==================== block 1
==> block_1/wires.png <==
(3 px per um) Two of the layers only.
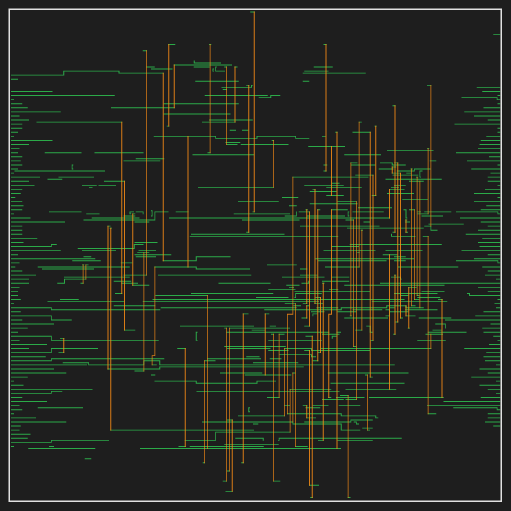

[src/rtl/pmem_line_buffer_pkg.sv]
// Shared types and geometry for the one-entry write-back line buffer.
package pmem_line_buffer_pkg;

    localparam int unsigned LB_ADDR_W      = 16;
    localparam int unsigned LB_WORD_W      = 16;
    localparam int unsigned LB_LINE_W      = 128;
    localparam int unsigned OFFSET_W       = $clog2(LB_LINE_W / 8);
    localparam int unsigned TAG_W          = LB_ADDR_W - OFFSET_W;
    localparam int unsigned WORDS_PER_LINE = LB_LINE_W / LB_WORD_W;

    typedef enum logic [2:0] {
        IDLE,
        WRITEBACK,
        FILL,
        APPLY,
        RESPOND
    } lb_state_t;

endpackage

[src/rtl/line_word_merge.sv]
// Combinational word select and byte-lane merge into a cache line.
module line_word_merge
    import pmem_line_buffer_pkg::*;
#(
    parameter int unsigned LINE_W = LB_LINE_W,
    parameter int unsigned WORD_W = LB_WORD_W
) (
    input  logic [LINE_W-1:0]                line,
    input  logic [$clog2(LINE_W/WORD_W)-1:0] word_idx,
    input  logic [WORD_W-1:0]                wdata,
    input  logic [WORD_W/8-1:0]              byte_en,
    output logic [LINE_W-1:0]                merged_line,
    output logic [WORD_W-1:0]                rd_word
);

    localparam int unsigned WORDS = LINE_W / WORD_W;
    localparam int unsigned BYTES = WORD_W / 8;

    always_comb begin
        merged_line = line;
        rd_word     = '0;
        for (int unsigned w = 0; w < WORDS; w++) begin
            if (w == 32'(word_idx)) begin
                rd_word = line[w*WORD_W +: WORD_W];
                for (int unsigned b = 0; b < BYTES; b++) begin
                    if (byte_en[b]) begin
                        merged_line[w*WORD_W + b*8 +: 8] = wdata[b*8 +: 8];
                    end
                end
            end
        end
    end

endmodule

[src/rtl/pmem_line_buffer.sv]
// One-entry write-back line buffer between a 16-bit CPU word port and a 128-bit pmem port.
module pmem_line_buffer
    import pmem_line_buffer_pkg::*;
#(
    parameter int unsigned ADDR_W = LB_ADDR_W,
    parameter int unsigned WORD_W = LB_WORD_W,
    parameter int unsigned LINE_W = LB_LINE_W
) (
    input  logic                clk,
    input  logic                rst_n,
    input  logic                mem_read,
    input  logic                mem_write,
    input  logic [WORD_W/8-1:0] mem_byte_enable,
    input  logic [ADDR_W-1:0]   mem_address,
    input  logic [WORD_W-1:0]   mem_wdata,
    output logic [WORD_W-1:0]   mem_rdata,
    output logic                mem_resp,
    output logic                pmem_read,
    output logic                pmem_write,
    output logic [ADDR_W-1:0]   pmem_address,
    output logic [LINE_W-1:0]   pmem_wdata,
    input  logic [LINE_W-1:0]   pmem_rdata,
    input  logic                pmem_resp
);

    localparam int unsigned OFF_W = $clog2(LINE_W / 8);
    localparam int unsigned IDX_W = $clog2(LINE_W / WORD_W);
    localparam int unsigned TG_W  = ADDR_W - OFF_W;
    localparam int unsigned BE_W  = WORD_W / 8;

    lb_state_t            state, state_nxt;
    logic                 valid, dirty;
    logic [TG_W-1:0]      tag, req_tag;
    logic [IDX_W-1:0]     req_word;
    logic                 req_wr;
    logic [WORD_W-1:0]    req_wdata, rdata_q, sel_word;
    logic [BE_W-1:0]      req_be;
    logic [LINE_W-1:0]    line, merged_line;
    logic                 req_any, hit;
    logic [TG_W-1:0]      addr_tag;
    logic                 unused_addr_lsb;

    assign req_any         = mem_read | mem_write;
    assign addr_tag        = mem_address[ADDR_W-1:OFF_W];
    assign hit             = valid && (tag == addr_tag);
    assign unused_addr_lsb = mem_address[0];

    line_word_merge #(
        .LINE_W (LINE_W),
        .WORD_W (WORD_W)
    ) u_merge (
        .line        (line),
        .word_idx    (req_word),
        .wdata       (req_wdata),
        .byte_en     (req_be),
        .merged_line (merged_line),
        .rd_word     (sel_word)
    );

    always_ff @(posedge clk or negedge rst_n) begin
        if (!rst_n) state <= IDLE;
        else        state <= state_nxt;
    end

    always_comb begin
        state_nxt = state;
        case (state)
            IDLE: begin
                if (req_any) begin
                    if (hit)                state_nxt = APPLY;
                    else if (valid && dirty) state_nxt = WRITEBACK;
                    else                    state_nxt = FILL;
                end
            end
            WRITEBACK: if (pmem_resp) state_nxt = FILL;
            FILL:      if (pmem_resp) state_nxt = APPLY;
            APPLY:     state_nxt = RESPOND;
            RESPOND:   state_nxt = IDLE;
            default:   state_nxt = IDLE;
        endcase
    end

    // A simultaneous read and write is latched as a write.
    always_ff @(posedge clk or negedge rst_n) begin
        if (!rst_n) begin
            valid     <= 1'b0;
            dirty     <= 1'b0;
            tag       <= '0;
            line      <= '0;
            req_wr    <= 1'b0;
            req_tag   <= '0;
            req_word  <= '0;
            req_wdata <= '0;
            req_be    <= '0;
            rdata_q   <= '0;
        end else begin
            case (state)
                IDLE: begin
                    if (req_any) begin
                        req_wr    <= mem_write;
                        req_tag   <= addr_tag;
                        req_word  <= mem_address[OFF_W-1 -: IDX_W];
                        req_wdata <= mem_wdata;
                        req_be    <= mem_byte_enable;
                    end
                end
                WRITEBACK: begin
                    if (pmem_resp) dirty <= 1'b0;
                end
                FILL: begin
                    if (pmem_resp) begin
                        line  <= pmem_rdata;
                        tag   <= req_tag;
                        valid <= 1'b1;
                        dirty <= 1'b0;
                    end
                end
                APPLY: begin
                    if (req_wr) begin
                        line  <= merged_line;
                        dirty <= 1'b1;
                    end else begin
                        rdata_q <= sel_word;
                    end
                end
                default: ;
            endcase
        end
    end

    assign mem_resp   = (state == RESPOND);
    assign mem_rdata  = rdata_q;
    assign pmem_read  = (state == FILL);
    assign pmem_write = (state == WRITEBACK);
    assign pmem_wdata = (state == WRITEBACK) ? line : '0;

    always_comb begin
        pmem_address = '0;
        if (state == WRITEBACK) pmem_address = {tag, {OFF_W{1'b0}}};
        else if (state == FILL) pmem_address = {req_tag, {OFF_W{1'b0}}};
    end

endmodule

[config.mk]
export PLATFORM = sky130hd
export DESIGN_NAME = pmem_line_buffer
export DESIGN_NICKNAME = d
export VERILOG_FILES = /design/src/rtl/pmem_line_buffer_pkg.sv /design/src/rtl/line_word_merge.sv /design/src/rtl/pmem_line_buffer.sv
export SDC_FILE = /design/constraint.sdc
export NUM_CORES = 1
export LEC_CHECK = 0
export CORE_MARGIN = 2
export CORE_UTILIZATION = 50
export CTS_CLUSTER_DIAMETER = 200
export DETAILED_ROUTE_END_ITERATION = 8
export PLACE_DENSITY = 0.9
export SYNTH_ARGS = -nofsm -noshare
export SYNTH_HDL_FRONTEND = slang
export SYNTH_HIERARCHICAL = 1
export SYNTH_SLANG_ARGS = --single-unit
[constraint.sdc]
create_clock -name clk -period 2.2 [get_ports clk]
set_input_delay 0.22 -clock clk [delete_from_list [all_inputs] [get_ports clk]]
set_output_delay 0.22 -clock clk [all_outputs]
set_load 0.005 [all_outputs]
==================== block 2
[config.mk]
export PLATFORM = sky130hd
export DESIGN_NAME = traffic_ctrl
export DESIGN_NICKNAME = d
export VERILOG_FILES = /design/src/rtl/traffic_ctrl.sv
export SDC_FILE = /design/constraint.sdc
export NUM_CORES = 1
export LEC_CHECK = 0
export CELL_PAD_IN_SITES_DETAIL_PLACEMENT = 1
export CELL_PAD_IN_SITES_GLOBAL_PLACEMENT = 2
export CORE_UTILIZATION = 39
export CTS_CLUSTER_DIAMETER = 200
export DETAILED_ROUTE_END_ITERATION = 8
export GPL_ROUTABILITY_DRIVEN = 0
export PLACE_DENSITY_LB_ADDON = 0.1
export SYNTH_ARGS = -nofsm -noshare
export SYNTH_HDL_FRONTEND = slang
export SYNTH_SLANG_ARGS = --single-unit
[constraint.sdc]
create_clock -name sysclk -period 5.9 [get_ports sysclk]
set_input_delay 1.18 -clock sysclk [delete_from_list [all_inputs] [get_ports sysclk]]
set_output_delay 1.18 -clock sysclk [all_outputs]
set_load 0.02 [all_outputs]
[src/rtl/traffic_ctrl.sv]
// Two-road traffic-light controller: one-second tick prescaler, phase
// sequencer with per-phase durations, night flashing-yellow mode.
//
// Optional feature macro: TRAFFIC_PED_EN
//   defined   -> pedestrian latch shortens road A green, ped_ack pulses
//   undefined -> ped_req ignored, ped_ack tied 0, fixed durations
//
// Ports:
//   sysclk   in   system clock
//   rst      in   asynchronous reset, active-high
//   night    in   level, 1 selects flashing-yellow mode (sampled on tick)
//   ped_req  in   pedestrian request for crossing road A (pulse or level)
//   light1   out  road A {r,g,b}: red=100 yellow=110 green=010 off=000
//   light2   out  road B, same encoding
//   remain   out  ticks left in the current phase, 0 in FLASH
//   phase    out  state code 0..6
//   ped_ack  out  one-cycle pulse when a request is consumed
module traffic_ctrl #(
    parameter int TICK_DIV    = 125000000,
    parameter int CNT_W       = 8,
    parameter int GREEN_S     = 30,
    parameter int YELLOW_S    = 3,
    parameter int ALLRED_S    = 1,
    parameter int MIN_GREEN_S = 5
) (
    input  logic             sysclk,
    input  logic             rst,
    input  logic             night,
    input  logic             ped_req,
    output logic [2:0]       light1,
    output logic [2:0]       light2,
    output logic [CNT_W-1:0] remain,
    output logic [2:0]       phase,
    output logic             ped_ack
);

    localparam int PW = (TICK_DIV > 1) ? $clog2(TICK_DIV) : 1;

    localparam logic [PW-1:0] TICK_LAST = PW'(TICK_DIV - 1);

    localparam logic [CNT_W-1:0] D_GREEN  = CNT_W'(GREEN_S);
    localparam logic [CNT_W-1:0] D_YELLOW = CNT_W'(YELLOW_S);
    localparam logic [CNT_W-1:0] D_ALLRED = CNT_W'(ALLRED_S);
    localparam logic [CNT_W-1:0] ONE      = CNT_W'(1);

    localparam logic [2:0] RED = 3'b100;
    localparam logic [2:0] YEL = 3'b110;
    localparam logic [2:0] GRN = 3'b010;
    localparam logic [2:0] OFF = 3'b000;

    typedef enum logic [2:0] {
        ALL_RED_A = 3'd0,
        A_GREEN   = 3'd1,
        A_YELLOW  = 3'd2,
        ALL_RED_B = 3'd3,
        B_GREEN   = 3'd4,
        B_YELLOW  = 3'd5,
        FLASH     = 3'd6
    } state_t;

    state_t          state;
    state_t          state_d;
    state_t          seq_next;
    logic [PW-1:0]   prescaler;
    logic            tick;
    logic [CNT_W-1:0] remain_d;
    logic [CNT_W-1:0] seq_dur;
    logic            flash_on;
    logic            flash_d;
    logic [2:0]      light1_d;
    logic [2:0]      light2_d;
    logic            night_go;
    logic            advance;

    assign tick     = (prescaler == TICK_LAST);
    assign phase    = state;
    // Night entry wins over a normal advance on the same tick.
    assign night_go = tick && night && (state != FLASH);
    assign advance  = tick && !night && (state != FLASH)
                      && (remain == ONE);

    // Successor in the normal six-phase rotation and its duration.
    always_comb begin
        seq_next = ALL_RED_A;
        seq_dur  = D_ALLRED;
        unique case (state)
            ALL_RED_A: begin
                seq_next = A_GREEN;
                seq_dur  = D_GREEN;
            end
            A_GREEN: begin
                seq_next = A_YELLOW;
                seq_dur  = D_YELLOW;
            end
            A_YELLOW: begin
                seq_next = ALL_RED_B;
                seq_dur  = D_ALLRED;
            end
            ALL_RED_B: begin
                seq_next = B_GREEN;
                seq_dur  = D_GREEN;
            end
            B_GREEN: begin
                seq_next = B_YELLOW;
                seq_dur  = D_YELLOW;
            end
            B_YELLOW: begin
                seq_next = ALL_RED_A;
                seq_dur  = D_ALLRED;
            end
            default: begin
                seq_next = ALL_RED_A;
                seq_dur  = D_ALLRED;
            end
        endcase
    end

`ifdef TRAFFIC_PED_EN
    localparam logic [CNT_W-1:0] D_MIN = CNT_W'(MIN_GREEN_S);

    logic ped_pend;
    logic pend_d;
    logic ack_d;
    logic consume;

    // A request is only consumed in A_GREEN on a cycle that does not
    // leave A_GREEN (neither a phase advance nor a night entry).
    assign consume = (state == A_GREEN) && ped_pend
                     && !advance && !night_go;
`endif

    // Next state, remain and flash phase.
    always_comb begin
        state_d  = state;
        remain_d = remain;
        flash_d  = flash_on;
        if (state == FLASH) begin
            if (tick) begin
                if (night) begin
                    flash_d = ~flash_on;
                end else begin
                    state_d  = ALL_RED_A;
                    remain_d = D_ALLRED;
                    flash_d  = 1'b1;
                end
            end
        end else if (night_go) begin
            state_d  = FLASH;
            remain_d = '0;
            flash_d  = 1'b1;
        end else if (advance) begin
            state_d  = seq_next;
            remain_d = seq_dur;
        end else if (tick) begin
            remain_d = remain - ONE;
        end
`ifdef TRAFFIC_PED_EN
        // Shortening overrides any tick decrement in the same cycle.
        if (consume && (remain > D_MIN)) begin
            remain_d = D_MIN;
        end
`endif
    end

`ifdef TRAFFIC_PED_EN
    always_comb begin
        pend_d = ped_pend;
        ack_d  = 1'b0;
        if (ped_req) begin
            pend_d = 1'b1;
        end
        if (consume) begin
            pend_d = 1'b0;
            ack_d  = 1'b1;
        end
        if (night_go) begin
            pend_d = 1'b0;
        end
    end
`endif

    // Lights are decoded from the next state so they are registered
    // alongside it and change in the same cycle.
    always_comb begin
        light1_d = RED;
        light2_d = RED;
        unique case (state_d)
            A_GREEN:  light1_d = GRN;
            A_YELLOW: light1_d = YEL;
            B_GREEN:  light2_d = GRN;
            B_YELLOW: light2_d = YEL;
            FLASH: begin
                light1_d = flash_d ? YEL : OFF;
                light2_d = flash_d ? YEL : OFF;
            end
            default: begin
                light1_d = RED;
                light2_d = RED;
            end
        endcase
    end

    always_ff @(posedge sysclk or posedge rst) begin
        if (rst) begin
            prescaler <= '0;
        end else if (tick) begin
            prescaler <= '0;
        end else begin
            prescaler <= prescaler + PW'(1);
        end
    end

    always_ff @(posedge sysclk or posedge rst) begin
        if (rst) begin
            state    <= ALL_RED_A;
            remain   <= D_ALLRED;
            flash_on <= 1'b1;
            light1   <= RED;
            light2   <= RED;
        end else begin
            state    <= state_d;
            remain   <= remain_d;
            flash_on <= flash_d;
            light1   <= light1_d;
            light2   <= light2_d;
        end
    end

`ifdef TRAFFIC_PED_EN
    always_ff @(posedge sysclk or posedge rst) begin
        if (rst) begin
            ped_pend <= 1'b0;
            ped_ack  <= 1'b0;
        end else begin
            ped_pend <= pend_d;
            ped_ack  <= ack_d;
        end
    end
`else
    logic             unused_ped;
    logic [CNT_W-1:0] unused_min;

    assign unused_ped = ped_req;
    assign unused_min = CNT_W'(MIN_GREEN_S);
    assign ped_ack    = 1'b0;
`endif

endmodule
==================== block 3
`src/rtl/seq_divider32.sv`:
```
`default_nettype none
// ============================================================================
// seq_divider32 : multicycle restoring divider (DIV/DIVU), one quotient bit
//                 per clock, fixed WIDTH+2 cycle latency.  Rev 1.0
// ============================================================================
module seq_divider32 #(
  parameter int WIDTH = 32
) (
  input  logic             clk,
  input  logic             rst_n,
  input  logic             start,
  input  logic             is_signed,
  input  logic [WIDTH-1:0] dividend,
  input  logic [WIDTH-1:0] divisor,
  output logic             busy,
  output logic             done,
  output logic [WIDTH-1:0] quotient,
  output logic [WIDTH-1:0] remainder,
  output logic             div_by_zero
);

  localparam int CW = $clog2(WIDTH);

  localparam logic [1:0] S_IDLE = 2'd0;
  localparam logic [1:0] S_CALC = 2'd1;
  localparam logic [1:0] S_FIN  = 2'd2;

  logic [1:0]       r_state;
  logic [CW-1:0]    r_cnt;
  logic [WIDTH-1:0] r_rem;
  logic [WIDTH-1:0] r_quo;
  logic [WIDTH-1:0] r_dvsr;
  logic             r_qneg;
  logic             r_rneg;
  logic             r_dvz;
  logic             r_busy;
  logic             r_done;
  logic [WIDTH-1:0] r_q_out;
  logic [WIDTH-1:0] r_r_out;
  logic             r_dvz_out;

  logic             w_dd_neg;
  logic             w_dv_neg;
  logic [WIDTH-1:0] w_dd_abs;
  logic [WIDTH-1:0] w_dv_abs;
  logic [WIDTH:0]   w_shift;
  logic [WIDTH-1:0] w_sub;
  logic             w_borrow;
  logic             w_ge;

  assign w_dd_neg = is_signed & dividend[WIDTH-1];
  assign w_dv_neg = is_signed & divisor[WIDTH-1];
  assign w_dd_abs = w_dd_neg ? (~dividend + 1'b1) : dividend;
  assign w_dv_abs = w_dv_neg ? (~divisor + 1'b1) : divisor;

  // Top bit of the shifted partial remainder is the carry out; when set the
  // trial subtract always succeeds and its low WIDTH bits are still exact.
  assign w_shift             = {r_rem, r_quo[WIDTH-1]};
  assign {w_borrow, w_sub}   = {1'b0, w_shift[WIDTH-1:0]} - {1'b0, r_dvsr};
  assign w_ge                = w_shift[WIDTH] | ~w_borrow;

  always_ff @(posedge clk or negedge rst_n) begin
    if (!rst_n) begin
      r_state   <= S_IDLE;
      r_cnt     <= '0;
      r_rem     <= '0;
      r_quo     <= '0;
      r_dvsr    <= '0;
      r_qneg    <= 1'b0;
      r_rneg    <= 1'b0;
      r_dvz     <= 1'b0;
      r_busy    <= 1'b0;
      r_done    <= 1'b0;
      r_q_out   <= '0;
      r_r_out   <= '0;
      r_dvz_out <= 1'b0;
    end else begin
      r_done <= 1'b0;
      case (r_state)
        S_IDLE: begin
          if (start) begin
            r_dvsr  <= w_dv_abs;
            r_quo   <= w_dd_abs;
            r_rem   <= '0;
            r_cnt   <= CW'(WIDTH - 1);
            r_qneg  <= w_dd_neg ^ w_dv_neg;
            r_rneg  <= w_dd_neg;
            r_dvz   <= (divisor == '0);
            r_busy  <= 1'b1;
            r_state <= S_CALC;
          end
        end
        S_CALC: begin
          r_rem <= w_ge ? w_sub : w_shift[WIDTH-1:0];
          r_quo <= {r_quo[WIDTH-2:0], w_ge};
          r_cnt <= r_cnt - 1'b1;
          if (r_cnt == '0) begin
            r_state <= S_FIN;
          end
        end
        S_FIN: begin
          r_q_out   <= r_qneg ? (~r_quo + 1'b1) : r_quo;
          r_r_out   <= r_rneg ? (~r_rem + 1'b1) : r_rem;
          r_dvz_out <= r_dvz;
          r_done    <= 1'b1;
          r_busy    <= 1'b0;
          r_state   <= S_IDLE;
        end
        default: begin
          r_busy  <= 1'b0;
          r_state <= S_IDLE;
        end
      endcase
    end
  end

  assign busy        = r_busy;
  assign done        = r_done;
  assign quotient    = r_q_out;
  assign remainder   = r_r_out;
  assign div_by_zero = r_dvz_out;

endmodule
`default_nettype wire
```
`config.mk`:
```
export PLATFORM = sky130hd
export DESIGN_NAME = seq_divider32
export DESIGN_NICKNAME = d
export VERILOG_FILES = /design/src/rtl/seq_divider32.sv
export SDC_FILE = /design/constraint.sdc
export NUM_CORES = 1
export LEC_CHECK = 0
export CAP_MARGIN = 20
export CORE_ASPECT_RATIO = 1.25
export CORE_MARGIN = 1.5
export CORE_UTILIZATION = 40
export CTS_CLUSTER_SIZE = 8
export DETAILED_ROUTE_END_ITERATION = 16
export PLACE_DENSITY = 0.68
export RECOVER_POWER = 100
export SETUP_SLACK_MARGIN = 0.15
export SLEW_MARGIN = 20
export SYNTH_ARGS = -nofsm -noshare
export SYNTH_HDL_FRONTEND = slang
export SYNTH_SLANG_ARGS = --single-unit
```
`constraint.sdc`:
```
create_clock -name clk -period 3.45 [get_ports clk]
set_input_delay 0.69 -clock clk [delete_from_list [all_inputs] [get_ports clk]]
set_output_delay 0.69 -clock clk [all_outputs]
set_load 0.03 [all_outputs]
```
==> block_3/clocks.png <==
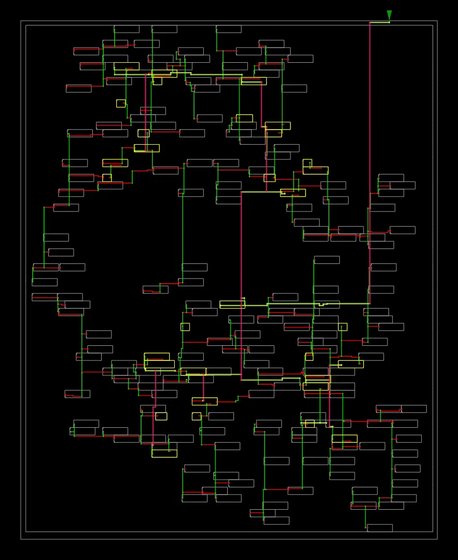
Flops: 173
clock sinks: 173
CTS Buf Count: 17

==> block_3/wires.png <==
(3 px per um) Two of the layers only.
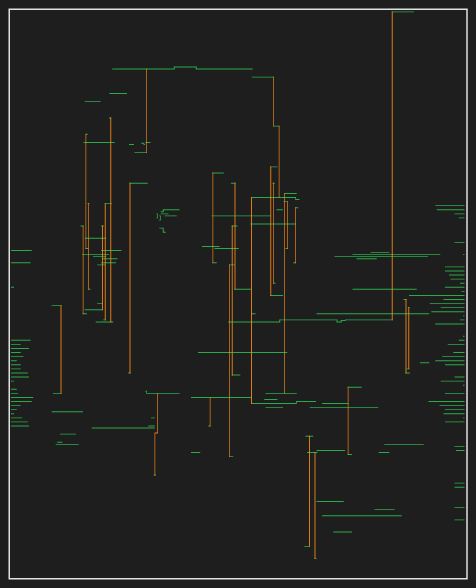
[metal 4] orange | wire length: 1,100 um
[metal 3] green | wire length: 1,060 um
GRT Total Usage: 0.2144
Post-Route WL: 30.37 mm
drt wl/cell: 16.84 um
via count: 9,926

==> flow_metrics.tcl, block 3 <==
# place-and-route summary
set metrics [dict create \
    dp_cells 1771 \
    failed_checks "max-capacitance violations, max-slew violations" \
    drv_slew 182 \
    p_leak_nw 5.801 \
    portBuffers 134 \
    wirelength_met1_mm 12.56 \
    worst_setup_path_end_kind "flip-flop" \
    final_cell_mix "201 x o21ai_0, 181 x nand2_1, 172 x dfrtp_1, 93 x xor2_1, 84 x a21oi_1" \
    p_int_w 0.007231 \
    status "complete, but fails checks" \
    postLayoutCoreUtil 0.4927 \
    highest-signal-layer "met4" \
    maxCapViolations 3 \
    finalPower_w 0.01374 \
    antenna_found_initial 0 \
    tns_ns 0 \
    ys_async_sr_fraction 1.000 \
    grt_pass1_vias 9638 \
    ys_top_cells_by_area "dfrtp_1 39%, o21ai_0 9.1%, xor2_1 7.3%" \
]
==> block_1/clocks.png <==
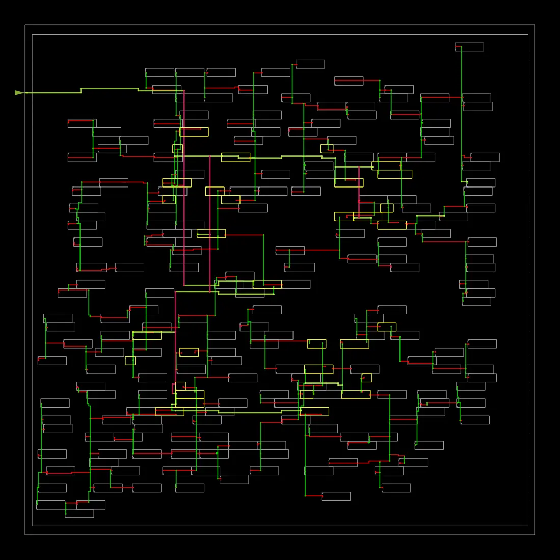
clock sinks: 195
Power Clock: 0.00332 W
CTS Buf Count: 17
Late-Pin Clk Latency: 0.45 ns

About block_1/wires.png:
[metal 4] orange | wire length: 2,910 um
[metal 3] green | wire length: 4,990 um
Post-Route WL: 49.49 mm
drt wl/cell: 26.14 um

==> flow_metrics.tcl, block 1 <==
# place-and-route summary
set metrics [dict create \
    drt_first_pass_iters 6 \
    num_vias 11730 \
    synth_cells 1217 \
    p_sw_w 0.01122 \
    postCtsSetupRepairBufs 7 \
    flops 195 \
    synth_area_um2 12720 \
    setup_ws_ns -0.2273 \
    status "complete, but fails checks" \
    htree_levels 4 \
    finalSetupViolCount 41 \
    clock_skew_ns 0.01132 \
    synth_top_area_share 0.3836 \
    crit-reg2reg-launch "state[1]" \
    worst_hold_slack_ns 0.3382 \
    drive_gt1_frac 0.2614 \
    yosys.cell_types.count 46 \
    die_w_um 163.5 \
    ir_drop_v 0.001140 \
    power_leader "combinational cells" \
    failed_checks "negative setup slack" \
]
==> block_2/wires.png <==
(8 px per um) Two of the layers only.
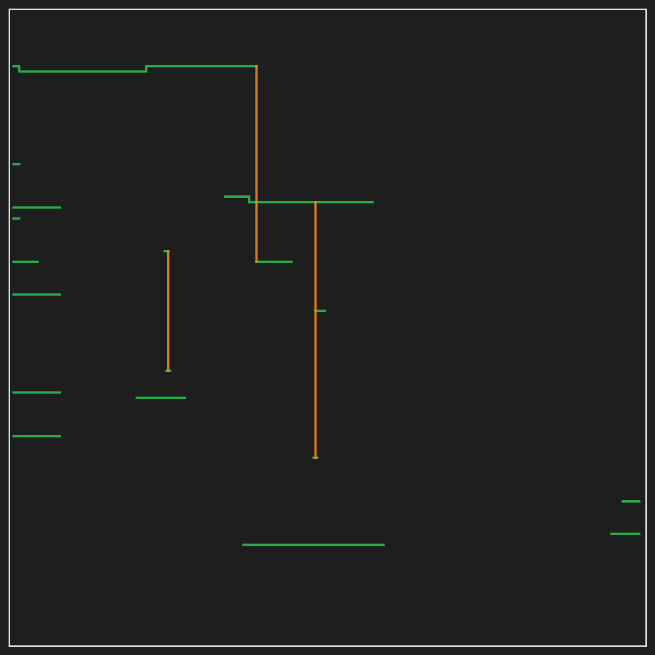
[metal 4] orange | wire length: 71.4 um
[metal 3] green | wire length: 113 um

==> flow_metrics.tcl, block 2 <==
# place-and-route summary
set metrics [dict create \
    die_area_um2 6310 \
    p_sw_w 0.0001182 \
    grt_use_met1 0.2471 \
    worst_hold_slack_ns 0.4938 \
    routed_via_density 5.483 \
    fin_crit_ns 2.843 \
    common_cells "39 x dfrtp_1, 25 x nor2_1, 22 x nand2_1, 15 x xor2_1" \
    period_used_share 0.4819 \
    swShare 0.2180 \
    layout_top_cell "dfrtp_1" \
    yosysSeqAreaShare 0.4623 \
    clock.fmax_ghz 0.3517 \
    critPathRequiredTime_ns 6.08 \
    n_tap_cell 72 \
    ys_warn_count 0 \
    drt_iter0_markers 84 \
    final_cell_mix "39 x dfrtp_1, 25 x nor2_1, 22 x nand2_1, 17 x clkdlybuf4s50_1, 15 x xor2_1" \
    synthFlopType "dfrtp_1" \
    grt_max_degree 44 \
    wl_per_cell_um 16.46 \
    grt_pass1_wl_mm 9.335 \
    nClkBuffers 5 \
    highest-signal-layer "met4" \
    ctsResizeCount 0 \
    r2r_slack_ns 3.06 \
    grt_pass1_vias 1917 \
    status "finished clean" \
    layout.area.top_class "combinational gates" \
    slowest_delay_ns 0.57 \
]

==> layout pictures side by side <==
Port wiring.
shot_01.png
(2 px per um)
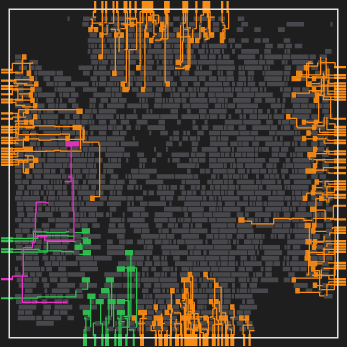
shot_02.png
(4 px per um)
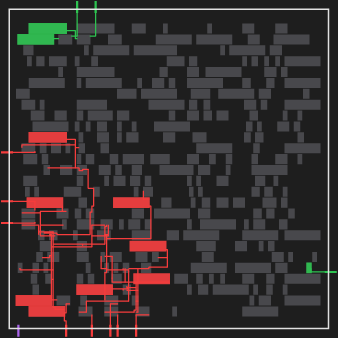
shot_03.png
(2 px per um)
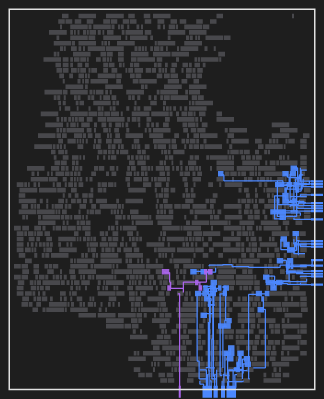
For block 1, see shot_01.png.
For block 2, see shot_02.png.
For block 3, see shot_03.png.

Key to shot_01.png:
[mem_wdata] green | bits: 16 | direction: input | end cells: 16 | wire: 484 um
[pmem_read] magenta | bits: 1 | direction: output | end cells: 1 | wire: 178 um
[pmem_wdata] orange | bits: 128 | direction: output | end cells: 128 | wire: 2,630 um


==================== block 4
==> block_4/clocks.png <==
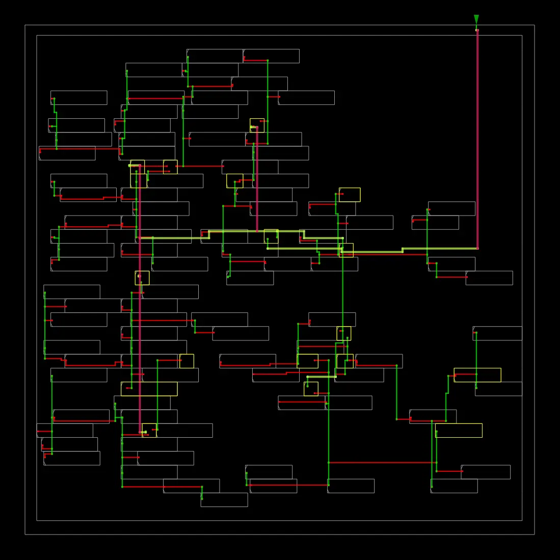

<file path="config.mk">
export PLATFORM = sky130hd
export DESIGN_NAME = uart_tx
export DESIGN_NICKNAME = d
export VERILOG_FILES = /design/src/rtl/uart_pkg.sv /design/src/rtl/uart_tx_fifo.sv /design/src/rtl/uart_tx.sv
export SDC_FILE = /design/constraint.sdc
export NUM_CORES = 1
export LEC_CHECK = 0
export CORE_MARGIN = 2
export CORE_UTILIZATION = 45
export CTS_BUF_LIST = sky130_fd_sc_hd__clkbuf_4
export DETAILED_ROUTE_END_ITERATION = 16
export PLACE_DENSITY = 0.69
export SLEW_MARGIN = 10
export SYNTH_ARGS = -nofsm -noshare
export SYNTH_HDL_FRONTEND = slang
export SYNTH_SLANG_ARGS = --single-unit
</file>
<file path="constraint.sdc">
create_clock -name i_Clock -period 2.2 [get_ports i_Clock]
set_clock_uncertainty 0.15 [all_clocks]
set_input_delay 0.44 -clock i_Clock [delete_from_list [all_inputs] [get_ports i_Clock]]
set_output_delay 0.44 -clock i_Clock [all_outputs]
set_load 0.005 [all_outputs]
</file>
<file path="src/rtl/uart_pkg.sv">
// Shared UART definitions: default bit period plus the TX and RX state encodings.
// The CLKS_PER_BIT define is the shared parameter default used by both directions.
`ifndef CLKS_PER_BIT
`define CLKS_PER_BIT 4
`endif

package uart_pkg;

    typedef enum logic [1:0] {
        TX_IDLE  = 2'b00,
        TX_START = 2'b01,
        TX_DATA  = 2'b10,
        TX_STOP  = 2'b11
    } tx_state_e;

    typedef enum logic [2:0] {
        RX_IDLE    = 3'b000,
        RX_START   = 3'b001,
        RX_DATA    = 3'b010,
        RX_STOP    = 3'b011,
        RX_CLEANUP = 3'b100
    } rx_state_e;

    localparam int unsigned DATA_BITS = 8;
    localparam logic [2:0]  LAST_DATA_BIT = 3'(DATA_BITS - 1);

endpackage

</file>
<file path="src/rtl/uart_tx_fifo.sv">
// Transmit byte buffer: power-of-two circular FIFO with registered full/empty/count.
// Writes while full are dropped even when a pop happens in the same cycle.
module uart_tx_fifo #(
    parameter int unsigned DEPTH = 8
) (
    input  logic                     i_Clock,
    input  logic                     i_Rst_L,
    input  logic                     push,
    input  logic                     pop,
    input  logic [7:0]               din,
    output logic [7:0]               dout,
    output logic                     full,
    output logic                     empty,
    output logic [$clog2(DEPTH):0]   count
);

    localparam int unsigned PTR_W = $clog2(DEPTH);
    localparam logic [PTR_W:0] COUNT_FULL = (PTR_W + 1)'(DEPTH);

    logic [7:0]       mem [DEPTH];
    logic [PTR_W-1:0] wr_ptr;
    logic [PTR_W-1:0] rd_ptr;
    logic             do_push;
    logic             do_pop;
    logic [PTR_W:0]   count_next;

    assign do_push = push && !full;
    assign do_pop  = pop && !empty;

    always_comb begin
        count_next = count;
        if (do_push && !do_pop) begin
            count_next = count + 1'b1;
        end else if (!do_push && do_pop) begin
            count_next = count - 1'b1;
        end
    end

    // Pointers wrap naturally because DEPTH is a power of two.
    always_ff @(posedge i_Clock or negedge i_Rst_L) begin
        if (!i_Rst_L) begin
            wr_ptr <= '0;
            rd_ptr <= '0;
            count  <= '0;
            full   <= 1'b0;
            empty  <= 1'b1;
        end else begin
            if (do_push) begin
                wr_ptr <= wr_ptr + 1'b1;
            end
            if (do_pop) begin
                rd_ptr <= rd_ptr + 1'b1;
            end
            count <= count_next;
            full  <= (count_next == COUNT_FULL);
            empty <= (count_next == '0);
        end
    end

    always_ff @(posedge i_Clock) begin
        if (do_push) begin
            mem[wr_ptr] <= din;
        end
    end

    assign dout = mem[rd_ptr];

endmodule

</file>
<file path="src/rtl/uart_tx.sv">
// Buffered 8N1 UART transmitter: FIFO feeds a start/data/stop FSM with a bit-period counter.
// Back-to-back frames are sent with no idle cycle while bytes remain buffered.
`ifndef CLKS_PER_BIT
`define CLKS_PER_BIT 4
`endif

module uart_tx
    import uart_pkg::*;
#(
    parameter int unsigned CLKS_PER_BIT = `CLKS_PER_BIT,
    parameter int unsigned FIFO_DEPTH   = 8
) (
    input  logic                          i_Clock,
    input  logic                          i_Rst_L,
    input  logic                          i_TX_DV,
    input  logic [7:0]                    i_TX_Byte,
    output logic                          o_TX_Ready,
    output logic                          o_TX_Serial,
    output logic                          o_TX_Active,
    output logic                          o_TX_Done,
    output logic [$clog2(FIFO_DEPTH):0]   o_FIFO_Count
);

    localparam int unsigned CNT_W = $clog2(CLKS_PER_BIT);
    localparam logic [CNT_W-1:0] BIT_LAST     = CNT_W'(CLKS_PER_BIT - 1);
    localparam logic [CNT_W-1:0] BIT_PRE_LAST = CNT_W'(CLKS_PER_BIT - 2);

    tx_state_e        state;
    logic [CNT_W-1:0] clk_count;
    logic [2:0]       bit_index;
    logic [7:0]       shift;
    logic             bit_end;

    logic             fifo_pop;
    logic             fifo_full;
    logic             fifo_empty;
    logic [7:0]       fifo_dout;

    uart_tx_fifo #(
        .DEPTH (FIFO_DEPTH)
    ) u_fifo (
        .i_Clock (i_Clock),
        .i_Rst_L (i_Rst_L),
        .push    (i_TX_DV),
        .pop     (fifo_pop),
        .din     (i_TX_Byte),
        .dout    (fifo_dout),
        .full    (fifo_full),
        .empty   (fifo_empty),
        .count   (o_FIFO_Count)
    );

    assign o_TX_Ready = ~fifo_full;
    assign bit_end    = (clk_count == BIT_LAST);

    // Pop from idle, or at the end of a stop bit to chain the next frame without a gap.
    always_comb begin
        fifo_pop = 1'b0;
        if (!fifo_empty) begin
            if (state == TX_IDLE) begin
                fifo_pop = 1'b1;
            end else if (state == TX_STOP && bit_end) begin
                fifo_pop = 1'b1;
            end
        end
    end

    always_ff @(posedge i_Clock or negedge i_Rst_L) begin
        if (!i_Rst_L) begin
            state       <= TX_IDLE;
            clk_count   <= '0;
            bit_index   <= '0;
            shift       <= '0;
            o_TX_Serial <= 1'b1;
            o_TX_Active <= 1'b0;
            o_TX_Done   <= 1'b0;
        end else begin
            o_TX_Done <= 1'b0;
            case (state)
                TX_IDLE: begin
                    o_TX_Serial <= 1'b1;
                    o_TX_Active <= 1'b0;
                    clk_count   <= '0;
                    bit_index   <= '0;
                    if (fifo_pop) begin
                        shift       <= fifo_dout;
                        state       <= TX_START;
                        o_TX_Serial <= 1'b0;
                        o_TX_Active <= 1'b1;
                    end
                end

                TX_START: begin
                    if (bit_end) begin
                        clk_count   <= '0;
                        bit_index   <= '0;
                        state       <= TX_DATA;
                        o_TX_Serial <= shift[0];
                    end else begin
                        clk_count <= clk_count + 1'b1;
                    end
                end

                TX_DATA: begin
                    if (bit_end) begin
                        clk_count <= '0;
                        if (bit_index == LAST_DATA_BIT) begin
                            bit_index   <= '0;
                            state       <= TX_STOP;
                            o_TX_Serial <= 1'b1;
                        end else begin
                            bit_index   <= bit_index + 1'b1;
                            shift       <= {1'b0, shift[7:1]};
                            o_TX_Serial <= shift[1];
                        end
                    end else begin
                        clk_count <= clk_count + 1'b1;
                    end
                end

                TX_STOP: begin
                    // Raise Done one cycle early so the registered pulse lands on the last stop cycle.
                    o_TX_Done <= (clk_count == BIT_PRE_LAST);
                    if (bit_end) begin
                        clk_count <= '0;
                        if (fifo_pop) begin
                            shift       <= fifo_dout;
                            state       <= TX_START;
                            o_TX_Serial <= 1'b0;
                        end else begin
                            state       <= TX_IDLE;
                            o_TX_Serial <= 1'b1;
                            o_TX_Active <= 1'b0;
                        end
                    end else begin
                        clk_count <= clk_count + 1'b1;
                    end
                end

                default: begin
                    state       <= TX_IDLE;
                    clk_count   <= '0;
                    bit_index   <= '0;
                    o_TX_Serial <= 1'b1;
                    o_TX_Active <= 1'b0;
                end
            endcase
        end
    end

endmodule

</file>
==================== block 5
==> src/rtl/csr_ctrl.sv <==
// Execute-stage sequencer driving the single-port M-mode CSR file for Zicsr, ECALL and MRET.
// Result after 3 (CSR op), 6 (ECALL), 4 (MRET) or 1 (no-op) cycles; held until out_ready, in_ready only in IDLE.
module csr_ctrl (
   input  logic        clk,
   input  logic        rst,
   input  logic        in_valid,
   output logic        in_ready,
   input  logic [2:0]  in_funct3,
   input  logic        in_is_ecall,
   input  logic        in_is_mret,
   input  logic [11:0] in_csr_addr,
   input  logic [4:0]  in_rs1_idx,
   input  logic [31:0] in_rs1_data,
   input  logic [31:0] in_pc,
   output logic        out_valid,
   input  logic        out_ready,
   output logic [31:0] out_rd_data,
   output logic        out_redirect,
   output logic [31:0] out_redirect_pc,
   output logic        csr_we,
   output logic [11:0] csr_addr,
   output logic [31:0] csr_wdata,
   input  logic [31:0] csr_rdata
);
   localparam logic [11:0] MSTATUS = 12'h300;
   localparam logic [11:0] MTVEC   = 12'h305;
   localparam logic [11:0] MEPC    = 12'h341;
   localparam logic [11:0] MCAUSE  = 12'h342;

   typedef enum logic [3:0] {
      IDLE, C_RD, C_WR,
      E_EPC, E_CAUSE, E_SRD, E_SWR, E_VEC,
      M_EPC, M_SRD, M_SWR,
      DONE
   } state_t;

   state_t      state;
   logic [2:0]  funct3;
   logic [4:0]  rs1_idx;
   logic [31:0] rs1_data;
   logic [31:0] old;
   logic        we;

   logic [31:0] src;
   logic [31:0] csr_new;
   logic        wr_en;
   logic [31:0] st_ecall;
   logic [31:0] st_mret;

   // Read-modify-write values are formed from csr_rdata in the read state and registered at its closing edge.
   always_comb begin
      src = funct3[2] ? {27'b0, rs1_idx} : rs1_data;
      case (funct3[1:0])
         2'b01:   csr_new = src;
         2'b10:   csr_new = csr_rdata | src;
         default: csr_new = csr_rdata & ~src;
      endcase
      wr_en = (funct3[1:0] == 2'b01) || (rs1_idx != 5'd0);

      st_ecall        = csr_rdata;
      st_ecall[7]     = csr_rdata[3];
      st_ecall[3]     = 1'b0;
      st_ecall[12:11] = 2'b11;

      st_mret         = csr_rdata;
      st_mret[3]      = csr_rdata[7];
      st_mret[7]      = 1'b1;
      st_mret[12:11]  = 2'b11;
   end

   always_ff @(posedge clk) begin
      if (rst) begin
         state           <= IDLE;
         in_ready        <= 1'b1;
         out_valid       <= 1'b0;
         out_rd_data     <= '0;
         out_redirect    <= 1'b0;
         out_redirect_pc <= '0;
         we              <= 1'b0;
         csr_addr        <= '0;
         csr_wdata       <= '0;
         funct3          <= '0;
         rs1_idx         <= '0;
         rs1_data        <= '0;
         old             <= '0;
      end else begin
         case (state)
            IDLE: if (in_valid) begin
               in_ready <= 1'b0;
               funct3   <= in_funct3;
               rs1_idx  <= in_rs1_idx;
               rs1_data <= in_rs1_data;
               if (in_is_ecall) begin
                  state     <= E_EPC;
                  we        <= 1'b1;
                  csr_addr  <= MEPC;
                  csr_wdata <= in_pc;
               end else if (in_is_mret) begin
                  state    <= M_EPC;
                  csr_addr <= MEPC;
               end else if (in_funct3[1:0] == 2'b00) begin
                  state       <= DONE;
                  out_rd_data <= '0;
                  out_valid   <= 1'b1;
               end else begin
                  state    <= C_RD;
                  csr_addr <= in_csr_addr;
               end
            end
            C_RD: begin
               old       <= csr_rdata;
               we        <= wr_en;
               csr_wdata <= csr_new;
               state     <= C_WR;
            end
            C_WR: begin
               we          <= 1'b0;
               csr_addr    <= '0;
               csr_wdata   <= '0;
               out_rd_data <= old;
               out_valid   <= 1'b1;
               state       <= DONE;
            end
            E_EPC: begin
               csr_addr  <= MCAUSE;
               csr_wdata <= 32'd11;
               state     <= E_CAUSE;
            end
            E_CAUSE: begin
               we        <= 1'b0;
               csr_addr  <= MSTATUS;
               csr_wdata <= '0;
               state     <= E_SRD;
            end
            E_SRD: begin
               we        <= 1'b1;
               csr_wdata <= st_ecall;
               state     <= E_SWR;
            end
            E_SWR: begin
               we        <= 1'b0;
               csr_addr  <= MTVEC;
               csr_wdata <= '0;
               state     <= E_VEC;
            end
            E_VEC: begin
               csr_addr        <= '0;
               out_redirect_pc <= {csr_rdata[31:2], 2'b00};
               out_redirect    <= 1'b1;
               out_rd_data     <= '0;
               out_valid       <= 1'b1;
               state           <= DONE;
            end
            M_EPC: begin
               out_redirect_pc <= csr_rdata;
               csr_addr        <= MSTATUS;
               state           <= M_SRD;
            end
            M_SRD: begin
               we        <= 1'b1;
               csr_wdata <= st_mret;
               state     <= M_SWR;
            end
            M_SWR: begin
               we           <= 1'b0;
               csr_addr     <= '0;
               csr_wdata    <= '0;
               out_redirect <= 1'b1;
               out_rd_data  <= '0;
               out_valid    <= 1'b1;
               state        <= DONE;
            end
            DONE: if (out_ready) begin
               out_valid       <= 1'b0;
               out_redirect    <= 1'b0;
               out_rd_data     <= '0;
               out_redirect_pc <= '0;
               in_ready        <= 1'b1;
               state           <= IDLE;
            end
            default: state <= IDLE;
         endcase
      end
   end

   // A reset arriving during a write state must keep that write from reaching the file.
   assign csr_we = we & ~rst;

endmodule
==> config.mk <==
export PLATFORM = sky130hd
export DESIGN_NAME = csr_ctrl
export DESIGN_NICKNAME = d
export VERILOG_FILES = /design/src/rtl/csr_ctrl.sv
export SDC_FILE = /design/constraint.sdc
export NUM_CORES = 1
export LEC_CHECK = 0
export CORE_MARGIN = 1.5
export CORE_UTILIZATION = 49
export CTS_CLUSTER_SIZE = 14
export DETAILED_ROUTE_END_ITERATION = 8
export PLACE_DENSITY = 0.88
export SKIP_LAST_GASP = 1
export SYNTH_ARGS = -nofsm -noshare
export SYNTH_HDL_FRONTEND = slang
export SYNTH_SLANG_ARGS = --single-unit
export TNS_END_PERCENT = 20
==> constraint.sdc <==
create_clock -name clk -period 4.9 [get_ports clk]
set_input_delay 0.98 -clock clk [delete_from_list [all_inputs] [get_ports clk]]
set_output_delay 0.98 -clock clk [all_outputs]
set_load 0.02 [all_outputs]
==================== block 6
## src/rtl/r_channel.sv

```systemverilog
// -----------------------------------------------------------------------------
// r_channel
//   OBI R-channel response stage. Sits directly behind the A-channel capture
//   register. Controller completions {err, rdata} are buffered in a small FIFO
//   and offered to the OBI master through an rvalid/rready handshake.
//   Accepted-but-unanswered requests are counted. internal_gnt throttles
//   A-channel capture so that the FIFO can never be oversubscribed.
//
// Parameters
//   DATA_WIDTH       width of ctrl_rdata / obi_rdata
//   DEPTH            response FIFO entries (power of two, >= 2)
//   MAX_OUTSTANDING  accepted-but-unanswered limit (<= DEPTH)
//
// Ports
//   clk           in   clock, rising edge
//   rst_n         in   asynchronous active-low reset
//   a_accept      in   A-channel handshake this cycle
//   ctrl_done     in   controller completes the oldest accepted request
//   ctrl_rdata    in   completion read data ('0 for writes)
//   ctrl_err      in   completion error flag
//   obi_rready    in   master ready to take a response
//   obi_rvalid    out  response valid
//   obi_rdata     out  response data (zero while no response is held)
//   obi_err       out  response error (zero while no response is held)
//   internal_gnt  out  A-channel may accept a new request
//   outstanding   out  current outstanding count
//   overflow_err  out  sticky protocol-violation flag (drop or underflow)
// -----------------------------------------------------------------------------
module r_channel #(
  parameter int unsigned DATA_WIDTH      = 64,
  parameter int unsigned DEPTH           = 2,
  parameter int unsigned MAX_OUTSTANDING = 2
) (
  input  logic                                   clk,
  input  logic                                   rst_n,
  input  logic                                   a_accept,
  input  logic                                   ctrl_done,
  input  logic [DATA_WIDTH-1:0]                  ctrl_rdata,
  input  logic                                   ctrl_err,
  input  logic                                   obi_rready,
  output logic                                   obi_rvalid,
  output logic [DATA_WIDTH-1:0]                  obi_rdata,
  output logic                                   obi_err,
  output logic                                   internal_gnt,
  output logic [$clog2(MAX_OUTSTANDING+1)-1:0]   outstanding,
  output logic                                   overflow_err
);

  localparam int unsigned PTR_W = $clog2(DEPTH);
  localparam int unsigned CNT_W = $clog2(DEPTH + 1);
  localparam int unsigned OUT_W = $clog2(MAX_OUTSTANDING + 1);
  localparam int unsigned ENT_W = DATA_WIDTH + 1;

  localparam logic [CNT_W-1:0] CNT_ZERO = {CNT_W{1'b0}};
  localparam logic [CNT_W-1:0] CNT_ONE  = CNT_W'(1);
  localparam logic [CNT_W-1:0] CNT_FULL = CNT_W'(DEPTH);
  localparam logic [OUT_W-1:0] OUT_ZERO = {OUT_W{1'b0}};
  localparam logic [OUT_W-1:0] OUT_ONE  = OUT_W'(1);
  localparam logic [OUT_W-1:0] OUT_MAX  = OUT_W'(MAX_OUTSTANDING);
  localparam logic [PTR_W-1:0] PTR_ONE  = PTR_W'(1);

  // ---------------------------------------------------------------------------
  // Elaboration-time parameter checks
  // ---------------------------------------------------------------------------
  if (MAX_OUTSTANDING > DEPTH) begin : g_bad_max_outstanding
    $error("r_channel: MAX_OUTSTANDING (%0d) must be <= DEPTH (%0d)",
           MAX_OUTSTANDING, DEPTH);
  end
  if ((DEPTH < 2) || ((DEPTH & (DEPTH - 1)) != 0)) begin : g_bad_depth
    $error("r_channel: DEPTH (%0d) must be a power of two >= 2", DEPTH);
  end

  // Pointer advance. DEPTH is a power of two, so the natural wrap of a
  // PTR_W-bit add gives the required modulo-DEPTH behaviour.
  function automatic logic [PTR_W-1:0] ptr_inc(input logic [PTR_W-1:0] ptr);
    ptr_inc = ptr + PTR_ONE;
  endfunction

  // ---------------------------------------------------------------------------
  // State
  // ---------------------------------------------------------------------------
  logic [ENT_W-1:0] mem_q [DEPTH];
  logic [PTR_W-1:0] wr_ptr_q, wr_ptr_d;
  logic [PTR_W-1:0] rd_ptr_q, rd_ptr_d;
  logic [CNT_W-1:0] count_q, count_d;
  logic [OUT_W-1:0] outstanding_q, outstanding_d;
  logic             overflow_q, overflow_d;

  // Handshake / event decode
  logic             empty_s;
  logic             full_s;
  logic             pop_s;
  logic             push_s;
  logic             drop_s;
  logic             gnt_s;
  logic             inc_s;
  logic             underflow_s;
  logic [ENT_W-1:0] head_s;

  // FIFO status and handshake events, all from registered state plus inputs
  always_comb begin
    empty_s = (count_q == CNT_ZERO);
    full_s  = (count_q == CNT_FULL);
    // obi_rvalid is !empty, so the pop condition is expressed on empty_s.
    pop_s   = ~empty_s & obi_rready;
    // A pop in the same cycle frees a slot, so a full FIFO still accepts.
    push_s  = ctrl_done & (~full_s | pop_s);
    drop_s  = ctrl_done & full_s & ~pop_s;
    gnt_s   = (outstanding_q < OUT_MAX);
    inc_s   = a_accept & gnt_s;
  end

  // FIFO pointer and occupancy next-state
  always_comb begin
    wr_ptr_d = push_s ? ptr_inc(wr_ptr_q) : wr_ptr_q;
    rd_ptr_d = pop_s  ? ptr_inc(rd_ptr_q) : rd_ptr_q;
    case ({push_s, pop_s})
      2'b10:   count_d = count_q + CNT_ONE;
      2'b01:   count_d = count_q - CNT_ONE;
      default: count_d = count_q;
    endcase
  end

  // Outstanding counter next-state and sticky error accumulation
  always_comb begin
    outstanding_d = outstanding_q;
    underflow_s   = 1'b0;
    case ({inc_s, pop_s})
      2'b10: begin
        outstanding_d = outstanding_q + OUT_ONE;
      end
      2'b01: begin
        // A response without a matching request is a protocol violation;
        // hold at zero instead of wrapping.
        if (outstanding_q == OUT_ZERO) begin
          outstanding_d = outstanding_q;
          underflow_s   = 1'b1;
        end else begin
          outstanding_d = outstanding_q - OUT_ONE;
          underflow_s   = 1'b0;
        end
      end
      default: begin
        outstanding_d = outstanding_q;
      end
    endcase
    overflow_d = overflow_q | drop_s | underflow_s;
  end

  // Control-state registers with asynchronous reset
  always_ff @(posedge clk or negedge rst_n) begin
    if (!rst_n) begin
      wr_ptr_q      <= {PTR_W{1'b0}};
      rd_ptr_q      <= {PTR_W{1'b0}};
      count_q       <= CNT_ZERO;
      outstanding_q <= OUT_ZERO;
      overflow_q    <= 1'b0;
    end else begin
      wr_ptr_q      <= wr_ptr_d;
      rd_ptr_q      <= rd_ptr_d;
      count_q       <= count_d;
      outstanding_q <= outstanding_d;
      overflow_q    <= overflow_d;
    end
  end

  // Response storage; contents are don't-care until written, so no reset
  always_ff @(posedge clk) begin
    if (push_s) begin
      mem_q[wr_ptr_q] <= {ctrl_err, ctrl_rdata};
    end
  end

  // Output decode from registered state only; nothing from ctrl_* reaches obi_*
  // combinationally. While not empty, a push targets wr_ptr != rd_ptr, so the
  // head entry is stable under backpressure.
  always_comb begin
    head_s = mem_q[rd_ptr_q];
    if (empty_s) begin
      obi_rdata = {DATA_WIDTH{1'b0}};
      obi_err   = 1'b0;
    end else begin
      obi_rdata = head_s[DATA_WIDTH-1:0];
      obi_err   = head_s[DATA_WIDTH];
    end
  end

  assign obi_rvalid   = ~empty_s;
  // Decoded from the registered count: a pop does not re-grant in-cycle.
  assign internal_gnt = gnt_s;
  assign outstanding  = outstanding_q;
  assign overflow_err = overflow_q;

endmodule
```

## config.mk

```make
export PLATFORM = sky130hd
export DESIGN_NAME = r_channel
export DESIGN_NICKNAME = d
export VERILOG_FILES = /design/src/rtl/r_channel.sv
export SDC_FILE = /design/constraint.sdc
export NUM_CORES = 1
export LEC_CHECK = 0
export CAP_MARGIN = 10
export CORE_AREA = 8 8 115 117
export DETAILED_ROUTE_END_ITERATION = 8
export DIE_AREA = 0 0 123 125
export GPL_ROUTABILITY_DRIVEN = 0
export PLACE_DENSITY = 0.78
export SLEW_MARGIN = 20
export SYNTH_ARGS = -nofsm -noshare
export SYNTH_HDL_FRONTEND = slang
export SYNTH_SLANG_ARGS = --single-unit
```

## constraint.sdc

```tcl
create_clock -name clk -period 5.4 [get_ports clk]
set_clock_uncertainty 0.1 [all_clocks]
set_input_delay 1.08 -clock clk [delete_from_list [all_inputs] [get_ports clk]]
set_output_delay 1.08 -clock clk [all_outputs]
set_load 0.05 [all_outputs]
```

==> block_6/detail.png <==
Window x 82 to 102, y 84 to 104 um. Cells in gray, sequential cells in the stronger gray; small squares are vias.
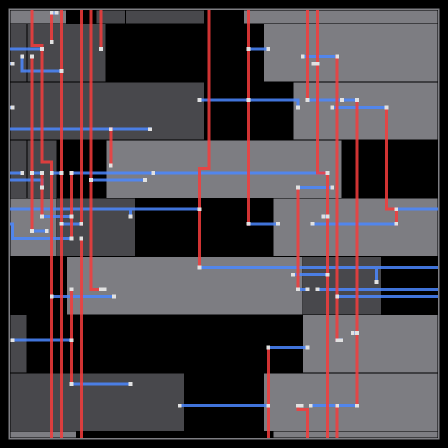
[metal 1] blue
[metal 2] red
most frequent: edfxtp_1 (7), mux2i_1 (3)
netlist names of flops here include: mem_q (7)
sequential cells in the window: 7
cells with their middle in the window: 14

==> flow_metrics.tcl, block 6 <==
# place-and-route summary
set metrics [dict create \
    yosys.area_share.aoi 0.01337 \
    cts_tree "yes" \
    syn-num-nets 382 \
    status "finished clean" \
    p_int_w 0.002942 \
    comb-cell-share 0.1468 \
    buffer_area_frac 0.1967 \
    share_comb_of_total_power 0.456 \
    drt_first_pass_iters 4 \
    yosys.cell_types.count 28 \
    period_used_share 0.7403 \
    top_cell "edfxtp_1" \
    ys_sh_xor 0.004926 \
    holdCritPathClass "flip-flop to flip-flop" \
    grt_overflow 0 \
    fillers 873 \
    drive_gt1_frac 0.08686 \
]
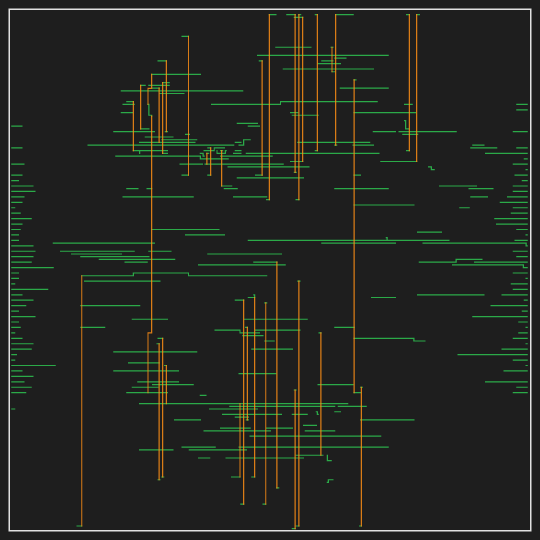
(block_5/wires.png)
(4 px per um) Two of the layers only.
[metal 3] green | wire length: 1,960 um
[metal 4] orange | wire length: 1,170 um

==> flow_metrics.tcl, block 5 <==
# place-and-route summary
set metrics [dict create \
    postCtsSetupRepairBufs 0 \
    route.detailed.drc 0 \
    top_cell "dfxtp_1" \
    seqPwrFrac 0.391 \
    ir_drop_v 0.0002912 \
    core-area_um2 15830 \
    tns_ns 0 \
    syn_area_per_cell_um2 8.365 \
    final_cell_mix "232 x clkdlybuf4s50_1, 188 x dfxtp_1, 167 x nand2_1, 106 x a21oi_1, 61 x o21ai_0" \
    dr_wl_met2_mm 11.67 \
    multi_input_comb_cells 668 \
    clock.fmax_ghz 0.3151 \
    ys_sh_simple 0.1850 \
    path_buffers 0 \
    fp_util 0.4994 \
    status "finished clean" \
    period_used_share 0.6478 \
    syn-num-nets 1069 \
    die_area_um2 16900 \
    combGateArea_um2 3791 \
    p_int_w 0.003160 \
    drv_slew 0 \
    placed_cell_area_um2 10260 \
]
==> block_4/layer_met2.png <==
(4 px per um) Cells faint in the background.
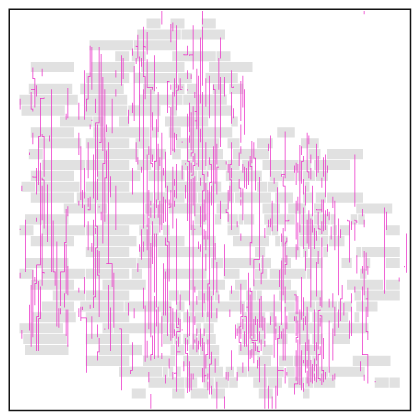
main direction: vertical
share of all routed wire: 48%
M2 GR Usage: 0.2765
via count: 2,433
Post-Route WL: 7.787 mm

About block_4/clocks.png:
Power Clock: 0.000997 W
Flops: 94
clock sinks: 94

==> flow_metrics.tcl, block 4 <==
# place-and-route summary
set metrics [dict create \
    largest_reg_flops 64 \
    r2r_end "u_fifo.full" \
    areaGrowthSynthToFinish_pct 14.77 \
    dr_wl_met2_mm 3.756 \
    setup_ws_ns 0.09729 \
    postCtsSetupRepairBufs 0 \
    clkCellAreaFrac 0.03237 \
    instances_no_fill 432 \
    syn_area_per_cell_um2 15.01 \
    ys_sh_simple 0.06071 \
    p_sw_w 0.002405 \
    route.detailed.drc 0 \
    grt_use_met1 0.2319 \
    common_cells "64 x edfxtp_1, 28 x dfrtp_1, 15 x mux2i_1, 14 x ha_1, 13 x nor2_1" \
    hold_violations 0 \
    placed_cell_area_um2 4571 \
    status "finished clean" \
    worst_hold_slack_ns 0.2076 \
    ys_top_cells_by_area "edfxtp_1 46%, dfrtp_1 17%, mux4_2 4.9%" \
    fillers 727 \
    ioPinCount 19 \
]

==================== block 7
==> block_7/io_fan.png <==
(3 px per um)
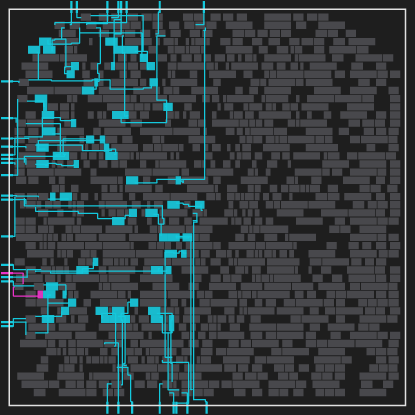

==> src/rtl/fetch_sequencer.sv <==
// Instruction-fetch sequencer: owns the PC, issues one instruction-memory
// request at a time, buffers the fetched word for IF/ID and applies
// exception, eret and branch/jump redirects.
module fetch_sequencer #(
  parameter logic [31:0] RESET_PC = 32'h0000_3000,
  parameter logic [31:0] EXC_PC   = 32'h0000_4180
) (
  input  logic        clk,
  input  logic        reset,
  input  logic        stall,
  input  logic        redirect_valid,
  input  logic [31:0] redirect_pc,
  input  logic        exc_req,
  input  logic        eret_req,
  input  logic [31:0] epc,
  output logic        imem_req,
  output logic [31:0] imem_addr,
  input  logic        imem_ready,
  input  logic [31:0] imem_rdata,
  output logic        if_valid,
  output logic [31:0] if_pc,
  output logic [31:0] if_instr,
  output logic        if_adel,
  output logic [31:0] pc
);

  typedef enum logic [1:0] {IDLE, FETCH, HOLD} state_t;

  state_t      state_reg, state_next;
  logic [31:0] pc_reg, pc_next;
  logic [31:0] req_addr_reg, req_addr_next;
  logic        kill_reg, kill_next;
  logic        pend_valid_reg, pend_valid_next;
  logic [31:0] pend_pc_reg, pend_pc_next;
  logic        if_valid_reg, if_valid_next;
  logic [31:0] if_pc_reg, if_pc_next;
  logic [31:0] if_instr_reg, if_instr_next;
  logic        if_adel_reg, if_adel_next;

  logic        flush;
  logic [31:0] flush_target;
  logic        misaligned;
  logic        in_fetch;
  logic        resp;
  logic        accept;
  logic        redir_take;

  // Exception outranks eret; a misaligned address completes without a bus access.
  assign flush        = exc_req | eret_req;
  assign flush_target = exc_req ? EXC_PC : epc;
  assign misaligned   = |req_addr_reg[1:0];
  assign in_fetch     = (state_reg == FETCH);
  assign resp         = in_fetch && (misaligned || imem_ready);
  assign accept       = resp && !kill_reg && !flush;
  assign redir_take   = redirect_valid && !stall;

  assign imem_req  = in_fetch && !misaligned;
  assign imem_addr = req_addr_reg;
  assign if_valid  = if_valid_reg;
  assign if_pc     = if_pc_reg;
  assign if_instr  = if_instr_reg;
  assign if_adel   = if_adel_reg;
  assign pc        = pc_reg;

  // State register with immediate (asynchronous) reset.
  always_ff @(posedge clk or negedge reset) begin
    if (!reset) begin
      state_reg      <= IDLE;
      pc_reg         <= RESET_PC;
      req_addr_reg   <= RESET_PC;
      kill_reg       <= 1'b0;
      pend_valid_reg <= 1'b0;
      pend_pc_reg    <= 32'd0;
      if_valid_reg   <= 1'b0;
      if_pc_reg      <= 32'd0;
      if_instr_reg   <= 32'd0;
      if_adel_reg    <= 1'b0;
    end else begin
      state_reg      <= state_next;
      pc_reg         <= pc_next;
      req_addr_reg   <= req_addr_next;
      kill_reg       <= kill_next;
      pend_valid_reg <= pend_valid_next;
      pend_pc_reg    <= pend_pc_next;
      if_valid_reg   <= if_valid_next;
      if_pc_reg      <= if_pc_next;
      if_instr_reg   <= if_instr_next;
      if_adel_reg    <= if_adel_next;
    end
  end

  // Next-state logic: flush first, then the normal fetch/hold sequence.
  always_comb begin
    state_next      = state_reg;
    pc_next         = pc_reg;
    req_addr_next   = req_addr_reg;
    kill_next       = kill_reg;
    pend_valid_next = pend_valid_reg;
    pend_pc_next    = pend_pc_reg;
    if_valid_next   = if_valid_reg;
    if_pc_next      = if_pc_reg;
    if_instr_next   = if_instr_reg;
    if_adel_next    = if_adel_reg;

    if (flush) begin
      pc_next         = flush_target;
      pend_valid_next = 1'b0;
      if_valid_next   = 1'b0;
      if (!in_fetch || resp) begin
        // Nothing outstanding (or it just finished): restart at the target now.
        state_next    = FETCH;
        req_addr_next = flush_target;
        kill_next     = 1'b0;
      end else begin
        // Request still in flight: let it finish at its address, then drop it.
        kill_next = 1'b1;
      end
    end else begin
      case (state_reg)
        IDLE: begin
          state_next    = FETCH;
          req_addr_next = pc_reg;
        end
        FETCH: begin
          if (resp && kill_reg) begin
            kill_next     = 1'b0;
            req_addr_next = pc_reg;
          end else if (accept) begin
            if_valid_next   = 1'b1;
            if_pc_next      = req_addr_reg;
            if_instr_next   = misaligned ? 32'd0 : imem_rdata;
            if_adel_next    = misaligned;
            pend_valid_next = 1'b0;
            if (redir_take)
              pc_next = redirect_pc;
            else if (pend_valid_reg)
              pc_next = pend_pc_reg;
            else
              pc_next = req_addr_reg + 32'd4;
            state_next = HOLD;
          end
        end
        HOLD: begin
          if (!stall) begin
            if_valid_next = 1'b0;
            req_addr_next = pc_reg;
            state_next    = FETCH;
          end
        end
        default: state_next = IDLE;
      endcase
      // A redirect not consumed by this cycle's response waits for the next one.
      if (redir_take && !accept) begin
        pend_valid_next = 1'b1;
        pend_pc_next    = redirect_pc;
      end
    end
  end

endmodule
==> config.mk <==
export PLATFORM = sky130hd
export DESIGN_NAME = fetch_sequencer
export DESIGN_NICKNAME = d
export VERILOG_FILES = /design/src/rtl/fetch_sequencer.sv
export SDC_FILE = /design/constraint.sdc
export NUM_CORES = 1
export LEC_CHECK = 0
export CAP_MARGIN = 20
export CORE_UTILIZATION = 48
export CTS_CLUSTER_DIAMETER = 200
export DETAILED_ROUTE_END_ITERATION = 12
export PLACE_DENSITY_LB_ADDON = 0.15
export SLEW_MARGIN = 10
export SYNTH_ARGS = -nofsm -noshare
export SYNTH_HDL_FRONTEND = slang
export SYNTH_SLANG_ARGS = --single-unit
==> constraint.sdc <==
create_clock -name clk -period 2.3 [get_ports clk]
set_input_delay 0.345 -clock clk [delete_from_list [all_inputs] [get_ports clk]]
set_output_delay 0.345 -clock clk [all_outputs]
set_load 0.02 [all_outputs]
==================== block 8
===== src/rtl/sub_instance_sequencer_if.sv =====
// rtl/sub_instance_sequencer_if.sv - control/status bundle between a run requester and the child sequencer
interface sub_instance_sequencer_if #(
  parameter int NUM_CHILD = 5,
  parameter int TMO_W     = 8
);
  localparam int IDX_W = (NUM_CHILD > 1) ? $clog2(NUM_CHILD) : 1;

  logic                 start_i;
  logic [NUM_CHILD-1:0] enable_mask_i;
  logic [TMO_W-1:0]     timeout_i;
  logic [NUM_CHILD-1:0] child_done_i;
  logic [NUM_CHILD-1:0] child_start_o;
  logic                 busy_o;
  logic                 done_o;
  logic                 error_o;
  logic [IDX_W-1:0]     err_idx_o;
  logic [IDX_W-1:0]     cur_idx_o;

  modport master (
    output start_i, enable_mask_i, timeout_i, child_done_i,
    input  child_start_o, busy_o, done_o, error_o, err_idx_o, cur_idx_o
  );

  modport slave (
    input  start_i, enable_mask_i, timeout_i, child_done_i,
    output child_start_o, busy_o, done_o, error_o, err_idx_o, cur_idx_o
  );
endinterface


===== src/rtl/sub_instance_sequencer.sv =====
// rtl/sub_instance_sequencer.sv - starts enabled children one at a time, waiting on each with an optional timeout
module sub_instance_sequencer #(
  parameter int NUM_CHILD = 5,
  parameter int TMO_W     = 8
) (
  input logic                     clk,
  input logic                     rst,
  sub_instance_sequencer_if.slave bus
);
  localparam int IDX_W = (NUM_CHILD > 1) ? $clog2(NUM_CHILD) : 1;
  localparam logic [IDX_W-1:0] LAST_IDX = IDX_W'(NUM_CHILD - 1);

  typedef enum logic [2:0] {
    ST_IDLE   = 3'd0,
    ST_SCAN   = 3'd1,
    ST_LAUNCH = 3'd2,
    ST_WAIT   = 3'd3,
    ST_FINISH = 3'd4
  } state_t;

  state_t               r_state;
  logic [NUM_CHILD-1:0] r_mask;
  logic [TMO_W-1:0]     r_tmo;
  logic [TMO_W-1:0]     r_cnt;
  logic [IDX_W-1:0]     r_idx;
  logic [IDX_W-1:0]     r_err_idx;
  logic                 r_err_flag;
  logic [NUM_CHILD-1:0] r_child_start;
  logic                 r_busy;
  logic                 r_done;
  logic                 r_error;

  // Pulse outputs default low each cycle and are raised on the transition into their state.
  always_ff @(posedge clk) begin
    if (rst) begin
      r_state       <= ST_IDLE;
      r_mask        <= '0;
      r_tmo         <= '0;
      r_cnt         <= '0;
      r_idx         <= '0;
      r_err_idx     <= '0;
      r_err_flag    <= 1'b0;
      r_child_start <= '0;
      r_busy        <= 1'b0;
      r_done        <= 1'b0;
      r_error       <= 1'b0;
    end else begin
      r_child_start <= '0;
      r_done        <= 1'b0;
      r_error       <= 1'b0;
      case (r_state)
        ST_IDLE: begin
          if (bus.start_i) begin
            r_mask    <= bus.enable_mask_i;
            r_tmo     <= bus.timeout_i;
            r_idx     <= '0;
            r_err_idx <= '0;
            r_busy    <= 1'b1;
            r_state   <= ST_SCAN;
          end
        end
        ST_SCAN: begin
          if (r_mask[r_idx]) begin
            r_child_start <= NUM_CHILD'(1) << r_idx;
            r_state       <= ST_LAUNCH;
          end else if (r_idx == LAST_IDX) begin
            r_done  <= 1'b1;
            r_error <= r_err_flag;
            r_state <= ST_FINISH;
          end else begin
            r_idx <= r_idx + 1'b1;
          end
        end
        ST_LAUNCH: begin
          r_cnt   <= '0;
          r_state <= ST_WAIT;
        end
        ST_WAIT: begin
          // Completion is checked first so a done on the timeout cycle still counts as success.
          if (bus.child_done_i[r_idx]) begin
            if (r_idx == LAST_IDX) begin
              r_done  <= 1'b1;
              r_error <= r_err_flag;
              r_state <= ST_FINISH;
            end else begin
              r_idx   <= r_idx + 1'b1;
              r_state <= ST_SCAN;
            end
          end else if ((r_tmo != '0) && (r_cnt == r_tmo)) begin
            r_err_flag <= 1'b1;
            r_err_idx  <= r_idx;
            r_done     <= 1'b1;
            r_error    <= 1'b1;
            r_state    <= ST_FINISH;
          end else if (r_cnt != '1) begin
            r_cnt <= r_cnt + 1'b1;
          end
        end
        ST_FINISH: begin
          r_err_flag <= 1'b0;
          r_busy     <= 1'b0;
          r_state    <= ST_IDLE;
        end
        default: begin
          r_busy  <= 1'b0;
          r_state <= ST_IDLE;
        end
      endcase
    end
  end

  assign bus.child_start_o = r_child_start;
  assign bus.busy_o        = r_busy;
  assign bus.done_o        = r_done;
  assign bus.error_o       = r_error;
  assign bus.err_idx_o     = r_err_idx;
  assign bus.cur_idx_o     = r_idx;
endmodule


===== src/flat_wrapper.sv =====
// flat-port wrapper written by rule: the top's interface ports become plain ports
module sub_instance_sequencer_flat 
#(
  parameter int NUM_CHILD = 5,
  parameter int TMO_W     = 8
)
  (clk, rst, bus_start_i, bus_enable_mask_i, bus_timeout_i, bus_child_done_i, bus_child_start_o, bus_busy_o, bus_done_o, bus_error_o, bus_err_idx_o, bus_cur_idx_o);
  sub_instance_sequencer_if #(.NUM_CHILD(NUM_CHILD), .TMO_W(TMO_W)) bus_i ();
  input logic clk;
  input logic rst;
  input wire logic [$bits(bus_i.start_i)-1:0] bus_start_i;
  input wire logic [$bits(bus_i.enable_mask_i)-1:0] bus_enable_mask_i;
  input wire logic [$bits(bus_i.timeout_i)-1:0] bus_timeout_i;
  input wire logic [$bits(bus_i.child_done_i)-1:0] bus_child_done_i;
  output wire logic [$bits(bus_i.child_start_o)-1:0] bus_child_start_o;
  output wire logic [$bits(bus_i.busy_o)-1:0] bus_busy_o;
  output wire logic [$bits(bus_i.done_o)-1:0] bus_done_o;
  output wire logic [$bits(bus_i.error_o)-1:0] bus_error_o;
  output wire logic [$bits(bus_i.err_idx_o)-1:0] bus_err_idx_o;
  output wire logic [$bits(bus_i.cur_idx_o)-1:0] bus_cur_idx_o;
  assign bus_i.start_i = bus_start_i;
  assign bus_i.enable_mask_i = bus_enable_mask_i;
  assign bus_i.timeout_i = bus_timeout_i;
  assign bus_i.child_done_i = bus_child_done_i;
  assign bus_child_start_o = bus_i.child_start_o;
  assign bus_busy_o = bus_i.busy_o;
  assign bus_done_o = bus_i.done_o;
  assign bus_error_o = bus_i.error_o;
  assign bus_err_idx_o = bus_i.err_idx_o;
  assign bus_cur_idx_o = bus_i.cur_idx_o;
  sub_instance_sequencer #(.NUM_CHILD(NUM_CHILD), .TMO_W(TMO_W)) u_core (.clk(clk), .rst(rst), .bus(bus_i));
endmodule

===== config.mk =====
export PLATFORM = sky130hd
export DESIGN_NAME = sub_instance_sequencer_flat
export DESIGN_NICKNAME = d
export VERILOG_FILES = /design/src/rtl/sub_instance_sequencer_if.sv /design/src/rtl/sub_instance_sequencer.sv /design/src/flat_wrapper.sv
export SDC_FILE = /design/constraint.sdc
export NUM_CORES = 1
export LEC_CHECK = 0
export ABC_CLOCK_PERIOD_IN_PS = 3400
export CORE_MARGIN = 1
export CORE_UTILIZATION = 50
export DETAILED_ROUTE_END_ITERATION = 10
export HOLD_SLACK_MARGIN = 0.15
export PLACE_DENSITY = 0.76
export SLEW_MARGIN = 20
export SYNTH_ARGS = -nofsm -noshare
export SYNTH_HDL_FRONTEND = slang
export SYNTH_SLANG_ARGS = --single-unit

===== constraint.sdc =====
create_clock -name clk -period 3.4 [get_ports clk]
set_input_delay 0.68 -clock clk [delete_from_list [all_inputs] [get_ports clk]]
set_output_delay 0.68 -clock clk [all_outputs]
set_load 0.005 [all_outputs]

==================== block 9
==> src/rtl/load_store_unit_pkg.sv <==
// Shared encodings, address limits and the access-fault rule for the load/store unit.
package load_store_unit_pkg;

  typedef enum logic [1:0] {
    SZ_BYTE = 2'b00,
    SZ_HALF = 2'b01,
    SZ_WORD = 2'b10,
    SZ_ILL  = 2'b11
  } size_e;

  typedef enum logic [1:0] {
    ST_IDLE   = 2'b00,
    ST_ACCESS = 2'b01,
    ST_WRITE  = 2'b10,
    ST_RESP   = 2'b11
  } state_e;

  localparam logic [31:0] ROM_LIMIT_DEF  = 32'h0002_0000;
  localparam logic [31:0] ADDR_LIMIT_DEF = 32'h0003_FFFB;

  // A request faults on an illegal size, misalignment, an address past the
  // top of memory, or a store into the read-only region.
  function automatic logic access_fault(
    input logic        write,
    input logic [1:0]  size,
    input logic [31:0] addr,
    input logic [31:0] rom_limit,
    input logic [31:0] addr_limit
  );
    logic f;
    f = 1'b0;
    case (size_e'(size))
      SZ_HALF: f = addr[0];
      SZ_WORD: f = |addr[1:0];
      SZ_ILL:  f = 1'b1;
      default: f = 1'b0;
    endcase
    if (addr > addr_limit) f = 1'b1;
    if (write && (addr < rom_limit)) f = 1'b1;
    return f;
  endfunction

endpackage

==> src/rtl/lsu_align.sv <==
// Combinational data alignment: extract/extend a load value from a memory word,
// or merge right-justified store data into the low bytes of that word.
module lsu_align
  import load_store_unit_pkg::*;
(
  input  logic [1:0]  size_i,
  input  logic        signed_i,
  input  logic [31:0] r_data_i,
  input  logic [31:0] w_data_i,
  output logic [31:0] load_data_o,
  output logic [31:0] merge_data_o
);

  always_comb begin
    load_data_o  = '0;
    merge_data_o = r_data_i;
    case (size_e'(size_i))
      SZ_BYTE: begin
        load_data_o  = {{24{signed_i & r_data_i[7]}}, r_data_i[7:0]};
        merge_data_o = {r_data_i[31:8], w_data_i[7:0]};
      end
      SZ_HALF: begin
        load_data_o  = {{16{signed_i & r_data_i[15]}}, r_data_i[15:0]};
        merge_data_o = {r_data_i[31:16], w_data_i[15:0]};
      end
      SZ_WORD: begin
        // Full word: sign selection has no effect.
        load_data_o  = r_data_i;
        merge_data_o = w_data_i;
      end
      default: begin
        load_data_o  = '0;
        merge_data_o = r_data_i;
      end
    endcase
  end

endmodule

==> src/rtl/load_store_unit.sv <==
// Single-outstanding load/store unit; rsp_valid 1 (fault), 2 (load), 3 (store) edges after accept.
// Accepts only in IDLE; response is held stable until rsp_ready, with no same-cycle bypass.
module load_store_unit
  import load_store_unit_pkg::*;
#(
  parameter logic [31:0] ROM_LIMIT  = ROM_LIMIT_DEF,
  parameter logic [31:0] ADDR_LIMIT = ADDR_LIMIT_DEF
) (
  input  logic        clk,
  input  logic        rst,
  input  logic        req_valid,
  output logic        req_ready,
  input  logic        req_write,
  input  logic [1:0]  req_size,
  input  logic        req_signed,
  input  logic [31:0] req_addr,
  input  logic [31:0] req_wdata,
  output logic        rsp_valid,
  input  logic        rsp_ready,
  output logic [31:0] rsp_rdata,
  output logic        rsp_fault,
  output logic [31:0] mem_addr,
  output logic        mem_w_en,
  output logic [31:0] mem_w_data,
  input  logic [31:0] mem_r_data
);

  state_e      state_q, state_d;
  logic        write_q, write_d;
  logic [1:0]  size_q, size_d;
  logic        signed_q, signed_d;
  logic [31:0] addr_q, addr_d;
  logic [31:0] wdata_q, wdata_d;
  logic        fault_q, fault_d;
  logic [31:0] rdata_q, rdata_d;
  logic [31:0] wword_q, wword_d;

  logic [31:0] load_data;
  logic [31:0] merge_data;

  lsu_align u_align (
    .size_i       (size_q),
    .signed_i     (signed_q),
    .r_data_i     (mem_r_data),
    .w_data_i     (wdata_q),
    .load_data_o  (load_data),
    .merge_data_o (merge_data)
  );

  always_ff @(posedge clk) begin
    if (rst) begin
      state_q  <= ST_IDLE;
      write_q  <= 1'b0;
      size_q   <= 2'b00;
      signed_q <= 1'b0;
      addr_q   <= '0;
      wdata_q  <= '0;
      fault_q  <= 1'b0;
      rdata_q  <= '0;
      wword_q  <= '0;
    end else begin
      state_q  <= state_d;
      write_q  <= write_d;
      size_q   <= size_d;
      signed_q <= signed_d;
      addr_q   <= addr_d;
      wdata_q  <= wdata_d;
      fault_q  <= fault_d;
      rdata_q  <= rdata_d;
      wword_q  <= wword_d;
    end
  end

  always_comb begin
    state_d  = state_q;
    write_d  = write_q;
    size_d   = size_q;
    signed_d = signed_q;
    addr_d   = addr_q;
    wdata_d  = wdata_q;
    fault_d  = fault_q;
    rdata_d  = rdata_q;
    wword_d  = wword_q;
    case (state_q)
      ST_IDLE: begin
        if (req_valid) begin
          write_d  = req_write;
          size_d   = req_size;
          signed_d = req_signed;
          addr_d   = req_addr;
          wdata_d  = req_wdata;
          rdata_d  = '0;
          fault_d  = access_fault(req_write, req_size, req_addr, ROM_LIMIT, ADDR_LIMIT);
          state_d  = fault_d ? ST_RESP : ST_ACCESS;
        end
      end
      ST_ACCESS: begin
        // Memory read data is valid here because mem_addr already holds the captured address.
        if (write_q) begin
          wword_d = merge_data;
          state_d = ST_WRITE;
        end else begin
          rdata_d = load_data;
          state_d = ST_RESP;
        end
      end
      ST_WRITE: begin
        state_d = ST_RESP;
      end
      ST_RESP: begin
        if (rsp_ready) state_d = ST_IDLE;
      end
      default: begin
        state_d = ST_IDLE;
      end
    endcase
  end

  assign req_ready  = (state_q == ST_IDLE);
  assign rsp_valid  = (state_q == ST_RESP);
  assign mem_w_en   = (state_q == ST_WRITE);
  assign rsp_rdata  = rdata_q;
  assign rsp_fault  = fault_q;
  assign mem_addr   = addr_q;
  assign mem_w_data = wword_q;

endmodule

==> config.mk <==
export PLATFORM = sky130hd
export DESIGN_NAME = load_store_unit
export DESIGN_NICKNAME = d
export VERILOG_FILES = /design/src/rtl/load_store_unit_pkg.sv /design/src/rtl/lsu_align.sv /design/src/rtl/load_store_unit.sv
export SDC_FILE = /design/constraint.sdc
export NUM_CORES = 1
export LEC_CHECK = 0
export CAP_MARGIN = 20
export CORE_MARGIN = 2
export CORE_UTILIZATION = 48
export CTS_BUF_LIST = sky130_fd_sc_hd__clkbuf_8 sky130_fd_sc_hd__clkbuf_16
export CTS_CLUSTER_SIZE = 16
export DETAILED_ROUTE_END_ITERATION = 16
export MAX_ROUTING_LAYER = met4
export PLACE_DENSITY_LB_ADDON = 0.25
export SYNTH_ARGS = -nofsm -noshare
export SYNTH_HDL_FRONTEND = slang
export SYNTH_SLANG_ARGS = --single-unit
==> constraint.sdc <==
create_clock -name clk -period 3.1 [get_ports clk]
set_input_delay 0.775 -clock clk [delete_from_list [all_inputs] [get_ports clk]]
set_output_delay 0.775 -clock clk [all_outputs]
set_load 0.01 [all_outputs]
==================== block 10
## config.mk

```make
export PLATFORM = sky130hd
export DESIGN_NAME = dmem_arbiter
export DESIGN_NICKNAME = d
export VERILOG_FILES = /design/src/rtl/dmem_arb_pkg.sv /design/src/rtl/dmem_arbiter.sv
export SDC_FILE = /design/constraint.sdc
export NUM_CORES = 1
export LEC_CHECK = 0
export CAP_MARGIN = 20
export CORE_AREA = 2 2 114 116
export DETAILED_ROUTE_END_ITERATION = 10
export DIE_AREA = 0 0 116 118
export GPL_ROUTABILITY_DRIVEN = 1
export HOLD_SLACK_MARGIN = 0.03
export PLACE_DENSITY = 0.66
export SLEW_MARGIN = 20
export SYNTH_ARGS = -nofsm -noshare
export SYNTH_HDL_FRONTEND = slang
export SYNTH_SLANG_ARGS = --single-unit
```

## constraint.sdc

```tcl
create_clock -name clk -period 1.74 [get_ports clk]
set_input_delay 0.348 -clock clk [delete_from_list [all_inputs] [get_ports clk]]
set_output_delay 0.348 -clock clk [all_outputs]
set_load 0.02 [all_outputs]
```

## src/rtl/dmem_arb_pkg.sv

```systemverilog
// Shared types and default widths for the data-memory arbiter.
package dmem_arb_pkg;

    localparam int DEF_ADDR_W     = 32;
    localparam int DEF_DATA_W     = 32;
    localparam int DEF_STARVE_MAX = 4;
    localparam int STARVE_W       = 4;

    typedef enum logic [0:0] {
        D_IDLE = 1'b0,
        D_ACK  = 1'b1
    } dbg_state_e;

endpackage

```

## src/rtl/dmem_arbiter.sv

```systemverilog
// Shares dmem between the core memory stage (default owner, zero latency) and a debug req/ack port.
// Debug loses at most STARVE_MAX contended cycles, then the core is stalled for exactly one cycle.
module dmem_arbiter
    import dmem_arb_pkg::*;
#(
    parameter int ADDR_W     = DEF_ADDR_W,
    parameter int DATA_W     = DEF_DATA_W,
    parameter int STARVE_MAX = DEF_STARVE_MAX
) (
    input  logic              clk,
    input  logic              rst,
    input  logic              cpu_req,
    input  logic              cpu_we,
    input  logic [ADDR_W-1:0] cpu_addr,
    input  logic [DATA_W-1:0] cpu_wdata,
    output logic [DATA_W-1:0] cpu_rdata,
    output logic              cpu_stall,
    input  logic              dbg_req,
    input  logic              dbg_we,
    input  logic [ADDR_W-1:0] dbg_addr,
    input  logic [DATA_W-1:0] dbg_wdata,
    output logic              dbg_ack,
    output logic [DATA_W-1:0] dbg_rdata,
    output logic              mem_we,
    output logic [ADDR_W-1:0] mem_addr,
    output logic [DATA_W-1:0] mem_wdata,
    input  logic [DATA_W-1:0] mem_rdata
);

    localparam logic [STARVE_W-1:0] STARVE_LIM = STARVE_W'(STARVE_MAX);

    dbg_state_e          state_q, state_d;
    logic [STARVE_W-1:0] starve_q, starve_d;
    logic [DATA_W-1:0]   dbg_rdata_q;
    logic                dbg_elig;
    logic                dbg_gnt;

    // Grant depends only on requests and registered state, never on read data.
    always_comb begin
        dbg_elig = dbg_req && (state_q == D_IDLE);
        dbg_gnt  = dbg_elig && (!cpu_req || (starve_q >= STARVE_LIM));
        state_d  = dbg_gnt ? D_ACK : D_IDLE;
        if (dbg_elig && cpu_req && !dbg_gnt) begin
            starve_d = starve_q + STARVE_W'(1);
        end else begin
            starve_d = '0;
        end
    end

    always_ff @(posedge clk or negedge rst) begin
        if (!rst) begin
            state_q     <= D_IDLE;
            starve_q    <= '0;
            dbg_rdata_q <= '0;
        end else begin
            state_q  <= state_d;
            starve_q <= starve_d;
            if (dbg_gnt) begin
                dbg_rdata_q <= mem_rdata;
            end
        end
    end

    assign cpu_stall = dbg_gnt && cpu_req;
    assign cpu_rdata = mem_rdata;
    assign dbg_ack   = (state_q == D_ACK);
    assign dbg_rdata = dbg_rdata_q;
    assign mem_addr  = dbg_gnt ? dbg_addr  : cpu_addr;
    assign mem_wdata = dbg_gnt ? dbg_wdata : cpu_wdata;
    assign mem_we    = dbg_gnt ? dbg_we    : (cpu_req && cpu_we);

endmodule

```


==> layout pictures side by side <==
Wiring by layer.
(a)
(10 px per um) Two of the layers only.
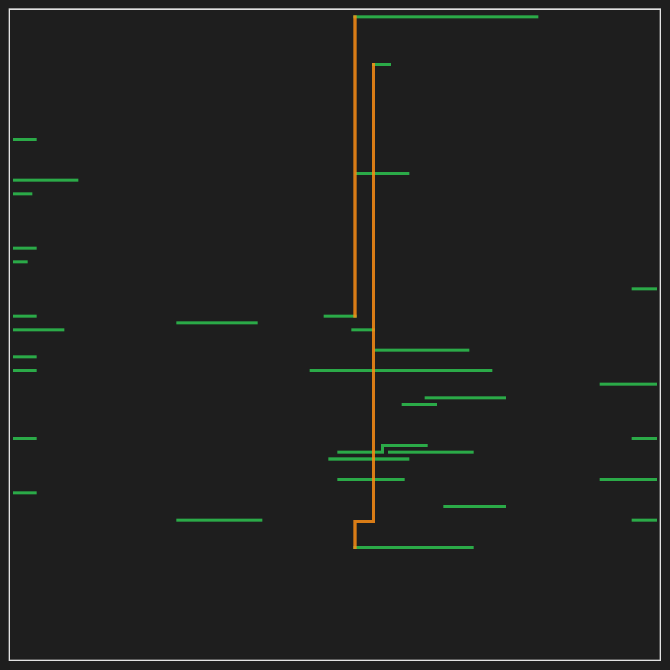
(b)
(4 px per um) Two of the layers only.
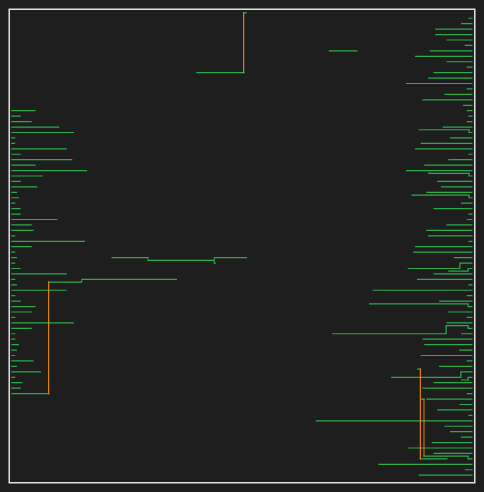
(c)
(4 px per um) Two of the layers only.
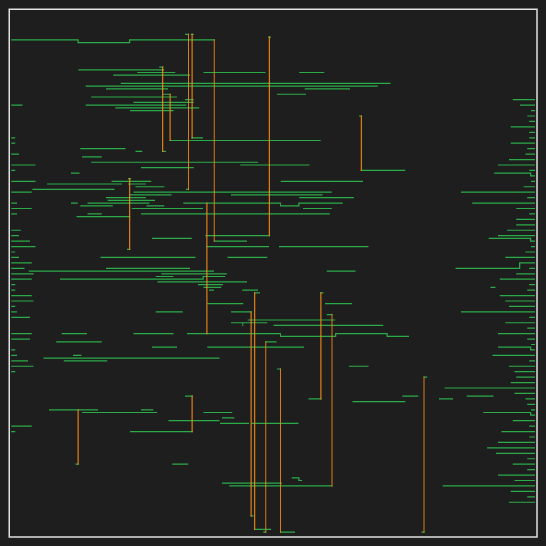
(d)
(4 px per um) Two of the layers only.
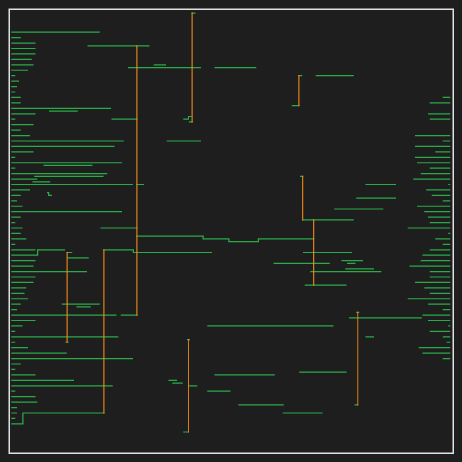
(b) comes from block 10.
(c) comes from block 7.
(a) comes from block 8.
(d) comes from block 9.
Of these, least wire: (a)

==> block_10/layer_met2.png <==
(3 px per um) Cells faint in the background.
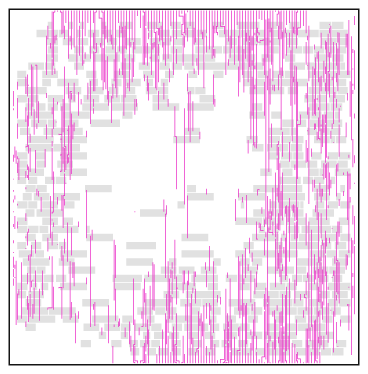
main direction: vertical
wire length on this layer: 6,220 um
share of all routed wire: 53%
M2 GR Usage: 0.2964
Post-Route WL: 11.76 mm
via count: 2,757

==> flow_metrics.tcl, block 10 <==
# place-and-route summary
set metrics [dict create \
    combGateArea_um2 1518 \
    dr_wl_met2_mm 6.216 \
    r2r_slack_ns -0.33 \
    cp_top_family "simple AND/OR/NAND/NOR gates" \
    grt_pass1_wl_mm 16.91 \
    tns_ns -39.59 \
    cts_tree "yes" \
    share_comb_of_total_power 0.522 \
    finalSetupViolCount 98 \
    highest-signal-layer "met4" \
    grtUsageTotal 0.1580 \
    grt_overflow 0 \
    ys_sh_xor 0 \
    failed_checks "negative setup slack" \
    status "complete, but fails checks" \
    warnings 29 \
    seqPwrFrac 0.245 \
    period_used_share 1.315 \
    setup_ws_ns -0.5488 \
    seqCellArea_um2 925.9 \
]
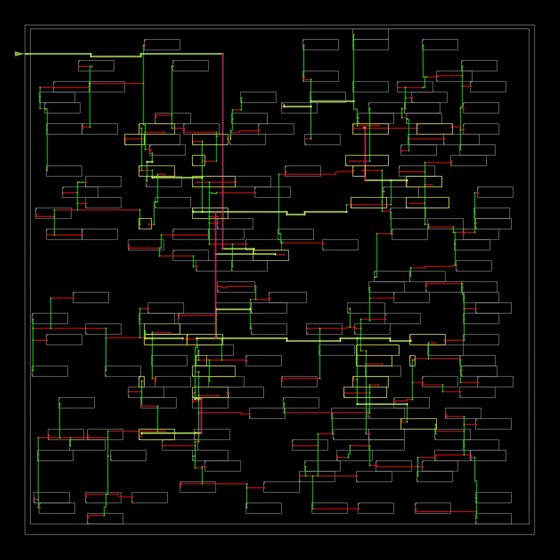
(block_7/clocks.png)
Power Clock: 0.00337 W
Worst Skew: 0.007536 ns
clock sinks: 166
Flops: 166
CTS Buf Count: 17

About block_7/io_fan.png:
[imem_req] magenta | bits: 1 | direction: output | end cells: 1 | wire: 19.6 um
[redirect_pc] cyan | bits: 32 | direction: input | end cells: 65 | wire: 1,390 um
IO Pins: 234
port buffer count: 233

==> flow_metrics.tcl, block 7 <==
# place-and-route summary
set metrics [dict create \
    drv_slew 0 \
    cp_max_fo 4 \
    grt_overflow 0 \
    globalRoute.busiestLayer "met2" \
    status "finished clean" \
    use_met2 0.4727 \
    buffer_area_frac 0.2435 \
    n_all_inverters 10 \
    p_sw_w 0.004125 \
    crit-reg2reg-launch "imem_addr[2]" \
    grt_use_met1 0.4282 \
    hpwl_mm 18.90 \
    r2r_slack_ns 0.11 \
    sh_seq_area 0.3563 \
    met3_length_mm 2.151 \
    ant_nets 0 \
    worstSetupPathDepth 6 \
    p_int_w 0.008357 \
    dp_cells 1198 \
    critPathArrivalTime_ns 2.48 \
    finalPower_w 0.01248 \
    final_cell_mix "229 x clkdlybuf4s50_1, 162 x dfrtp_1, 88 x nand2_1, 62 x mux2_2, 44 x buf_4" \
    instances_no_fill 1231 \
    root_buffer "clkbuf_16" \
    route.detailed.drc 0 \
    clockPowerShare 0.270 \
    hold_violations 0 \
    fillers 1251 \
]
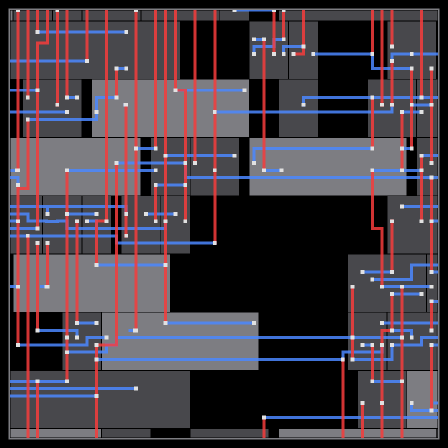
(block_9/detail.png)
Window x 73 to 93, y 73 to 93 um. Cells in gray, sequential cells in the stronger gray; small squares are vias.
[metal 2] red
[metal 1] blue
sequential cells in the window: 5
cells with their middle in the window: 28
netlist names of flops here include: rsp_rdata (2), wdata_q (2)
most frequent: and2_1 (6), dfxtp_1 (5)

==> flow_metrics.tcl, block 9 <==
# place-and-route summary
set metrics [dict create \
    status "finished clean" \
    worst_setup_path_end_kind "output pin" \
    drv_slew 0 \
    drt_wl_total_mm 15.84 \
    crit_type "flip-flop to output pin" \
    die-height_um 110.6 \
    post-route-cell-area_um2 8083 \
    critPathRequiredTime_ns 2.32 \
    wirelength_met1_mm 6.659 \
    ant_nets 0 \
    place.gp.congestion 0.8443 \
    pwr.group.clock_w 0.00183 \
    clk_path_buf_depth 2 \
    dr_wl_met2_mm 7.676 \
    clock_skew_ns 0.004374 \
    edf_count 0 \
    synth_area_um2 5455 \
    place_ws_ns 0.6531 \
    grt_pass1_vias 5278 \
    swShare 0.3172 \
    ys_sh_simple 0.2085 \
    ctsResizeCount 0 \
]
==> block_8/layer_met2.png <==
(6 px per um) Cells faint in the background.
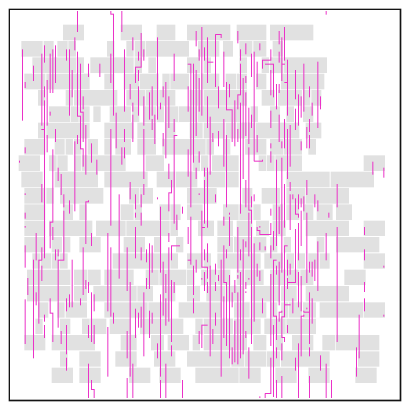
longest straight run: 26.2 um
wire length on this layer: 1,820 um
M2 GR Usage: 0.3477
via count: 1,741
Post-Route WL: 4.189 mm

==> flow_metrics.tcl, block 8 <==
# place-and-route summary
set metrics [dict create \
    die-height_um 64.96 \
    layout.area.top_class "combinational gates" \
    yosysSeqAreaShare 0.3939 \
    cts_tree "yes" \
    ys_top_logic_family "simple AND/OR/NAND/NOR gates" \
    fp_util 0.5294 \
    p_per_area_nw_per_um2 413.8 \
    reg.largest.list "u_core.r_cnt x8, u_core.r_tmo x8" \
    final_cell_mix "43 x nand2_1, 39 x dfxtp_1, 34 x clkdlybuf4s50_1, 17 x a21oi_1, 12 x nor2_1" \
    status "finished clean" \
    min-delay-start "u_core.r_mask[1]" \
    clkCellAreaFrac 0.04098 \
    clockPowerShare 0.337 \
    ff2ff_path_depth 6 \
    top_cell "nand2_1" \
    grt_pass1_vias 1631 \
    pg_comb_w 0.000172 \
    ys.flops 39 \
]

==================== block 11
==> block_11/io_fan.png <==
(3 px per um)
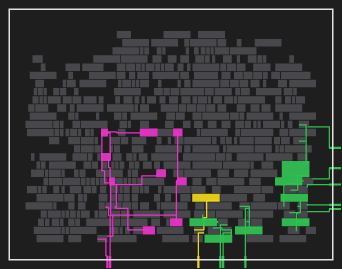

[src/rtl/rmii_rx_deser.sv]
// rmii_rx_deser: RMII receive front end: strips preamble/SFD, packs dibits into bytes and reports frame status at end of frame
module rmii_rx_deser #(
  parameter int MIN_PRE = 8,
  parameter int MIN_LEN = 64,
  parameter int MAX_LEN = 1522
) (
  input  logic       clk,
  input  logic       rst,
  input  logic       crs_dv,
  input  logic       rx_er,
  input  logic [1:0] rxd,
  output logic [7:0] m_data,
  output logic       m_valid,
  output logic       m_sof,
  output logic       m_eof,
  output logic       m_crc_ok,
  output logic       m_err
);
  typedef enum logic [1:0] {IDLE, PRE, RECV, DROP} state_t;
  localparam logic [3:0]  PRE_MIN = 4'(MIN_PRE);
  localparam logic [10:0] LEN_MIN = 11'(MIN_LEN);
  localparam logic [10:0] LEN_MAX = 11'(MAX_LEN);
  localparam logic [31:0] RESIDUE = 32'hDEBB20E3;
  state_t state_q, state_d;
  logic gap_q, gap_d, er_q, er_d, sof_q, sof_d;
  logic [3:0] pre_q, pre_d;
  logic [1:0] dcnt_q, dcnt_d;
  logic [7:0] sh_q, sh_d, hold_q, hold_d, full;
  logic [10:0] len_q, len_d;
  logic [31:0] crc_q, crc_d;
  logic [7:0] dat_q, dat_d;
  logic vld_q, vld_d, osof_q, osof_d, eof_q, eof_d, ok_q, ok_d, err_q, err_d;
  logic eoc, crc_good;
  function automatic logic [31:0] crc_step(input logic [31:0] c, input logic [7:0] b);
    logic [31:0] r;
    r = c ^ {24'd0, b};
    for (int i = 0; i < 8; i++) r = r[0] ? (r >> 1) ^ 32'hEDB88320 : r >> 1;
    return r;
  endfunction
  assign full = {rxd, sh_q[7:2]};
  assign eoc = !crs_dv && gap_q;
  assign crc_good = crc_q == RESIDUE;
  always_comb begin
    state_d = state_q;
    gap_d = !crs_dv && state_q != IDLE;
    er_d = er_q;
    sof_d = sof_q;
    pre_d = pre_q;
    dcnt_d = dcnt_q;
    sh_d = sh_q;
    hold_d = hold_q;
    len_d = len_q;
    crc_d = crc_q;
    dat_d = dat_q;
    vld_d = 1'b0;
    osof_d = 1'b0;
    eof_d = 1'b0;
    ok_d = 1'b0;
    err_d = 1'b0;
    if (state_q == IDLE) begin
      if (crs_dv) begin
        state_d = rxd == 2'b01 ? PRE : DROP;
        pre_d = 4'd1;
      end
    end else if (eoc) begin
      state_d = IDLE;
      // the held byte is the true last byte; a zero-byte frame has nothing held
      if (state_q == RECV && len_q != 11'd0) begin
        vld_d = 1'b1;
        dat_d = hold_q;
        osof_d = sof_q;
        eof_d = 1'b1;
        ok_d = crc_good;
        err_d = er_q || dcnt_q != 2'd0 || len_q < LEN_MIN || len_q > LEN_MAX || !crc_good;
      end
    end else if (crs_dv) begin
      if (state_q == PRE) begin
        if (rxd == 2'b01) pre_d = pre_q == 4'd15 ? pre_q : pre_q + 4'd1;
        else if (rxd == 2'b11 && pre_q >= PRE_MIN) begin
          state_d = RECV;
          dcnt_d = 2'd0;
          sh_d = 8'd0;
          len_d = 11'd0;
          crc_d = 32'hFFFFFFFF;
          er_d = 1'b0;
          sof_d = 1'b1;
        end else state_d = DROP;
      end else if (state_q == RECV) begin
        er_d = er_q || rx_er;
        sh_d = full;
        dcnt_d = dcnt_q + 2'd1;
        if (dcnt_q == 2'd3) begin
          len_d = len_q == 11'h7FF ? len_q : len_q + 11'd1;
          crc_d = crc_step(crc_q, full);
          // past MAX_LEN the last in-range byte stays held for the end-of-frame marker
          if (len_q < LEN_MAX) begin
            hold_d = full;
            if (len_q != 11'd0) begin
              vld_d = 1'b1;
              dat_d = hold_q;
              osof_d = sof_q;
              sof_d = 1'b0;
            end
          end
        end
      end
    end
  end
  always_ff @(posedge clk or posedge rst) begin
    if (rst) begin
      state_q <= IDLE;
      gap_q <= 1'b0;
      er_q <= 1'b0;
      sof_q <= 1'b0;
      pre_q <= 4'd0;
      dcnt_q <= 2'd0;
      sh_q <= 8'd0;
      hold_q <= 8'd0;
      len_q <= 11'd0;
      crc_q <= 32'd0;
      dat_q <= 8'd0;
      vld_q <= 1'b0;
      osof_q <= 1'b0;
      eof_q <= 1'b0;
      ok_q <= 1'b0;
      err_q <= 1'b0;
    end else begin
      state_q <= state_d;
      gap_q <= gap_d;
      er_q <= er_d;
      sof_q <= sof_d;
      pre_q <= pre_d;
      dcnt_q <= dcnt_d;
      sh_q <= sh_d;
      hold_q <= hold_d;
      len_q <= len_d;
      crc_q <= crc_d;
      dat_q <= dat_d;
      vld_q <= vld_d;
      osof_q <= osof_d;
      eof_q <= eof_d;
      ok_q <= ok_d;
      err_q <= err_d;
    end
  end
  assign m_data = dat_q;
  assign m_valid = vld_q;
  assign m_sof = osof_q;
  assign m_eof = eof_q;
  assign m_crc_ok = ok_q;
  assign m_err = err_q;
endmodule

[config.mk]
export PLATFORM = sky130hd
export DESIGN_NAME = rmii_rx_deser
export DESIGN_NICKNAME = d
export VERILOG_FILES = /design/src/rtl/rmii_rx_deser.sv
export SDC_FILE = /design/constraint.sdc
export NUM_CORES = 1
export LEC_CHECK = 0
export CAP_MARGIN = 20
export CORE_ASPECT_RATIO = 0.75
export CORE_MARGIN = 5
export CORE_UTILIZATION = 61
export DETAILED_ROUTE_END_ITERATION = 8
export GPL_ROUTABILITY_DRIVEN = 0
export PLACE_DENSITY = 0.8
export SYNTH_ARGS = -nofsm -noshare
export SYNTH_HDL_FRONTEND = slang
export SYNTH_SLANG_ARGS = --single-unit
[constraint.sdc]
create_clock -name clk -period 3.2 [get_ports clk]
set_input_delay 0.64 -clock clk [delete_from_list [all_inputs] [get_ports clk]]
set_output_delay 0.64 -clock clk [all_outputs]
set_load 0.05 [all_outputs]
==================== block 12
[src/rtl/motor_ctrl_pkg.sv]
// Shared types and helpers for the multi-drive spindle motor controller.
package motor_ctrl_pkg;

  typedef enum logic [2:0] {
    ST_OFF        = 3'd0,
    ST_WAIT_GRANT = 3'd1,
    ST_SPINUP     = 3'd2,
    ST_AT_SPEED   = 3'd3,
    ST_SPINDOWN   = 3'd4
  } motor_state_e;

  localparam logic [7:0] REV_SAT = 8'hFF;

  function automatic longint unsigned ms_to_cycles(input longint unsigned clk_hz,
                                                   input longint unsigned ms);
    return (clk_hz / 64'd1000) * ms;
  endfunction

endpackage

[src/rtl/motor_channel.sv]
// One drive channel: spinup/at-speed/spindown FSM with timers, revolution
// counters, idle auto-off and the re-command lockout bit.
module motor_channel
  import motor_ctrl_pkg::*;
#(
  parameter int unsigned         TIMER_W      = 32,
  parameter int unsigned         IDLE_W       = 4,
  parameter int unsigned         SPINUP_REVS  = 3,
  parameter logic [TIMER_W-1:0]  SPINUP_CYC   = '0,
  parameter logic [TIMER_W-1:0]  SPINDOWN_CYC = '0
) (
  input  logic              clk,
  input  logic              reset,
  input  logic              cmd_i,
  input  logic              index_i,
  input  logic              active_i,
  input  logic              auto_off_en_i,
  input  logic [IDLE_W-1:0] idle_revs_i,
  input  logic              grant_i,
  output logic              pending_o,
  output logic              spinup_o,
  output logic              enable_o,
  output logic              running_o,
  output logic              at_speed_o,
  output logic              auto_off_o,
  output logic [7:0]        rev_count_o
);

  localparam int unsigned IDX_W = 8;

  motor_state_e       state_q, state_d;
  logic [TIMER_W-1:0] timer_q, timer_d;
  logic [IDX_W-1:0]   idx_q, idx_d;
  logic [IDLE_W-1:0]  idle_q, idle_d;
  logic [7:0]         rev_q, rev_d;
  logic               lock_q, lock_d;
  logic               idle_armed;
  logic               fire;

  assign idle_armed = auto_off_en_i && (idle_revs_i != '0);

  // A dropped command outranks auto-off, so fire is qualified by cmd_i.
  assign fire = (state_q == ST_AT_SPEED) && cmd_i && idle_armed && index_i && !active_i &&
                ((IDLE_W+1)'(idle_q) + (IDLE_W+1)'(1) >= (IDLE_W+1)'(idle_revs_i));

  always_comb begin
    state_d = state_q;
    timer_d = timer_q;
    idx_d   = idx_q;
    idle_d  = idle_q;
    rev_d   = rev_q;
    lock_d  = lock_q;

    if (!cmd_i) begin
      lock_d = 1'b0;
    end else if (fire) begin
      lock_d = 1'b1;
    end

    unique case (state_q)
      ST_OFF: begin
        rev_d  = '0;
        idle_d = '0;
        if (cmd_i && !lock_q) state_d = ST_WAIT_GRANT;
      end
      ST_WAIT_GRANT: begin
        if (!cmd_i) begin
          state_d = ST_OFF;
        end else if (grant_i) begin
          state_d = ST_SPINUP;
          timer_d = SPINUP_CYC;
          idx_d   = '0;
        end
      end
      ST_SPINUP: begin
        if (!cmd_i) begin
          state_d = ST_SPINDOWN;
          timer_d = SPINDOWN_CYC;
        end else if ((index_i && idx_q == IDX_W'(SPINUP_REVS - 1)) || timer_q == '0) begin
          state_d = ST_AT_SPEED;
          idle_d  = '0;
        end else begin
          timer_d = timer_q - TIMER_W'(1);
          if (index_i) idx_d = idx_q + IDX_W'(1);
        end
      end
      ST_AT_SPEED: begin
        if (index_i && rev_q != REV_SAT) rev_d = rev_q + 8'd1;
        if (idle_armed) begin
          if (active_i)     idle_d = '0;
          else if (index_i) idle_d = idle_q + IDLE_W'(1);
        end
        if (!cmd_i || fire) begin
          state_d = ST_SPINDOWN;
          timer_d = SPINDOWN_CYC;
        end
      end
      ST_SPINDOWN: begin
        if (cmd_i && !lock_q) begin
          state_d = ST_WAIT_GRANT;
        end else if (timer_q == '0) begin
          state_d = ST_OFF;
        end else begin
          timer_d = timer_q - TIMER_W'(1);
        end
      end
      default: state_d = ST_OFF;
    endcase
  end

  always_ff @(posedge clk) begin
    if (reset) begin
      state_q <= ST_OFF;
      timer_q <= '0;
      idx_q   <= '0;
      idle_q  <= '0;
      rev_q   <= '0;
      lock_q  <= 1'b0;
    end else begin
      state_q <= state_d;
      timer_q <= timer_d;
      idx_q   <= idx_d;
      idle_q  <= idle_d;
      rev_q   <= rev_d;
      lock_q  <= lock_d;
    end
  end

  assign pending_o   = (state_q == ST_WAIT_GRANT);
  assign spinup_o    = (state_q == ST_SPINUP);
  assign enable_o    = (state_q == ST_SPINUP) || (state_q == ST_AT_SPEED);
  assign running_o   = (state_q == ST_SPINUP) || (state_q == ST_AT_SPEED) ||
                       (state_q == ST_SPINDOWN);
  assign at_speed_o  = (state_q == ST_AT_SPEED);
  assign auto_off_o  = fire;
  assign rev_count_o = rev_q;

endmodule

[src/rtl/motor_controller_multi.sv]
// N-drive motor controller: per-drive channels plus a spinup arbiter that
// optionally serialises spinups to limit inrush on the shared 12V rail.
module motor_controller_multi
  import motor_ctrl_pkg::*;
#(
  parameter int unsigned NUM_DRIVES  = 4,
  parameter int unsigned CLK_HZ      = 200_000_000,
  parameter int unsigned SPINUP_MS   = 500,
  parameter int unsigned SPINDOWN_MS = 2000,
  parameter int unsigned SPINUP_REVS = 3,
  parameter int unsigned IDLE_W      = 4,
  parameter int unsigned STAGGER     = 1,
  parameter int unsigned TIMER_W     = 32
) (
  input  logic                    clk,
  input  logic                    reset,
  input  logic [NUM_DRIVES-1:0]   motor_on_cmd,
  input  logic [NUM_DRIVES-1:0]   index_pulse,
  input  logic [NUM_DRIVES-1:0]   drive_active,
  input  logic                    auto_off_enable,
  input  logic [IDLE_W-1:0]       idle_revs,
  output logic [NUM_DRIVES-1:0]   motor_enable,
  output logic [NUM_DRIVES-1:0]   motor_running,
  output logic [NUM_DRIVES-1:0]   motor_at_speed,
  output logic [NUM_DRIVES-1:0]   spinup_pending,
  output logic [NUM_DRIVES-1:0]   auto_off_event,
  output logic [8*NUM_DRIVES-1:0] rev_count
);

  localparam longint unsigned SPINUP_FULL   = ms_to_cycles(64'(CLK_HZ), 64'(SPINUP_MS));
  localparam longint unsigned SPINDOWN_FULL = ms_to_cycles(64'(CLK_HZ), 64'(SPINDOWN_MS));
  localparam longint unsigned TIMER_LIMIT   = 64'd1 << TIMER_W;
  localparam logic [TIMER_W-1:0] SPINUP_CYC   = TIMER_W'(SPINUP_FULL);
  localparam logic [TIMER_W-1:0] SPINDOWN_CYC = TIMER_W'(SPINDOWN_FULL);

  if (NUM_DRIVES < 1 || NUM_DRIVES > 8) begin : g_bad_drives
    $error("NUM_DRIVES must be in 1..8");
  end
  if (TIMER_W < 1 || TIMER_W > 63) begin : g_bad_timer_w
    $error("TIMER_W must be in 1..63");
  end
  if (SPINUP_REVS < 1 || SPINUP_REVS > 256) begin : g_bad_revs
    $error("SPINUP_REVS must be in 1..256");
  end
  if (SPINUP_FULL >= TIMER_LIMIT || SPINDOWN_FULL >= TIMER_LIMIT) begin : g_timer_ovf
    $error("spinup/spindown cycle count overflows TIMER_W");
  end

  logic [NUM_DRIVES-1:0] pending;
  logic [NUM_DRIVES-1:0] in_spinup;
  logic [NUM_DRIVES-1:0] grant;

  // Lowest set bit of pending via two's-complement isolate.
  always_comb begin
    grant = '0;
    if (STAGGER == 0) begin
      grant = pending;
    end else if (in_spinup == '0) begin
      grant = pending & (~pending + NUM_DRIVES'(1));
    end
  end

  for (genvar i = 0; i < NUM_DRIVES; i++) begin : g_ch
    motor_channel #(
      .TIMER_W      (TIMER_W),
      .IDLE_W       (IDLE_W),
      .SPINUP_REVS  (SPINUP_REVS),
      .SPINUP_CYC   (SPINUP_CYC),
      .SPINDOWN_CYC (SPINDOWN_CYC)
    ) u_ch (
      .clk           (clk),
      .reset         (reset),
      .cmd_i         (motor_on_cmd[i]),
      .index_i       (index_pulse[i]),
      .active_i      (drive_active[i]),
      .auto_off_en_i (auto_off_enable),
      .idle_revs_i   (idle_revs),
      .grant_i       (grant[i]),
      .pending_o     (pending[i]),
      .spinup_o      (in_spinup[i]),
      .enable_o      (motor_enable[i]),
      .running_o     (motor_running[i]),
      .at_speed_o    (motor_at_speed[i]),
      .auto_off_o    (auto_off_event[i]),
      .rev_count_o   (rev_count[8*i +: 8])
    );
  end

  assign spinup_pending = pending;

endmodule

[config.mk]
export PLATFORM = sky130hd
export DESIGN_NAME = motor_controller_multi
export DESIGN_NICKNAME = d
export VERILOG_FILES = /design/src/rtl/motor_ctrl_pkg.sv /design/src/rtl/motor_channel.sv /design/src/rtl/motor_controller_multi.sv
export SDC_FILE = /design/constraint.sdc
export NUM_CORES = 1
export LEC_CHECK = 0
export CAP_MARGIN = 0
export CORE_AREA = 3 3 151 153
export CTS_CLUSTER_DIAMETER = 120
export DETAILED_ROUTE_END_ITERATION = 10
export DIE_AREA = 0 0 154 156
export MAX_ROUTING_LAYER = met4
export PLACE_DENSITY = 0.79
export SETUP_SLACK_MARGIN = 0.3
export SLEW_MARGIN = 20
export SYNTH_ARGS = -nofsm -noshare
export SYNTH_HDL_FRONTEND = slang
export SYNTH_SLANG_ARGS = --single-unit
[constraint.sdc]
create_clock -name clk -period 3.5 [get_ports clk]
set_clock_uncertainty 0.15 [all_clocks]
set_input_delay 0.525 -clock clk [delete_from_list [all_inputs] [get_ports clk]]
set_output_delay 0.525 -clock clk [all_outputs]
set_load 0.005 [all_outputs]
==================== block 13
### src/rtl/scancode_pkg.sv
// Shared constants and enums for the PS/2 scancode display controller.
package scancode_pkg;

  localparam logic [7:0] SC_EXT = 8'hE0;
  localparam logic [7:0] SC_BRK = 8'hF0;

  typedef enum logic [1:0] {
    IDLE    = 2'd0,
    EXT     = 2'd1,
    BRK     = 2'd2,
    EXT_BRK = 2'd3
  } prefix_state_t;

  typedef enum logic [1:0] {
    MODE_RAW   = 2'd0,
    MODE_MAKE  = 2'd1,
    MODE_HIST  = 2'd2,
    MODE_COUNT = 2'd3
  } mode_t;

endpackage

### src/rtl/scancode_history.sv
// Circular buffer of the most recent make codes; read index 0 is the newest entry.
module scancode_history #(
  parameter int WIDTH = 8,
  parameter int DEPTH = 4
) (
  input  logic                     clk,
  input  logic                     rst,
  input  logic                     i_push,
  input  logic [WIDTH-1:0]         i_push_data,
  input  logic [$clog2(DEPTH)-1:0] i_rd_sel,
  output logic [WIDTH-1:0]         o_rd_data
);

  localparam int AW = $clog2(DEPTH);

  logic [WIDTH-1:0] r_mem [DEPTH];
  logic [AW-1:0]    r_wptr;
  logic [AW-1:0]    w_rd_idx;

  always_ff @(posedge clk) begin
    if (rst) begin
      for (int i = 0; i < DEPTH; i++) begin
        r_mem[i] <= '0;
      end
      r_wptr <= '0;
    end else if (i_push) begin
      r_mem[r_wptr] <= i_push_data;
      r_wptr        <= r_wptr + AW'(1);
    end
  end

  // DEPTH is a power of two, so the subtraction wraps naturally.
  assign w_rd_idx  = r_wptr - AW'(1) - i_rd_sel;
  assign o_rd_data = r_mem[w_rd_idx];

endmodule

### src/rtl/scancode_display_ctrl.sv
// PS/2 prefix decoder with make history, make counter and a selectable LED display.
//   state   | meaning
//   IDLE    | no prefix pending
//   EXT     | E0 seen
//   BRK     | F0 seen
//   EXT_BRK | E0 and F0 both seen
module scancode_display_ctrl
  import scancode_pkg::*;
#(
  parameter int WIDTH = 8,
  parameter int DEPTH = 4,
  parameter int LED_W = 8,
  parameter logic [LED_W-1:0] RST_LED = LED_W'(8'b0111_1110)
) (
  input  logic                     CLK50MHZ,
  input  logic                     RST,
  input  logic [WIDTH-1:0]         scancode,
  input  logic                     scan_ready,
  input  logic [1:0]               mode,
  input  logic [$clog2(DEPTH)-1:0] sel,
  output logic [LED_W-1:0]         led,
  output logic                     key_valid,
  output logic [WIDTH-1:0]         key_code,
  output logic                     key_ext,
  output logic                     key_break,
  output logic [LED_W-1:0]         make_count
);

  localparam logic [WIDTH-1:0] W_EXT = WIDTH'(SC_EXT);
  localparam logic [WIDTH-1:0] W_BRK = WIDTH'(SC_BRK);

  prefix_state_t    r_state;
  prefix_state_t    w_state_next;
  logic             w_event;
  logic             w_ev_ext;
  logic             w_ev_brk;
  logic             w_push;

  logic [WIDTH-1:0] r_raw;
  logic [WIDTH-1:0] r_make;
  logic [LED_W-1:0] r_count;
  logic [LED_W-1:0] r_led;
  logic [LED_W-1:0] w_led_next;
  logic             r_key_valid;
  logic [WIDTH-1:0] r_key_code;
  logic             r_key_ext;
  logic             r_key_break;
  logic [WIDTH-1:0] w_hist_data;

  always_ff @(posedge CLK50MHZ) begin
    if (RST) begin
      r_state <= IDLE;
    end else begin
      r_state <= w_state_next;
    end
  end

  always_comb begin
    w_state_next = r_state;
    if (scan_ready) begin
      if (scancode == W_EXT) begin
        case (r_state)
          IDLE:    w_state_next = EXT;
          BRK:     w_state_next = EXT_BRK;
          default: w_state_next = r_state;
        endcase
      end else if (scancode == W_BRK) begin
        case (r_state)
          IDLE:    w_state_next = BRK;
          EXT:     w_state_next = EXT_BRK;
          default: w_state_next = r_state;
        endcase
      end else begin
        w_state_next = IDLE;
      end
    end
  end

  always_comb begin
    w_event  = scan_ready && (scancode != W_EXT) && (scancode != W_BRK);
    w_ev_ext = (r_state == EXT) || (r_state == EXT_BRK);
    w_ev_brk = (r_state == BRK) || (r_state == EXT_BRK);
    w_push   = w_event && !w_ev_brk;
  end

  scancode_history #(
    .WIDTH (WIDTH),
    .DEPTH (DEPTH)
  ) u_history (
    .clk         (CLK50MHZ),
    .rst         (RST),
    .i_push      (w_push),
    .i_push_data (scancode),
    .i_rd_sel    (sel),
    .o_rd_data   (w_hist_data)
  );

  always_ff @(posedge CLK50MHZ) begin
    if (RST) begin
      r_raw       <= '0;
      r_make      <= '0;
      r_count     <= '0;
      r_key_valid <= 1'b0;
      r_key_code  <= '0;
      r_key_ext   <= 1'b0;
      r_key_break <= 1'b0;
    end else begin
      r_key_valid <= w_event;
      if (scan_ready) begin
        r_raw <= scancode;
      end
      if (w_event) begin
        r_key_code  <= scancode;
        r_key_ext   <= w_ev_ext;
        r_key_break <= w_ev_brk;
      end
      if (w_push) begin
        r_make  <= scancode;
        r_count <= r_count + LED_W'(1);
      end
    end
  end

  // The LED register samples the already-updated state, adding one edge of latency.
  always_comb begin
    w_led_next = '0;
    case (mode_t'(mode))
      MODE_RAW:   w_led_next = LED_W'(r_raw);
      MODE_MAKE:  w_led_next = LED_W'(r_make);
      MODE_HIST:  w_led_next = LED_W'(w_hist_data);
      MODE_COUNT: w_led_next = r_count;
      default:    w_led_next = '0;
    endcase
  end

  always_ff @(posedge CLK50MHZ) begin
    if (RST) begin
      r_led <= RST_LED;
    end else begin
      r_led <= w_led_next;
    end
  end

  assign led        = r_led;
  assign key_valid  = r_key_valid;
  assign key_code   = r_key_code;
  assign key_ext    = r_key_ext;
  assign key_break  = r_key_break;
  assign make_count = r_count;

endmodule
### config.mk
export PLATFORM = sky130hd
export DESIGN_NAME = scancode_display_ctrl
export DESIGN_NICKNAME = d
export VERILOG_FILES = /design/src/rtl/scancode_pkg.sv /design/src/rtl/scancode_history.sv /design/src/rtl/scancode_display_ctrl.sv
export SDC_FILE = /design/constraint.sdc
export NUM_CORES = 1
export LEC_CHECK = 0
export ABC_CLOCK_PERIOD_IN_PS = 2200
export CORE_AREA = 2 2 86 88
export DETAILED_ROUTE_END_ITERATION = 6
export DIE_AREA = 0 0 88 90
export GPL_ROUTABILITY_DRIVEN = 0
export HOLD_SLACK_MARGIN = 0.06
export PLACE_DENSITY = 0.82
export RECOVER_POWER = 50
export SLEW_MARGIN = 20
export SYNTH_ARGS = -nofsm -noshare
export SYNTH_HDL_FRONTEND = slang
export SYNTH_HIERARCHICAL = 1
export SYNTH_SLANG_ARGS = --single-unit
### constraint.sdc
create_clock -name CLK50MHZ -period 2.2 [get_ports CLK50MHZ]
set_input_delay 0.22 -clock CLK50MHZ [delete_from_list [all_inputs] [get_ports CLK50MHZ]]
set_output_delay 0.22 -clock CLK50MHZ [all_outputs]
set_load 0.03 [all_outputs]
==> block_13/io_fan.png <==
(4 px per um)
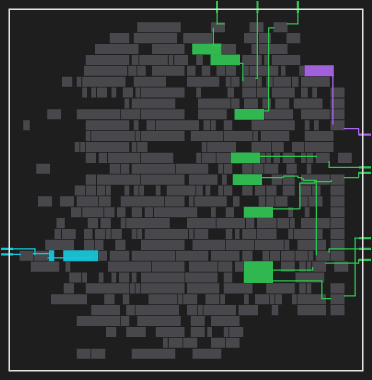
[led] green | bits: 8 | direction: output | end cells: 8 | wire: 215 um
[key_valid] purple | bits: 1 | direction: output | end cells: 1 | wire: 18.2 um
[sel] cyan | bits: 2 | direction: input | end cells: 2 | wire: 25.6 um

==> block_13/detail.png <==
Window x 56 to 76, y 58 to 78 um. Cells in gray, sequential cells in the stronger gray; small squares are vias.
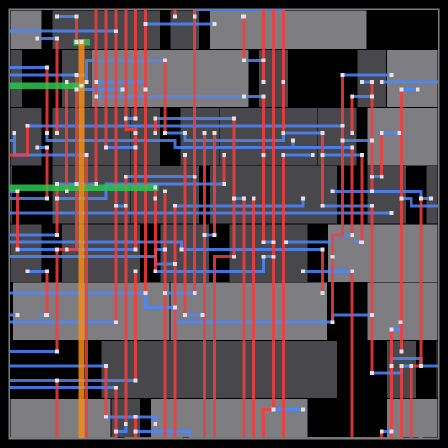
[metal 2] red
[metal 4] orange
[metal 3] green
[metal 1] blue
most frequent: dfxtp_1 (7), nor2_1 (6), a21oi_1 (3)
cells with their middle in the window: 29
sequential cells in the window: 7
netlist names of flops here include: make_count (2), r_raw (2)

==> flow_metrics.tcl, block 13 <==
# place-and-route summary
set metrics [dict create \
    areaGrowthSynthToFinish_pct 23.43 \
    dr_wl_met2_mm 3.684 \
    status "finished clean" \
    n_tap_cell 99 \
    cts_tree "yes" \
    grt_max_degree 35 \
    cp_common_cell "mux4_2" \
    ys.flops 79 \
    place_ws_ns -0.4088 \
    routed_via_density 5.231 \
    yosysChipArea_um2 3407 \
    cp_max_fo 8 \
    placed_cell_area_um2 4034 \
]
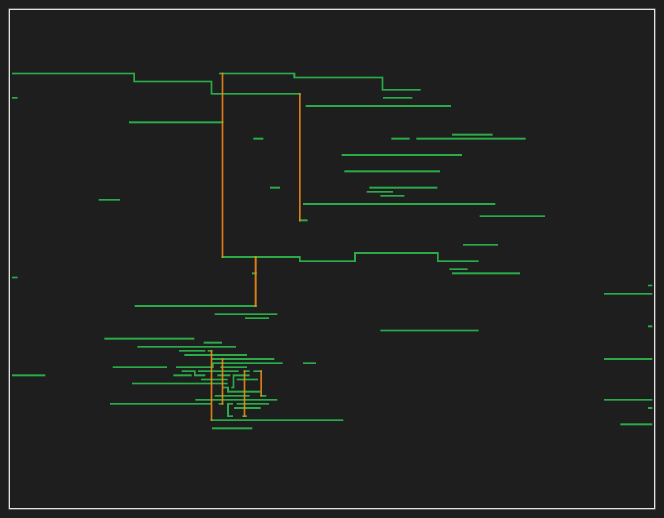
(block_11/wires.png)
(6 px per um) Two of the layers only.
[metal 4] orange | wire length: 90.4 um
[metal 3] green | wire length: 634 um
GRT Total Usage: 0.2254
drt wl/cell: 17.36 um

Notes on block_11/io_fan.png above:
[m_crc_ok] yellow | bits: 1 | direction: output | end cells: 1 | wire: 28.3 um
[m_data] green | bits: 8 | direction: output | end cells: 8 | wire: 187 um
[rxd] magenta | bits: 2 | direction: input | end cells: 9 | wire: 206 um

==> flow_metrics.tcl, block 11 <==
# place-and-route summary
set metrics [dict create \
    use_met2 0.3322 \
    crit_end "len_q[7]" \
    met3_length_um 633 \
    status "finished clean" \
    clk_pin_slew_ns 0.09 \
    drt_wl_total_mm 9.289 \
    flops 81 \
    grt_use_met1 0.3320 \
    cp_slowest_cell "a211oi_1" \
    r2r_end "len_q[7]" \
    postCtsSetupRepairBufs 0 \
    ant_nets 0 \
    layout_top_cell "dfrtp_1" \
    period_used_share 0.8177 \
    common_cells "81 x dfrtp_1, 55 x nor2_1, 40 x xnor2_1, 33 x a21oi_1, 22 x xor2_1" \
    syn_area_per_cell_um2 10.62 \
    start_kind "flip-flop" \
    holdCritPathClass "flip-flop to flip-flop" \
    globalRoute.busiestLayer "met2" \
    worstSetupPathDepth 7 \
    grt_setup_unrepaired "no" \
]
==> block_12/clocks.png <==
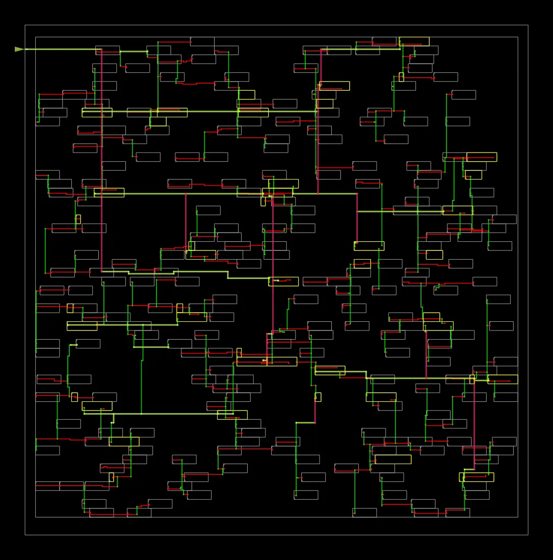
clock sinks: 224
CTS Buf Count: 25
clkbuf count: 39

==> block_12/detail.png <==
Window x 106 to 126, y 107 to 127 um. Cells in gray, sequential cells in the stronger gray; small squares are vias.
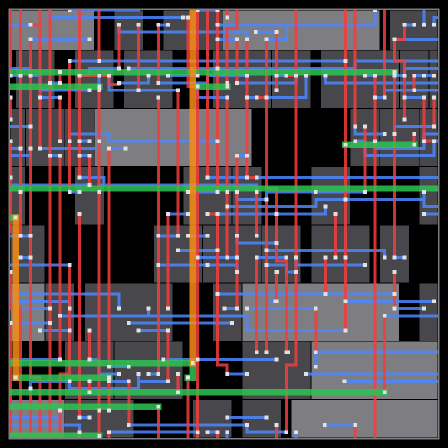
[metal 3] green
[metal 1] blue
[metal 4] orange
[metal 2] red
netlist names of flops here include: g_ch.u_ch.timer_q (4), g_ch.u_ch.idx_q (2)
sequential cells in the window: 6
cells with their middle in the window: 40
most frequent: nor2_1 (6), dfxtp_1 (6), a21oi_1 (4)

==> flow_metrics.tcl, block 12 <==
# place-and-route summary
set metrics [dict create \
    status "finished clean" \
    drive_gt1_frac 0.1076 \
    maxCapViolations 0 \
    path_buffers 4 \
    yosysChipArea_um2 12960 \
    grt_use_met1 0.3653 \
    grt_max_degree 54 \
    ys_sh_simple 0.2859 \
    flops 224 \
    postLayoutCoreUtil 0.6992 \
    synthFlopType "dfxtp_1" \
    drt_first_pass_iters 5 \
    place_ws_ns -0.05830 \
    clock.fmax_ghz 0.3121 \
]

==================== block 14
==> block_14/detail.png <==
Window x 77 to 97, y 77 to 97 um. Cells in gray, sequential cells in the stronger gray; small squares are vias.
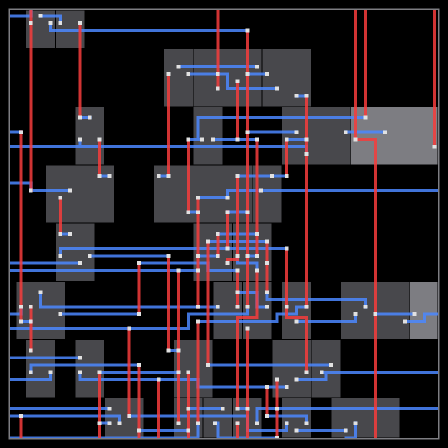

### config.mk
export PLATFORM = sky130hd
export DESIGN_NAME = slice_frame_unpack_flat
export DESIGN_NICKNAME = d
export VERILOG_FILES = /design/src/rtl/slice_pkg.sv /design/src/rtl/slice_frame_unpack_if.sv /design/src/rtl/slice_skid_buf.sv /design/src/rtl/slice_frame_unpack.sv /design/src/flat_wrapper.sv
export SDC_FILE = /design/constraint.sdc
export NUM_CORES = 1
export LEC_CHECK = 0
export ABC_AREA = 1
export CORE_MARGIN = 8
export CORE_UTILIZATION = 30
export CTS_CLUSTER_SIZE = 10
export DETAILED_ROUTE_END_ITERATION = 12
export PLACE_DENSITY_LB_ADDON = 0.15
export SYNTH_ARGS = -nofsm -noshare
export SYNTH_HDL_FRONTEND = slang
export SYNTH_SLANG_ARGS = --single-unit
### constraint.sdc
create_clock -name clk -period 3.37 [get_ports clk]
set_clock_uncertainty 0.15 [all_clocks]
set_input_delay 0.337 -clock clk [delete_from_list [all_inputs] [get_ports clk]]
set_output_delay 0.337 -clock clk [all_outputs]
set_load 0.03 [all_outputs]
### src/rtl/slice_pkg.sv
// Shared types and helpers for the LVDS word slicer / frame tracker.
`ifndef SLICE_PKG_SV
`define SLICE_PKG_SV

// Field split of a {marker, payload} word whose payload is dw bits wide.
`define SLICE_MARKER(word, dw)  word[dw]
`define SLICE_PAYLOAD(word, dw) word[(dw)-1:0]

package slice_pkg;

    // Frame alignment tracker states.
    typedef enum logic [1:0] {
        HUNT   = 2'd0,
        CHECK  = 2'd1,
        LOCKED = 2'd2
    } track_state_e;

    // Width of the word-in-frame index.
    function automatic int idx_w(input int frame_len);
        return (frame_len < 2) ? 1 : $clog2(frame_len);
    endfunction

endpackage

`endif

### src/rtl/slice_frame_unpack_if.sv
// Stream bundle of the slicer: word input side and sliced output side.
//
// Handshake (both sides): a transfer happens on a rising clock edge where
// valid & ready are both high. Once valid is raised it stays high, with its
// payload unchanged, until that transfer; ready may change freely.
interface slice_frame_unpack_if
    import slice_pkg::*;
#(
    parameter int DATA_W    = 6,
    parameter int FRAME_LEN = 16
);
    localparam int IDX_W = idx_w(FRAME_LEN);

    logic              in_valid;
    logic              in_ready;
    logic [DATA_W:0]   in_word;
    logic              out_valid;
    logic              out_ready;
    logic [DATA_W-1:0] out_data;
    logic              out_flag;
    logic [IDX_W-1:0]  out_idx;
    logic              out_sof;

    // Slicer side.
    modport slave (
        input  in_valid, in_word, out_ready,
        output in_ready, out_valid, out_data, out_flag, out_idx, out_sof
    );

    // Deserialiser / consumer side.
    modport master (
        output in_valid, in_word, out_ready,
        input  in_ready, out_valid, out_data, out_flag, out_idx, out_sof
    );
endinterface

### src/rtl/slice_skid_buf.sv
// Two-entry skid buffer: one cycle latency, full throughput, registered ready.
module slice_skid_buf #(
    parameter int W = 8
) (
    input  logic         clk,
    input  logic         rst_n,
    input  logic         push_valid,
    output logic         push_ready,
    input  logic [W-1:0] push_data,
    output logic         pop_valid,
    input  logic         pop_ready,
    output logic [W-1:0] pop_data
);
    logic [W-1:0] mem [2];
    logic         wr_ptr;
    logic         rd_ptr;
    logic [1:0]   count_q;
    logic [1:0]   count_d;
    logic         push;
    logic         pop;

    assign push      = push_valid & push_ready;
    assign pop       = pop_valid & pop_ready;
    assign pop_valid = (count_q != 2'd0);
    assign pop_data  = mem[rd_ptr];

    // Occupancy after this cycle's push/pop.
    always_comb begin
        count_d = count_q;
        case ({push, pop})
            2'b10:   count_d = count_q + 2'd1;
            2'b01:   count_d = count_q - 2'd1;
            default: count_d = count_q;
        endcase
    end

    // Storage, pointers and the registered not-full ready.
    always_ff @(posedge clk or negedge rst_n) begin
        if (!rst_n) begin
            mem[0]     <= '0;
            mem[1]     <= '0;
            wr_ptr     <= 1'b0;
            rd_ptr     <= 1'b0;
            count_q    <= 2'd0;
            push_ready <= 1'b1;
        end else begin
            if (push) begin
                mem[wr_ptr] <= push_data;
                wr_ptr      <= ~wr_ptr;
            end
            if (pop) begin
                rd_ptr <= ~rd_ptr;
            end
            count_q    <= count_d;
            push_ready <= (count_d != 2'd2);
        end
    end
endmodule

### src/rtl/slice_frame_unpack.sv
// Registered word slicer with hunt/check/lock frame alignment tracking.
module slice_frame_unpack
    import slice_pkg::*;
#(
    parameter int DATA_W      = 6,
    parameter int FRAME_LEN   = 16,
    parameter int LOCK_FRAMES = 3,
    parameter int ERR_TOL     = 2,
    parameter int CNT_W       = 16
) (
    input  logic                 clk,
    input  logic                 rst_n,
    slice_frame_unpack_if.slave  bus,
    output logic                 locked,
    output logic                 frame_err,
    output logic [CNT_W-1:0]     err_cnt,
    output track_state_e         dbg_state
);
    localparam int IDX_W  = idx_w(FRAME_LEN);
    localparam int GOOD_W = $clog2(LOCK_FRAMES + 1);
    localparam int BAD_W  = $clog2(ERR_TOL + 1);
    localparam int BUF_W  = 1 + DATA_W + IDX_W + 1;

    localparam logic [IDX_W-1:0]  IDX_LAST  = IDX_W'(FRAME_LEN - 1);
    localparam logic [IDX_W-1:0]  IDX_ONE   = IDX_W'(1);
    localparam logic [GOOD_W-1:0] GOOD_LOCK = GOOD_W'(LOCK_FRAMES - 1);
    localparam logic [BAD_W-1:0]  BAD_MAX   = BAD_W'(ERR_TOL);

    track_state_e      state_q, state_d;
    logic [IDX_W-1:0]  idx_q, idx_d, idx_inc, tag_idx;
    logic [GOOD_W-1:0] good_q, good_d, good_inc;
    logic [BAD_W-1:0]  bad_q, bad_d, bad_inc;
    logic              accept;
    logic              marker;
    logic              at_start;
    logic              err_d;
    logic              tag_sof;
    logic [BUF_W-1:0]  buf_out;

    assign accept   = bus.in_valid & bus.in_ready;
    assign marker   = `SLICE_MARKER(bus.in_word, DATA_W);
    assign at_start = (idx_q == '0);
    assign idx_inc  = (idx_q == IDX_LAST) ? '0 : idx_q + IDX_ONE;
    assign good_inc = good_q + GOOD_W'(1);
    assign bad_inc  = bad_q + BAD_W'(1);

    // Tracker state register and status outputs; only accepted words move it.
    always_ff @(posedge clk or negedge rst_n) begin
        if (!rst_n) begin
            state_q   <= HUNT;
            idx_q     <= '0;
            good_q    <= '0;
            bad_q     <= '0;
            locked    <= 1'b0;
            frame_err <= 1'b0;
            err_cnt   <= '0;
        end else begin
            state_q   <= state_d;
            idx_q     <= idx_d;
            good_q    <= good_d;
            bad_q     <= bad_d;
            locked    <= (state_d == LOCKED);
            frame_err <= err_d;
            if (err_d && (err_cnt != '1)) begin
                err_cnt <= err_cnt + CNT_W'(1);
            end
        end
    end

    // Next tracker state: hunt for a marker, confirm it, then flywheel.
    always_comb begin
        state_d = state_q;
        idx_d   = idx_q;
        good_d  = good_q;
        bad_d   = bad_q;
        if (accept) begin
            case (state_q)
                HUNT: begin
                    if (marker) begin
                        state_d = CHECK;
                        idx_d   = IDX_ONE;
                        good_d  = '0;
                    end
                end
                CHECK: begin
                    idx_d = idx_inc;
                    if (at_start && marker) begin
                        good_d = good_inc;
                        if (good_inc >= GOOD_LOCK) begin
                            state_d = LOCKED;
                            bad_d   = '0;
                        end
                    end else if (at_start) begin
                        state_d = HUNT;
                        idx_d   = '0;
                    end else if (marker) begin
                        // Marker out of place: treat it as the new frame start.
                        idx_d  = IDX_ONE;
                        good_d = '0;
                    end
                end
                LOCKED: begin
                    idx_d = idx_inc;
                    if (at_start == marker) begin
                        if (at_start) begin
                            bad_d = '0;
                        end
                    end else begin
                        bad_d = bad_inc;
                        if (bad_inc >= BAD_MAX) begin
                            state_d = HUNT;
                            idx_d   = '0;
                            bad_d   = '0;
                        end
                    end
                end
                default: state_d = HUNT;
            endcase
        end
    end

    // Per-word tag and error pulse; sof marks index 0 while the tracker stays aligned.
    always_comb begin
        err_d   = 1'b0;
        tag_idx = idx_q;
        if ((state_q == HUNT) || ((state_q == CHECK) && marker)) begin
            tag_idx = '0;
        end
        if (accept && (state_q != HUNT)) begin
            err_d = (at_start != marker);
        end
        tag_sof = (tag_idx == '0) && (state_d != HUNT);
    end

    assign dbg_state = state_q;

    slice_skid_buf #(
        .W (BUF_W)
    ) u_buf (
        .clk        (clk),
        .rst_n      (rst_n),
        .push_valid (bus.in_valid),
        .push_ready (bus.in_ready),
        .push_data  ({marker, `SLICE_PAYLOAD(bus.in_word, DATA_W), tag_idx, tag_sof}),
        .pop_valid  (bus.out_valid),
        .pop_ready  (bus.out_ready),
        .pop_data   (buf_out)
    );

    assign {bus.out_flag, bus.out_data, bus.out_idx, bus.out_sof} = buf_out;
endmodule
### src/flat_wrapper.sv
// flat-port wrapper written by rule: the top's interface ports become plain ports
module slice_frame_unpack_flat import slice_pkg::*;
#(
    parameter int DATA_W      = 6,
    parameter int FRAME_LEN   = 16,
    parameter int LOCK_FRAMES = 3,
    parameter int ERR_TOL     = 2,
    parameter int CNT_W       = 16
)
  (clk, rst_n, locked, frame_err, err_cnt, dbg_state, bus_in_valid, bus_in_word, bus_out_ready, bus_in_ready, bus_out_valid, bus_out_data, bus_out_flag, bus_out_idx, bus_out_sof);
  slice_frame_unpack_if #(.DATA_W(DATA_W), .FRAME_LEN(FRAME_LEN)) bus_i ();
  input  logic clk;
  input  logic rst_n;
  output logic locked;
  output logic frame_err;
  output logic [CNT_W-1:0] err_cnt;
  output track_state_e dbg_state;
  input wire logic [$bits(bus_i.in_valid)-1:0] bus_in_valid;
  input wire logic [$bits(bus_i.in_word)-1:0] bus_in_word;
  input wire logic [$bits(bus_i.out_ready)-1:0] bus_out_ready;
  output wire logic [$bits(bus_i.in_ready)-1:0] bus_in_ready;
  output wire logic [$bits(bus_i.out_valid)-1:0] bus_out_valid;
  output wire logic [$bits(bus_i.out_data)-1:0] bus_out_data;
  output wire logic [$bits(bus_i.out_flag)-1:0] bus_out_flag;
  output wire logic [$bits(bus_i.out_idx)-1:0] bus_out_idx;
  output wire logic [$bits(bus_i.out_sof)-1:0] bus_out_sof;
  assign bus_i.in_valid = bus_in_valid;
  assign bus_i.in_word = bus_in_word;
  assign bus_i.out_ready = bus_out_ready;
  assign bus_in_ready = bus_i.in_ready;
  assign bus_out_valid = bus_i.out_valid;
  assign bus_out_data = bus_i.out_data;
  assign bus_out_flag = bus_i.out_flag;
  assign bus_out_idx = bus_i.out_idx;
  assign bus_out_sof = bus_i.out_sof;
  slice_frame_unpack #(.DATA_W(DATA_W), .FRAME_LEN(FRAME_LEN), .LOCK_FRAMES(LOCK_FRAMES), .ERR_TOL(ERR_TOL), .CNT_W(CNT_W)) u_core (.clk(clk), .rst_n(rst_n), .bus(bus_i), .locked(locked), .frame_err(frame_err), .err_cnt(err_cnt), .dbg_state(dbg_state));
endmodule
==================== block 15
[config.mk]
export PLATFORM = sky130hd
export DESIGN_NAME = dec_scan_ctrl
export DESIGN_NICKNAME = d
export VERILOG_FILES = /design/src/rtl/dec_pkg.sv /design/src/rtl/dec_next_ch.sv /design/src/rtl/dec_scan_ctrl.sv
export SDC_FILE = /design/constraint.sdc
export NUM_CORES = 1
export LEC_CHECK = 0
export ABC_AREA = 1
export CAP_MARGIN = 20
export CORE_MARGIN = 2
export CORE_UTILIZATION = 60
export DETAILED_ROUTE_END_ITERATION = 10
export GPL_ROUTABILITY_DRIVEN = 0
export PLACE_DENSITY = 0.88
export SETUP_SLACK_MARGIN = 0.02
export SLEW_MARGIN = 20
export SYNTH_ARGS = -nofsm -noshare
export SYNTH_HDL_FRONTEND = slang
export SYNTH_SLANG_ARGS = --single-unit
[constraint.sdc]
create_clock -name clk -period 7.61 [get_ports clk]
set_clock_uncertainty 0.2 [all_clocks]
set_input_delay 1.522 -clock clk [delete_from_list [all_inputs] [get_ports clk]]
set_output_delay 1.522 -clock clk [all_outputs]
set_load 0.01 [all_outputs]
[src/rtl/dec_pkg.sv]
// Shared constants, FSM state type and channel search helpers for the decoder scan controller.
// DEC_SCAN_BLANK_EN adds the BLANK state used for break-before-make blanking.
package dec_pkg;

  localparam int SEL_W   = 3;
  localparam int NCH     = 1 << SEL_W;
  localparam int DWELL_W = 8;

`ifdef DEC_SCAN_BLANK_EN
  typedef enum logic [1:0] {
    IDLE,
    ACTIVE,
    BLANK
  } state_t;
`else
  typedef enum logic [1:0] {
    IDLE,
    ACTIVE
  } state_t;
`endif

  // Returns 0 for an empty mask; callers only use these on non-zero masks.
  function automatic logic [SEL_W-1:0] lowestSet(input logic [NCH-1:0] m);
    logic [SEL_W-1:0] r;
    r = '0;
    for (int i = NCH - 1; i >= 0; i--) begin
      if (m[i]) r = SEL_W'(i);
    end
    return r;
  endfunction

  function automatic logic [SEL_W-1:0] highestSet(input logic [NCH-1:0] m);
    logic [SEL_W-1:0] r;
    r = '0;
    for (int i = 0; i < NCH; i++) begin
      if (m[i]) r = SEL_W'(i);
    end
    return r;
  endfunction

endpackage

[src/rtl/dec_next_ch.sv]
// Circular next-channel search: the first set mask bit above the current select,
// with a flag raised when the search had to wrap past the top channel.
module dec_next_ch
  import dec_pkg::*;
(
  input  logic [NCH-1:0]   i_mask,
  input  logic [SEL_W-1:0] i_curSel,
  output logic [SEL_W-1:0] o_nextSel,
  output logic             o_isLast
);

  logic [SEL_W-1:0] w_idx;
  logic             w_found;

  // Offsets 1..NCH cover every channel once, ending back on the current one.
  always_comb begin
    o_nextSel = i_curSel;
    o_isLast  = 1'b1;
    w_found   = 1'b0;
    w_idx     = '0;
    for (int i = 1; i <= NCH; i++) begin
      w_idx = SEL_W'(int'(i_curSel) + i);
      if (!w_found && i_mask[w_idx]) begin
        w_found   = 1'b1;
        o_nextSel = w_idx;
        o_isLast  = (int'(i_curSel) + i) >= NCH;
      end
    end
  end

endmodule

[src/rtl/dec_scan_ctrl.sv]
// Channel scan sequencer driving the select and enable of a 3-to-8 decoder.
// Define DEC_SCAN_BLANK_EN to insert a one-cycle blank (sel_en low) between channels.
module dec_scan_ctrl
  import dec_pkg::*;
(
  input  logic               clk,
  input  logic               rst_n,
  input  logic               start,
  input  logic               stop,
  input  logic [NCH-1:0]     mask,
  input  logic [DWELL_W-1:0] dwell,
  input  logic               one_shot,
  output logic [SEL_W-1:0]   sel,
  output logic               sel_en,
  output logic               busy,
  output logic               done,
  output logic               wrap
);

  state_t             r_state;
  logic [SEL_W-1:0]   r_sel;
  logic               r_selEn;
  logic               r_busy;
  logic               r_done;
  logic               r_wrap;
  logic [DWELL_W-1:0] r_cnt;
  logic [DWELL_W-1:0] r_dwellLast;
  logic [NCH-1:0]     r_shadowMask;
  logic               r_oneShot;
  logic [SEL_W-1:0]   r_hiSel;

  logic [DWELL_W-1:0] w_dwellLast;
  logic [SEL_W-1:0]   w_startSel;
  logic [SEL_W-1:0]   w_startHi;
  logic [SEL_W-1:0]   w_nextSel;
  logic               w_isLast;

  assign w_dwellLast = (dwell == '0) ? '0 : dwell - 1'b1;
  assign w_startSel  = lowestSet(mask);
  assign w_startHi   = highestSet(mask);

  dec_next_ch u_nextCh (
    .i_mask    (r_shadowMask),
    .i_curSel  (r_sel),
    .o_nextSel (w_nextSel),
    .o_isLast  (w_isLast)
  );

  // done/wrap are registered one edge early so they line up with the final
  // dwell cycle of the top channel rather than trailing it.
  always_ff @(posedge clk or negedge rst_n) begin
    if (!rst_n) begin
      r_state      <= IDLE;
      r_sel        <= '0;
      r_selEn      <= 1'b0;
      r_busy       <= 1'b0;
      r_done       <= 1'b0;
      r_wrap       <= 1'b0;
      r_cnt        <= '0;
      r_dwellLast  <= '0;
      r_shadowMask <= '0;
      r_oneShot    <= 1'b0;
      r_hiSel      <= '0;
    end else begin
      r_done <= 1'b0;
      r_wrap <= 1'b0;
      case (r_state)
        IDLE: begin
          if (start && !stop && (mask != '0)) begin
            r_state      <= ACTIVE;
            r_shadowMask <= mask;
            r_dwellLast  <= w_dwellLast;
            r_oneShot    <= one_shot;
            r_hiSel      <= w_startHi;
            r_sel        <= w_startSel;
            r_cnt        <= w_dwellLast;
            r_selEn      <= 1'b1;
            r_busy       <= 1'b1;
            if ((w_dwellLast == '0) && (w_startSel == w_startHi)) begin
              r_done <= one_shot;
              r_wrap <= !one_shot;
            end
          end
        end
        ACTIVE: begin
          if (stop || ((r_cnt == '0) && w_isLast && r_oneShot)) begin
            r_state <= IDLE;
            r_selEn <= 1'b0;
            r_busy  <= 1'b0;
            r_cnt   <= '0;
          end else if (r_cnt != '0) begin
            r_cnt <= r_cnt - 1'b1;
            if ((r_cnt == DWELL_W'(1)) && (r_sel == r_hiSel)) begin
              r_done <= r_oneShot;
              r_wrap <= !r_oneShot;
            end
          end else begin
`ifdef DEC_SCAN_BLANK_EN
            r_state <= BLANK;
            r_sel   <= w_nextSel;
            r_selEn <= 1'b0;
`else
            r_sel <= w_nextSel;
            r_cnt <= r_dwellLast;
            if ((r_dwellLast == '0) && (w_nextSel == r_hiSel)) begin
              r_done <= r_oneShot;
              r_wrap <= !r_oneShot;
            end
`endif
          end
        end
`ifdef DEC_SCAN_BLANK_EN
        BLANK: begin
          if (stop) begin
            r_state <= IDLE;
            r_selEn <= 1'b0;
            r_busy  <= 1'b0;
            r_cnt   <= '0;
          end else begin
            r_state <= ACTIVE;
            r_selEn <= 1'b1;
            r_cnt   <= r_dwellLast;
            if ((r_dwellLast == '0) && (r_sel == r_hiSel)) begin
              r_done <= r_oneShot;
              r_wrap <= !r_oneShot;
            end
          end
        end
`endif
        default: begin
          r_state <= IDLE;
          r_selEn <= 1'b0;
          r_busy  <= 1'b0;
        end
      endcase
    end
  end

  assign sel    = r_sel;
  assign sel_en = r_selEn;
  assign busy   = r_busy;
  assign done   = r_done;
  assign wrap   = r_wrap;

endmodule

==================== block 16
===== src/rtl/vga_sync_gen_if.sv =====
// Pixel-timing bundle from the VGA sync generator to the font/pixel stages.
interface vga_sync_gen_if;
    logic [9:0] Qh;
    logic [9:0] Qv;
    logic       pix_tick;
    logic       hsync;
    logic       vsync;
    logic       video_on;
    logic       frame_start;
    logic       blink;

    modport master (
        output Qh,
        output Qv,
        output pix_tick,
        output hsync,
        output vsync,
        output video_on,
        output frame_start,
        output blink
    );

    modport slave (
        input Qh,
        input Qv,
        input pix_tick,
        input hsync,
        input vsync,
        input video_on,
        input frame_start,
        input blink
    );
endinterface


===== src/rtl/vga_sync_gen.sv =====
// VGA timing source: pixel tick divider, Qh/Qv counters, delayed syncs,
// frame-start pulse and blink flag for the text path.
module vga_sync_gen #(
    parameter int TICK_DIV     = 4,
    parameter int H_VIS        = 640,
    parameter int H_FP         = 16,
    parameter int H_SYNC       = 96,
    parameter int H_BP         = 48,
    parameter int V_VIS        = 480,
    parameter int V_FP         = 10,
    parameter int V_SYNC       = 2,
    parameter int V_BP         = 33,
    parameter int SYNC_DELAY   = 2,
    parameter int BLINK_FRAMES = 30
) (
    input  logic           reloj,
    input  logic           resetM,
    vga_sync_gen_if.master vga
);

    localparam int H_TOTAL = H_VIS + H_FP + H_SYNC + H_BP;
    localparam int V_TOTAL = V_VIS + V_FP + V_SYNC + V_BP;

    localparam logic [9:0] H_LAST = 10'(H_TOTAL - 1);
    localparam logic [9:0] V_LAST = 10'(V_TOTAL - 1);
    localparam logic [9:0] H_VIS_L = 10'(H_VIS);
    localparam logic [9:0] V_VIS_L = 10'(V_VIS);
    localparam logic [9:0] HS_BEG = 10'(H_VIS + H_FP);
    localparam logic [9:0] HS_END = 10'(H_VIS + H_FP + H_SYNC - 1);
    localparam logic [9:0] VS_BEG = 10'(V_VIS + V_FP);
    localparam logic [9:0] VS_END = 10'(V_VIS + V_FP + V_SYNC - 1);

    localparam logic [3:0] TICK_LAST = 4'(TICK_DIV - 1);

    localparam int FW = (BLINK_FRAMES > 1) ? $clog2(BLINK_FRAMES) : 1;
    localparam logic [FW-1:0] FB_LAST = FW'(BLINK_FRAMES - 1);

    // {hsync, vsync, video_on} with all three inactive
    localparam logic [2:0] SYNC_IDLE = 3'b110;

    logic [3:0]    tick_cnt;
    logic          pix_tick_q;
    logic [9:0]    h_cnt;
    logic [9:0]    v_cnt;
    logic          h_last;
    logic          v_last;
    logic          frame_start_q;
    logic [FW-1:0] frame_cnt;
    logic          blink_q;
    logic          hs_raw;
    logic          vs_raw;
    logic          vo_raw;
    logic [2:0]    sync_raw;
    logic [2:0]    sync_out;

    always_ff @(posedge reloj or negedge resetM) begin
        if (!resetM) begin
            tick_cnt   <= '0;
            pix_tick_q <= 1'b0;
        end else if (tick_cnt == TICK_LAST) begin
            tick_cnt   <= '0;
            pix_tick_q <= 1'b1;
        end else begin
            tick_cnt   <= tick_cnt + 4'd1;
            pix_tick_q <= 1'b0;
        end
    end

    assign h_last = (h_cnt == H_LAST);
    assign v_last = (v_cnt == V_LAST);

    always_ff @(posedge reloj or negedge resetM) begin
        if (!resetM) begin
            h_cnt <= '0;
            v_cnt <= '0;
        end else if (pix_tick_q) begin
            if (h_last) begin
                h_cnt <= '0;
                v_cnt <= v_last ? 10'd0 : v_cnt + 10'd1;
            end else begin
                h_cnt <= h_cnt + 10'd1;
            end
        end
    end

    // Fires on the same edge that wraps both counters back to (0,0)
    always_ff @(posedge reloj or negedge resetM) begin
        if (!resetM) begin
            frame_start_q <= 1'b0;
        end else begin
            frame_start_q <= pix_tick_q && h_last && v_last;
        end
    end

    always_ff @(posedge reloj or negedge resetM) begin
        if (!resetM) begin
            frame_cnt <= '0;
            blink_q   <= 1'b0;
        end else if (frame_start_q) begin
            if (frame_cnt == FB_LAST) begin
                frame_cnt <= '0;
                blink_q   <= ~blink_q;
            end else begin
                frame_cnt <= frame_cnt + 1'b1;
            end
        end
    end

    always_comb begin
        hs_raw = !((h_cnt >= HS_BEG) && (h_cnt <= HS_END));
        vs_raw = !((v_cnt >= VS_BEG) && (v_cnt <= VS_END));
        vo_raw = (h_cnt < H_VIS_L) && (v_cnt < V_VIS_L);
    end

    assign sync_raw = {hs_raw, vs_raw, vo_raw};

    // Matches the font stage latency so syncs line up with pixel data
    generate
        if (SYNC_DELAY == 0) begin : g_nodly
            assign sync_out = sync_raw;
        end else begin : g_dly
            logic [2:0] dly [SYNC_DELAY];

            always_ff @(posedge reloj or negedge resetM) begin
                if (!resetM) begin
                    for (int i = 0; i < SYNC_DELAY; i++) begin
                        dly[i] <= SYNC_IDLE;
                    end
                end else begin
                    dly[0] <= sync_raw;
                    for (int i = 1; i < SYNC_DELAY; i++) begin
                        dly[i] <= dly[i-1];
                    end
                end
            end

            assign sync_out = dly[SYNC_DELAY-1];
        end
    endgenerate

    assign vga.Qh          = h_cnt;
    assign vga.Qv          = v_cnt;
    assign vga.pix_tick    = pix_tick_q;
    assign vga.hsync       = sync_out[2];
    assign vga.vsync       = sync_out[1];
    assign vga.video_on    = sync_out[0];
    assign vga.frame_start = frame_start_q;
    assign vga.blink       = blink_q;

endmodule


===== src/flat_wrapper.sv =====
// flat-port wrapper written by rule: the top's interface ports become plain ports
module vga_sync_gen_flat 
#(
    parameter int TICK_DIV     = 4,
    parameter int H_VIS        = 640,
    parameter int H_FP         = 16,
    parameter int H_SYNC       = 96,
    parameter int H_BP         = 48,
    parameter int V_VIS        = 480,
    parameter int V_FP         = 10,
    parameter int V_SYNC       = 2,
    parameter int V_BP         = 33,
    parameter int SYNC_DELAY   = 2,
    parameter int BLINK_FRAMES = 30
)
  (reloj, resetM, vga_Qh, vga_Qv, vga_pix_tick, vga_hsync, vga_vsync, vga_video_on, vga_frame_start, vga_blink);
  vga_sync_gen_if vga_i ();
  input  logic reloj;
  input  logic resetM;
  output wire logic [$bits(vga_i.Qh)-1:0] vga_Qh;
  output wire logic [$bits(vga_i.Qv)-1:0] vga_Qv;
  output wire logic [$bits(vga_i.pix_tick)-1:0] vga_pix_tick;
  output wire logic [$bits(vga_i.hsync)-1:0] vga_hsync;
  output wire logic [$bits(vga_i.vsync)-1:0] vga_vsync;
  output wire logic [$bits(vga_i.video_on)-1:0] vga_video_on;
  output wire logic [$bits(vga_i.frame_start)-1:0] vga_frame_start;
  output wire logic [$bits(vga_i.blink)-1:0] vga_blink;
  assign vga_Qh = vga_i.Qh;
  assign vga_Qv = vga_i.Qv;
  assign vga_pix_tick = vga_i.pix_tick;
  assign vga_hsync = vga_i.hsync;
  assign vga_vsync = vga_i.vsync;
  assign vga_video_on = vga_i.video_on;
  assign vga_frame_start = vga_i.frame_start;
  assign vga_blink = vga_i.blink;
  vga_sync_gen #(.TICK_DIV(TICK_DIV), .H_VIS(H_VIS), .H_FP(H_FP), .H_SYNC(H_SYNC), .H_BP(H_BP), .V_VIS(V_VIS), .V_FP(V_FP), .V_SYNC(V_SYNC), .V_BP(V_BP), .SYNC_DELAY(SYNC_DELAY), .BLINK_FRAMES(BLINK_FRAMES)) u_core (.reloj(reloj), .resetM(resetM), .vga(vga_i));
endmodule

===== config.mk =====
export PLATFORM = sky130hd
export DESIGN_NAME = vga_sync_gen_flat
export DESIGN_NICKNAME = d
export VERILOG_FILES = /design/src/rtl/vga_sync_gen_if.sv /design/src/rtl/vga_sync_gen.sv /design/src/flat_wrapper.sv
export SDC_FILE = /design/constraint.sdc
export NUM_CORES = 1
export LEC_CHECK = 0
export CAP_MARGIN = 20
export CORE_ASPECT_RATIO = 1.75
export CORE_MARGIN = 5
export CORE_UTILIZATION = 53
export DETAILED_ROUTE_END_ITERATION = 10
export PLACE_DENSITY = 0.79
export SLEW_MARGIN = 20
export SYNTH_ARGS = -nofsm -noshare
export SYNTH_HDL_FRONTEND = slang
export SYNTH_SLANG_ARGS = --single-unit

===== constraint.sdc =====
create_clock -name reloj -period 2.7 [get_ports reloj]
set_clock_uncertainty 0.2 [all_clocks]
set_input_delay 0.405 -clock reloj [delete_from_list [all_inputs] [get_ports reloj]]
set_output_delay 0.405 -clock reloj [all_outputs]
set_load 0.02 [all_outputs]

==> block_16/layer_met2.png <==
(6 px per um) Cells faint in the background.
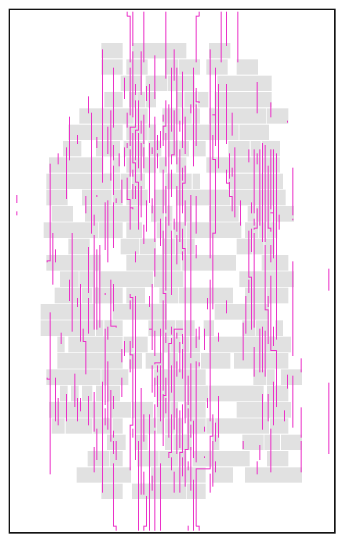
longest straight run: 34.7 um
wire length on this layer: 1,980 um
nets with wire on the layer: 174
main direction: vertical
M2 GR Usage: 0.3002
Post-Route WL: 3.510 mm
via count: 1,340

==> flow_metrics.tcl, block 16 <==
# place-and-route summary
set metrics [dict create \
    status "finished clean" \
    areaGrowthSynthToFinish_pct 25.63 \
    core-area_um2 3328 \
    globalRoute.busiestLayer "met2" \
    cts_num_sinks 38 \
    cp_cell_sequence "nor4b_4, nand4_2, nor3_1, mux2_2" \
    r2r_slack_ns 0.50 \
    post-route-cell-area_um2 2257 \
    crit-reg2reg-launch "u_core.vga.Qh[7]" \
    fin_crit_ns 2.201 \
    die_w_um 54.02 \
    n_tap_cell 45 \
    buffer_area_frac 0.1231 \
    flops 38 \
    grt_setup_unrepaired "no" \
    place.gp.congestion 0.8238 \
    wl_per_cell_um 14.33 \
]
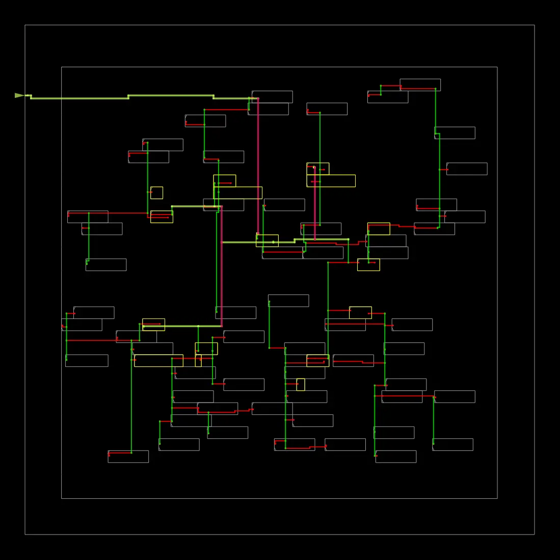
(block_14/clocks.png)
CTS Buf Count: 9
Power Clock: 0.000784 W

Notes on block_14/detail.png above:
[metal 2] red
[metal 1] blue
most frequent: nand2_1 (8)
cells with their middle in the window: 30
sequential cells in the window: 0

==> flow_metrics.tcl, block 14 <==
# place-and-route summary
set metrics [dict create \
    die-height_um 115.6 \
    ant_nets 0 \
    period_used_share 0.7598 \
    yosysChipArea_um2 2977 \
    ys_sh_adder 0.04203 \
    largest-register "u_core.u_buf.mem" \
    sh_seq_area 0.3751 \
    grt_max_degree 40 \
    finalPower_w 0.003342 \
    share_comb_of_total_power 0.438 \
    holdCritPathClass "input pin to asynchronous set/reset pin" \
    r2r_end "u_core.u_buf.mem[12]" \
    ioPinCount 45 \
    diodes 0 \
    ys_async_sr_fraction 1.000 \
    ys_sh_xor 0.04119 \
    r2r_slack_ns 1.02 \
    critPathArrivalTime_ns 2.07 \
    ys.flops 57 \
    synth_area_um2 2977 \
    postCtsSetupRepairBufs 0 \
    p_int_w 0.001972 \
    status "finished clean" \
    grt_overflow 0 \
    cp_cell_sequence "inv_1, nand2_1, nand2_1, clkdlybuf4s50_1" \
    portBuffers 44 \
    tns_ns 0 \
]
==> block_15/detail.png <==
Window x 44 to 64, y 44 to 64 um. Cells in gray, sequential cells in the stronger gray; small squares are vias.
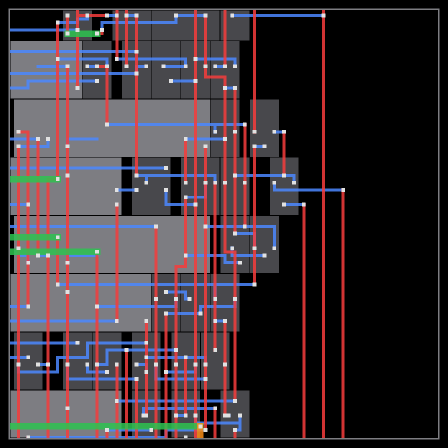
[metal 2] red
[metal 3] green
[metal 4] orange
[metal 1] blue
most frequent: nand2_1 (11), nor2_1 (8), inv_1 (6)
sequential cells in the window: 5
cells with their middle in the window: 34
netlist names of flops here include: r_cnt (4), r_dwellLast (1)

==> flow_metrics.tcl, block 15 <==
# place-and-route summary
set metrics [dict create \
    r2r_slack_ns 4.02 \
    top_cell "nand2_1" \
    ys_top_logic_family "simple AND/OR/NAND/NOR gates" \
    yosysChipArea_um2 2761 \
    path_buffers 3 \
    whs_path_depth 2 \
    combGateArea_um2 1629 \
    ys_warn_count 0 \
    maxCapViolations 0 \
    fp_util 0.6299 \
    syn_area_per_cell_um2 6.606 \
    p_int_w 0.0006433 \
    clk_pin_slew_ns 0.08 \
    flops 34 \
    status "finished clean" \
    highest-signal-layer "met4" \
    worstSetupPathDepth 9 \
    grt_pass1_vias 2553 \
    num_vias 2819 \
    place_ws_ns 3.101 \
    min-delay-start "r_shadowMask[0]" \
    root_buffer "clkbuf_8" \
    clockPowerShare 0.151 \
    ioPinCount 28 \
    crit_path_start "mask[3]" \
    post-route-cell-area_um2 3187 \
    ir_drop_v 0.0002638 \
    synthFlopType "dfrtp_1" \
    reg.largest.list "r_cnt x8, r_dwellLast x8, r_shadowMask x8" \
    postCtsSetupRepairBufs 0 \
]

==> screenshots <==
Wiring by layer.
picture 1
(8 px per um) Two of the layers only.
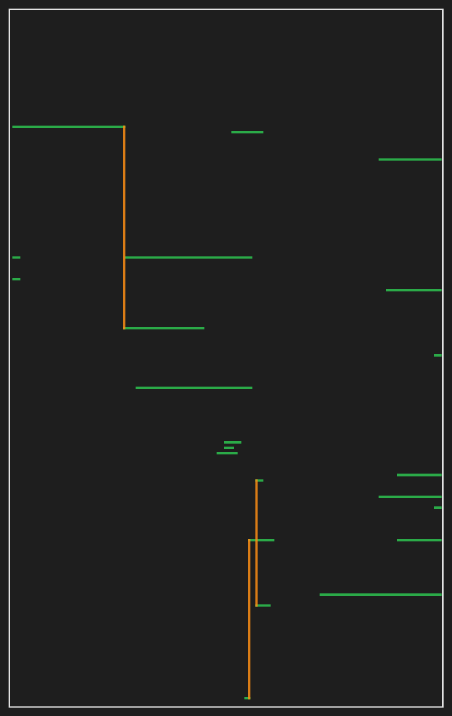
picture 2
(8 px per um) Two of the layers only.
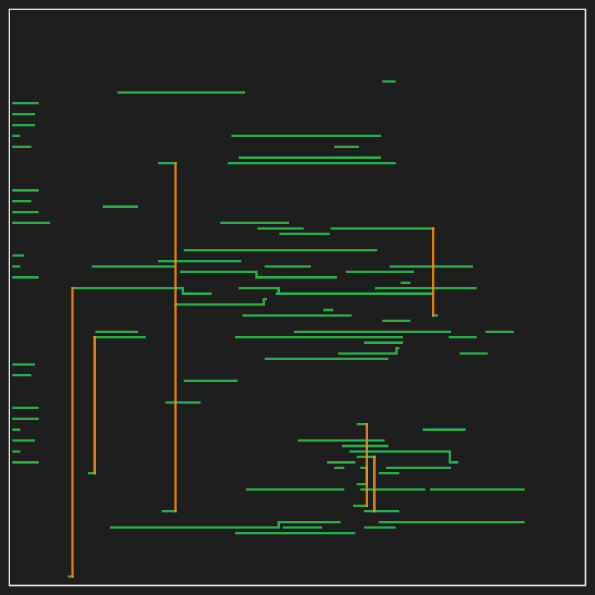
picture 3
(4 px per um) Two of the layers only.
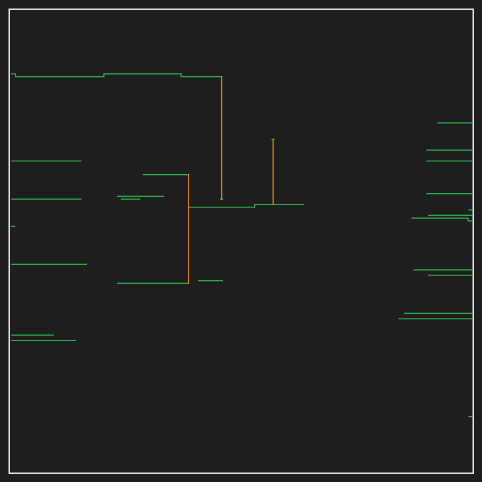
block 14: picture 3
block 16: picture 1
block 15: picture 2
- largest die: picture 3
- least wire: picture 1

Key to picture 1:
[metal 4] orange | wire length: 60.5 um
[metal 3] green | wire length: 118 um


==================== block 17
==> block_17/wires.png <==
(4 px per um) Two of the layers only.
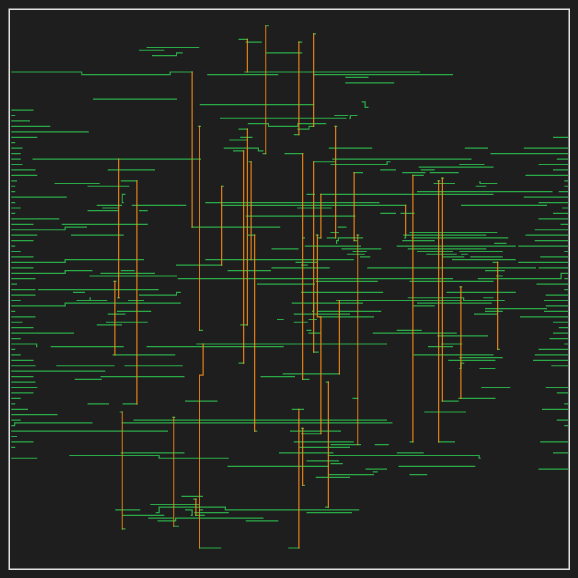

$ cat config.mk
export PLATFORM = sky130hd
export DESIGN_NAME = alu_mul_sequencer
export DESIGN_NICKNAME = d
export VERILOG_FILES = /design/src/rtl/alu_mul_sequencer.sv
export SDC_FILE = /design/constraint.sdc
export NUM_CORES = 1
export LEC_CHECK = 0
export ABC_CLOCK_PERIOD_IN_PS = 4600
export CAP_MARGIN = 10
export CORE_MARGIN = 2
export CORE_UTILIZATION = 56
export DETAILED_ROUTE_END_ITERATION = 10
export PLACE_DENSITY = 0.87
export SKIP_LAST_GASP = 1
export SYNTH_ARGS = -nofsm -noshare
export SYNTH_HDL_FRONTEND = slang
export SYNTH_SLANG_ARGS = --single-unit
$ cat constraint.sdc
create_clock -name clk -period 4.6 [get_ports clk]
set_clock_uncertainty 0.05 [all_clocks]
set_input_delay 0.69 -clock clk [delete_from_list [all_inputs] [get_ports clk]]
set_output_delay 0.69 -clock clk [all_outputs]
set_load 0.05 [all_outputs]
$ cat src/rtl/alu_mul_sequencer.sv
// Issue-port controller for a shared alu32: passes single-cycle ops straight
// through and sequences a full NxN multiply from (N/2)x(N/2) MUL, ADD and SLL passes.
module alu_mul_sequencer #(
  parameter int unsigned N           = 32,
  parameter logic [3:0]  OP_MUL_FULL = 4'b0111
) (
  input  logic         clk,
  input  logic         rst,
  input  logic         start,
  input  logic [3:0]   op,
  input  logic [N-1:0] a,
  input  logic [N-1:0] b,
  output logic         busy,
  output logic         done,
  output logic [N-1:0] result,
  output logic [N-1:0] alu_a,
  output logic [N-1:0] alu_b,
  output logic [3:0]   alu_op,
  input  logic [N-1:0] alu_y
);

  localparam int unsigned H = N / 2;

  localparam logic [3:0] ALU_NOP  = 4'b0000;
  localparam logic [3:0] ALU_ADD  = 4'b0100;
  localparam logic [3:0] ALU_HMUL = 4'b0110;
  localparam logic [3:0] ALU_SLL  = 4'b1100;

  typedef enum logic [2:0] {
    IDLE   = 3'd0,
    EXEC   = 3'd1,
    M_LL   = 3'd2,
    M_LH   = 3'd3,
    M_HL   = 3'd4,
    M_ADD1 = 3'd5,
    M_SHL  = 3'd6,
    M_ADD2 = 3'd7
  } state_t;

  state_t       state;
  logic [N-1:0] ra;
  logic [N-1:0] rb;
  logic [3:0]   rop;
  logic [N-1:0] acc;
  logic [N-1:0] t;

  // Sequencer FSM. The ALU drive registers are loaded with the values the
  // *next* state needs, so alu_a/alu_b/alu_op are valid from the first cycle
  // of every state. AH*BL and the shifted partial sum are forwarded straight
  // from alu_y into the operand registers rather than kept in separate copies.
  always_ff @(posedge clk) begin
    if (rst) begin
      state  <= IDLE;
      busy   <= 1'b0;
      done   <= 1'b0;
      result <= {N{1'b0}};
      ra     <= {N{1'b0}};
      rb     <= {N{1'b0}};
      rop    <= 4'b0000;
      acc    <= {N{1'b0}};
      t      <= {N{1'b0}};
      alu_a  <= {N{1'b0}};
      alu_b  <= {N{1'b0}};
      alu_op <= ALU_NOP;
    end else begin
      done <= 1'b0;
      case (state)
        IDLE: begin
          if (start) begin
            ra    <= a;
            rb    <= b;
            rop   <= op;
            busy  <= 1'b1;
            alu_a <= a;
            alu_b <= b;
            if (op == OP_MUL_FULL) begin
              state  <= M_LL;
              alu_op <= ALU_HMUL;
            end else begin
              state  <= EXEC;
              alu_op <= op;
            end
          end else begin
            state  <= IDLE;
            busy   <= 1'b0;
            alu_a  <= {N{1'b0}};
            alu_b  <= {N{1'b0}};
            alu_op <= ALU_NOP;
          end
        end
        EXEC: begin
          result <= alu_y;
          done   <= 1'b1;
          busy   <= 1'b0;
          state  <= IDLE;
          alu_a  <= {N{1'b0}};
          alu_b  <= {N{1'b0}};
          alu_op <= ALU_NOP;
        end
        M_LL: begin
          acc    <= alu_y;
          state  <= M_LH;
          alu_a  <= ra;
          alu_b  <= rb >> H;
          alu_op <= ALU_HMUL;
        end
        M_LH: begin
          t      <= alu_y;
          state  <= M_HL;
          alu_a  <= ra >> H;
          alu_b  <= rb;
          alu_op <= ALU_HMUL;
        end
        M_HL: begin
          state  <= M_ADD1;
          alu_a  <= t;
          alu_b  <= alu_y;
          alu_op <= ALU_ADD;
        end
        M_ADD1: begin
          t      <= alu_y;
          state  <= M_SHL;
          alu_a  <= alu_y;
          alu_b  <= N'(H);
          alu_op <= ALU_SLL;
        end
        M_SHL: begin
          t      <= alu_y;
          state  <= M_ADD2;
          alu_a  <= acc;
          alu_b  <= alu_y;
          alu_op <= ALU_ADD;
        end
        M_ADD2: begin
          result <= alu_y;
          done   <= 1'b1;
          busy   <= 1'b0;
          state  <= IDLE;
          alu_a  <= {N{1'b0}};
          alu_b  <= {N{1'b0}};
          alu_op <= ALU_NOP;
        end
        default: begin
          busy   <= 1'b0;
          state  <= IDLE;
          alu_a  <= {N{1'b0}};
          alu_b  <= {N{1'b0}};
          alu_op <= ALU_NOP;
        end
      endcase
    end
  end

  alu_mul_sequencer_chk #(.N(N)) u_chk (
    .clk     (clk),
    .rst     (rst),
    .busy    (busy),
    .done    (done),
    .in_exec (state == EXEC),
    .rop     (rop),
    .alu_a   (alu_a),
    .alu_b   (alu_b),
    .alu_op  (alu_op)
  );

endmodule

// Protocol properties of the sequencer: done never repeats, IDLE parks the ALU,
// and a pass-through request issues the latched opcode.
module alu_mul_sequencer_chk #(
  parameter int unsigned N = 32
) (
  input logic         clk,
  input logic         rst,
  input logic         busy,
  input logic         done,
  input logic         in_exec,
  input logic [3:0]   rop,
  input logic [N-1:0] alu_a,
  input logic [N-1:0] alu_b,
  input logic [3:0]   alu_op
);

  done_single_cycle: assert property (@(posedge clk) disable iff (rst) done |=> !done);
  done_not_busy:     assert property (@(posedge clk) disable iff (rst) done |-> !busy);
  idle_alu_parked:   assert property (@(posedge clk) disable iff (rst)
                       !busy |-> (alu_op == 4'b0000 && alu_a == {N{1'b0}} && alu_b == {N{1'b0}}));
  exec_issues_rop:   assert property (@(posedge clk) disable iff (rst) in_exec |-> alu_op == rop);

endmodule

==================== block 18
<file path="src/rtl/avsdpll_pkg.sv">
// Shared types and default parameters for the PLL digital lock detector.
package avsdpll_pkg;

    localparam int unsigned CNT_W    = 8;
    localparam int unsigned MULT     = 8;
    localparam int unsigned TOL      = 1;
    localparam int unsigned LOCK_CNT = 4;
    localparam int unsigned TIMEOUT  = 255;

    typedef enum logic [1:0] {
        IDLE    = 2'd0,
        ACQUIRE = 2'd1,
        MEASURE = 2'd2,
        LOCKED  = 2'd3
    } state_t;

endpackage

</file>
<file path="src/rtl/avsdpll_ref_sync.sv">
// Brings the asynchronous reference into the CLK domain and flags its rising edges.
module avsdpll_ref_sync (
    input  logic clk,
    input  logic rst,
    input  logic ref_in,
    output logic ref_rise_c
);

    logic [2:0] sync_d;
    logic [2:0] sync_q;

    // Two metastability stages followed by an edge-detect stage.
    always_comb begin
        sync_d = {sync_q[1:0], ref_in};
    end

    always_ff @(posedge clk) begin
        if (rst) begin
            sync_q <= '0;
        end else begin
            sync_q <= sync_d;
        end
    end

    assign ref_rise_c = sync_q[1] & ~sync_q[2];

endmodule

</file>
<file path="src/rtl/avsdpll_lock_det.sv">
// Lock detector: measures CLK cycles per REF period, declares lock after a run
// of in-tolerance periods and flags a missing reference.
module avsdpll_lock_det #(
    parameter int unsigned CNT_W    = avsdpll_pkg::CNT_W,
    parameter int unsigned MULT     = avsdpll_pkg::MULT,
    parameter int unsigned TOL      = avsdpll_pkg::TOL,
    parameter int unsigned LOCK_CNT = avsdpll_pkg::LOCK_CNT,
    parameter int unsigned TIMEOUT  = avsdpll_pkg::TIMEOUT
) (
    input  logic             CLK,
    input  logic             RST,
    input  logic             EN,
    input  logic             REF,
    output logic             LOCK,
    output logic             REF_LOST,
    output logic             MEAS_VALID,
    output logic [CNT_W-1:0] MEAS_CNT
);

    import avsdpll_pkg::*;

    localparam int unsigned GOOD_W = $clog2(LOCK_CNT + 1);
    localparam int unsigned DIFF_W = CNT_W + 1;

    state_t              state_d, state_q;
    logic [CNT_W-1:0]    cnt_d, cnt_q;
    logic [GOOD_W-1:0]   good_d, good_q;
    logic                lock_d, lock_q;
    logic                ref_lost_d, ref_lost_q;
    logic                meas_valid_d, meas_valid_q;
    logic [CNT_W-1:0]    meas_cnt_d, meas_cnt_q;

    logic                ref_rise_c;
    logic [DIFF_W-1:0]   cnt_ext_c;
    logic [DIFF_W-1:0]   diff_c;
    logic                period_good_c;
    logic                timeout_c;
    logic [GOOD_W-1:0]   good_inc_c;

    avsdpll_ref_sync u_ref_sync (
        .clk        (CLK),
        .rst        (RST),
        .ref_in     (REF),
        .ref_rise_c (ref_rise_c)
    );

    // Period classification and saturating good-period increment.
    always_comb begin
        cnt_ext_c     = {1'b0, cnt_q};
        diff_c        = (cnt_ext_c >= DIFF_W'(MULT)) ? (cnt_ext_c - DIFF_W'(MULT))
                                                     : (DIFF_W'(MULT) - cnt_ext_c);
        period_good_c = (diff_c <= DIFF_W'(TOL));
        timeout_c     = (cnt_q == CNT_W'(TIMEOUT));
        good_inc_c    = (good_q == GOOD_W'(LOCK_CNT)) ? good_q : (good_q + GOOD_W'(1));
    end

    // Next state and outputs; a coincident edge takes priority over timeout.
    always_comb begin
        state_d      = state_q;
        cnt_d        = cnt_q;
        good_d       = good_q;
        lock_d       = lock_q;
        ref_lost_d   = ref_lost_q;
        meas_valid_d = 1'b0;
        meas_cnt_d   = meas_cnt_q;

        if (!EN) begin
            state_d    = IDLE;
            cnt_d      = '0;
            good_d     = '0;
            lock_d     = 1'b0;
            ref_lost_d = 1'b0;
            meas_cnt_d = '0;
        end else begin
            if (state_q != IDLE) begin
                if (ref_rise_c) begin
                    cnt_d = CNT_W'(1);
                end else if (!timeout_c) begin
                    cnt_d = cnt_q + CNT_W'(1);
                end
            end

            case (state_q)
                IDLE: begin
                    state_d = ACQUIRE;
                end
                ACQUIRE: begin
                    if (ref_rise_c) begin
                        state_d    = MEASURE;
                        ref_lost_d = 1'b0;
                    end else if (timeout_c) begin
                        ref_lost_d = 1'b1;
                        lock_d     = 1'b0;
                        good_d     = '0;
                    end
                end
                MEASURE, LOCKED: begin
                    if (ref_rise_c) begin
                        meas_valid_d = 1'b1;
                        meas_cnt_d   = cnt_q;
                        ref_lost_d   = 1'b0;
                        if (period_good_c) begin
                            good_d = good_inc_c;
                            if (good_inc_c == GOOD_W'(LOCK_CNT)) begin
                                state_d = LOCKED;
                                lock_d  = 1'b1;
                            end
                        end else begin
                            good_d  = '0;
                            lock_d  = 1'b0;
                            state_d = MEASURE;
                        end
                    end else if (timeout_c) begin
                        ref_lost_d = 1'b1;
                        lock_d     = 1'b0;
                        good_d     = '0;
                        state_d    = ACQUIRE;
                    end
                end
                default: begin
                    state_d = IDLE;
                end
            endcase
        end
    end

    always_ff @(posedge CLK) begin
        if (RST) begin
            state_q      <= IDLE;
            cnt_q        <= '0;
            good_q       <= '0;
            lock_q       <= 1'b0;
            ref_lost_q   <= 1'b0;
            meas_valid_q <= 1'b0;
            meas_cnt_q   <= '0;
        end else begin
            state_q      <= state_d;
            cnt_q        <= cnt_d;
            good_q       <= good_d;
            lock_q       <= lock_d;
            ref_lost_q   <= ref_lost_d;
            meas_valid_q <= meas_valid_d;
            meas_cnt_q   <= meas_cnt_d;
        end
    end

    assign LOCK       = lock_q;
    assign REF_LOST   = ref_lost_q;
    assign MEAS_VALID = meas_valid_q;
    assign MEAS_CNT   = meas_cnt_q;

endmodule

</file>
<file path="config.mk">
export PLATFORM = sky130hd
export DESIGN_NAME = avsdpll_lock_det
export DESIGN_NICKNAME = d
export VERILOG_FILES = /design/src/rtl/avsdpll_pkg.sv /design/src/rtl/avsdpll_ref_sync.sv /design/src/rtl/avsdpll_lock_det.sv
export SDC_FILE = /design/constraint.sdc
export NUM_CORES = 1
export LEC_CHECK = 0
export CAP_MARGIN = 20
export CORE_UTILIZATION = 55
export CTS_BUF_LIST = sky130_fd_sc_hd__clkbuf_8
export DETAILED_ROUTE_END_ITERATION = 12
export PLACE_DENSITY = 0.78
export SLEW_MARGIN = 20
export SYNTH_ARGS = -nofsm -noshare
export SYNTH_HDL_FRONTEND = slang
export SYNTH_SLANG_ARGS = --single-unit
export TNS_END_PERCENT = 5
</file>
<file path="constraint.sdc">
create_clock -name CLK -period 7.2 [get_ports CLK]
set_clock_uncertainty 0.2 [all_clocks]
set_input_delay 1.44 -clock CLK [delete_from_list [all_inputs] [get_ports CLK]]
set_output_delay 1.44 -clock CLK [all_outputs]
set_load 0.01 [all_outputs]
</file>
==================== block 19
File: src/rtl/amp_bcd_pkg.sv
// Shared defaults, FSM state type and iteration count for the amplitude-to-BCD converter.
package amp_bcd_pkg;

    localparam int unsigned DATA_W_DEF     = 9;
    localparam int unsigned BCD_DIGITS_DEF = 3;
    localparam int unsigned SHIFT_ITERS    = DATA_W_DEF;

    typedef enum logic [1:0] {
        IDLE  = 2'd0,
        CALC  = 2'd1,
        SHIFT = 2'd2,
        DONE  = 2'd3
    } state_t;

    // Double-dabble needs one step per binary input bit.
    function automatic int unsigned shift_iters(input int unsigned data_w);
        return data_w;
    endfunction

endpackage

File: src/rtl/amp_bcd_conv_dabble_step.sv
// bcd_dabble_step: one combinational double-dabble step (add 3 to digits >= 5, then shift left)
// on a {bcd, binary} scratch vector.
module bcd_dabble_step
    import amp_bcd_pkg::*;
#(
    parameter int unsigned DATA_W     = DATA_W_DEF,
    parameter int unsigned BCD_DIGITS = BCD_DIGITS_DEF
) (
    input  logic [DATA_W+4*BCD_DIGITS-1:0] scratch,
    output logic [DATA_W+4*BCD_DIGITS-1:0] next_c
);

    localparam int unsigned SW = DATA_W + 4 * BCD_DIGITS;

    logic [SW-1:0] adj;

    always_comb begin
        adj = scratch;
        for (int i = 0; i < int'(BCD_DIGITS); i++) begin
            if (adj[DATA_W+4*i +: 4] >= 4'd5) begin
                adj[DATA_W+4*i +: 4] = adj[DATA_W+4*i +: 4] + 4'd3;
            end
        end
        next_c = {adj[SW-2:0], 1'b0};
    end

endmodule

File: src/rtl/amp_bcd_conv.sv
// Peak-to-peak amplitude (max - min, saturating at 0) converted to BCD by a serial double-dabble.
// Optional sticky overrun flag for ignored win_done pulses, enabled by AMP_BCD_OVR_EN.
module amp_bcd_conv
    import amp_bcd_pkg::*;
#(
    parameter int unsigned DATA_W     = DATA_W_DEF,
    parameter int unsigned BCD_DIGITS = BCD_DIGITS_DEF
) (
    input  logic                    clock,
    input  logic                    rst,
    input  logic [DATA_W-1:0]       max_in,
    input  logic [DATA_W-1:0]       min_in,
    input  logic                    win_done,
    output logic [DATA_W-1:0]       amp_out,
    output logic [4*BCD_DIGITS-1:0] bcd_out,
    output logic                    bcd_valid,
`ifdef AMP_BCD_OVR_EN
    output logic                    busy,
    output logic                    ovr_flag
`else
    output logic                    busy
`endif
);

    localparam int unsigned SW    = DATA_W + 4 * BCD_DIGITS;
    localparam int unsigned ITERS = shift_iters(DATA_W);
    localparam int unsigned CNT_W = $clog2(ITERS + 1);

    state_t            state, state_n;
    logic [DATA_W-1:0] max_r, min_r, amp_r;
    logic [SW-1:0]     scratch, step_c;
    logic [CNT_W-1:0]  cnt;
    logic [DATA_W:0]   diff_c;
    logic [DATA_W-1:0] amp_c;

    // Extra bit catches the borrow when min exceeds max.
    assign diff_c = {1'b0, max_r} - {1'b0, min_r};
    assign amp_c  = diff_c[DATA_W] ? '0 : diff_c[DATA_W-1:0];

    bcd_dabble_step #(
        .DATA_W     (DATA_W),
        .BCD_DIGITS (BCD_DIGITS)
    ) u_step (
        .scratch (scratch),
        .next_c  (step_c)
    );

    always_ff @(posedge clock or posedge rst) begin
        if (rst) begin
            state <= IDLE;
        end else begin
            state <= state_n;
        end
    end

    always_comb begin
        state_n = state;
        case (state)
            IDLE:    if (win_done) state_n = CALC;
            CALC:    state_n = SHIFT;
            SHIFT:   if (cnt == CNT_W'(ITERS - 1)) state_n = DONE;
            DONE:    state_n = IDLE;
            default: state_n = IDLE;
        endcase
    end

    // Datapath: operand capture, subtraction, serial conversion and output registers.
    always_ff @(posedge clock or posedge rst) begin
        if (rst) begin
            max_r     <= '0;
            min_r     <= '0;
            amp_r     <= '0;
            scratch   <= '0;
            cnt       <= '0;
            amp_out   <= '0;
            bcd_out   <= '0;
            bcd_valid <= 1'b0;
            busy      <= 1'b0;
        end else begin
            case (state)
                IDLE: begin
                    if (win_done) begin
                        max_r <= max_in;
                        min_r <= min_in;
                    end
                end
                CALC: begin
                    amp_r   <= amp_c;
                    scratch <= SW'(amp_c);
                    cnt     <= '0;
                end
                SHIFT: begin
                    scratch <= step_c;
                    cnt     <= cnt + CNT_W'(1);
                end
                DONE: begin
                    amp_out <= amp_r;
                    bcd_out <= scratch[SW-1:DATA_W];
                end
                default: ;
            endcase
            bcd_valid <= (state == DONE);
            busy      <= (state_n != IDLE);
        end
    end

`ifdef AMP_BCD_OVR_EN
    // Sticky until reset: a window ended while a conversion was still running.
    always_ff @(posedge clock or posedge rst) begin
        if (rst) begin
            ovr_flag <= 1'b0;
        end else if (win_done && (state != IDLE)) begin
            ovr_flag <= 1'b1;
        end
    end
`endif

endmodule

File: config.mk
export PLATFORM = sky130hd
export DESIGN_NAME = amp_bcd_conv
export DESIGN_NICKNAME = d
export VERILOG_FILES = /design/src/rtl/amp_bcd_pkg.sv /design/src/rtl/amp_bcd_conv_dabble_step.sv /design/src/rtl/amp_bcd_conv.sv
export SDC_FILE = /design/constraint.sdc
export NUM_CORES = 1
export LEC_CHECK = 0
export CAP_MARGIN = 5
export CORE_ASPECT_RATIO = 0.9
export CORE_MARGIN = 3
export CORE_UTILIZATION = 42
export DETAILED_ROUTE_END_ITERATION = 10
export GPL_ROUTABILITY_DRIVEN = 0
export HOLD_SLACK_MARGIN = 0.1
export PLACE_DENSITY = 0.74
export SLEW_MARGIN = 15
export SYNTH_ARGS = -nofsm -noshare
export SYNTH_HDL_FRONTEND = slang
export SYNTH_SLANG_ARGS = --single-unit
File: constraint.sdc
create_clock -name clock -period 2.59 [get_ports clock]
set_clock_uncertainty 0.2 [all_clocks]
set_input_delay 0.6475 -clock clock [delete_from_list [all_inputs] [get_ports clock]]
set_output_delay 0.6475 -clock clock [all_outputs]
set_load 0.03 [all_outputs]
==================== block 20
[src/rtl/pico_pkg.sv]
// Shared definitions for the pico core: instruction geometry and the
// program-loader state type. Optional loader feature macro:
// PROG_LOADER_CHECKSUM_EN (see prog_loader.sv).
`ifndef W_INST
`define W_INST 16
`endif

package pico_pkg;

    // Instruction memory address width and instruction word width.
    localparam int unsigned A      = 8;
    localparam int unsigned W_INST = `W_INST;

    // Largest program image (instruction count) that fits the memory.
    localparam logic [31:0] LOAD_LEN_MAX = 32'd1 << A;

    typedef enum logic [2:0] {
        LS_IDLE = 3'd0,
        LS_HDR  = 3'd1,
        LS_LOAD = 3'd2,
        LS_CHK  = 3'd3,
        LS_DONE = 3'd4,
        LS_ERR  = 3'd5
    } loaderState;

    // Length limit for an arbitrary address width.
    function automatic logic [31:0] len_limit(input int unsigned aw);
        return 32'd1 << aw;
    endfunction

endpackage

[src/rtl/prog_loader_ser2par.sv]
// Serial-to-parallel word assembler: MSB-first shift register, bit counter
// and a word-valid pulse. The completed word is presented combinationally
// while its last bit is being sampled, so the consumer can act on that edge.
module ser2par #(
    parameter int unsigned W = 16
) (
    input  logic         clk,
    input  logic         rst,
    input  logic         clr,
    input  logic         en,
    input  logic         bit_in,
    input  logic         bit_valid,
    output logic [W-1:0] word,
    output logic         word_valid
);

    localparam int unsigned CW = (W > 1) ? $clog2(W) : 1;

    logic [W-2:0] shreg;
    logic [CW-1:0] cnt;
    logic          take;

    assign take       = en & bit_valid;
    assign word       = {shreg, bit_in};
    assign word_valid = take && (cnt == CW'(W - 1));

    // Shift in accepted bits and count position within the current word.
    always_ff @(posedge clk or posedge rst) begin
        if (rst) begin
            shreg <= '0;
            cnt   <= '0;
        end else if (clr) begin
            shreg <= '0;
            cnt   <= '0;
        end else if (take) begin
            shreg <= word[W-2:0];
            cnt   <= word_valid ? '0 : cnt + 1'b1;
        end
    end

endmodule

[src/rtl/prog_loader.sv]
// Serial program loader: receives a length header and instruction words
// bit-serially, writes them to instruction RAM from address 0, then enables
// the core. Define PROG_LOADER_CHECKSUM_EN to require a trailing XOR
// checksum word (header ^ all payload words) before releasing the core.
module prog_loader
    import pico_pkg::*;
#(
    parameter int unsigned AW = A,
    parameter int unsigned IW = `W_INST
) (
    input  logic          clk_i,
    input  logic          rst_i,
    input  logic          start_i,
    input  logic          bit_i,
    input  logic          bit_valid_i,
    output logic          wr_en_o,
    output logic [AW-1:0] wr_addr_o,
    output logic [IW-1:0] wr_data_o,
    output logic          busy_o,
    output logic          done_o,
    output logic          err_o,
    output logic          core_run_o
);

`ifdef PROG_LOADER_CHECKSUM_EN
    localparam loaderState END_ST = LS_CHK;
`else
    localparam loaderState END_ST = LS_DONE;
`endif

    loaderState    state;
    logic [IW-1:0] len;
    logic [AW:0]   word_cnt;
    logic [IW-1:0] word;
    logic          word_valid;
    logic          start_ok;
    logic          last_word;
    logic          len_over;
`ifdef PROG_LOADER_CHECKSUM_EN
    logic [IW-1:0] csum;
`endif

    assign busy_o     = (state == LS_HDR) || (state == LS_LOAD) || (state == LS_CHK);
    assign done_o     = (state == LS_DONE);
    assign core_run_o = (state == LS_DONE);
    assign err_o      = (state == LS_ERR);

    // Restart is only honoured when no load is running.
    assign start_ok  = start_i && ((state == LS_IDLE) || (state == LS_DONE) || (state == LS_ERR));
    assign last_word = (32'(word_cnt) + 32'd1) == 32'(len);
    assign len_over  = 32'(word) > len_limit(AW);

    ser2par #(
        .W(IW)
    ) u_ser2par (
        .clk       (clk_i),
        .rst       (rst_i),
        .clr       (start_ok),
        .en        (busy_o),
        .bit_in    (bit_i),
        .bit_valid (bit_valid_i),
        .word      (word),
        .word_valid(word_valid)
    );

    // Load sequencing, registered RAM write port and checksum accumulation.
    always_ff @(posedge clk_i or posedge rst_i) begin
        if (rst_i) begin
            state     <= LS_IDLE;
            len       <= '0;
            word_cnt  <= '0;
            wr_en_o   <= 1'b0;
            wr_addr_o <= '0;
            wr_data_o <= '0;
`ifdef PROG_LOADER_CHECKSUM_EN
            csum      <= '0;
`endif
        end else begin
            wr_en_o <= 1'b0;
            if (start_ok) begin
                state    <= LS_HDR;
                word_cnt <= '0;
`ifdef PROG_LOADER_CHECKSUM_EN
                csum     <= '0;
`endif
            end else if (word_valid) begin
                case (state)
                    LS_HDR: begin
                        len <= word;
`ifdef PROG_LOADER_CHECKSUM_EN
                        csum <= word;
`endif
                        if (word == '0)
                            state <= END_ST;
                        else if (len_over)
                            state <= LS_ERR;
                        else
                            state <= LS_LOAD;
                    end
                    LS_LOAD: begin
                        wr_en_o   <= 1'b1;
                        wr_addr_o <= word_cnt[AW-1:0];
                        wr_data_o <= word;
                        word_cnt  <= word_cnt + 1'b1;
`ifdef PROG_LOADER_CHECKSUM_EN
                        csum <= csum ^ word;
`endif
                        if (last_word)
                            state <= END_ST;
                    end
`ifdef PROG_LOADER_CHECKSUM_EN
                    LS_CHK: state <= (word == csum) ? LS_DONE : LS_ERR;
`endif
                    default: ;
                endcase
            end
        end
    end

endmodule
[config.mk]
export PLATFORM = sky130hd
export DESIGN_NAME = prog_loader
export DESIGN_NICKNAME = d
export VERILOG_FILES = /design/src/rtl/pico_pkg.sv /design/src/rtl/prog_loader_ser2par.sv /design/src/rtl/prog_loader.sv
export SDC_FILE = /design/constraint.sdc
export NUM_CORES = 1
export LEC_CHECK = 0
export CAP_MARGIN = 20
export CORE_MARGIN = 2
export CORE_UTILIZATION = 35
export CTS_CLUSTER_DIAMETER = 40
export CTS_CLUSTER_SIZE = 28
export DETAILED_ROUTE_END_ITERATION = 10
export GPL_TIMING_DRIVEN = 0
export SLEW_MARGIN = 20
export SYNTH_ARGS = -nofsm -noshare
export SYNTH_HDL_FRONTEND = slang
export SYNTH_SLANG_ARGS = --single-unit
[constraint.sdc]
create_clock -name clk_i -period 2.1 [get_ports clk_i]
set_input_delay 0.42 -clock clk_i [delete_from_list [all_inputs] [get_ports clk_i]]
set_output_delay 0.42 -clock clk_i [all_outputs]
set_load 0.005 [all_outputs]

==> notes/layouts.md <==
Pictures saved along the way, in no particular order.

Close-up of the layout.
image #1
Window x 70 to 90, y 62 to 82 um. Cells in gray, sequential cells in the stronger gray; small squares are vias.
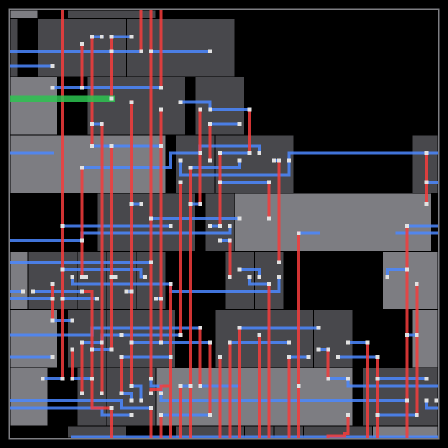
image #2
Window x 95 to 115, y 95 to 115 um. Cells in gray, sequential cells in the stronger gray; small squares are vias.
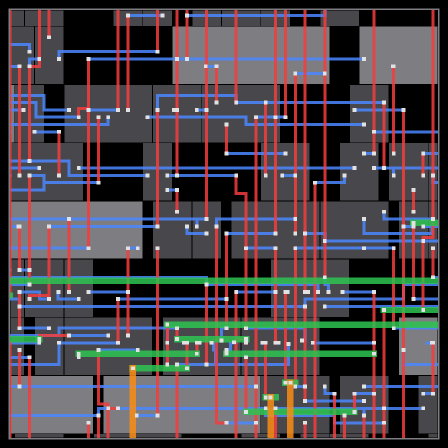
image #3
Window x 29 to 49, y 29 to 49 um. Cells in gray, sequential cells in the stronger gray; small squares are vias.
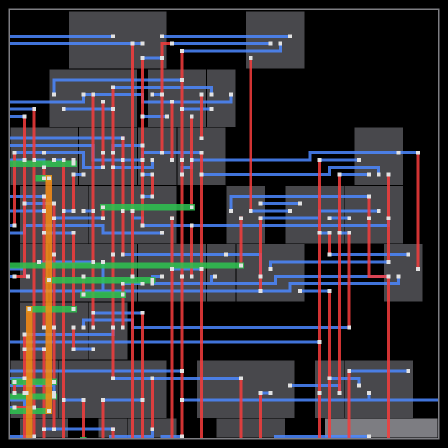
image #4
Window x 67 to 87, y 67 to 87 um. Cells in gray, sequential cells in the stronger gray; small squares are vias.
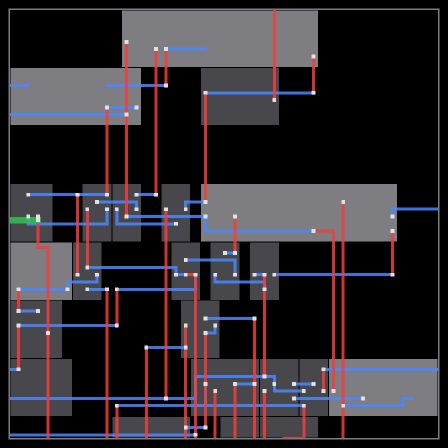
For block 19, see image #1.
For block 17, see image #2.
For block 20, see image #4.
For block 18, see image #3.

==> block_18/wires.png <==
(12 px per um) Two of the layers only.
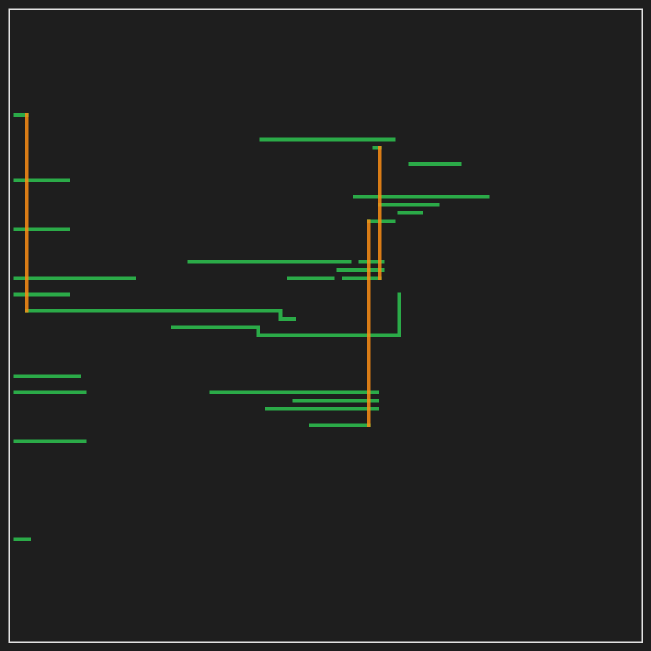
[metal 3] green | wire length: 183 um
[metal 4] orange | wire length: 44.2 um
Post-Route WL: 2.911 mm
via count: 1,206

==> flow_metrics.tcl, block 18 <==
# place-and-route summary
set metrics [dict create \
    status "finished clean" \
    pwr.group.clock_w 0.0000815 \
    fin_crit_ns 2.996 \
    cp_slowest_cell "nand2b_1" \
    p_sw_w 0.00005041 \
    grt_overflow 0 \
    cts.hold.buffers_added 0 \
    clk_path_buf_depth 2 \
    p_int_w 0.0001937 \
    comb-cell-share 0.4988 \
    place_ws_ns 3.911 \
    die-height_um 52.61 \
    n_tap_cell 28 \
    hpwl_mm 2.129 \
    met3_usage 0.05507 \
    grt_setup_unrepaired "no" \
    critPathArrivalTime_ns 2.94 \
    synth_top_area_share 0.3837 \
]
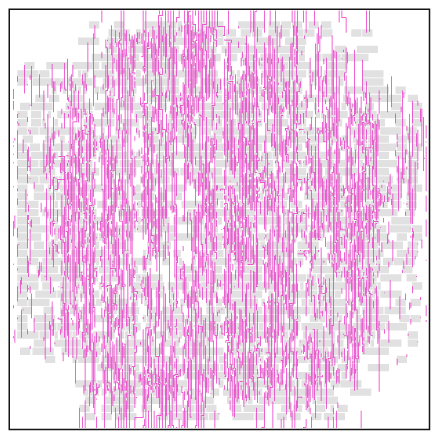
(block_17/layer_met2.png)
(3 px per um) Cells faint in the background.
share of all routed wire: 46%
main direction: vertical

## Picture notes: block_17/wires.png
[metal 4] orange | wire length: 1,200 um
[metal 3] green | wire length: 3,360 um
GRT Total Usage: 0.3108
via count: 9,687

==> flow_metrics.tcl, block 17 <==
# place-and-route summary
set metrics [dict create \
    status "finished clean" \
    worst_setup_path_end_kind "flip-flop" \
    postCtsSetupRepairBufs 0 \
    clockPowerShare 0.408 \
    post-route-cell-area_um2 13010 \
    r2r_slack_ns 1.59 \
    ys_warn_count 0 \
    ctsResizeCount 0 \
    pg_comb_w 0.000667 \
    worst_pin_slew_ns 1.090 \
    final_cell_mix "239 x nand2_1, 230 x dfxtp_1, 203 x clkdlybuf4s50_1, 160 x a21oi_1, 67 x nand2b_1" \
    n_all_inverters 6 \
    maxCapViolations 0 \
    wirelength_met1_mm 12.74 \
    fin_crit_ns 3.013 \
    period_used_share 0.6551 \
    comb-cell-share 0.3893 \
    synthFlopType "dfxtp_1" \
    final_net_count 1443 \
    n_tap_cell 229 \
    clock.fmax_ghz 0.3319 \
    grt_max_degree 159 \
    cp_common_cell "buf_4" \
    grt_pass1_vias 9102 \
    synth_cells 1215 \
    sh_seq_area 0.3594 \
]
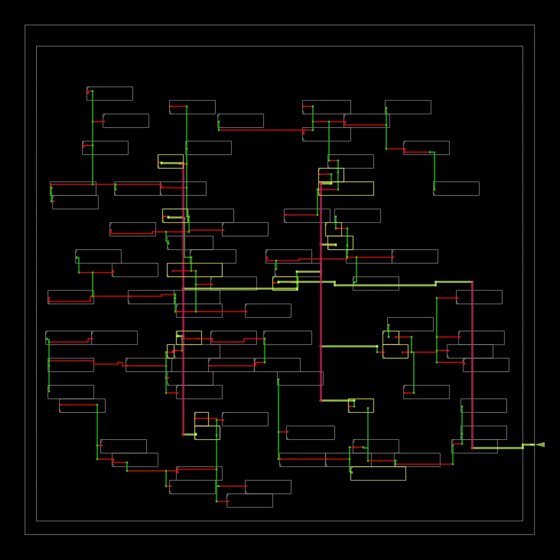
(block_20/clocks.png)
clkbuf count: 10
Flops: 72
Worst Skew: 0.01257 ns
Power Clock: 0.00134 W

==> flow_metrics.tcl, block 20 <==
# place-and-route summary
set metrics [dict create \
    share_comb_of_total_power 0.228 \
    drt_first_pass_iters 4 \
    critPathArrivalTime_ns 2.30 \
    yosys.cell_types.count 45 \
    status "finished clean" \
    cp_cell_sequence "buf_6, and4_4, a21boi_2, or4b_4, a221oi_4, and3_4, a211oi_2" \
    diodes 0 \
    worst_hold_slack_ns 0.3600 \
    start_kind "flip-flop" \
    fillers 909 \
    clock.fmax_ghz 0.4865 \
    placed_cell_area_um2 3909 \
    fin_crit_ns 2.055 \
    grtUsageTotal 0.1608 \
    synth_cells 358 \
    cts.hold.buffers_added 0 \
    n_all_inverters 5 \
    met3_length_um 237 \
    yosys.area_share.aoi 0.1065 \
    finalPower_w 0.004190 \
    yosysSeqAreaShare 0.5341 \
]
==> block_19/layer_met2.png <==
(4 px per um) Cells faint in the background.
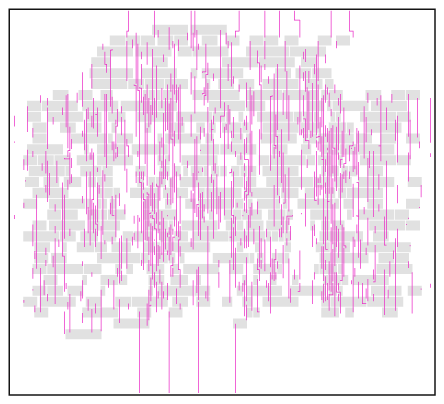
wire length on this layer: 3,560 um
longest straight run: 37.1 um
M2 GR Usage: 0.2601
Post-Route WL: 7.171 mm

==> flow_metrics.tcl, block 19 <==
# place-and-route summary
set metrics [dict create \
    status "finished clean" \
    htree_levels 3 \
    sequentialPower_w 0.00180 \
    root_buffer "clkbuf_8" \
    worst_pin_slew_ns 0.5169 \
    critPathRequiredTime_ns 2.61 \
    holdPathEnd "amp_r[0]" \
    die_w_um 106.0 \
    sh_seq_area 0.4149 \
    die-height_um 96.04 \
    grt_use_met1 0.1922 \
    relSlewSlack 0.6531 \
    finalPower_w 0.005929 \
    synthFlopType "dfrtp_1" \
    whs_path_depth 2 \
    swShare 0.4086 \
    areaGrowthSynthToFinish_pct 22.75 \
    holdCritPathClass "flip-flop to flip-flop" \
    crit_path_start "max_r[0]" \
    diodes 0 \
    seqPwrFrac 0.303 \
    start_kind "flip-flop" \
    ys_sh_simple 0.08730 \
    buffer_area_frac 0.1083 \
    fp_util 0.4355 \
    hold_violations 0 \
    slowest_delay_ns 0.43 \
    cts_tree "yes" \
]

==================== block 21
==> block_21/clocks.png <==
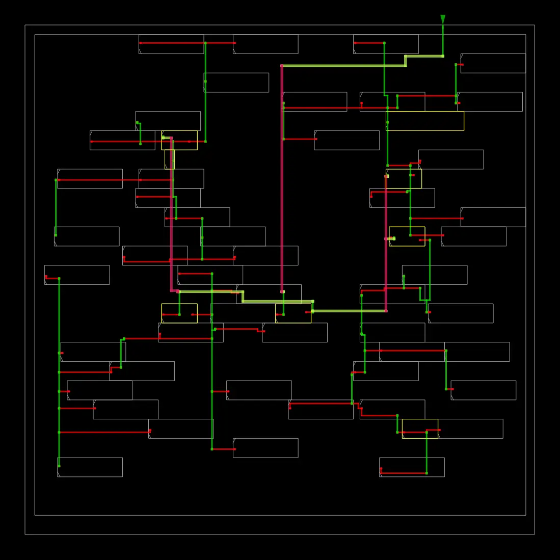

## config.mk

```make
export PLATFORM = sky130hd
export DESIGN_NAME = booth_mult_seq
export DESIGN_NICKNAME = d
export VERILOG_FILES = /design/src/rtl/booth_mult_seq.sv
export SDC_FILE = /design/constraint.sdc
export NUM_CORES = 1
export LEC_CHECK = 0
export ABC_CLOCK_PERIOD_IN_PS = 10220
export CAP_MARGIN = 40
export CORE_MARGIN = 1
export CORE_UTILIZATION = 50
export DETAILED_ROUTE_END_ITERATION = 6
export PLACE_DENSITY = 0.73
export SYNTH_ARGS = -nofsm -noshare
export SYNTH_HDL_FRONTEND = slang
export SYNTH_SLANG_ARGS = --single-unit
```

## constraint.sdc

```tcl
create_clock -name clk -period 10.22 [get_ports clk]
set_input_delay 1.022 -clock clk [delete_from_list [all_inputs] [get_ports clk]]
set_output_delay 1.022 -clock clk [all_outputs]
set_load 0.02 [all_outputs]
```

## src/rtl/booth_mult_seq.sv

```systemverilog
// Sequential radix-2 Booth multiplier: signed WIDTH x WIDTH product in WIDTH RUN cycles.
// The add/subtract step is a ripple chain of full-adder cells; the controller registers all outputs.
module booth_mult_seq #(
  parameter int unsigned WIDTH = 8
) (
  input  logic                 clk,
  input  logic                 reset,
  input  logic                 start,
  input  logic [WIDTH-1:0]     multiplicand,
  input  logic [WIDTH-1:0]     multiplier,
  output logic                 busy,
  output logic                 done,
  output logic [2*WIDTH-1:0]   product
);

  localparam int unsigned CntW = $clog2(WIDTH + 1);

  typedef enum logic [1:0] {
    StIdle = 2'd0,
    StRun  = 2'd1,
    StDone = 2'd2
  } state_e;

  state_e            state_q;
  logic [WIDTH:0]    m_q;
  logic [WIDTH:0]    a_q;
  logic [WIDTH-1:0]  q_q;
  logic              q1_q;
  logic [CntW-1:0]   cnt_q;

  // Booth recode of {Q[0], q_1}
  logic do_add;
  logic do_sub;
  assign do_add = ~q_q[0] & q1_q;
  assign do_sub = q_q[0] & ~q1_q;

  // Ripple add/subtract: A + (M ^ {sub}) + sub, carry-out discarded
  logic [WIDTH:0] m_x;
  logic [WIDTH:0] sum;
  logic [WIDTH:0] carry;

  assign m_x      = m_q ^ {(WIDTH + 1){do_sub}};
  assign carry[0] = do_sub;

  for (genvar i = 0; i <= WIDTH; i++) begin : g_fa
    assign sum[i] = a_q[i] ^ m_x[i] ^ carry[i];
    if (i < WIDTH) begin : g_cout
      assign carry[i+1] = (a_q[i] & m_x[i]) | (carry[i] & (a_q[i] ^ m_x[i]));
    end
  end

  // Arithmetic right shift of {A', Q, q_1}
  logic [WIDTH:0]   a_sel;
  logic [WIDTH:0]   a_sh;
  logic [WIDTH-1:0] q_sh;
  logic             q1_sh;

  always_comb begin
    a_sel = (do_add || do_sub) ? sum : a_q;
    a_sh  = {a_sel[WIDTH], a_sel[WIDTH:1]};
    q_sh  = {a_sel[0], q_q[WIDTH-1:1]};
    q1_sh = q_q[0];
  end

  always_ff @(posedge clk or posedge reset) begin
    if (reset) begin
      state_q <= StIdle;
      m_q     <= '0;
      a_q     <= '0;
      q_q     <= '0;
      q1_q    <= 1'b0;
      cnt_q   <= '0;
      busy    <= 1'b0;
      done    <= 1'b0;
      product <= '0;
    end else begin
      unique case (state_q)
        StIdle: begin
          if (start) begin
            m_q     <= {multiplicand[WIDTH-1], multiplicand};
            a_q     <= '0;
            q_q     <= multiplier;
            q1_q    <= 1'b0;
            cnt_q   <= CntW'(WIDTH);
            busy    <= 1'b1;
            state_q <= StRun;
          end
        end
        StRun: begin
          a_q   <= a_sh;
          q_q   <= q_sh;
          q1_q  <= q1_sh;
          cnt_q <= cnt_q - 1'b1;
          if (cnt_q == CntW'(1)) begin
            product <= {a_sh[WIDTH-1:0], q_sh};
            done    <= 1'b1;
            busy    <= 1'b0;
            state_q <= StDone;
          end
        end
        StDone: begin
          done    <= 1'b0;
          state_q <= StIdle;
        end
        default: begin
          busy    <= 1'b0;
          done    <= 1'b0;
          state_q <= StIdle;
        end
      endcase
    end
  end

endmodule
```

==================== block 22
[src/rtl/vga_sync_gen.sv]
// -----------------------------------------------------------------------------
// vga_sync_gen
//   VGA raster timing generator (640x480@60 by default) running from the
//   100 MHz board clock. A down-divided pixel enable (p_tick) advances the
//   horizontal/vertical counters. hsync, vsync and video_on are registered and
//   always describe the current x/y with no added latency.
//
// Ports
//   clk_100MHz  in   system clock
//   reset       in   asynchronous, active-high reset
//   p_tick      out  one-clock pixel enable, once every DIV clocks
//   x, y        out  current horizontal / vertical count
//   video_on    out  1 while (x,y) is inside the visible area
//   hsync       out  horizontal sync, active level SYNC_POL
//   vsync       out  vertical sync, active level SYNC_POL
//   line_end    out  one-clock pulse on the last pixel of a line
//   frame_end   out  one-clock pulse on the last pixel of a frame
// -----------------------------------------------------------------------------
module vga_sync_gen #(
  parameter int   DIV       = 4,
  parameter int   H_DISPLAY = 640,
  parameter int   H_FRONT   = 16,
  parameter int   H_SYNC    = 96,
  parameter int   H_BACK    = 48,
  parameter int   V_DISPLAY = 480,
  parameter int   V_FRONT   = 10,
  parameter int   V_SYNC    = 2,
  parameter int   V_BACK    = 33,
  parameter logic SYNC_POL  = 1'b0
) (
  input  logic       clk_100MHz,
  input  logic       reset,
  output logic       p_tick,
  output logic [9:0] x,
  output logic [9:0] y,
  output logic       video_on,
  output logic       hsync,
  output logic       vsync,
  output logic       line_end,
  output logic       frame_end
);

  localparam int H_TOTAL = H_DISPLAY + H_FRONT + H_SYNC + H_BACK;
  localparam int V_TOTAL = V_DISPLAY + V_FRONT + V_SYNC + V_BACK;
  localparam int DW      = (DIV > 1) ? $clog2(DIV) : 1;

  localparam logic [DW-1:0] DIV_LAST = DW'(DIV - 1);
  localparam logic [9:0]    H_LAST   = 10'(H_TOTAL - 1);
  localparam logic [9:0]    V_LAST   = 10'(V_TOTAL - 1);
  localparam logic [9:0]    H_VIS    = 10'(H_DISPLAY);
  localparam logic [9:0]    V_VIS    = 10'(V_DISPLAY);
  localparam logic [9:0]    HS_START = 10'(H_DISPLAY + H_FRONT);
  localparam logic [9:0]    HS_END   = 10'(H_DISPLAY + H_FRONT + H_SYNC);
  localparam logic [9:0]    VS_START = 10'(V_DISPLAY + V_FRONT);
  localparam logic [9:0]    VS_END   = 10'(V_DISPLAY + V_FRONT + V_SYNC);

  logic [DW-1:0] r_div;
  logic [9:0]    r_x;
  logic [9:0]    r_y;
  logic          r_hsync;
  logic          r_vsync;
  logic          r_video_on;

  logic          w_tick;
  logic          w_x_last;
  logic          w_y_last;
  logic [9:0]    w_x_next;
  logic [9:0]    w_y_next;
  logic          w_hs_act;
  logic          w_vs_act;
  logic          w_vid;

  // Pixel divider: the tick is decoded from the registered count only, so it
  // carries no combinational hazard from upstream logic.
  always_ff @(posedge clk_100MHz or posedge reset) begin
    if (reset) begin
      r_div <= '0;
    end else if (r_div == DIV_LAST) begin
      r_div <= '0;
    end else begin
      r_div <= r_div + 1'b1;
    end
  end

  assign w_tick   = (r_div == DIV_LAST);
  assign w_x_last = (r_x == H_LAST);
  assign w_y_last = (r_y == V_LAST);
  assign w_x_next = w_x_last ? 10'd0 : r_x + 10'd1;
  assign w_y_next = w_x_last ? (w_y_last ? 10'd0 : r_y + 10'd1) : r_y;

  // Syncs and blanking are decoded from the *next* position and registered on
  // the same edge as x/y, so they line up with the counters with no lag.
  assign w_hs_act = (w_x_next >= HS_START) && (w_x_next < HS_END);
  assign w_vs_act = (w_y_next >= VS_START) && (w_y_next < VS_END);
  assign w_vid    = (w_x_next < H_VIS) && (w_y_next < V_VIS);

  always_ff @(posedge clk_100MHz or posedge reset) begin
    if (reset) begin
      r_x        <= '0;
      r_y        <= '0;
      r_hsync    <= ~SYNC_POL;
      r_vsync    <= ~SYNC_POL;
      r_video_on <= 1'b1;
    end else if (w_tick) begin
      r_x        <= w_x_next;
      r_y        <= w_y_next;
      r_hsync    <= w_hs_act ? SYNC_POL : ~SYNC_POL;
      r_vsync    <= w_vs_act ? SYNC_POL : ~SYNC_POL;
      r_video_on <= w_vid;
    end
  end

  assign p_tick    = w_tick;
  assign x         = r_x;
  assign y         = r_y;
  assign hsync     = r_hsync;
  assign vsync     = r_vsync;
  assign video_on  = r_video_on;
  assign line_end  = w_tick && w_x_last;
  assign frame_end = w_tick && w_x_last && w_y_last;

endmodule

[config.mk]
export PLATFORM = sky130hd
export DESIGN_NAME = vga_sync_gen
export DESIGN_NICKNAME = d
export VERILOG_FILES = /design/src/rtl/vga_sync_gen.sv
export SDC_FILE = /design/constraint.sdc
export NUM_CORES = 1
export LEC_CHECK = 0
export CORE_MARGIN = 4
export CORE_UTILIZATION = 60
export CTS_CLUSTER_DIAMETER = 100
export DETAILED_ROUTE_END_ITERATION = 6
export DONT_BUFFER_PORTS = 1
export PLACE_DENSITY = 0.76
export SETUP_SLACK_MARGIN = 0.1
export SLEW_MARGIN = 20
export SYNTH_ARGS = -nofsm -noshare
export SYNTH_HDL_FRONTEND = slang
export SYNTH_SLANG_ARGS = --single-unit
[constraint.sdc]
create_clock -name clk_100MHz -period 5.15 [get_ports clk_100MHz]
set_input_delay 1.03 -clock clk_100MHz [delete_from_list [all_inputs] [get_ports clk_100MHz]]
set_output_delay 1.03 -clock clk_100MHz [all_outputs]
set_load 0.05 [all_outputs]
==================== block 23
<file path="src/rtl/ccsds_iq_axis_packer.sv">
// IQ-sample to AXI4-Stream packer: circular FIFO, tagged I/Q lanes, framed TLAST.
// Optional start-of-frame TUSER output enabled by defining CCSDS_TX_SOF_TUSER_EN.
module ccsds_iq_axis_packer #(
  parameter int C_M_AXIS_TDATA_WIDTH = 32,
  parameter int SAMPLE_WIDTH         = 13,
  parameter int FIFO_DEPTH           = 16,
  parameter int FRAME_LEN            = 256
) (
  input  logic                                M_AXIS_ACLK,
  input  logic                                M_AXIS_ARESETN,
  input  logic [SAMPLE_WIDTH-1:0]             i_data_i,
  input  logic [SAMPLE_WIDTH-1:0]             q_data_i,
  input  logic                                valid_i,
  input  logic                                clear_ovf_i,
  output logic                                overflow_o,
  output logic [$clog2(FIFO_DEPTH+1)-1:0]     fifo_level_o,
  output logic                                M_AXIS_TVALID,
  output logic [C_M_AXIS_TDATA_WIDTH-1:0]     M_AXIS_TDATA,
  output logic [C_M_AXIS_TDATA_WIDTH/8-1:0]   M_AXIS_TSTRB,
  output logic                                M_AXIS_TLAST,
`ifdef CCSDS_TX_SOF_TUSER_EN
  output logic [0:0]                          M_AXIS_TUSER,
`endif
  input  logic                                M_AXIS_TREADY
);

  localparam int W     = C_M_AXIS_TDATA_WIDTH;
  localparam int H     = W / 2;
  localparam int PTR_W = $clog2(FIFO_DEPTH);
  localparam int LVL_W = $clog2(FIFO_DEPTH + 1);
  localparam int CNT_W = (FRAME_LEN > 1) ? $clog2(FRAME_LEN) : 1;
  localparam int ENT_W = 2 * SAMPLE_WIDTH;

  logic [ENT_W-1:0] mem [FIFO_DEPTH];
  logic [PTR_W:0]   wr_ptr, rd_ptr;
  logic [LVL_W-1:0] level_q;
  logic [W-1:0]     tdata_q;
  logic             tvalid_q;
  logic [CNT_W-1:0] beat_cnt;
  logic             ovf_q;

  logic empty, full, pop, push, accept, last_beat;
  logic [ENT_W-1:0] rd_entry;

  // Each lane: 2-bit tag, sample, then zero pad down to the lane LSB.
  function automatic logic [W-1:0] pack_beat(input logic [SAMPLE_WIDTH-1:0] i_s,
                                             input logic [SAMPLE_WIDTH-1:0] q_s);
    logic [H-1:0] i_lane;
    logic [H-1:0] q_lane;
    i_lane = '0;
    q_lane = '0;
    i_lane[H-1 -: 2]            = 2'b10;
    i_lane[H-3 -: SAMPLE_WIDTH] = i_s;
    q_lane[H-1 -: 2]            = 2'b01;
    q_lane[H-3 -: SAMPLE_WIDTH] = q_s;
    return {i_lane, q_lane};
  endfunction

  // Pointers carry one extra wrap bit so full and empty are distinguishable.
  assign empty     = (wr_ptr == rd_ptr);
  assign full      = (wr_ptr[PTR_W] != rd_ptr[PTR_W]) &&
                     (wr_ptr[PTR_W-1:0] == rd_ptr[PTR_W-1:0]);
  assign accept    = tvalid_q && M_AXIS_TREADY;
  assign pop       = !empty && (!tvalid_q || M_AXIS_TREADY);
  assign push      = valid_i && (!full || pop);
  assign rd_entry  = mem[rd_ptr[PTR_W-1:0]];
  assign last_beat = (beat_cnt == CNT_W'(FRAME_LEN - 1));

  // NOTE: sample storage is deliberately left out of reset; the pointers alone
  // define which entries are live, and a reset-free array maps onto RAM.
  always_ff @(posedge M_AXIS_ACLK) begin
    if (push) mem[wr_ptr[PTR_W-1:0]] <= {i_data_i, q_data_i};
  end

  // NOTE: all state below updates with non-blocking assignments so every
  // register samples the same pre-edge values of push/pop/accept.
  always_ff @(posedge M_AXIS_ACLK or negedge M_AXIS_ARESETN) begin
    if (!M_AXIS_ARESETN) begin
      wr_ptr   <= '0;
      rd_ptr   <= '0;
      level_q  <= '0;
      tdata_q  <= '0;
      tvalid_q <= 1'b0;
      beat_cnt <= '0;
      ovf_q    <= 1'b0;
    end else begin
      if (push) wr_ptr <= wr_ptr + 1'b1;
      if (pop)  rd_ptr <= rd_ptr + 1'b1;

      if (push && !pop)      level_q <= level_q + LVL_W'(1);
      else if (pop && !push) level_q <= level_q - LVL_W'(1);

      if (pop) begin
        tdata_q  <= pack_beat(rd_entry[ENT_W-1 -: SAMPLE_WIDTH],
                              rd_entry[SAMPLE_WIDTH-1:0]);
        tvalid_q <= 1'b1;
      end else if (accept) begin
        tdata_q  <= '0;
        tvalid_q <= 1'b0;
      end

      if (accept) beat_cnt <= last_beat ? '0 : beat_cnt + 1'b1;

      // A drop in the same cycle as a clear request keeps the flag set.
      if (valid_i && full && !pop) ovf_q <= 1'b1;
      else if (clear_ovf_i)        ovf_q <= 1'b0;
    end
  end

  assign overflow_o    = ovf_q;
  assign fifo_level_o  = level_q;
  assign M_AXIS_TVALID = tvalid_q;
  assign M_AXIS_TDATA  = tdata_q;
  assign M_AXIS_TSTRB  = {(W/8){tvalid_q}};
  assign M_AXIS_TLAST  = tvalid_q && last_beat;
`ifdef CCSDS_TX_SOF_TUSER_EN
  assign M_AXIS_TUSER  = tvalid_q && (beat_cnt == '0);
`endif

endmodule

</file>
<file path="config.mk">
export PLATFORM = sky130hd
export DESIGN_NAME = ccsds_iq_axis_packer
export DESIGN_NICKNAME = d
export VERILOG_FILES = /design/src/rtl/ccsds_iq_axis_packer.sv
export SDC_FILE = /design/constraint.sdc
export NUM_CORES = 1
export LEC_CHECK = 0
export ABC_AREA = 1
export CAP_MARGIN = 20
export CELL_PAD_IN_SITES_DETAIL_PLACEMENT = 2
export CELL_PAD_IN_SITES_GLOBAL_PLACEMENT = 2
export CORE_MARGIN = 2
export CORE_UTILIZATION = 25
export CTS_CLUSTER_SIZE = 14
export DETAILED_ROUTE_END_ITERATION = 7
export PLACE_DENSITY = 0.52
export SLEW_MARGIN = 25
export SYNTH_ARGS = -nofsm -noshare
export SYNTH_HDL_FRONTEND = slang
export SYNTH_SLANG_ARGS = --single-unit
</file>
<file path="constraint.sdc">
create_clock -name M_AXIS_ACLK -period 6.3 [get_ports M_AXIS_ACLK]
set_input_delay 0.945 -clock M_AXIS_ACLK [delete_from_list [all_inputs] [get_ports M_AXIS_ACLK]]
set_output_delay 0.945 -clock M_AXIS_ACLK [all_outputs]
set_load 0.02 [all_outputs]
</file>
==> block_22/layer_met2.png <==
(6 px per um) Cells faint in the background.
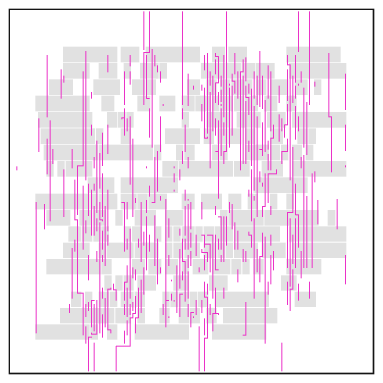
wire length on this layer: 1,550 um
nets with wire on the layer: 150
main direction: vertical
M2 GR Usage: 0.3349
via count: 1,355
Post-Route WL: 3.493 mm

==> block_22/clocks.png <==
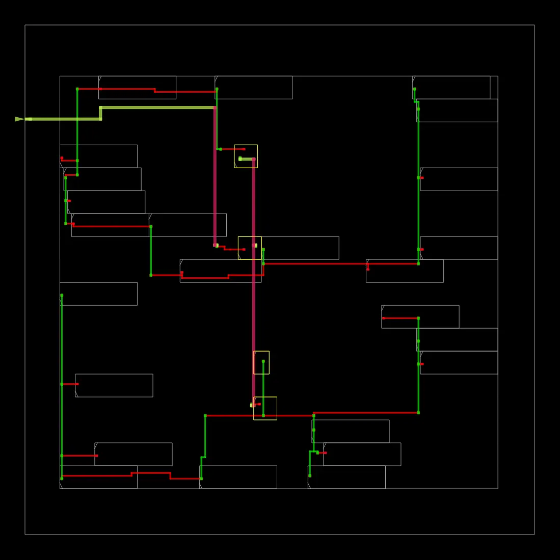
Late-Pin Clk Latency: 0.32 ns
Power Clock: 0.0000892 W
CTS Buf Count: 3
clkbuf count: 3
clock sinks: 25

==> flow_metrics.tcl, block 22 <==
# place-and-route summary
set metrics [dict create \
    die_w_um 60.47 \
    post-route-cell-area_um2 1663 \
    critPathArrivalTime_ns 3.13 \
    instances_no_fill 209 \
    p_per_area_nw_per_um2 174.1 \
    ys_sh_adder 0.03788 \
    routed_via_density 6.483 \
    fin_crit_ns 4.163 \
    postLayoutCoreUtil 0.6534 \
    status "finished clean" \
    ys_top_cells_by_area "dfrtp_1 33%, o21ai_0 5.2%, nand2_1 5.0%" \
    sequentialPower_w 0.000196 \
    clk_pin_slew_ns 0.14 \
    period_used_share 0.8083 \
    whs_path_depth 1 \
    holdPathEnd "r_div[0]" \
    place.gp.congestion 0.8677 \
    wl_per_cell_um 16.71 \
    ir_drop_v 0.0001259 \
    dp_cells 205 \
    common_cells "22 x dfrtp_1, 22 x nand2_1, 17 x o21ai_0, 14 x nor2_1, 10 x nand3_1" \
    yosys.cell_types.count 52 \
    grt_use_met1 0.3031 \
    grt_setup_unrepaired "no" \
    finalSetupViolCount 0 \
]
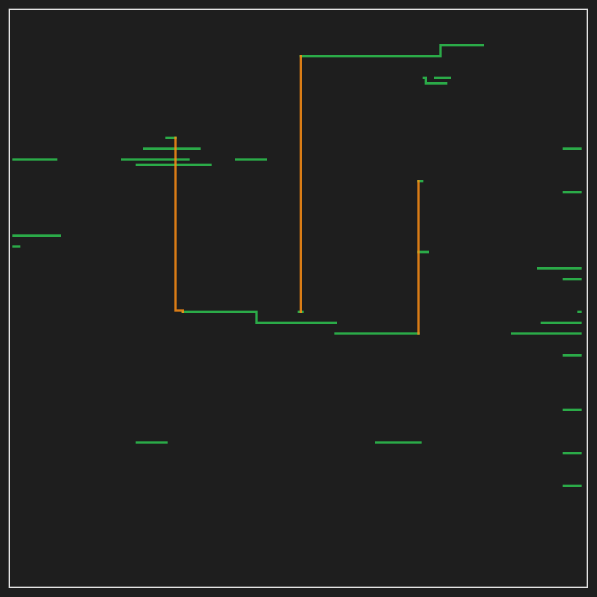
(block_21/wires.png)
(8 px per um) Two of the layers only.
[metal 4] orange | wire length: 73.7 um
[metal 3] green | wire length: 145 um

About block_21/clocks.png:
clock sinks: 49
CTS Buf Count: 5

==> flow_metrics.tcl, block 21 <==
# place-and-route summary
set metrics [dict create \
    status "finished clean" \
    placed_cell_area_um2 2873 \
    min-delay-start "m_q[7]" \
    dp_cells 315 \
    die_area_um2 5194 \
    die_w_um 72.07 \
    sequentialPower_w 0.000358 \
    p_int_w 0.0006160 \
    fp_util 0.5197 \
    swShare 0.3951 \
    ys_top_logic_family "simple AND/OR/NAND/NOR gates" \
    grt_overflow 0 \
    synthFlopType "dfrtp_1" \
    p_leak_nw 1.405 \
    diodes 0 \
]
==> block_23/layer_met2.png <==
(1.5 px per um) Cells faint in the background.
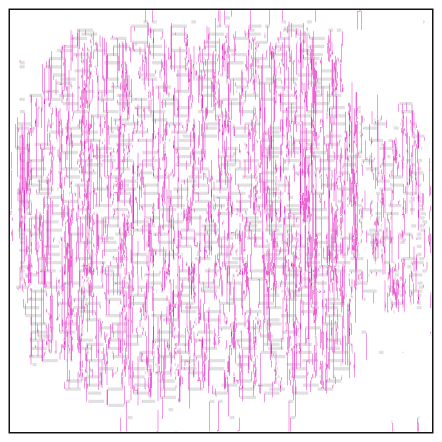
main direction: vertical
wire length on this layer: 27.5 mm
longest straight run: 129 um
share of all routed wire: 47%
nets with wire on the layer: 1,522

==> block_23/clocks.png <==
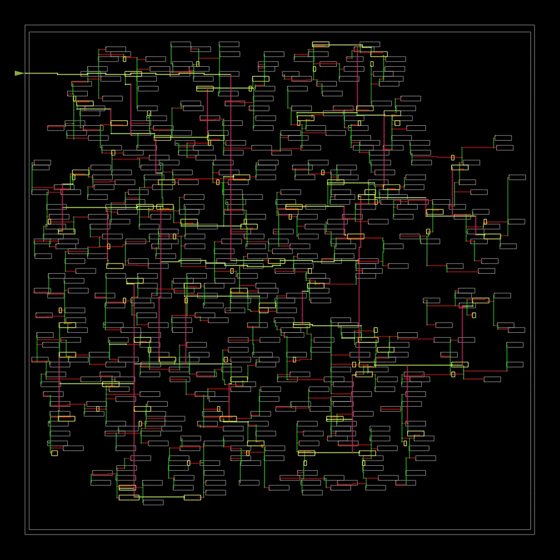
clkbuf count: 73
clock sinks: 467
Late-Pin Clk Latency: 0.61 ns

==> flow_metrics.tcl, block 23 <==
# place-and-route summary
set metrics [dict create \
    setup_ws_ns 1.817 \
    p_leak_nw 8.488 \
    root_buffer "clkbuf_16" \
    power_leader "registers" \
    status "finished clean" \
    crit_end "fifo_level_o[4]" \
    r2r_end "fifo_level_o[4]" \
    fp_util 0.2527 \
    ctsResizeCount 0 \
    num_vias 12700 \
    cp_top_family "simple AND/OR/NAND/NOR gates" \
    common_cells "674 x nand2_1, 416 x edfxtp_1, 321 x nand3_1, 58 x buf_2, 54 x nor2_1" \
    wl_per_cell_um 20.62 \
    rows 101 \
    die_area_um2 79140 \
    met3_length_mm 1.560 \
    tns_ns 0 \
    grtUsageTotal 0.1504 \
    yosysSeqAreaShare 0.7161 \
    clk_pin_slew_ns 0.06 \
    drv_slew 0 \
    die_w_um 281.3 \
    highest-signal-layer "met4" \
    fin_crit_ns 4.483 \
    cts_buffers 56 \
    hpwl_mm 33.72 \
    top_cell "nand2_1" \
    synth_cells 1699 \
    synth_top_area_share 0.6497 \
]

==> layout pictures side by side <==
Port wiring.
Plate I
(4 px per um)
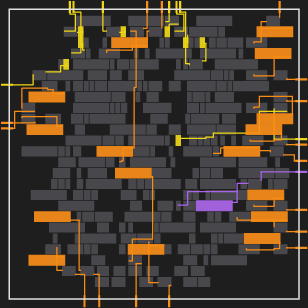
Plate II
(6 px per um)
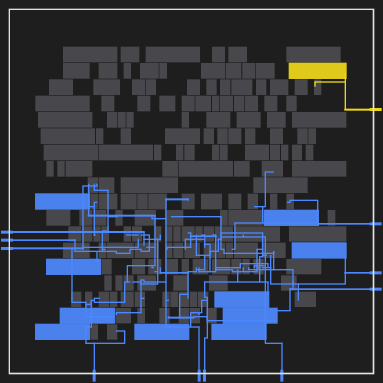
Plate III
(1.5 px per um)
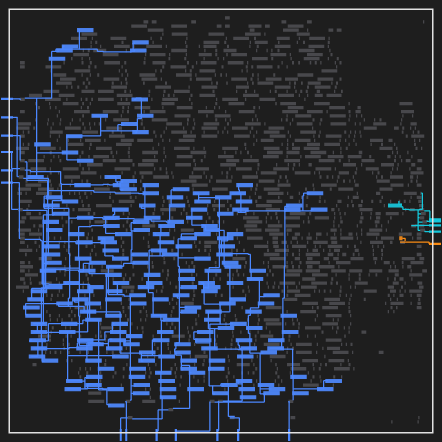
Block 21 is Plate I.
Block 22 is Plate II.
Block 23 is Plate III.


==================== block 24
[config.mk]
export PLATFORM = sky130hd
export DESIGN_NAME = dsa_step_controller_multi
export DESIGN_NICKNAME = d
export VERILOG_FILES = /design/src/rtl/dsa_step_controller_multi.sv
export SDC_FILE = /design/constraint.sdc
export NUM_CORES = 1
export LEC_CHECK = 0
export CAP_MARGIN = 10
export CELL_PAD_IN_SITES_DETAIL_PLACEMENT = 0
export CELL_PAD_IN_SITES_GLOBAL_PLACEMENT = 1
export CORE_MARGIN = 5
export CORE_UTILIZATION = 39
export CTS_CLUSTER_SIZE = 30
export DETAILED_ROUTE_END_ITERATION = 12
export PLACE_DENSITY = 0.9
export SYNTH_ARGS = -nofsm -noshare
export SYNTH_HDL_FRONTEND = slang
export SYNTH_SLANG_ARGS = --single-unit
[constraint.sdc]
create_clock -name clk -period 5.87 [get_ports clk]
set_clock_uncertainty 0.15 [all_clocks]
set_input_delay 1.174 -clock clk [delete_from_list [all_inputs] [get_ports clk]]
set_output_delay 1.174 -clock clk [all_outputs]
set_load 0.005 [all_outputs]
[src/rtl/dsa_step_controller_multi.sv]
// Debug step controller: halts the DSA FSMs via fsm_hold and releases bursts of N steps per trigger.
// Latency: hold reasserts the cycle after the stopping event; backpressure: a trigger outside HOLD is dropped.
module dsa_step_controller_multi #(
   parameter  int NUM_FSM = 2,
   parameter  int STATE_W = 4,
   parameter  int NUM_EVT = 2,
   parameter  int CNT_W   = 16,
   localparam int SEL_W   = (NUM_FSM > 1) ? $clog2(NUM_FSM) : 1
) (
   input  logic                       clk,
   input  logic                       rst,
   input  logic                       i_step_enable,
   input  logic                       i_step_trigger,
   input  logic [CNT_W-1:0]           i_step_count,
   input  logic [1:0]                 i_step_granularity,
   input  logic [SEL_W-1:0]           i_fsm_sel,
   input  logic [NUM_FSM*STATE_W-1:0] i_fsm_state,
   input  logic [NUM_EVT-1:0]         i_evt,
   input  logic                       i_bp_enable,
   input  logic [STATE_W-1:0]         i_bp_state,
   input  logic [CNT_W-1:0]           i_timeout_cycles,
   output logic                       o_fsm_hold,
   output logic                       o_step_ack,
   output logic                       o_step_ready,
   output logic                       o_bp_hit,
   output logic                       o_timeout_flag,
   output logic [CNT_W-1:0]           o_steps_remaining,
   output logic [CNT_W-1:0]           o_cycle_count
);

   typedef enum logic [2:0] {
      S_IDLE, S_RUNNING, S_HOLD, S_RELEASE, S_WAIT
   } state_t;

   state_t               r_state;
   logic [STATE_W-1:0]   r_cur_prev;
   logic [SEL_W-1:0]     r_sel_prev;
   logic                 r_trig_prev;
   logic [NUM_EVT-1:0]   r_evt_prev;
   logic                 r_bp_hit;
   logic                 r_timeout_flag;
   logic [CNT_W-1:0]     r_steps;
   logic [CNT_W-1:0]     r_cycle_count;

   logic [STATE_W-1:0]   w_cur;
   logic                 w_state_chg;
   logic                 w_trig_edge;
   logic [NUM_EVT-1:0]   w_evt_edge;
   logic                 w_bp_match;
   logic                 w_stop_evt;
   logic [CNT_W:0]       w_cyc_inc;
   logic                 w_to_hit;
   logic [CNT_W-1:0]     w_cyc_sat;

   always_comb begin
      w_cur = '0;
      for (int i = 0; i < NUM_FSM; i++) begin
         if (i_fsm_sel == SEL_W'(i)) w_cur = i_fsm_state[i*STATE_W +: STATE_W];
      end
   end

   // A select change alters cur without any FSM moving, so it must not count as a step.
   assign w_state_chg = (w_cur != r_cur_prev) && (i_fsm_sel == r_sel_prev);
   assign w_trig_edge = i_step_trigger & ~r_trig_prev;
   assign w_evt_edge  = i_evt & ~r_evt_prev;
   assign w_bp_match  = i_bp_enable && w_state_chg && (w_cur == i_bp_state);

   always_comb begin
      case (i_step_granularity)
         2'd0:    w_stop_evt = w_state_chg;
         2'd1:    w_stop_evt = w_evt_edge[0];
         2'd2:    w_stop_evt = w_evt_edge[NUM_EVT-1];
         default: w_stop_evt = 1'b0;
      endcase
   end

   assign w_cyc_inc = {1'b0, r_cycle_count} + (CNT_W+1)'(1);
   assign w_to_hit  = (i_timeout_cycles != '0) && (w_cyc_inc >= {1'b0, i_timeout_cycles});
   assign w_cyc_sat = (&r_cycle_count) ? r_cycle_count : w_cyc_inc[CNT_W-1:0];

   always_ff @(posedge clk or posedge rst) begin
      if (rst) begin
         r_state        <= S_IDLE;
         r_cur_prev     <= '0;
         r_sel_prev     <= '0;
         r_trig_prev    <= 1'b0;
         r_evt_prev     <= '0;
         r_bp_hit       <= 1'b0;
         r_timeout_flag <= 1'b0;
         r_steps        <= '0;
         r_cycle_count  <= '0;
      end else begin
         r_cur_prev  <= w_cur;
         r_sel_prev  <= i_fsm_sel;
         r_trig_prev <= i_step_trigger;
         r_evt_prev  <= i_evt;
         case (r_state)
            S_IDLE: r_state <= i_step_enable ? S_HOLD : S_RUNNING;
            S_RUNNING: begin
               if (w_bp_match) begin
                  r_state  <= S_HOLD;
                  r_bp_hit <= 1'b1;
               end else if (i_step_enable) begin
                  r_state <= S_HOLD;
               end
            end
            S_HOLD: begin
               if (w_trig_edge) begin
                  r_state        <= S_RELEASE;
                  r_bp_hit       <= 1'b0;
                  r_timeout_flag <= 1'b0;
               end else if (!i_step_enable && !r_bp_hit) begin
                  r_state <= S_RUNNING;
               end
            end
            S_RELEASE: begin
               r_steps       <= (i_step_count == '0) ? CNT_W'(1) : i_step_count;
               r_cycle_count <= '0;
               r_state       <= S_WAIT;
            end
            S_WAIT: begin
               r_cycle_count <= w_cyc_sat;
               if (!i_step_enable) begin
                  r_state <= S_RUNNING;
                  r_steps <= '0;
               end else if (w_bp_match) begin
                  r_state  <= S_HOLD;
                  r_bp_hit <= 1'b1;
               end else if (w_stop_evt) begin
                  if (r_steps <= CNT_W'(1)) begin
                     r_steps <= '0;
                     r_state <= S_HOLD;
                  end else begin
                     r_steps <= r_steps - CNT_W'(1);
                  end
               end else if (w_to_hit) begin
                  r_state        <= S_HOLD;
                  r_timeout_flag <= 1'b1;
               end
            end
            default: r_state <= S_IDLE;
         endcase
      end
   end

   assign o_fsm_hold        = (r_state == S_HOLD);
   assign o_step_ready      = (r_state == S_HOLD);
   assign o_step_ack        = (r_state == S_RELEASE);
   assign o_bp_hit          = r_bp_hit;
   assign o_timeout_flag    = r_timeout_flag;
   assign o_steps_remaining = r_steps;
   assign o_cycle_count     = r_cycle_count;

endmodule

==================== block 25
**config.mk**
```make
export PLATFORM = sky130hd
export DESIGN_NAME = serial_frame_sender
export DESIGN_NICKNAME = d
export VERILOG_FILES = /design/src/rtl/serial_frame_sender_pkg.sv /design/src/rtl/serial_frame_sender_tick.sv /design/src/rtl/serial_frame_sender.sv
export SDC_FILE = /design/constraint.sdc
export NUM_CORES = 1
export LEC_CHECK = 0
export ABC_AREA = 1
export CAP_MARGIN = 10
export CELL_PAD_IN_SITES_DETAIL_PLACEMENT = 1
export CELL_PAD_IN_SITES_GLOBAL_PLACEMENT = 2
export CORE_UTILIZATION = 32
export DETAILED_ROUTE_END_ITERATION = 16
export PLACE_DENSITY = 0.87
export SLEW_MARGIN = 20
export SYNTH_ARGS = -nofsm -noshare
export SYNTH_HDL_FRONTEND = slang
export SYNTH_HIERARCHICAL = 1
export SYNTH_SLANG_ARGS = --single-unit
```
**constraint.sdc**
```tcl
create_clock -name clk -period 4.4 [get_ports clk]
set_input_delay 0.88 -clock clk [delete_from_list [all_inputs] [get_ports clk]]
set_output_delay 0.88 -clock clk [all_outputs]
set_load 0.1 [all_outputs]
```
**src/rtl/serial_frame_sender_pkg.sv**
```systemverilog
// Shared constants and state encoding for the serial frame link (sender and receiver).
package serial_frame_sender_pkg;

    typedef enum logic [2:0] {
        IDLE,
        START,
        CHAN,
        LEN,
        DATA,
        GAP
    } state_t;

    localparam int CH_W    = 2;
    localparam int LEN_W   = 4;
    localparam int DATA_W  = 15;
    localparam int FRAME_W = 1 + CH_W + LEN_W + DATA_W;

    localparam logic START_BIT = 1'b0;
    localparam logic IDLE_LVL  = 1'b1;

    // Move payload bit [len-1] up to the top of the data field so it leaves right after the length LSB.
    function automatic logic [DATA_W-1:0] align_payload(input logic [DATA_W-1:0] data,
                                                        input logic [LEN_W-1:0]  len);
        return data << (5'(DATA_W) - {1'b0, len});
    endfunction

endpackage

```
**src/rtl/serial_frame_sender_tick.sv**
```systemverilog
// Bit-time divider: counts BIT_DIV clocks per serial bit and flags the last clock of each bit.
module bit_tick_gen #(
    parameter int BIT_DIV = 1
) (
    input  logic clk,
    input  logic rst,
    input  logic clear,
    output logic tick
);

    localparam int CNT_W = (BIT_DIV > 1) ? $clog2(BIT_DIV) : 1;
    localparam logic [CNT_W-1:0] LAST = CNT_W'(BIT_DIV - 1);

    logic [CNT_W-1:0] cnt;

    // Free-running modulo-BIT_DIV counter, held at zero while cleared so a new frame starts a fresh bit.
    always_ff @(posedge clk) begin
        if (rst || clear) begin
            cnt <= '0;
        end else if (cnt == LAST) begin
            cnt <= '0;
        end else begin
            cnt <= cnt + CNT_W'(1);
        end
    end

    assign tick = !clear && (cnt == LAST);

endmodule

```
**src/rtl/serial_frame_sender.sv**
```systemverilog
// Serial frame sender: accepts one request at a time and shifts out start, channel, length and payload.
module serial_frame_sender
    import serial_frame_sender_pkg::*;
#(
    parameter int BIT_DIV  = 1,
    parameter int GAP_BITS = 2
) (
    input  logic              clk,
    input  logic              rst,
    input  logic              req_valid,
    output logic              req_ready,
    input  logic [CH_W-1:0]   req_ch,
    input  logic [LEN_W-1:0]  req_len,
    input  logic [DATA_W-1:0] req_data,
    output logic              Ser_Out,
    output logic              busy,
    output logic              done
);

    localparam logic [LEN_W-1:0] GAP_RELOAD = LEN_W'(GAP_BITS - 1);

    state_t             state;
    state_t             state_next;
    logic [LEN_W-1:0]   bit_cnt;
    logic [LEN_W-1:0]   bit_cnt_next;
    logic [LEN_W-1:0]   len_q;
    logic [LEN_W-1:0]   len_next;
    logic [FRAME_W-1:0] shreg;
    logic [FRAME_W-1:0] shreg_next;
    logic               ser_q;
    logic               ser_next;
    logic               done_q;
    logic               done_next;
    logic               tick;

    bit_tick_gen #(
        .BIT_DIV(BIT_DIV)
    ) u_tick (
        .clk  (clk),
        .rst  (rst),
        .clear(state == IDLE),
        .tick (tick)
    );

    // State, counters, shift register and the registered line/done outputs.
    always_ff @(posedge clk) begin
        if (rst) begin
            state   <= IDLE;
            bit_cnt <= '0;
            len_q   <= '0;
            shreg   <= '0;
            ser_q   <= IDLE_LVL;
            done_q  <= 1'b0;
        end else begin
            state   <= state_next;
            bit_cnt <= bit_cnt_next;
            len_q   <= len_next;
            shreg   <= shreg_next;
            ser_q   <= ser_next;
            done_q  <= done_next;
        end
    end

    // Next-state logic: load on accept, then advance field by field at each bit-tick end.
    always_comb begin
        state_next   = state;
        bit_cnt_next = bit_cnt;
        len_next     = len_q;
        shreg_next   = shreg;
        ser_next     = ser_q;
        done_next    = 1'b0;

        if (state == IDLE) begin
            ser_next = IDLE_LVL;
            if (req_valid) begin
                state_next   = START;
                bit_cnt_next = '0;
                len_next     = req_len;
                shreg_next   = {START_BIT, req_ch, req_len, align_payload(req_data, req_len)};
                ser_next     = START_BIT;
            end
        end else if (tick) begin
            bit_cnt_next = bit_cnt - LEN_W'(1);
            if (bit_cnt == '0) begin
                case (state)
                    START: begin
                        state_next   = CHAN;
                        bit_cnt_next = LEN_W'(1);
                    end
                    CHAN: begin
                        state_next   = LEN;
                        bit_cnt_next = LEN_W'(3);
                    end
                    LEN: begin
                        if (len_q != '0) begin
                            state_next   = DATA;
                            bit_cnt_next = len_q - LEN_W'(1);
                        end else begin
                            state_next   = GAP;
                            bit_cnt_next = GAP_RELOAD;
                        end
                    end
                    DATA: begin
                        state_next   = GAP;
                        bit_cnt_next = GAP_RELOAD;
                    end
                    default: begin
                        state_next   = IDLE;
                        bit_cnt_next = '0;
                    end
                endcase
            end
            shreg_next = shreg << 1;
            ser_next   = (state_next == GAP || state_next == IDLE) ? IDLE_LVL : shreg[FRAME_W-2];
            done_next  = (state_next == GAP) && (state != GAP);
        end
    end

    assign Ser_Out   = ser_q;
    assign done      = done_q;
    assign busy      = (state != IDLE);
    assign req_ready = (state == IDLE);

endmodule

```
==> block_25/detail.png <==
Window x 56 to 76, y 56 to 76 um. Cells in gray, sequential cells in the stronger gray; small squares are vias.
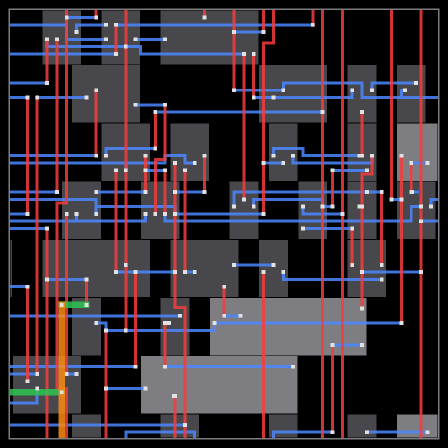
[metal 1] blue
[metal 3] green
[metal 4] orange
[metal 2] red
most frequent: inv_1 (4), o21ai_0 (4), nand2_1 (3)
netlist names of flops here include: bit_cnt (1), len_q (1)
sequential cells in the window: 2
cells with their middle in the window: 26

==> flow_metrics.tcl, block 25 <==
# place-and-route summary
set metrics [dict create \
    cts_buffers 5 \
    r2r_slack_ns 2.13 \
    largest_reg_flops 21 \
    post-route-cell-area_um2 2773 \
    status "finished clean" \
    die_area_um2 7658 \
    wl_per_cell_um 14.05 \
    pg_comb_w 0.000259 \
    tns_ns 0 \
    cts_num_sinks 35 \
    comb-cell-share 0.5059 \
    largest-register "shreg" \
    dp_cells 479 \
    ys_sh_adder 0.01604 \
    critPathRequiredTime_ns 3.52 \
    highest-signal-layer "met4" \
    yosysSeqAreaShare 0.2995 \
    p_per_area_nw_per_um2 316.7 \
    start_kind "flip-flop" \
]
==> block_24/clocks.png <==
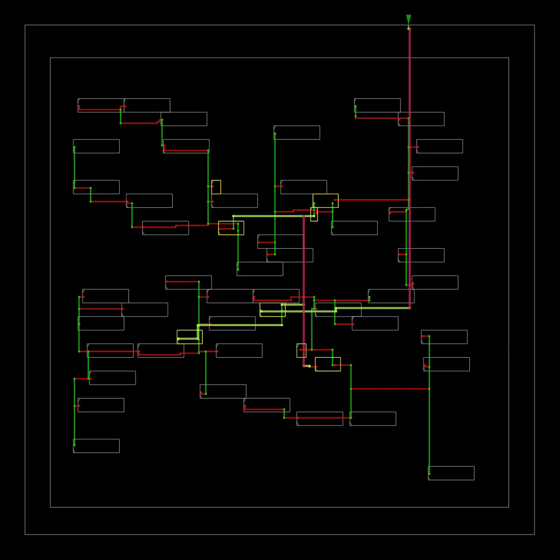
Flops: 45
Late-Pin Clk Latency: 0.30 ns

==> flow_metrics.tcl, block 24 <==
# place-and-route summary
set metrics [dict create \
    status "finished clean" \
    post-route-cell-area_um2 4309 \
    grt_max_degree 46 \
    die_w_um 101.7 \
    min-delay-start "o_steps_remaining[9]" \
    power_leader "combinational cells" \
    grt_use_met1 0.2372 \
    seqCellArea_um2 1126 \
    yosys.area_share.aoi 0.2440 \
    ys_top_logic_family "AND-OR/OR-AND gates" \
    clockPowerShare 0.142 \
    routed_via_density 5.519 \
    instances_no_fill 561 \
    dr_wl_met2_mm 4.270 \
    r2r_end "r_state[1]" \
    path_buffers 2 \
    ys_sh_adder 0.07244 \
    nClkBuffers 6 \
    placed_cell_area_um2 4227 \
    buffer_area_frac 0.2125 \
]

==================== block 26
`src/rtl/registro_pkg.sv`:
```
// registro_pkg: shared mode and state encodings for registro_universal
package registro_pkg;
  typedef enum logic [2:0] {
    MODE_SHL = 3'b000,
    MODE_SHR = 3'b001,
    MODE_SAR = 3'b010,
    MODE_ROL = 3'b011,
    MODE_ROR = 3'b100,
    MODE_SIL = 3'b101,
    MODE_SIR = 3'b110,
    MODE_NOP = 3'b111
  } mode_t;
  typedef enum logic [1:0] {
    ST_IDLE  = 2'd0,
    ST_SHIFT = 2'd1,
    ST_DONE  = 2'd2
  } state_t;
endpackage

```
`src/rtl/registro_paso.sv`:
```
// registro_paso: one combinational 1-bit shift/rotate step with the bit that leaves the word
module registro_paso
  import registro_pkg::*;
#(
  parameter int W = 16
) (
  input  logic [W-1:0] d,
  input  mode_t        mode,
  input  logic         serial_in,
  output logic [W-1:0] q,
  output logic         out_bit
);
  // left modes drop the MSB, right modes drop the LSB; NOP leaves the word alone
  always_comb begin
    q = d;
    out_bit = 1'b0;
    case (mode)
      MODE_SHL: begin q = {d[W-2:0], 1'b0};      out_bit = d[W-1]; end
      MODE_SHR: begin q = {1'b0, d[W-1:1]};      out_bit = d[0];   end
      MODE_SAR: begin q = {d[W-1], d[W-1:1]};    out_bit = d[0];   end
      MODE_ROL: begin q = {d[W-2:0], d[W-1]};    out_bit = d[W-1]; end
      MODE_ROR: begin q = {d[0], d[W-1:1]};      out_bit = d[0];   end
      MODE_SIL: begin q = {d[W-2:0], serial_in}; out_bit = d[W-1]; end
      MODE_SIR: begin q = {serial_in, d[W-1:1]}; out_bit = d[0];   end
      default:  begin q = d;                     out_bit = 1'b0;   end
    endcase
  end
endmodule

```
`src/rtl/registro_universal.sv`:
```
// registro_universal: parallel-load register with multi-cycle shift/rotate and start/busy/done handshake; REGISTRO_UNIVERSAL_ABORT_EN adds an abort input
module registro_universal
  import registro_pkg::*;
#(
  parameter int REGISTER_WIDTH = 16,
  parameter int AMOUNT_WIDTH   = 5
) (
  input  logic                      clk,
  input  logic                      rst,
  input  logic                      we,
  input  logic [REGISTER_WIDTH-1:0] i_data,
  input  logic                      start,
  input  logic [2:0]                mode,
  input  logic [AMOUNT_WIDTH-1:0]   amount,
  input  logic                      serial_in,
`ifdef REGISTRO_UNIVERSAL_ABORT_EN
  input  logic                      abort,
`endif
  output logic [REGISTER_WIDTH-1:0] o_data,
  output logic                      serial_out,
  output logic                      busy,
  output logic                      done
);
  state_t                    state_q, state_d;
  mode_t                     mode_q, mode_d;
  logic [REGISTER_WIDTH-1:0] data_q, data_d, step_data;
  logic [AMOUNT_WIDTH-1:0]   cnt_q, cnt_d;
  logic                      busy_q, busy_d, sout_q, sout_d, step_out, abort_i;

`ifdef REGISTRO_UNIVERSAL_ABORT_EN
  assign abort_i = abort;
`else
  assign abort_i = 1'b0;
`endif

  registro_paso #(.W(REGISTER_WIDTH)) u_paso (
    .d        (data_q),
    .mode     (mode_q),
    .serial_in(serial_in),
    .q        (step_data),
    .out_bit  (step_out)
  );

  // next-state: load or accept a start in IDLE, one step per cycle in SHIFT, single DONE cycle
  always_comb begin
    state_d = state_q;
    mode_d  = mode_q;
    data_d  = data_q;
    cnt_d   = cnt_q;
    busy_d  = busy_q;
    sout_d  = sout_q;
    case (state_q)
      ST_IDLE: begin
        if (we) begin
          data_d = i_data;
        end else if (start) begin
          mode_d  = mode_t'(mode);
          cnt_d   = amount;
          busy_d  = amount != '0;
          state_d = amount != '0 ? ST_SHIFT : ST_DONE;
        end
      end
      ST_SHIFT: begin
        if (abort_i) begin
          busy_d  = 1'b0;
          state_d = ST_DONE;
        end else begin
          data_d = step_data;
          sout_d = mode_q == MODE_NOP ? sout_q : step_out;
          cnt_d  = cnt_q - AMOUNT_WIDTH'(1);
          if (cnt_q == AMOUNT_WIDTH'(1)) begin
            busy_d  = 1'b0;
            state_d = ST_DONE;
          end
        end
      end
      default: state_d = ST_IDLE;
    endcase
  end

  // state register with synchronous active-low reset discarding any partial result
  always_ff @(posedge clk) begin
    if (!rst) begin
      state_q <= ST_IDLE;
      mode_q  <= MODE_SHL;
      data_q  <= '0;
      cnt_q   <= '0;
      busy_q  <= 1'b0;
      sout_q  <= 1'b0;
    end else begin
      state_q <= state_d;
      mode_q  <= mode_d;
      data_q  <= data_d;
      cnt_q   <= cnt_d;
      busy_q  <= busy_d;
      sout_q  <= sout_d;
    end
  end

  assign o_data     = data_q;
  assign serial_out = sout_q;
  assign busy       = busy_q;
  assign done       = state_q == ST_DONE;
endmodule

```
`config.mk`:
```
export PLATFORM = sky130hd
export DESIGN_NAME = registro_universal
export DESIGN_NICKNAME = d
export VERILOG_FILES = /design/src/rtl/registro_pkg.sv /design/src/rtl/registro_paso.sv /design/src/rtl/registro_universal.sv
export SDC_FILE = /design/constraint.sdc
export NUM_CORES = 1
export LEC_CHECK = 0
export CORE_MARGIN = 2
export CORE_UTILIZATION = 48
export DETAILED_ROUTE_END_ITERATION = 7
export PLACE_DENSITY = 0.83
export SLEW_MARGIN = 30
export SYNTH_ARGS = -nofsm -noshare
export SYNTH_HDL_FRONTEND = slang
export SYNTH_SLANG_ARGS = --single-unit
```
`constraint.sdc`:
```
create_clock -name clk -period 1.85 [get_ports clk]
set_clock_uncertainty 0.15 [all_clocks]
set_input_delay 0.37 -clock clk [delete_from_list [all_inputs] [get_ports clk]]
set_output_delay 0.37 -clock clk [all_outputs]
set_load 0.05 [all_outputs]
```
==================== block 27
$ cat src/rtl/sdu_dump.sv
// rtl/sdu_dump.sv - ASCII hex dump of NCH snapshotted channel words toward a byte transmitter
// Optional trailing checksum line enabled by SDU_DUMP_CHKSUM_EN.
module sdu_dump #(
    parameter int NCH = 8,
    parameter int W   = 32
) (
    input  logic             clk,
    input  logic             rst,
    input  logic             start,
    input  logic [NCH*W-1:0] data_in,
    output logic [7:0]       d_tx,
    output logic             vld_tx,
    input  logic             rdy_tx,
    output logic             busy,
    output logic             done
);

    localparam int         ND       = W / 4;
    localparam logic [3:0] LAST_CH  = 4'(NCH - 1);
    localparam logic [3:0] LAST_NIB = 4'(ND - 1);

`ifdef SDU_DUMP_CHKSUM_EN
    typedef enum logic [3:0] {
        IDLE, IDX, COLON, DIGIT, CR, LF, END, CHK_HI, CHK_LO, CHK_CR, CHK_LF
    } state_t;
`else
    typedef enum logic [2:0] {
        IDLE, IDX, COLON, DIGIT, CR, LF, END
    } state_t;
`endif

    state_t             state, state_next;
    logic [3:0]         ch;
    logic [3:0]         nib;
    logic [NCH*W-1:0]   snap;
    logic [W-1:0]       cur_word;
    logic [3:0]         cur_nib;
    logic               in_dump;
    logic               xfer;

    function automatic logic [7:0] hex(input logic [3:0] v);
        return (v < 4'd10) ? {4'h3, v} : 8'(8'h37 + {4'h0, v});
    endfunction

    assign in_dump = (state != IDLE) && (state != END);
    assign vld_tx  = in_dump;
    assign busy    = in_dump;
    assign done    = (state == END);
    assign xfer    = in_dump && rdy_tx;

`ifdef SDU_DUMP_CHKSUM_EN
    logic [7:0] sum;
    logic       in_body;

    // Only the channel lines contribute; the checksum line itself is excluded.
    assign in_body = (state == IDX) || (state == COLON) || (state == DIGIT) ||
                     (state == CR)  || (state == LF);

    always_ff @(posedge clk) begin
        if (rst) begin
            sum <= 8'h00;
        end else if (state == IDLE && start) begin
            sum <= 8'h00;
        end else if (xfer && in_body) begin
            sum <= sum + d_tx;
        end
    end
`endif

    always_ff @(posedge clk) begin
        if (rst) begin
            state <= IDLE;
            ch    <= 4'd0;
            nib   <= 4'd0;
            snap  <= '0;
        end else begin
            state <= state_next;
            if (state == IDLE && start) begin
                snap <= data_in;
                ch   <= 4'd0;
                nib  <= LAST_NIB;
            end else if (xfer && state == DIGIT) begin
                nib <= nib - 4'd1;
            end else if (xfer && state == LF && ch != LAST_CH) begin
                ch  <= ch + 4'd1;
                nib <= LAST_NIB;
            end
        end
    end

    always_comb begin
        cur_word = '0;
        for (int i = 0; i < NCH; i++) begin
            if (ch == 4'(i)) cur_word = snap[i*W +: W];
        end
        cur_nib = 4'h0;
        for (int j = 0; j < ND; j++) begin
            if (nib == 4'(j)) cur_nib = cur_word[j*4 +: 4];
        end
    end

    always_comb begin
        state_next = state;
        d_tx       = 8'h00;
        case (state)
            IDLE: begin
                if (start) state_next = IDX;
            end
            IDX: begin
                d_tx = hex(ch);
                if (xfer) state_next = COLON;
            end
            COLON: begin
                d_tx = 8'h3A;
                if (xfer) state_next = DIGIT;
            end
            DIGIT: begin
                d_tx = hex(cur_nib);
                if (xfer && nib == 4'd0) state_next = CR;
            end
            CR: begin
                d_tx = 8'h0D;
                if (xfer) state_next = LF;
            end
            LF: begin
                d_tx = 8'h0A;
                if (xfer) begin
                    if (ch != LAST_CH) begin
                        state_next = IDX;
                    end else begin
`ifdef SDU_DUMP_CHKSUM_EN
                        state_next = CHK_HI;
`else
                        state_next = END;
`endif
                    end
                end
            end
`ifdef SDU_DUMP_CHKSUM_EN
            CHK_HI: begin
                d_tx = hex(sum[7:4]);
                if (xfer) state_next = CHK_LO;
            end
            CHK_LO: begin
                d_tx = hex(sum[3:0]);
                if (xfer) state_next = CHK_CR;
            end
            CHK_CR: begin
                d_tx = 8'h0D;
                if (xfer) state_next = CHK_LF;
            end
            CHK_LF: begin
                d_tx = 8'h0A;
                if (xfer) state_next = END;
            end
`endif
            END: begin
                state_next = IDLE;
            end
            default: begin
                state_next = IDLE;
            end
        endcase
    end

endmodule
$ cat config.mk
export PLATFORM = sky130hd
export DESIGN_NAME = sdu_dump
export DESIGN_NICKNAME = d
export VERILOG_FILES = /design/src/rtl/sdu_dump.sv
export SDC_FILE = /design/constraint.sdc
export NUM_CORES = 1
export LEC_CHECK = 0
export CAP_MARGIN = 20
export CORE_MARGIN = 2
export CORE_UTILIZATION = 25
export DETAILED_ROUTE_END_ITERATION = 16
export HOLD_SLACK_MARGIN = 0.05
export PLACE_DENSITY = 0.47
export SLEW_MARGIN = 20
export SYNTH_ARGS = -nofsm -noshare
export SYNTH_HDL_FRONTEND = slang
export SYNTH_SLANG_ARGS = --single-unit
$ cat constraint.sdc
create_clock -name clk -period 3.2 [get_ports clk]
set_input_delay 0.32 -clock clk [delete_from_list [all_inputs] [get_ports clk]]
set_output_delay 0.32 -clock clk [all_outputs]
set_load 0.03 [all_outputs]
==> block_27/detail.png <==
Window x 163 to 183, y 163 to 183 um. Cells in gray, sequential cells in the stronger gray; small squares are vias.
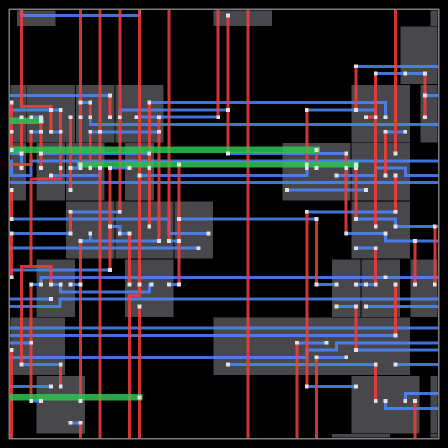
[metal 3] green
[metal 2] red
[metal 1] blue
sequential cells in the window: 0
most frequent: a21oi_1 (4), nand2_1 (3)
cells with their middle in the window: 23

==> block_27/clocks.png <==
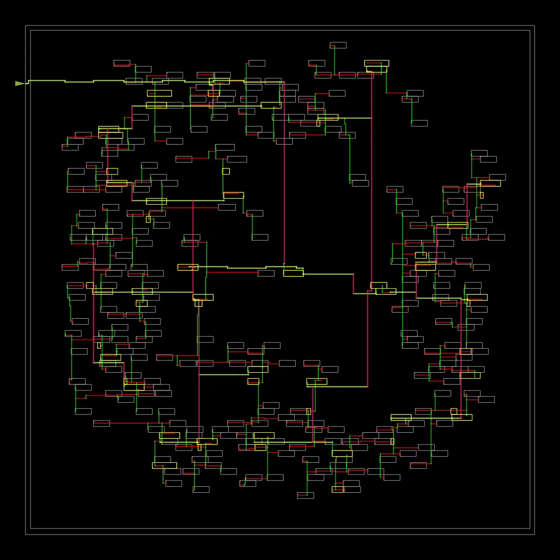
CTS Buf Count: 31
Worst Skew: 0.009070 ns
clkbuf count: 46
clock sinks: 267

==> flow_metrics.tcl, block 27 <==
# place-and-route summary
set metrics [dict create \
    setup_ws_ns -0.8443 \
    rows 83 \
    syn-num-nets 2045 \
    failed_checks "negative setup slack" \
    r2r_end "ch[3]" \
    place_ws_ns -0.6275 \
    swShare 0.3549 \
    critPathArrivalTime_ns 3.72 \
    final_cell_mix "572 x nand2_1, 323 x a21oi_1, 264 x dfxtp_1, 261 x clkdlybuf4s50_1, 172 x buf_4" \
    layout.area.top_class "combinational gates" \
    ys_top_cells_by_area "dfxtp_1 42%, nand2_1 17%, a21oi_1 13%" \
    yosysSeqAreaShare 0.4162 \
    place.gp.congestion 0.9272 \
    synth_top_area_share 0.4162 \
    period_used_share 1.264 \
    grt_pass1_wl_mm 84.29 \
    n_all_inverters 41 \
    finalSetupViolCount 7 \
    holdCritPathClass "input pin to flip-flop" \
    status "complete, but fails checks" \
    ctsResizeCount 99 \
    clk_path_buf_depth 3 \
    p_per_area_nw_per_um2 636.4 \
    htree_levels 1 \
    drt_wl_total_mm 56.68 \
    sequentialPower_w 0.00450 \
    antenna_found_initial 0 \
    clk_pin_slew_ns 0.06 \
    p_sw_w 0.004409 \
]
==> block_26/wires.png <==
(10 px per um) Two of the layers only.
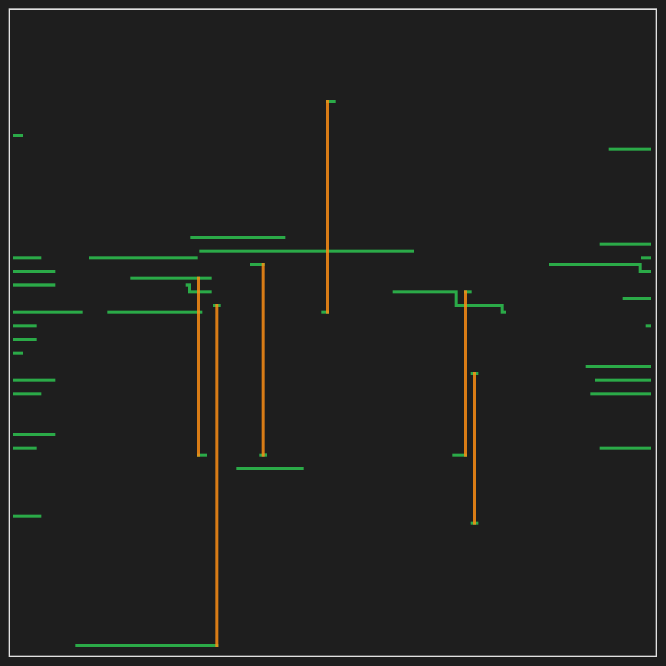
[metal 4] orange | wire length: 123 um
[metal 3] green | wire length: 182 um

==> flow_metrics.tcl, block 26 <==
# place-and-route summary
set metrics [dict create \
    sequentialPower_w 0.000722 \
    r2r_slack_ns 0.08 \
    hpwl_mm 3.144 \
    ff2ff_path_depth 4 \
    seqCellArea_um2 561.8 \
    ys_warn_count 0 \
    status "finished clean" \
    crit-reg2reg-launch "mode_q[0]" \
    dp_cells 306 \
    r2r_end "o_data[1]" \
    wl_per_cell_um 14.06 \
    instances_no_fill 310 \
    drt_iter0_markers 77 \
    synth_area_um2 1760 \
    n_tap_cell 48 \
    swShare 0.3346 \
    route.detailed.drc 0 \
    p_per_area_nw_per_um2 767.9 \
    die-height_um 64.56 \
    grt_pass1_vias 1743 \
    layout_top_cell "buf_4" \
    clk_pin_slew_ns 0.10 \
    ys_sh_xor 0.01493 \
    synth_cells 208 \
    post-route-cell-area_um2 2460 \
    ioPinCount 48 \
]

==> screenshots <==
Port wiring.
panel A
(6 px per um)
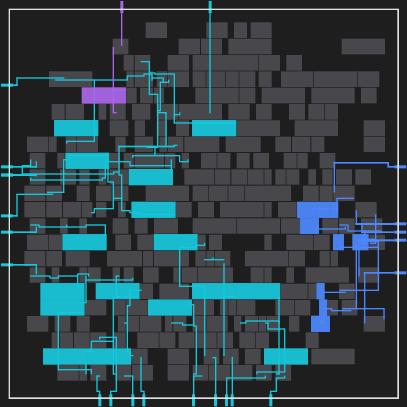
panel B
(1.5 px per um)
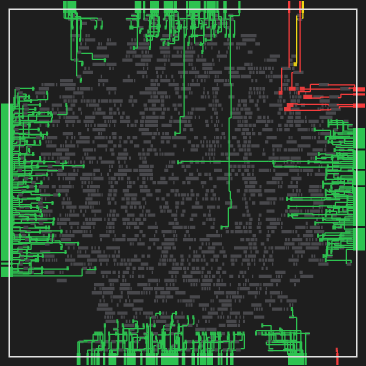
The one with the most cells is panel B.
The one with the largest die is panel B.
block 26: panel A
block 27: panel B



==> screenshots <==
Port wiring.
picture 1
(4 px per um)
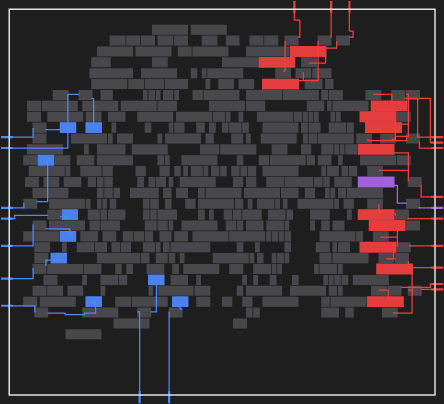
picture 2
(4 px per um)
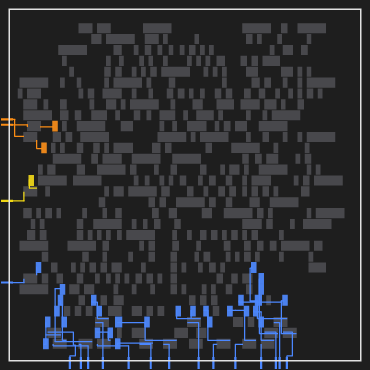
picture 3
(8 px per um)
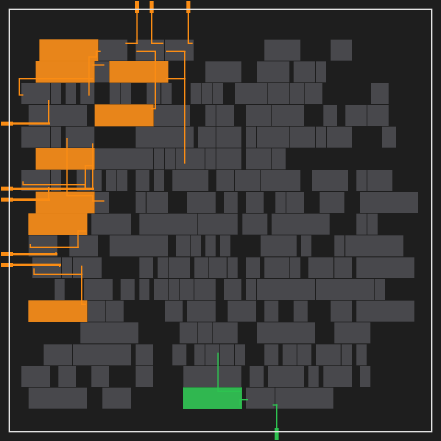
picture 4
(3 px per um)
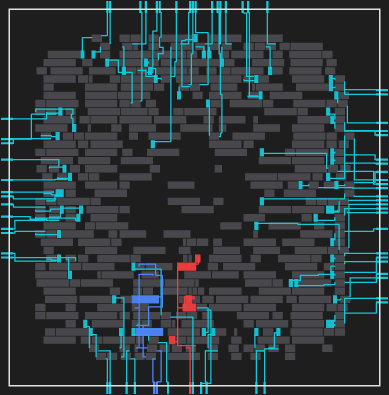
picture 5
(4 px per um)
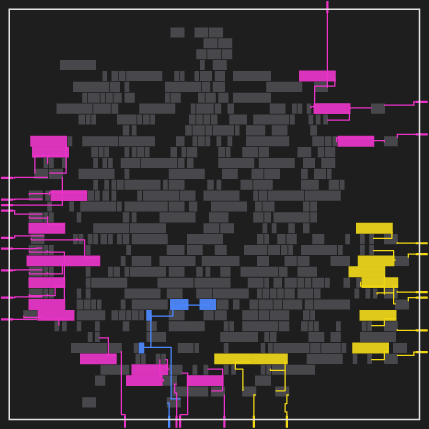
picture 6
(4 px per um)
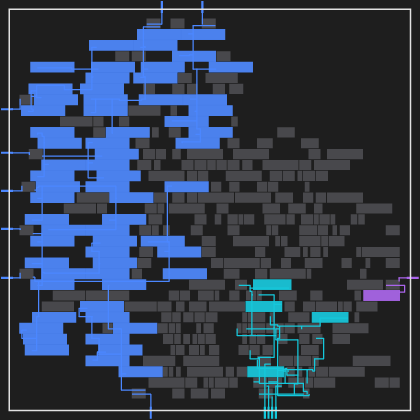
block 4: picture 6
block 25: picture 2
block 20: picture 5
block 18: picture 3
block 19: picture 1
block 6: picture 4
- largest die: picture 4
- smallest die: picture 3


==> notes/layouts.md <==
Pictures saved along the way, in no particular order.

Wiring by layer.
panel A
(4 px per um) Two of the layers only.
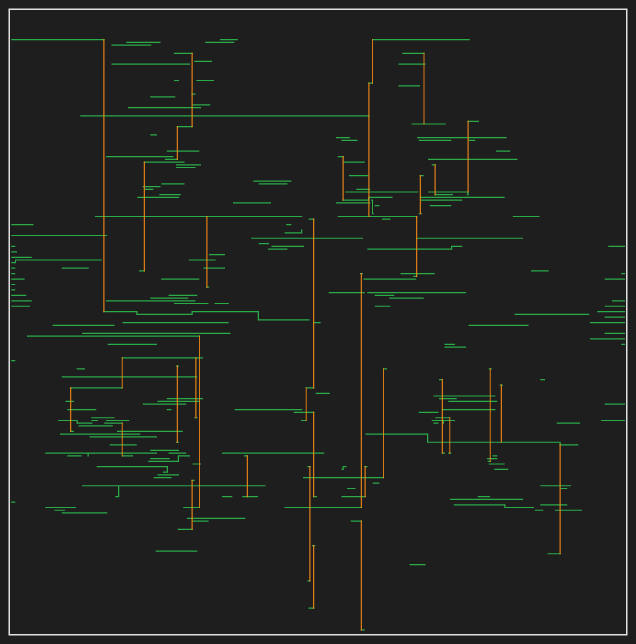
panel B
(2 px per um) Two of the layers only.
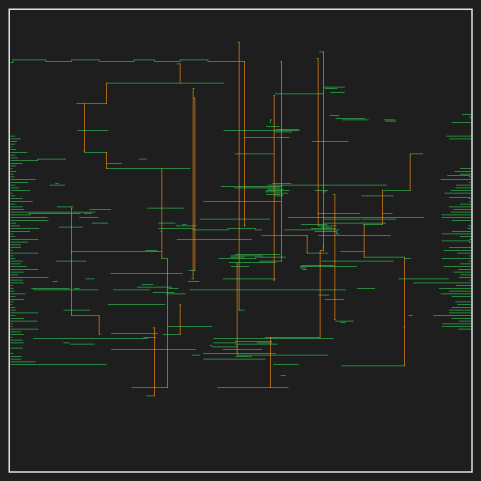
panel C
(6 px per um) Two of the layers only.
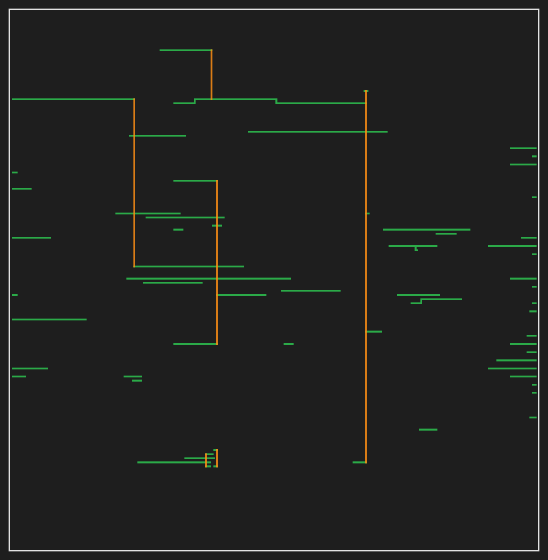
panel D
(10 px per um) Two of the layers only.
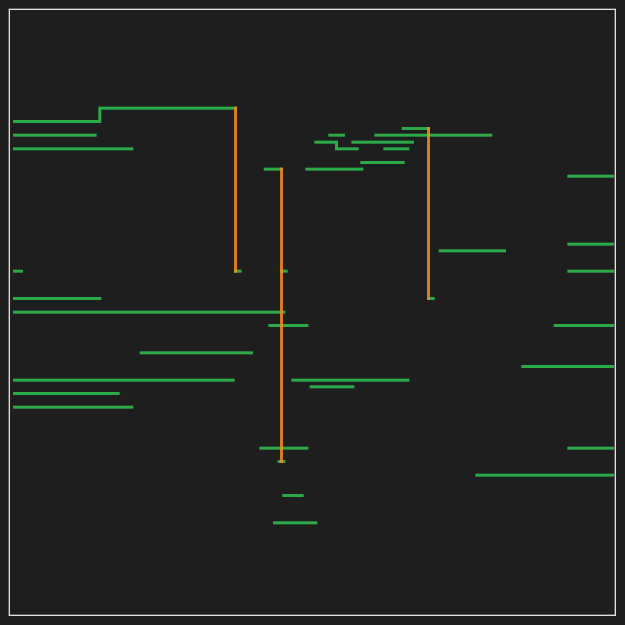
panel E
(6 px per um) Two of the layers only.
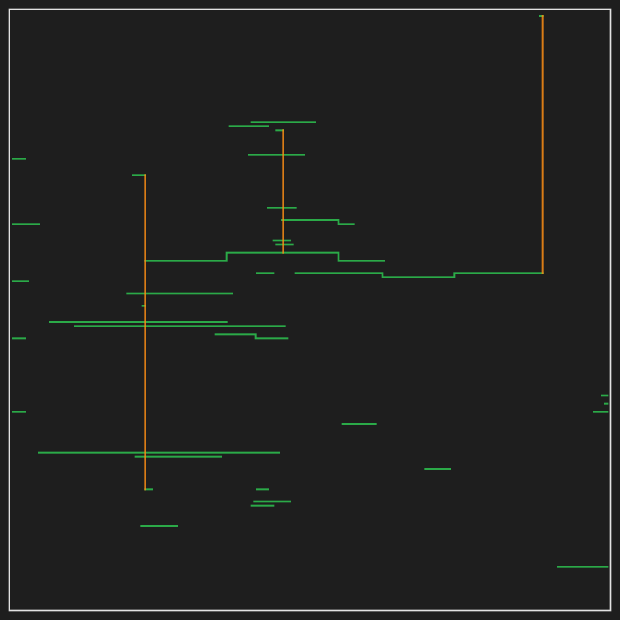
panel F
(6 px per um) Two of the layers only.
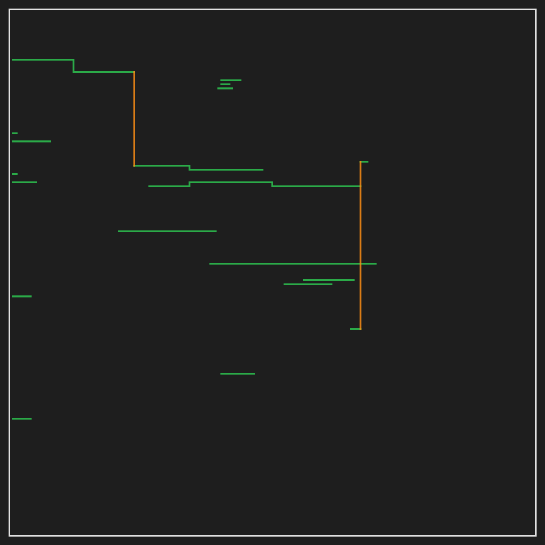
| picture | from |
|---|---|
| panel E | block 4 |
| panel C | block 13 |
| panel D | block 22 |
| panel F | block 25 |
| panel A | block 12 |
| panel B | block 27 |
Of these, largest die: panel B
Of these, smallest die: panel D

Key to panel E:
[metal 4] orange | wire length: 116 um
[metal 3] green | wire length: 343 um

Power and IR drop assume default switching activity.
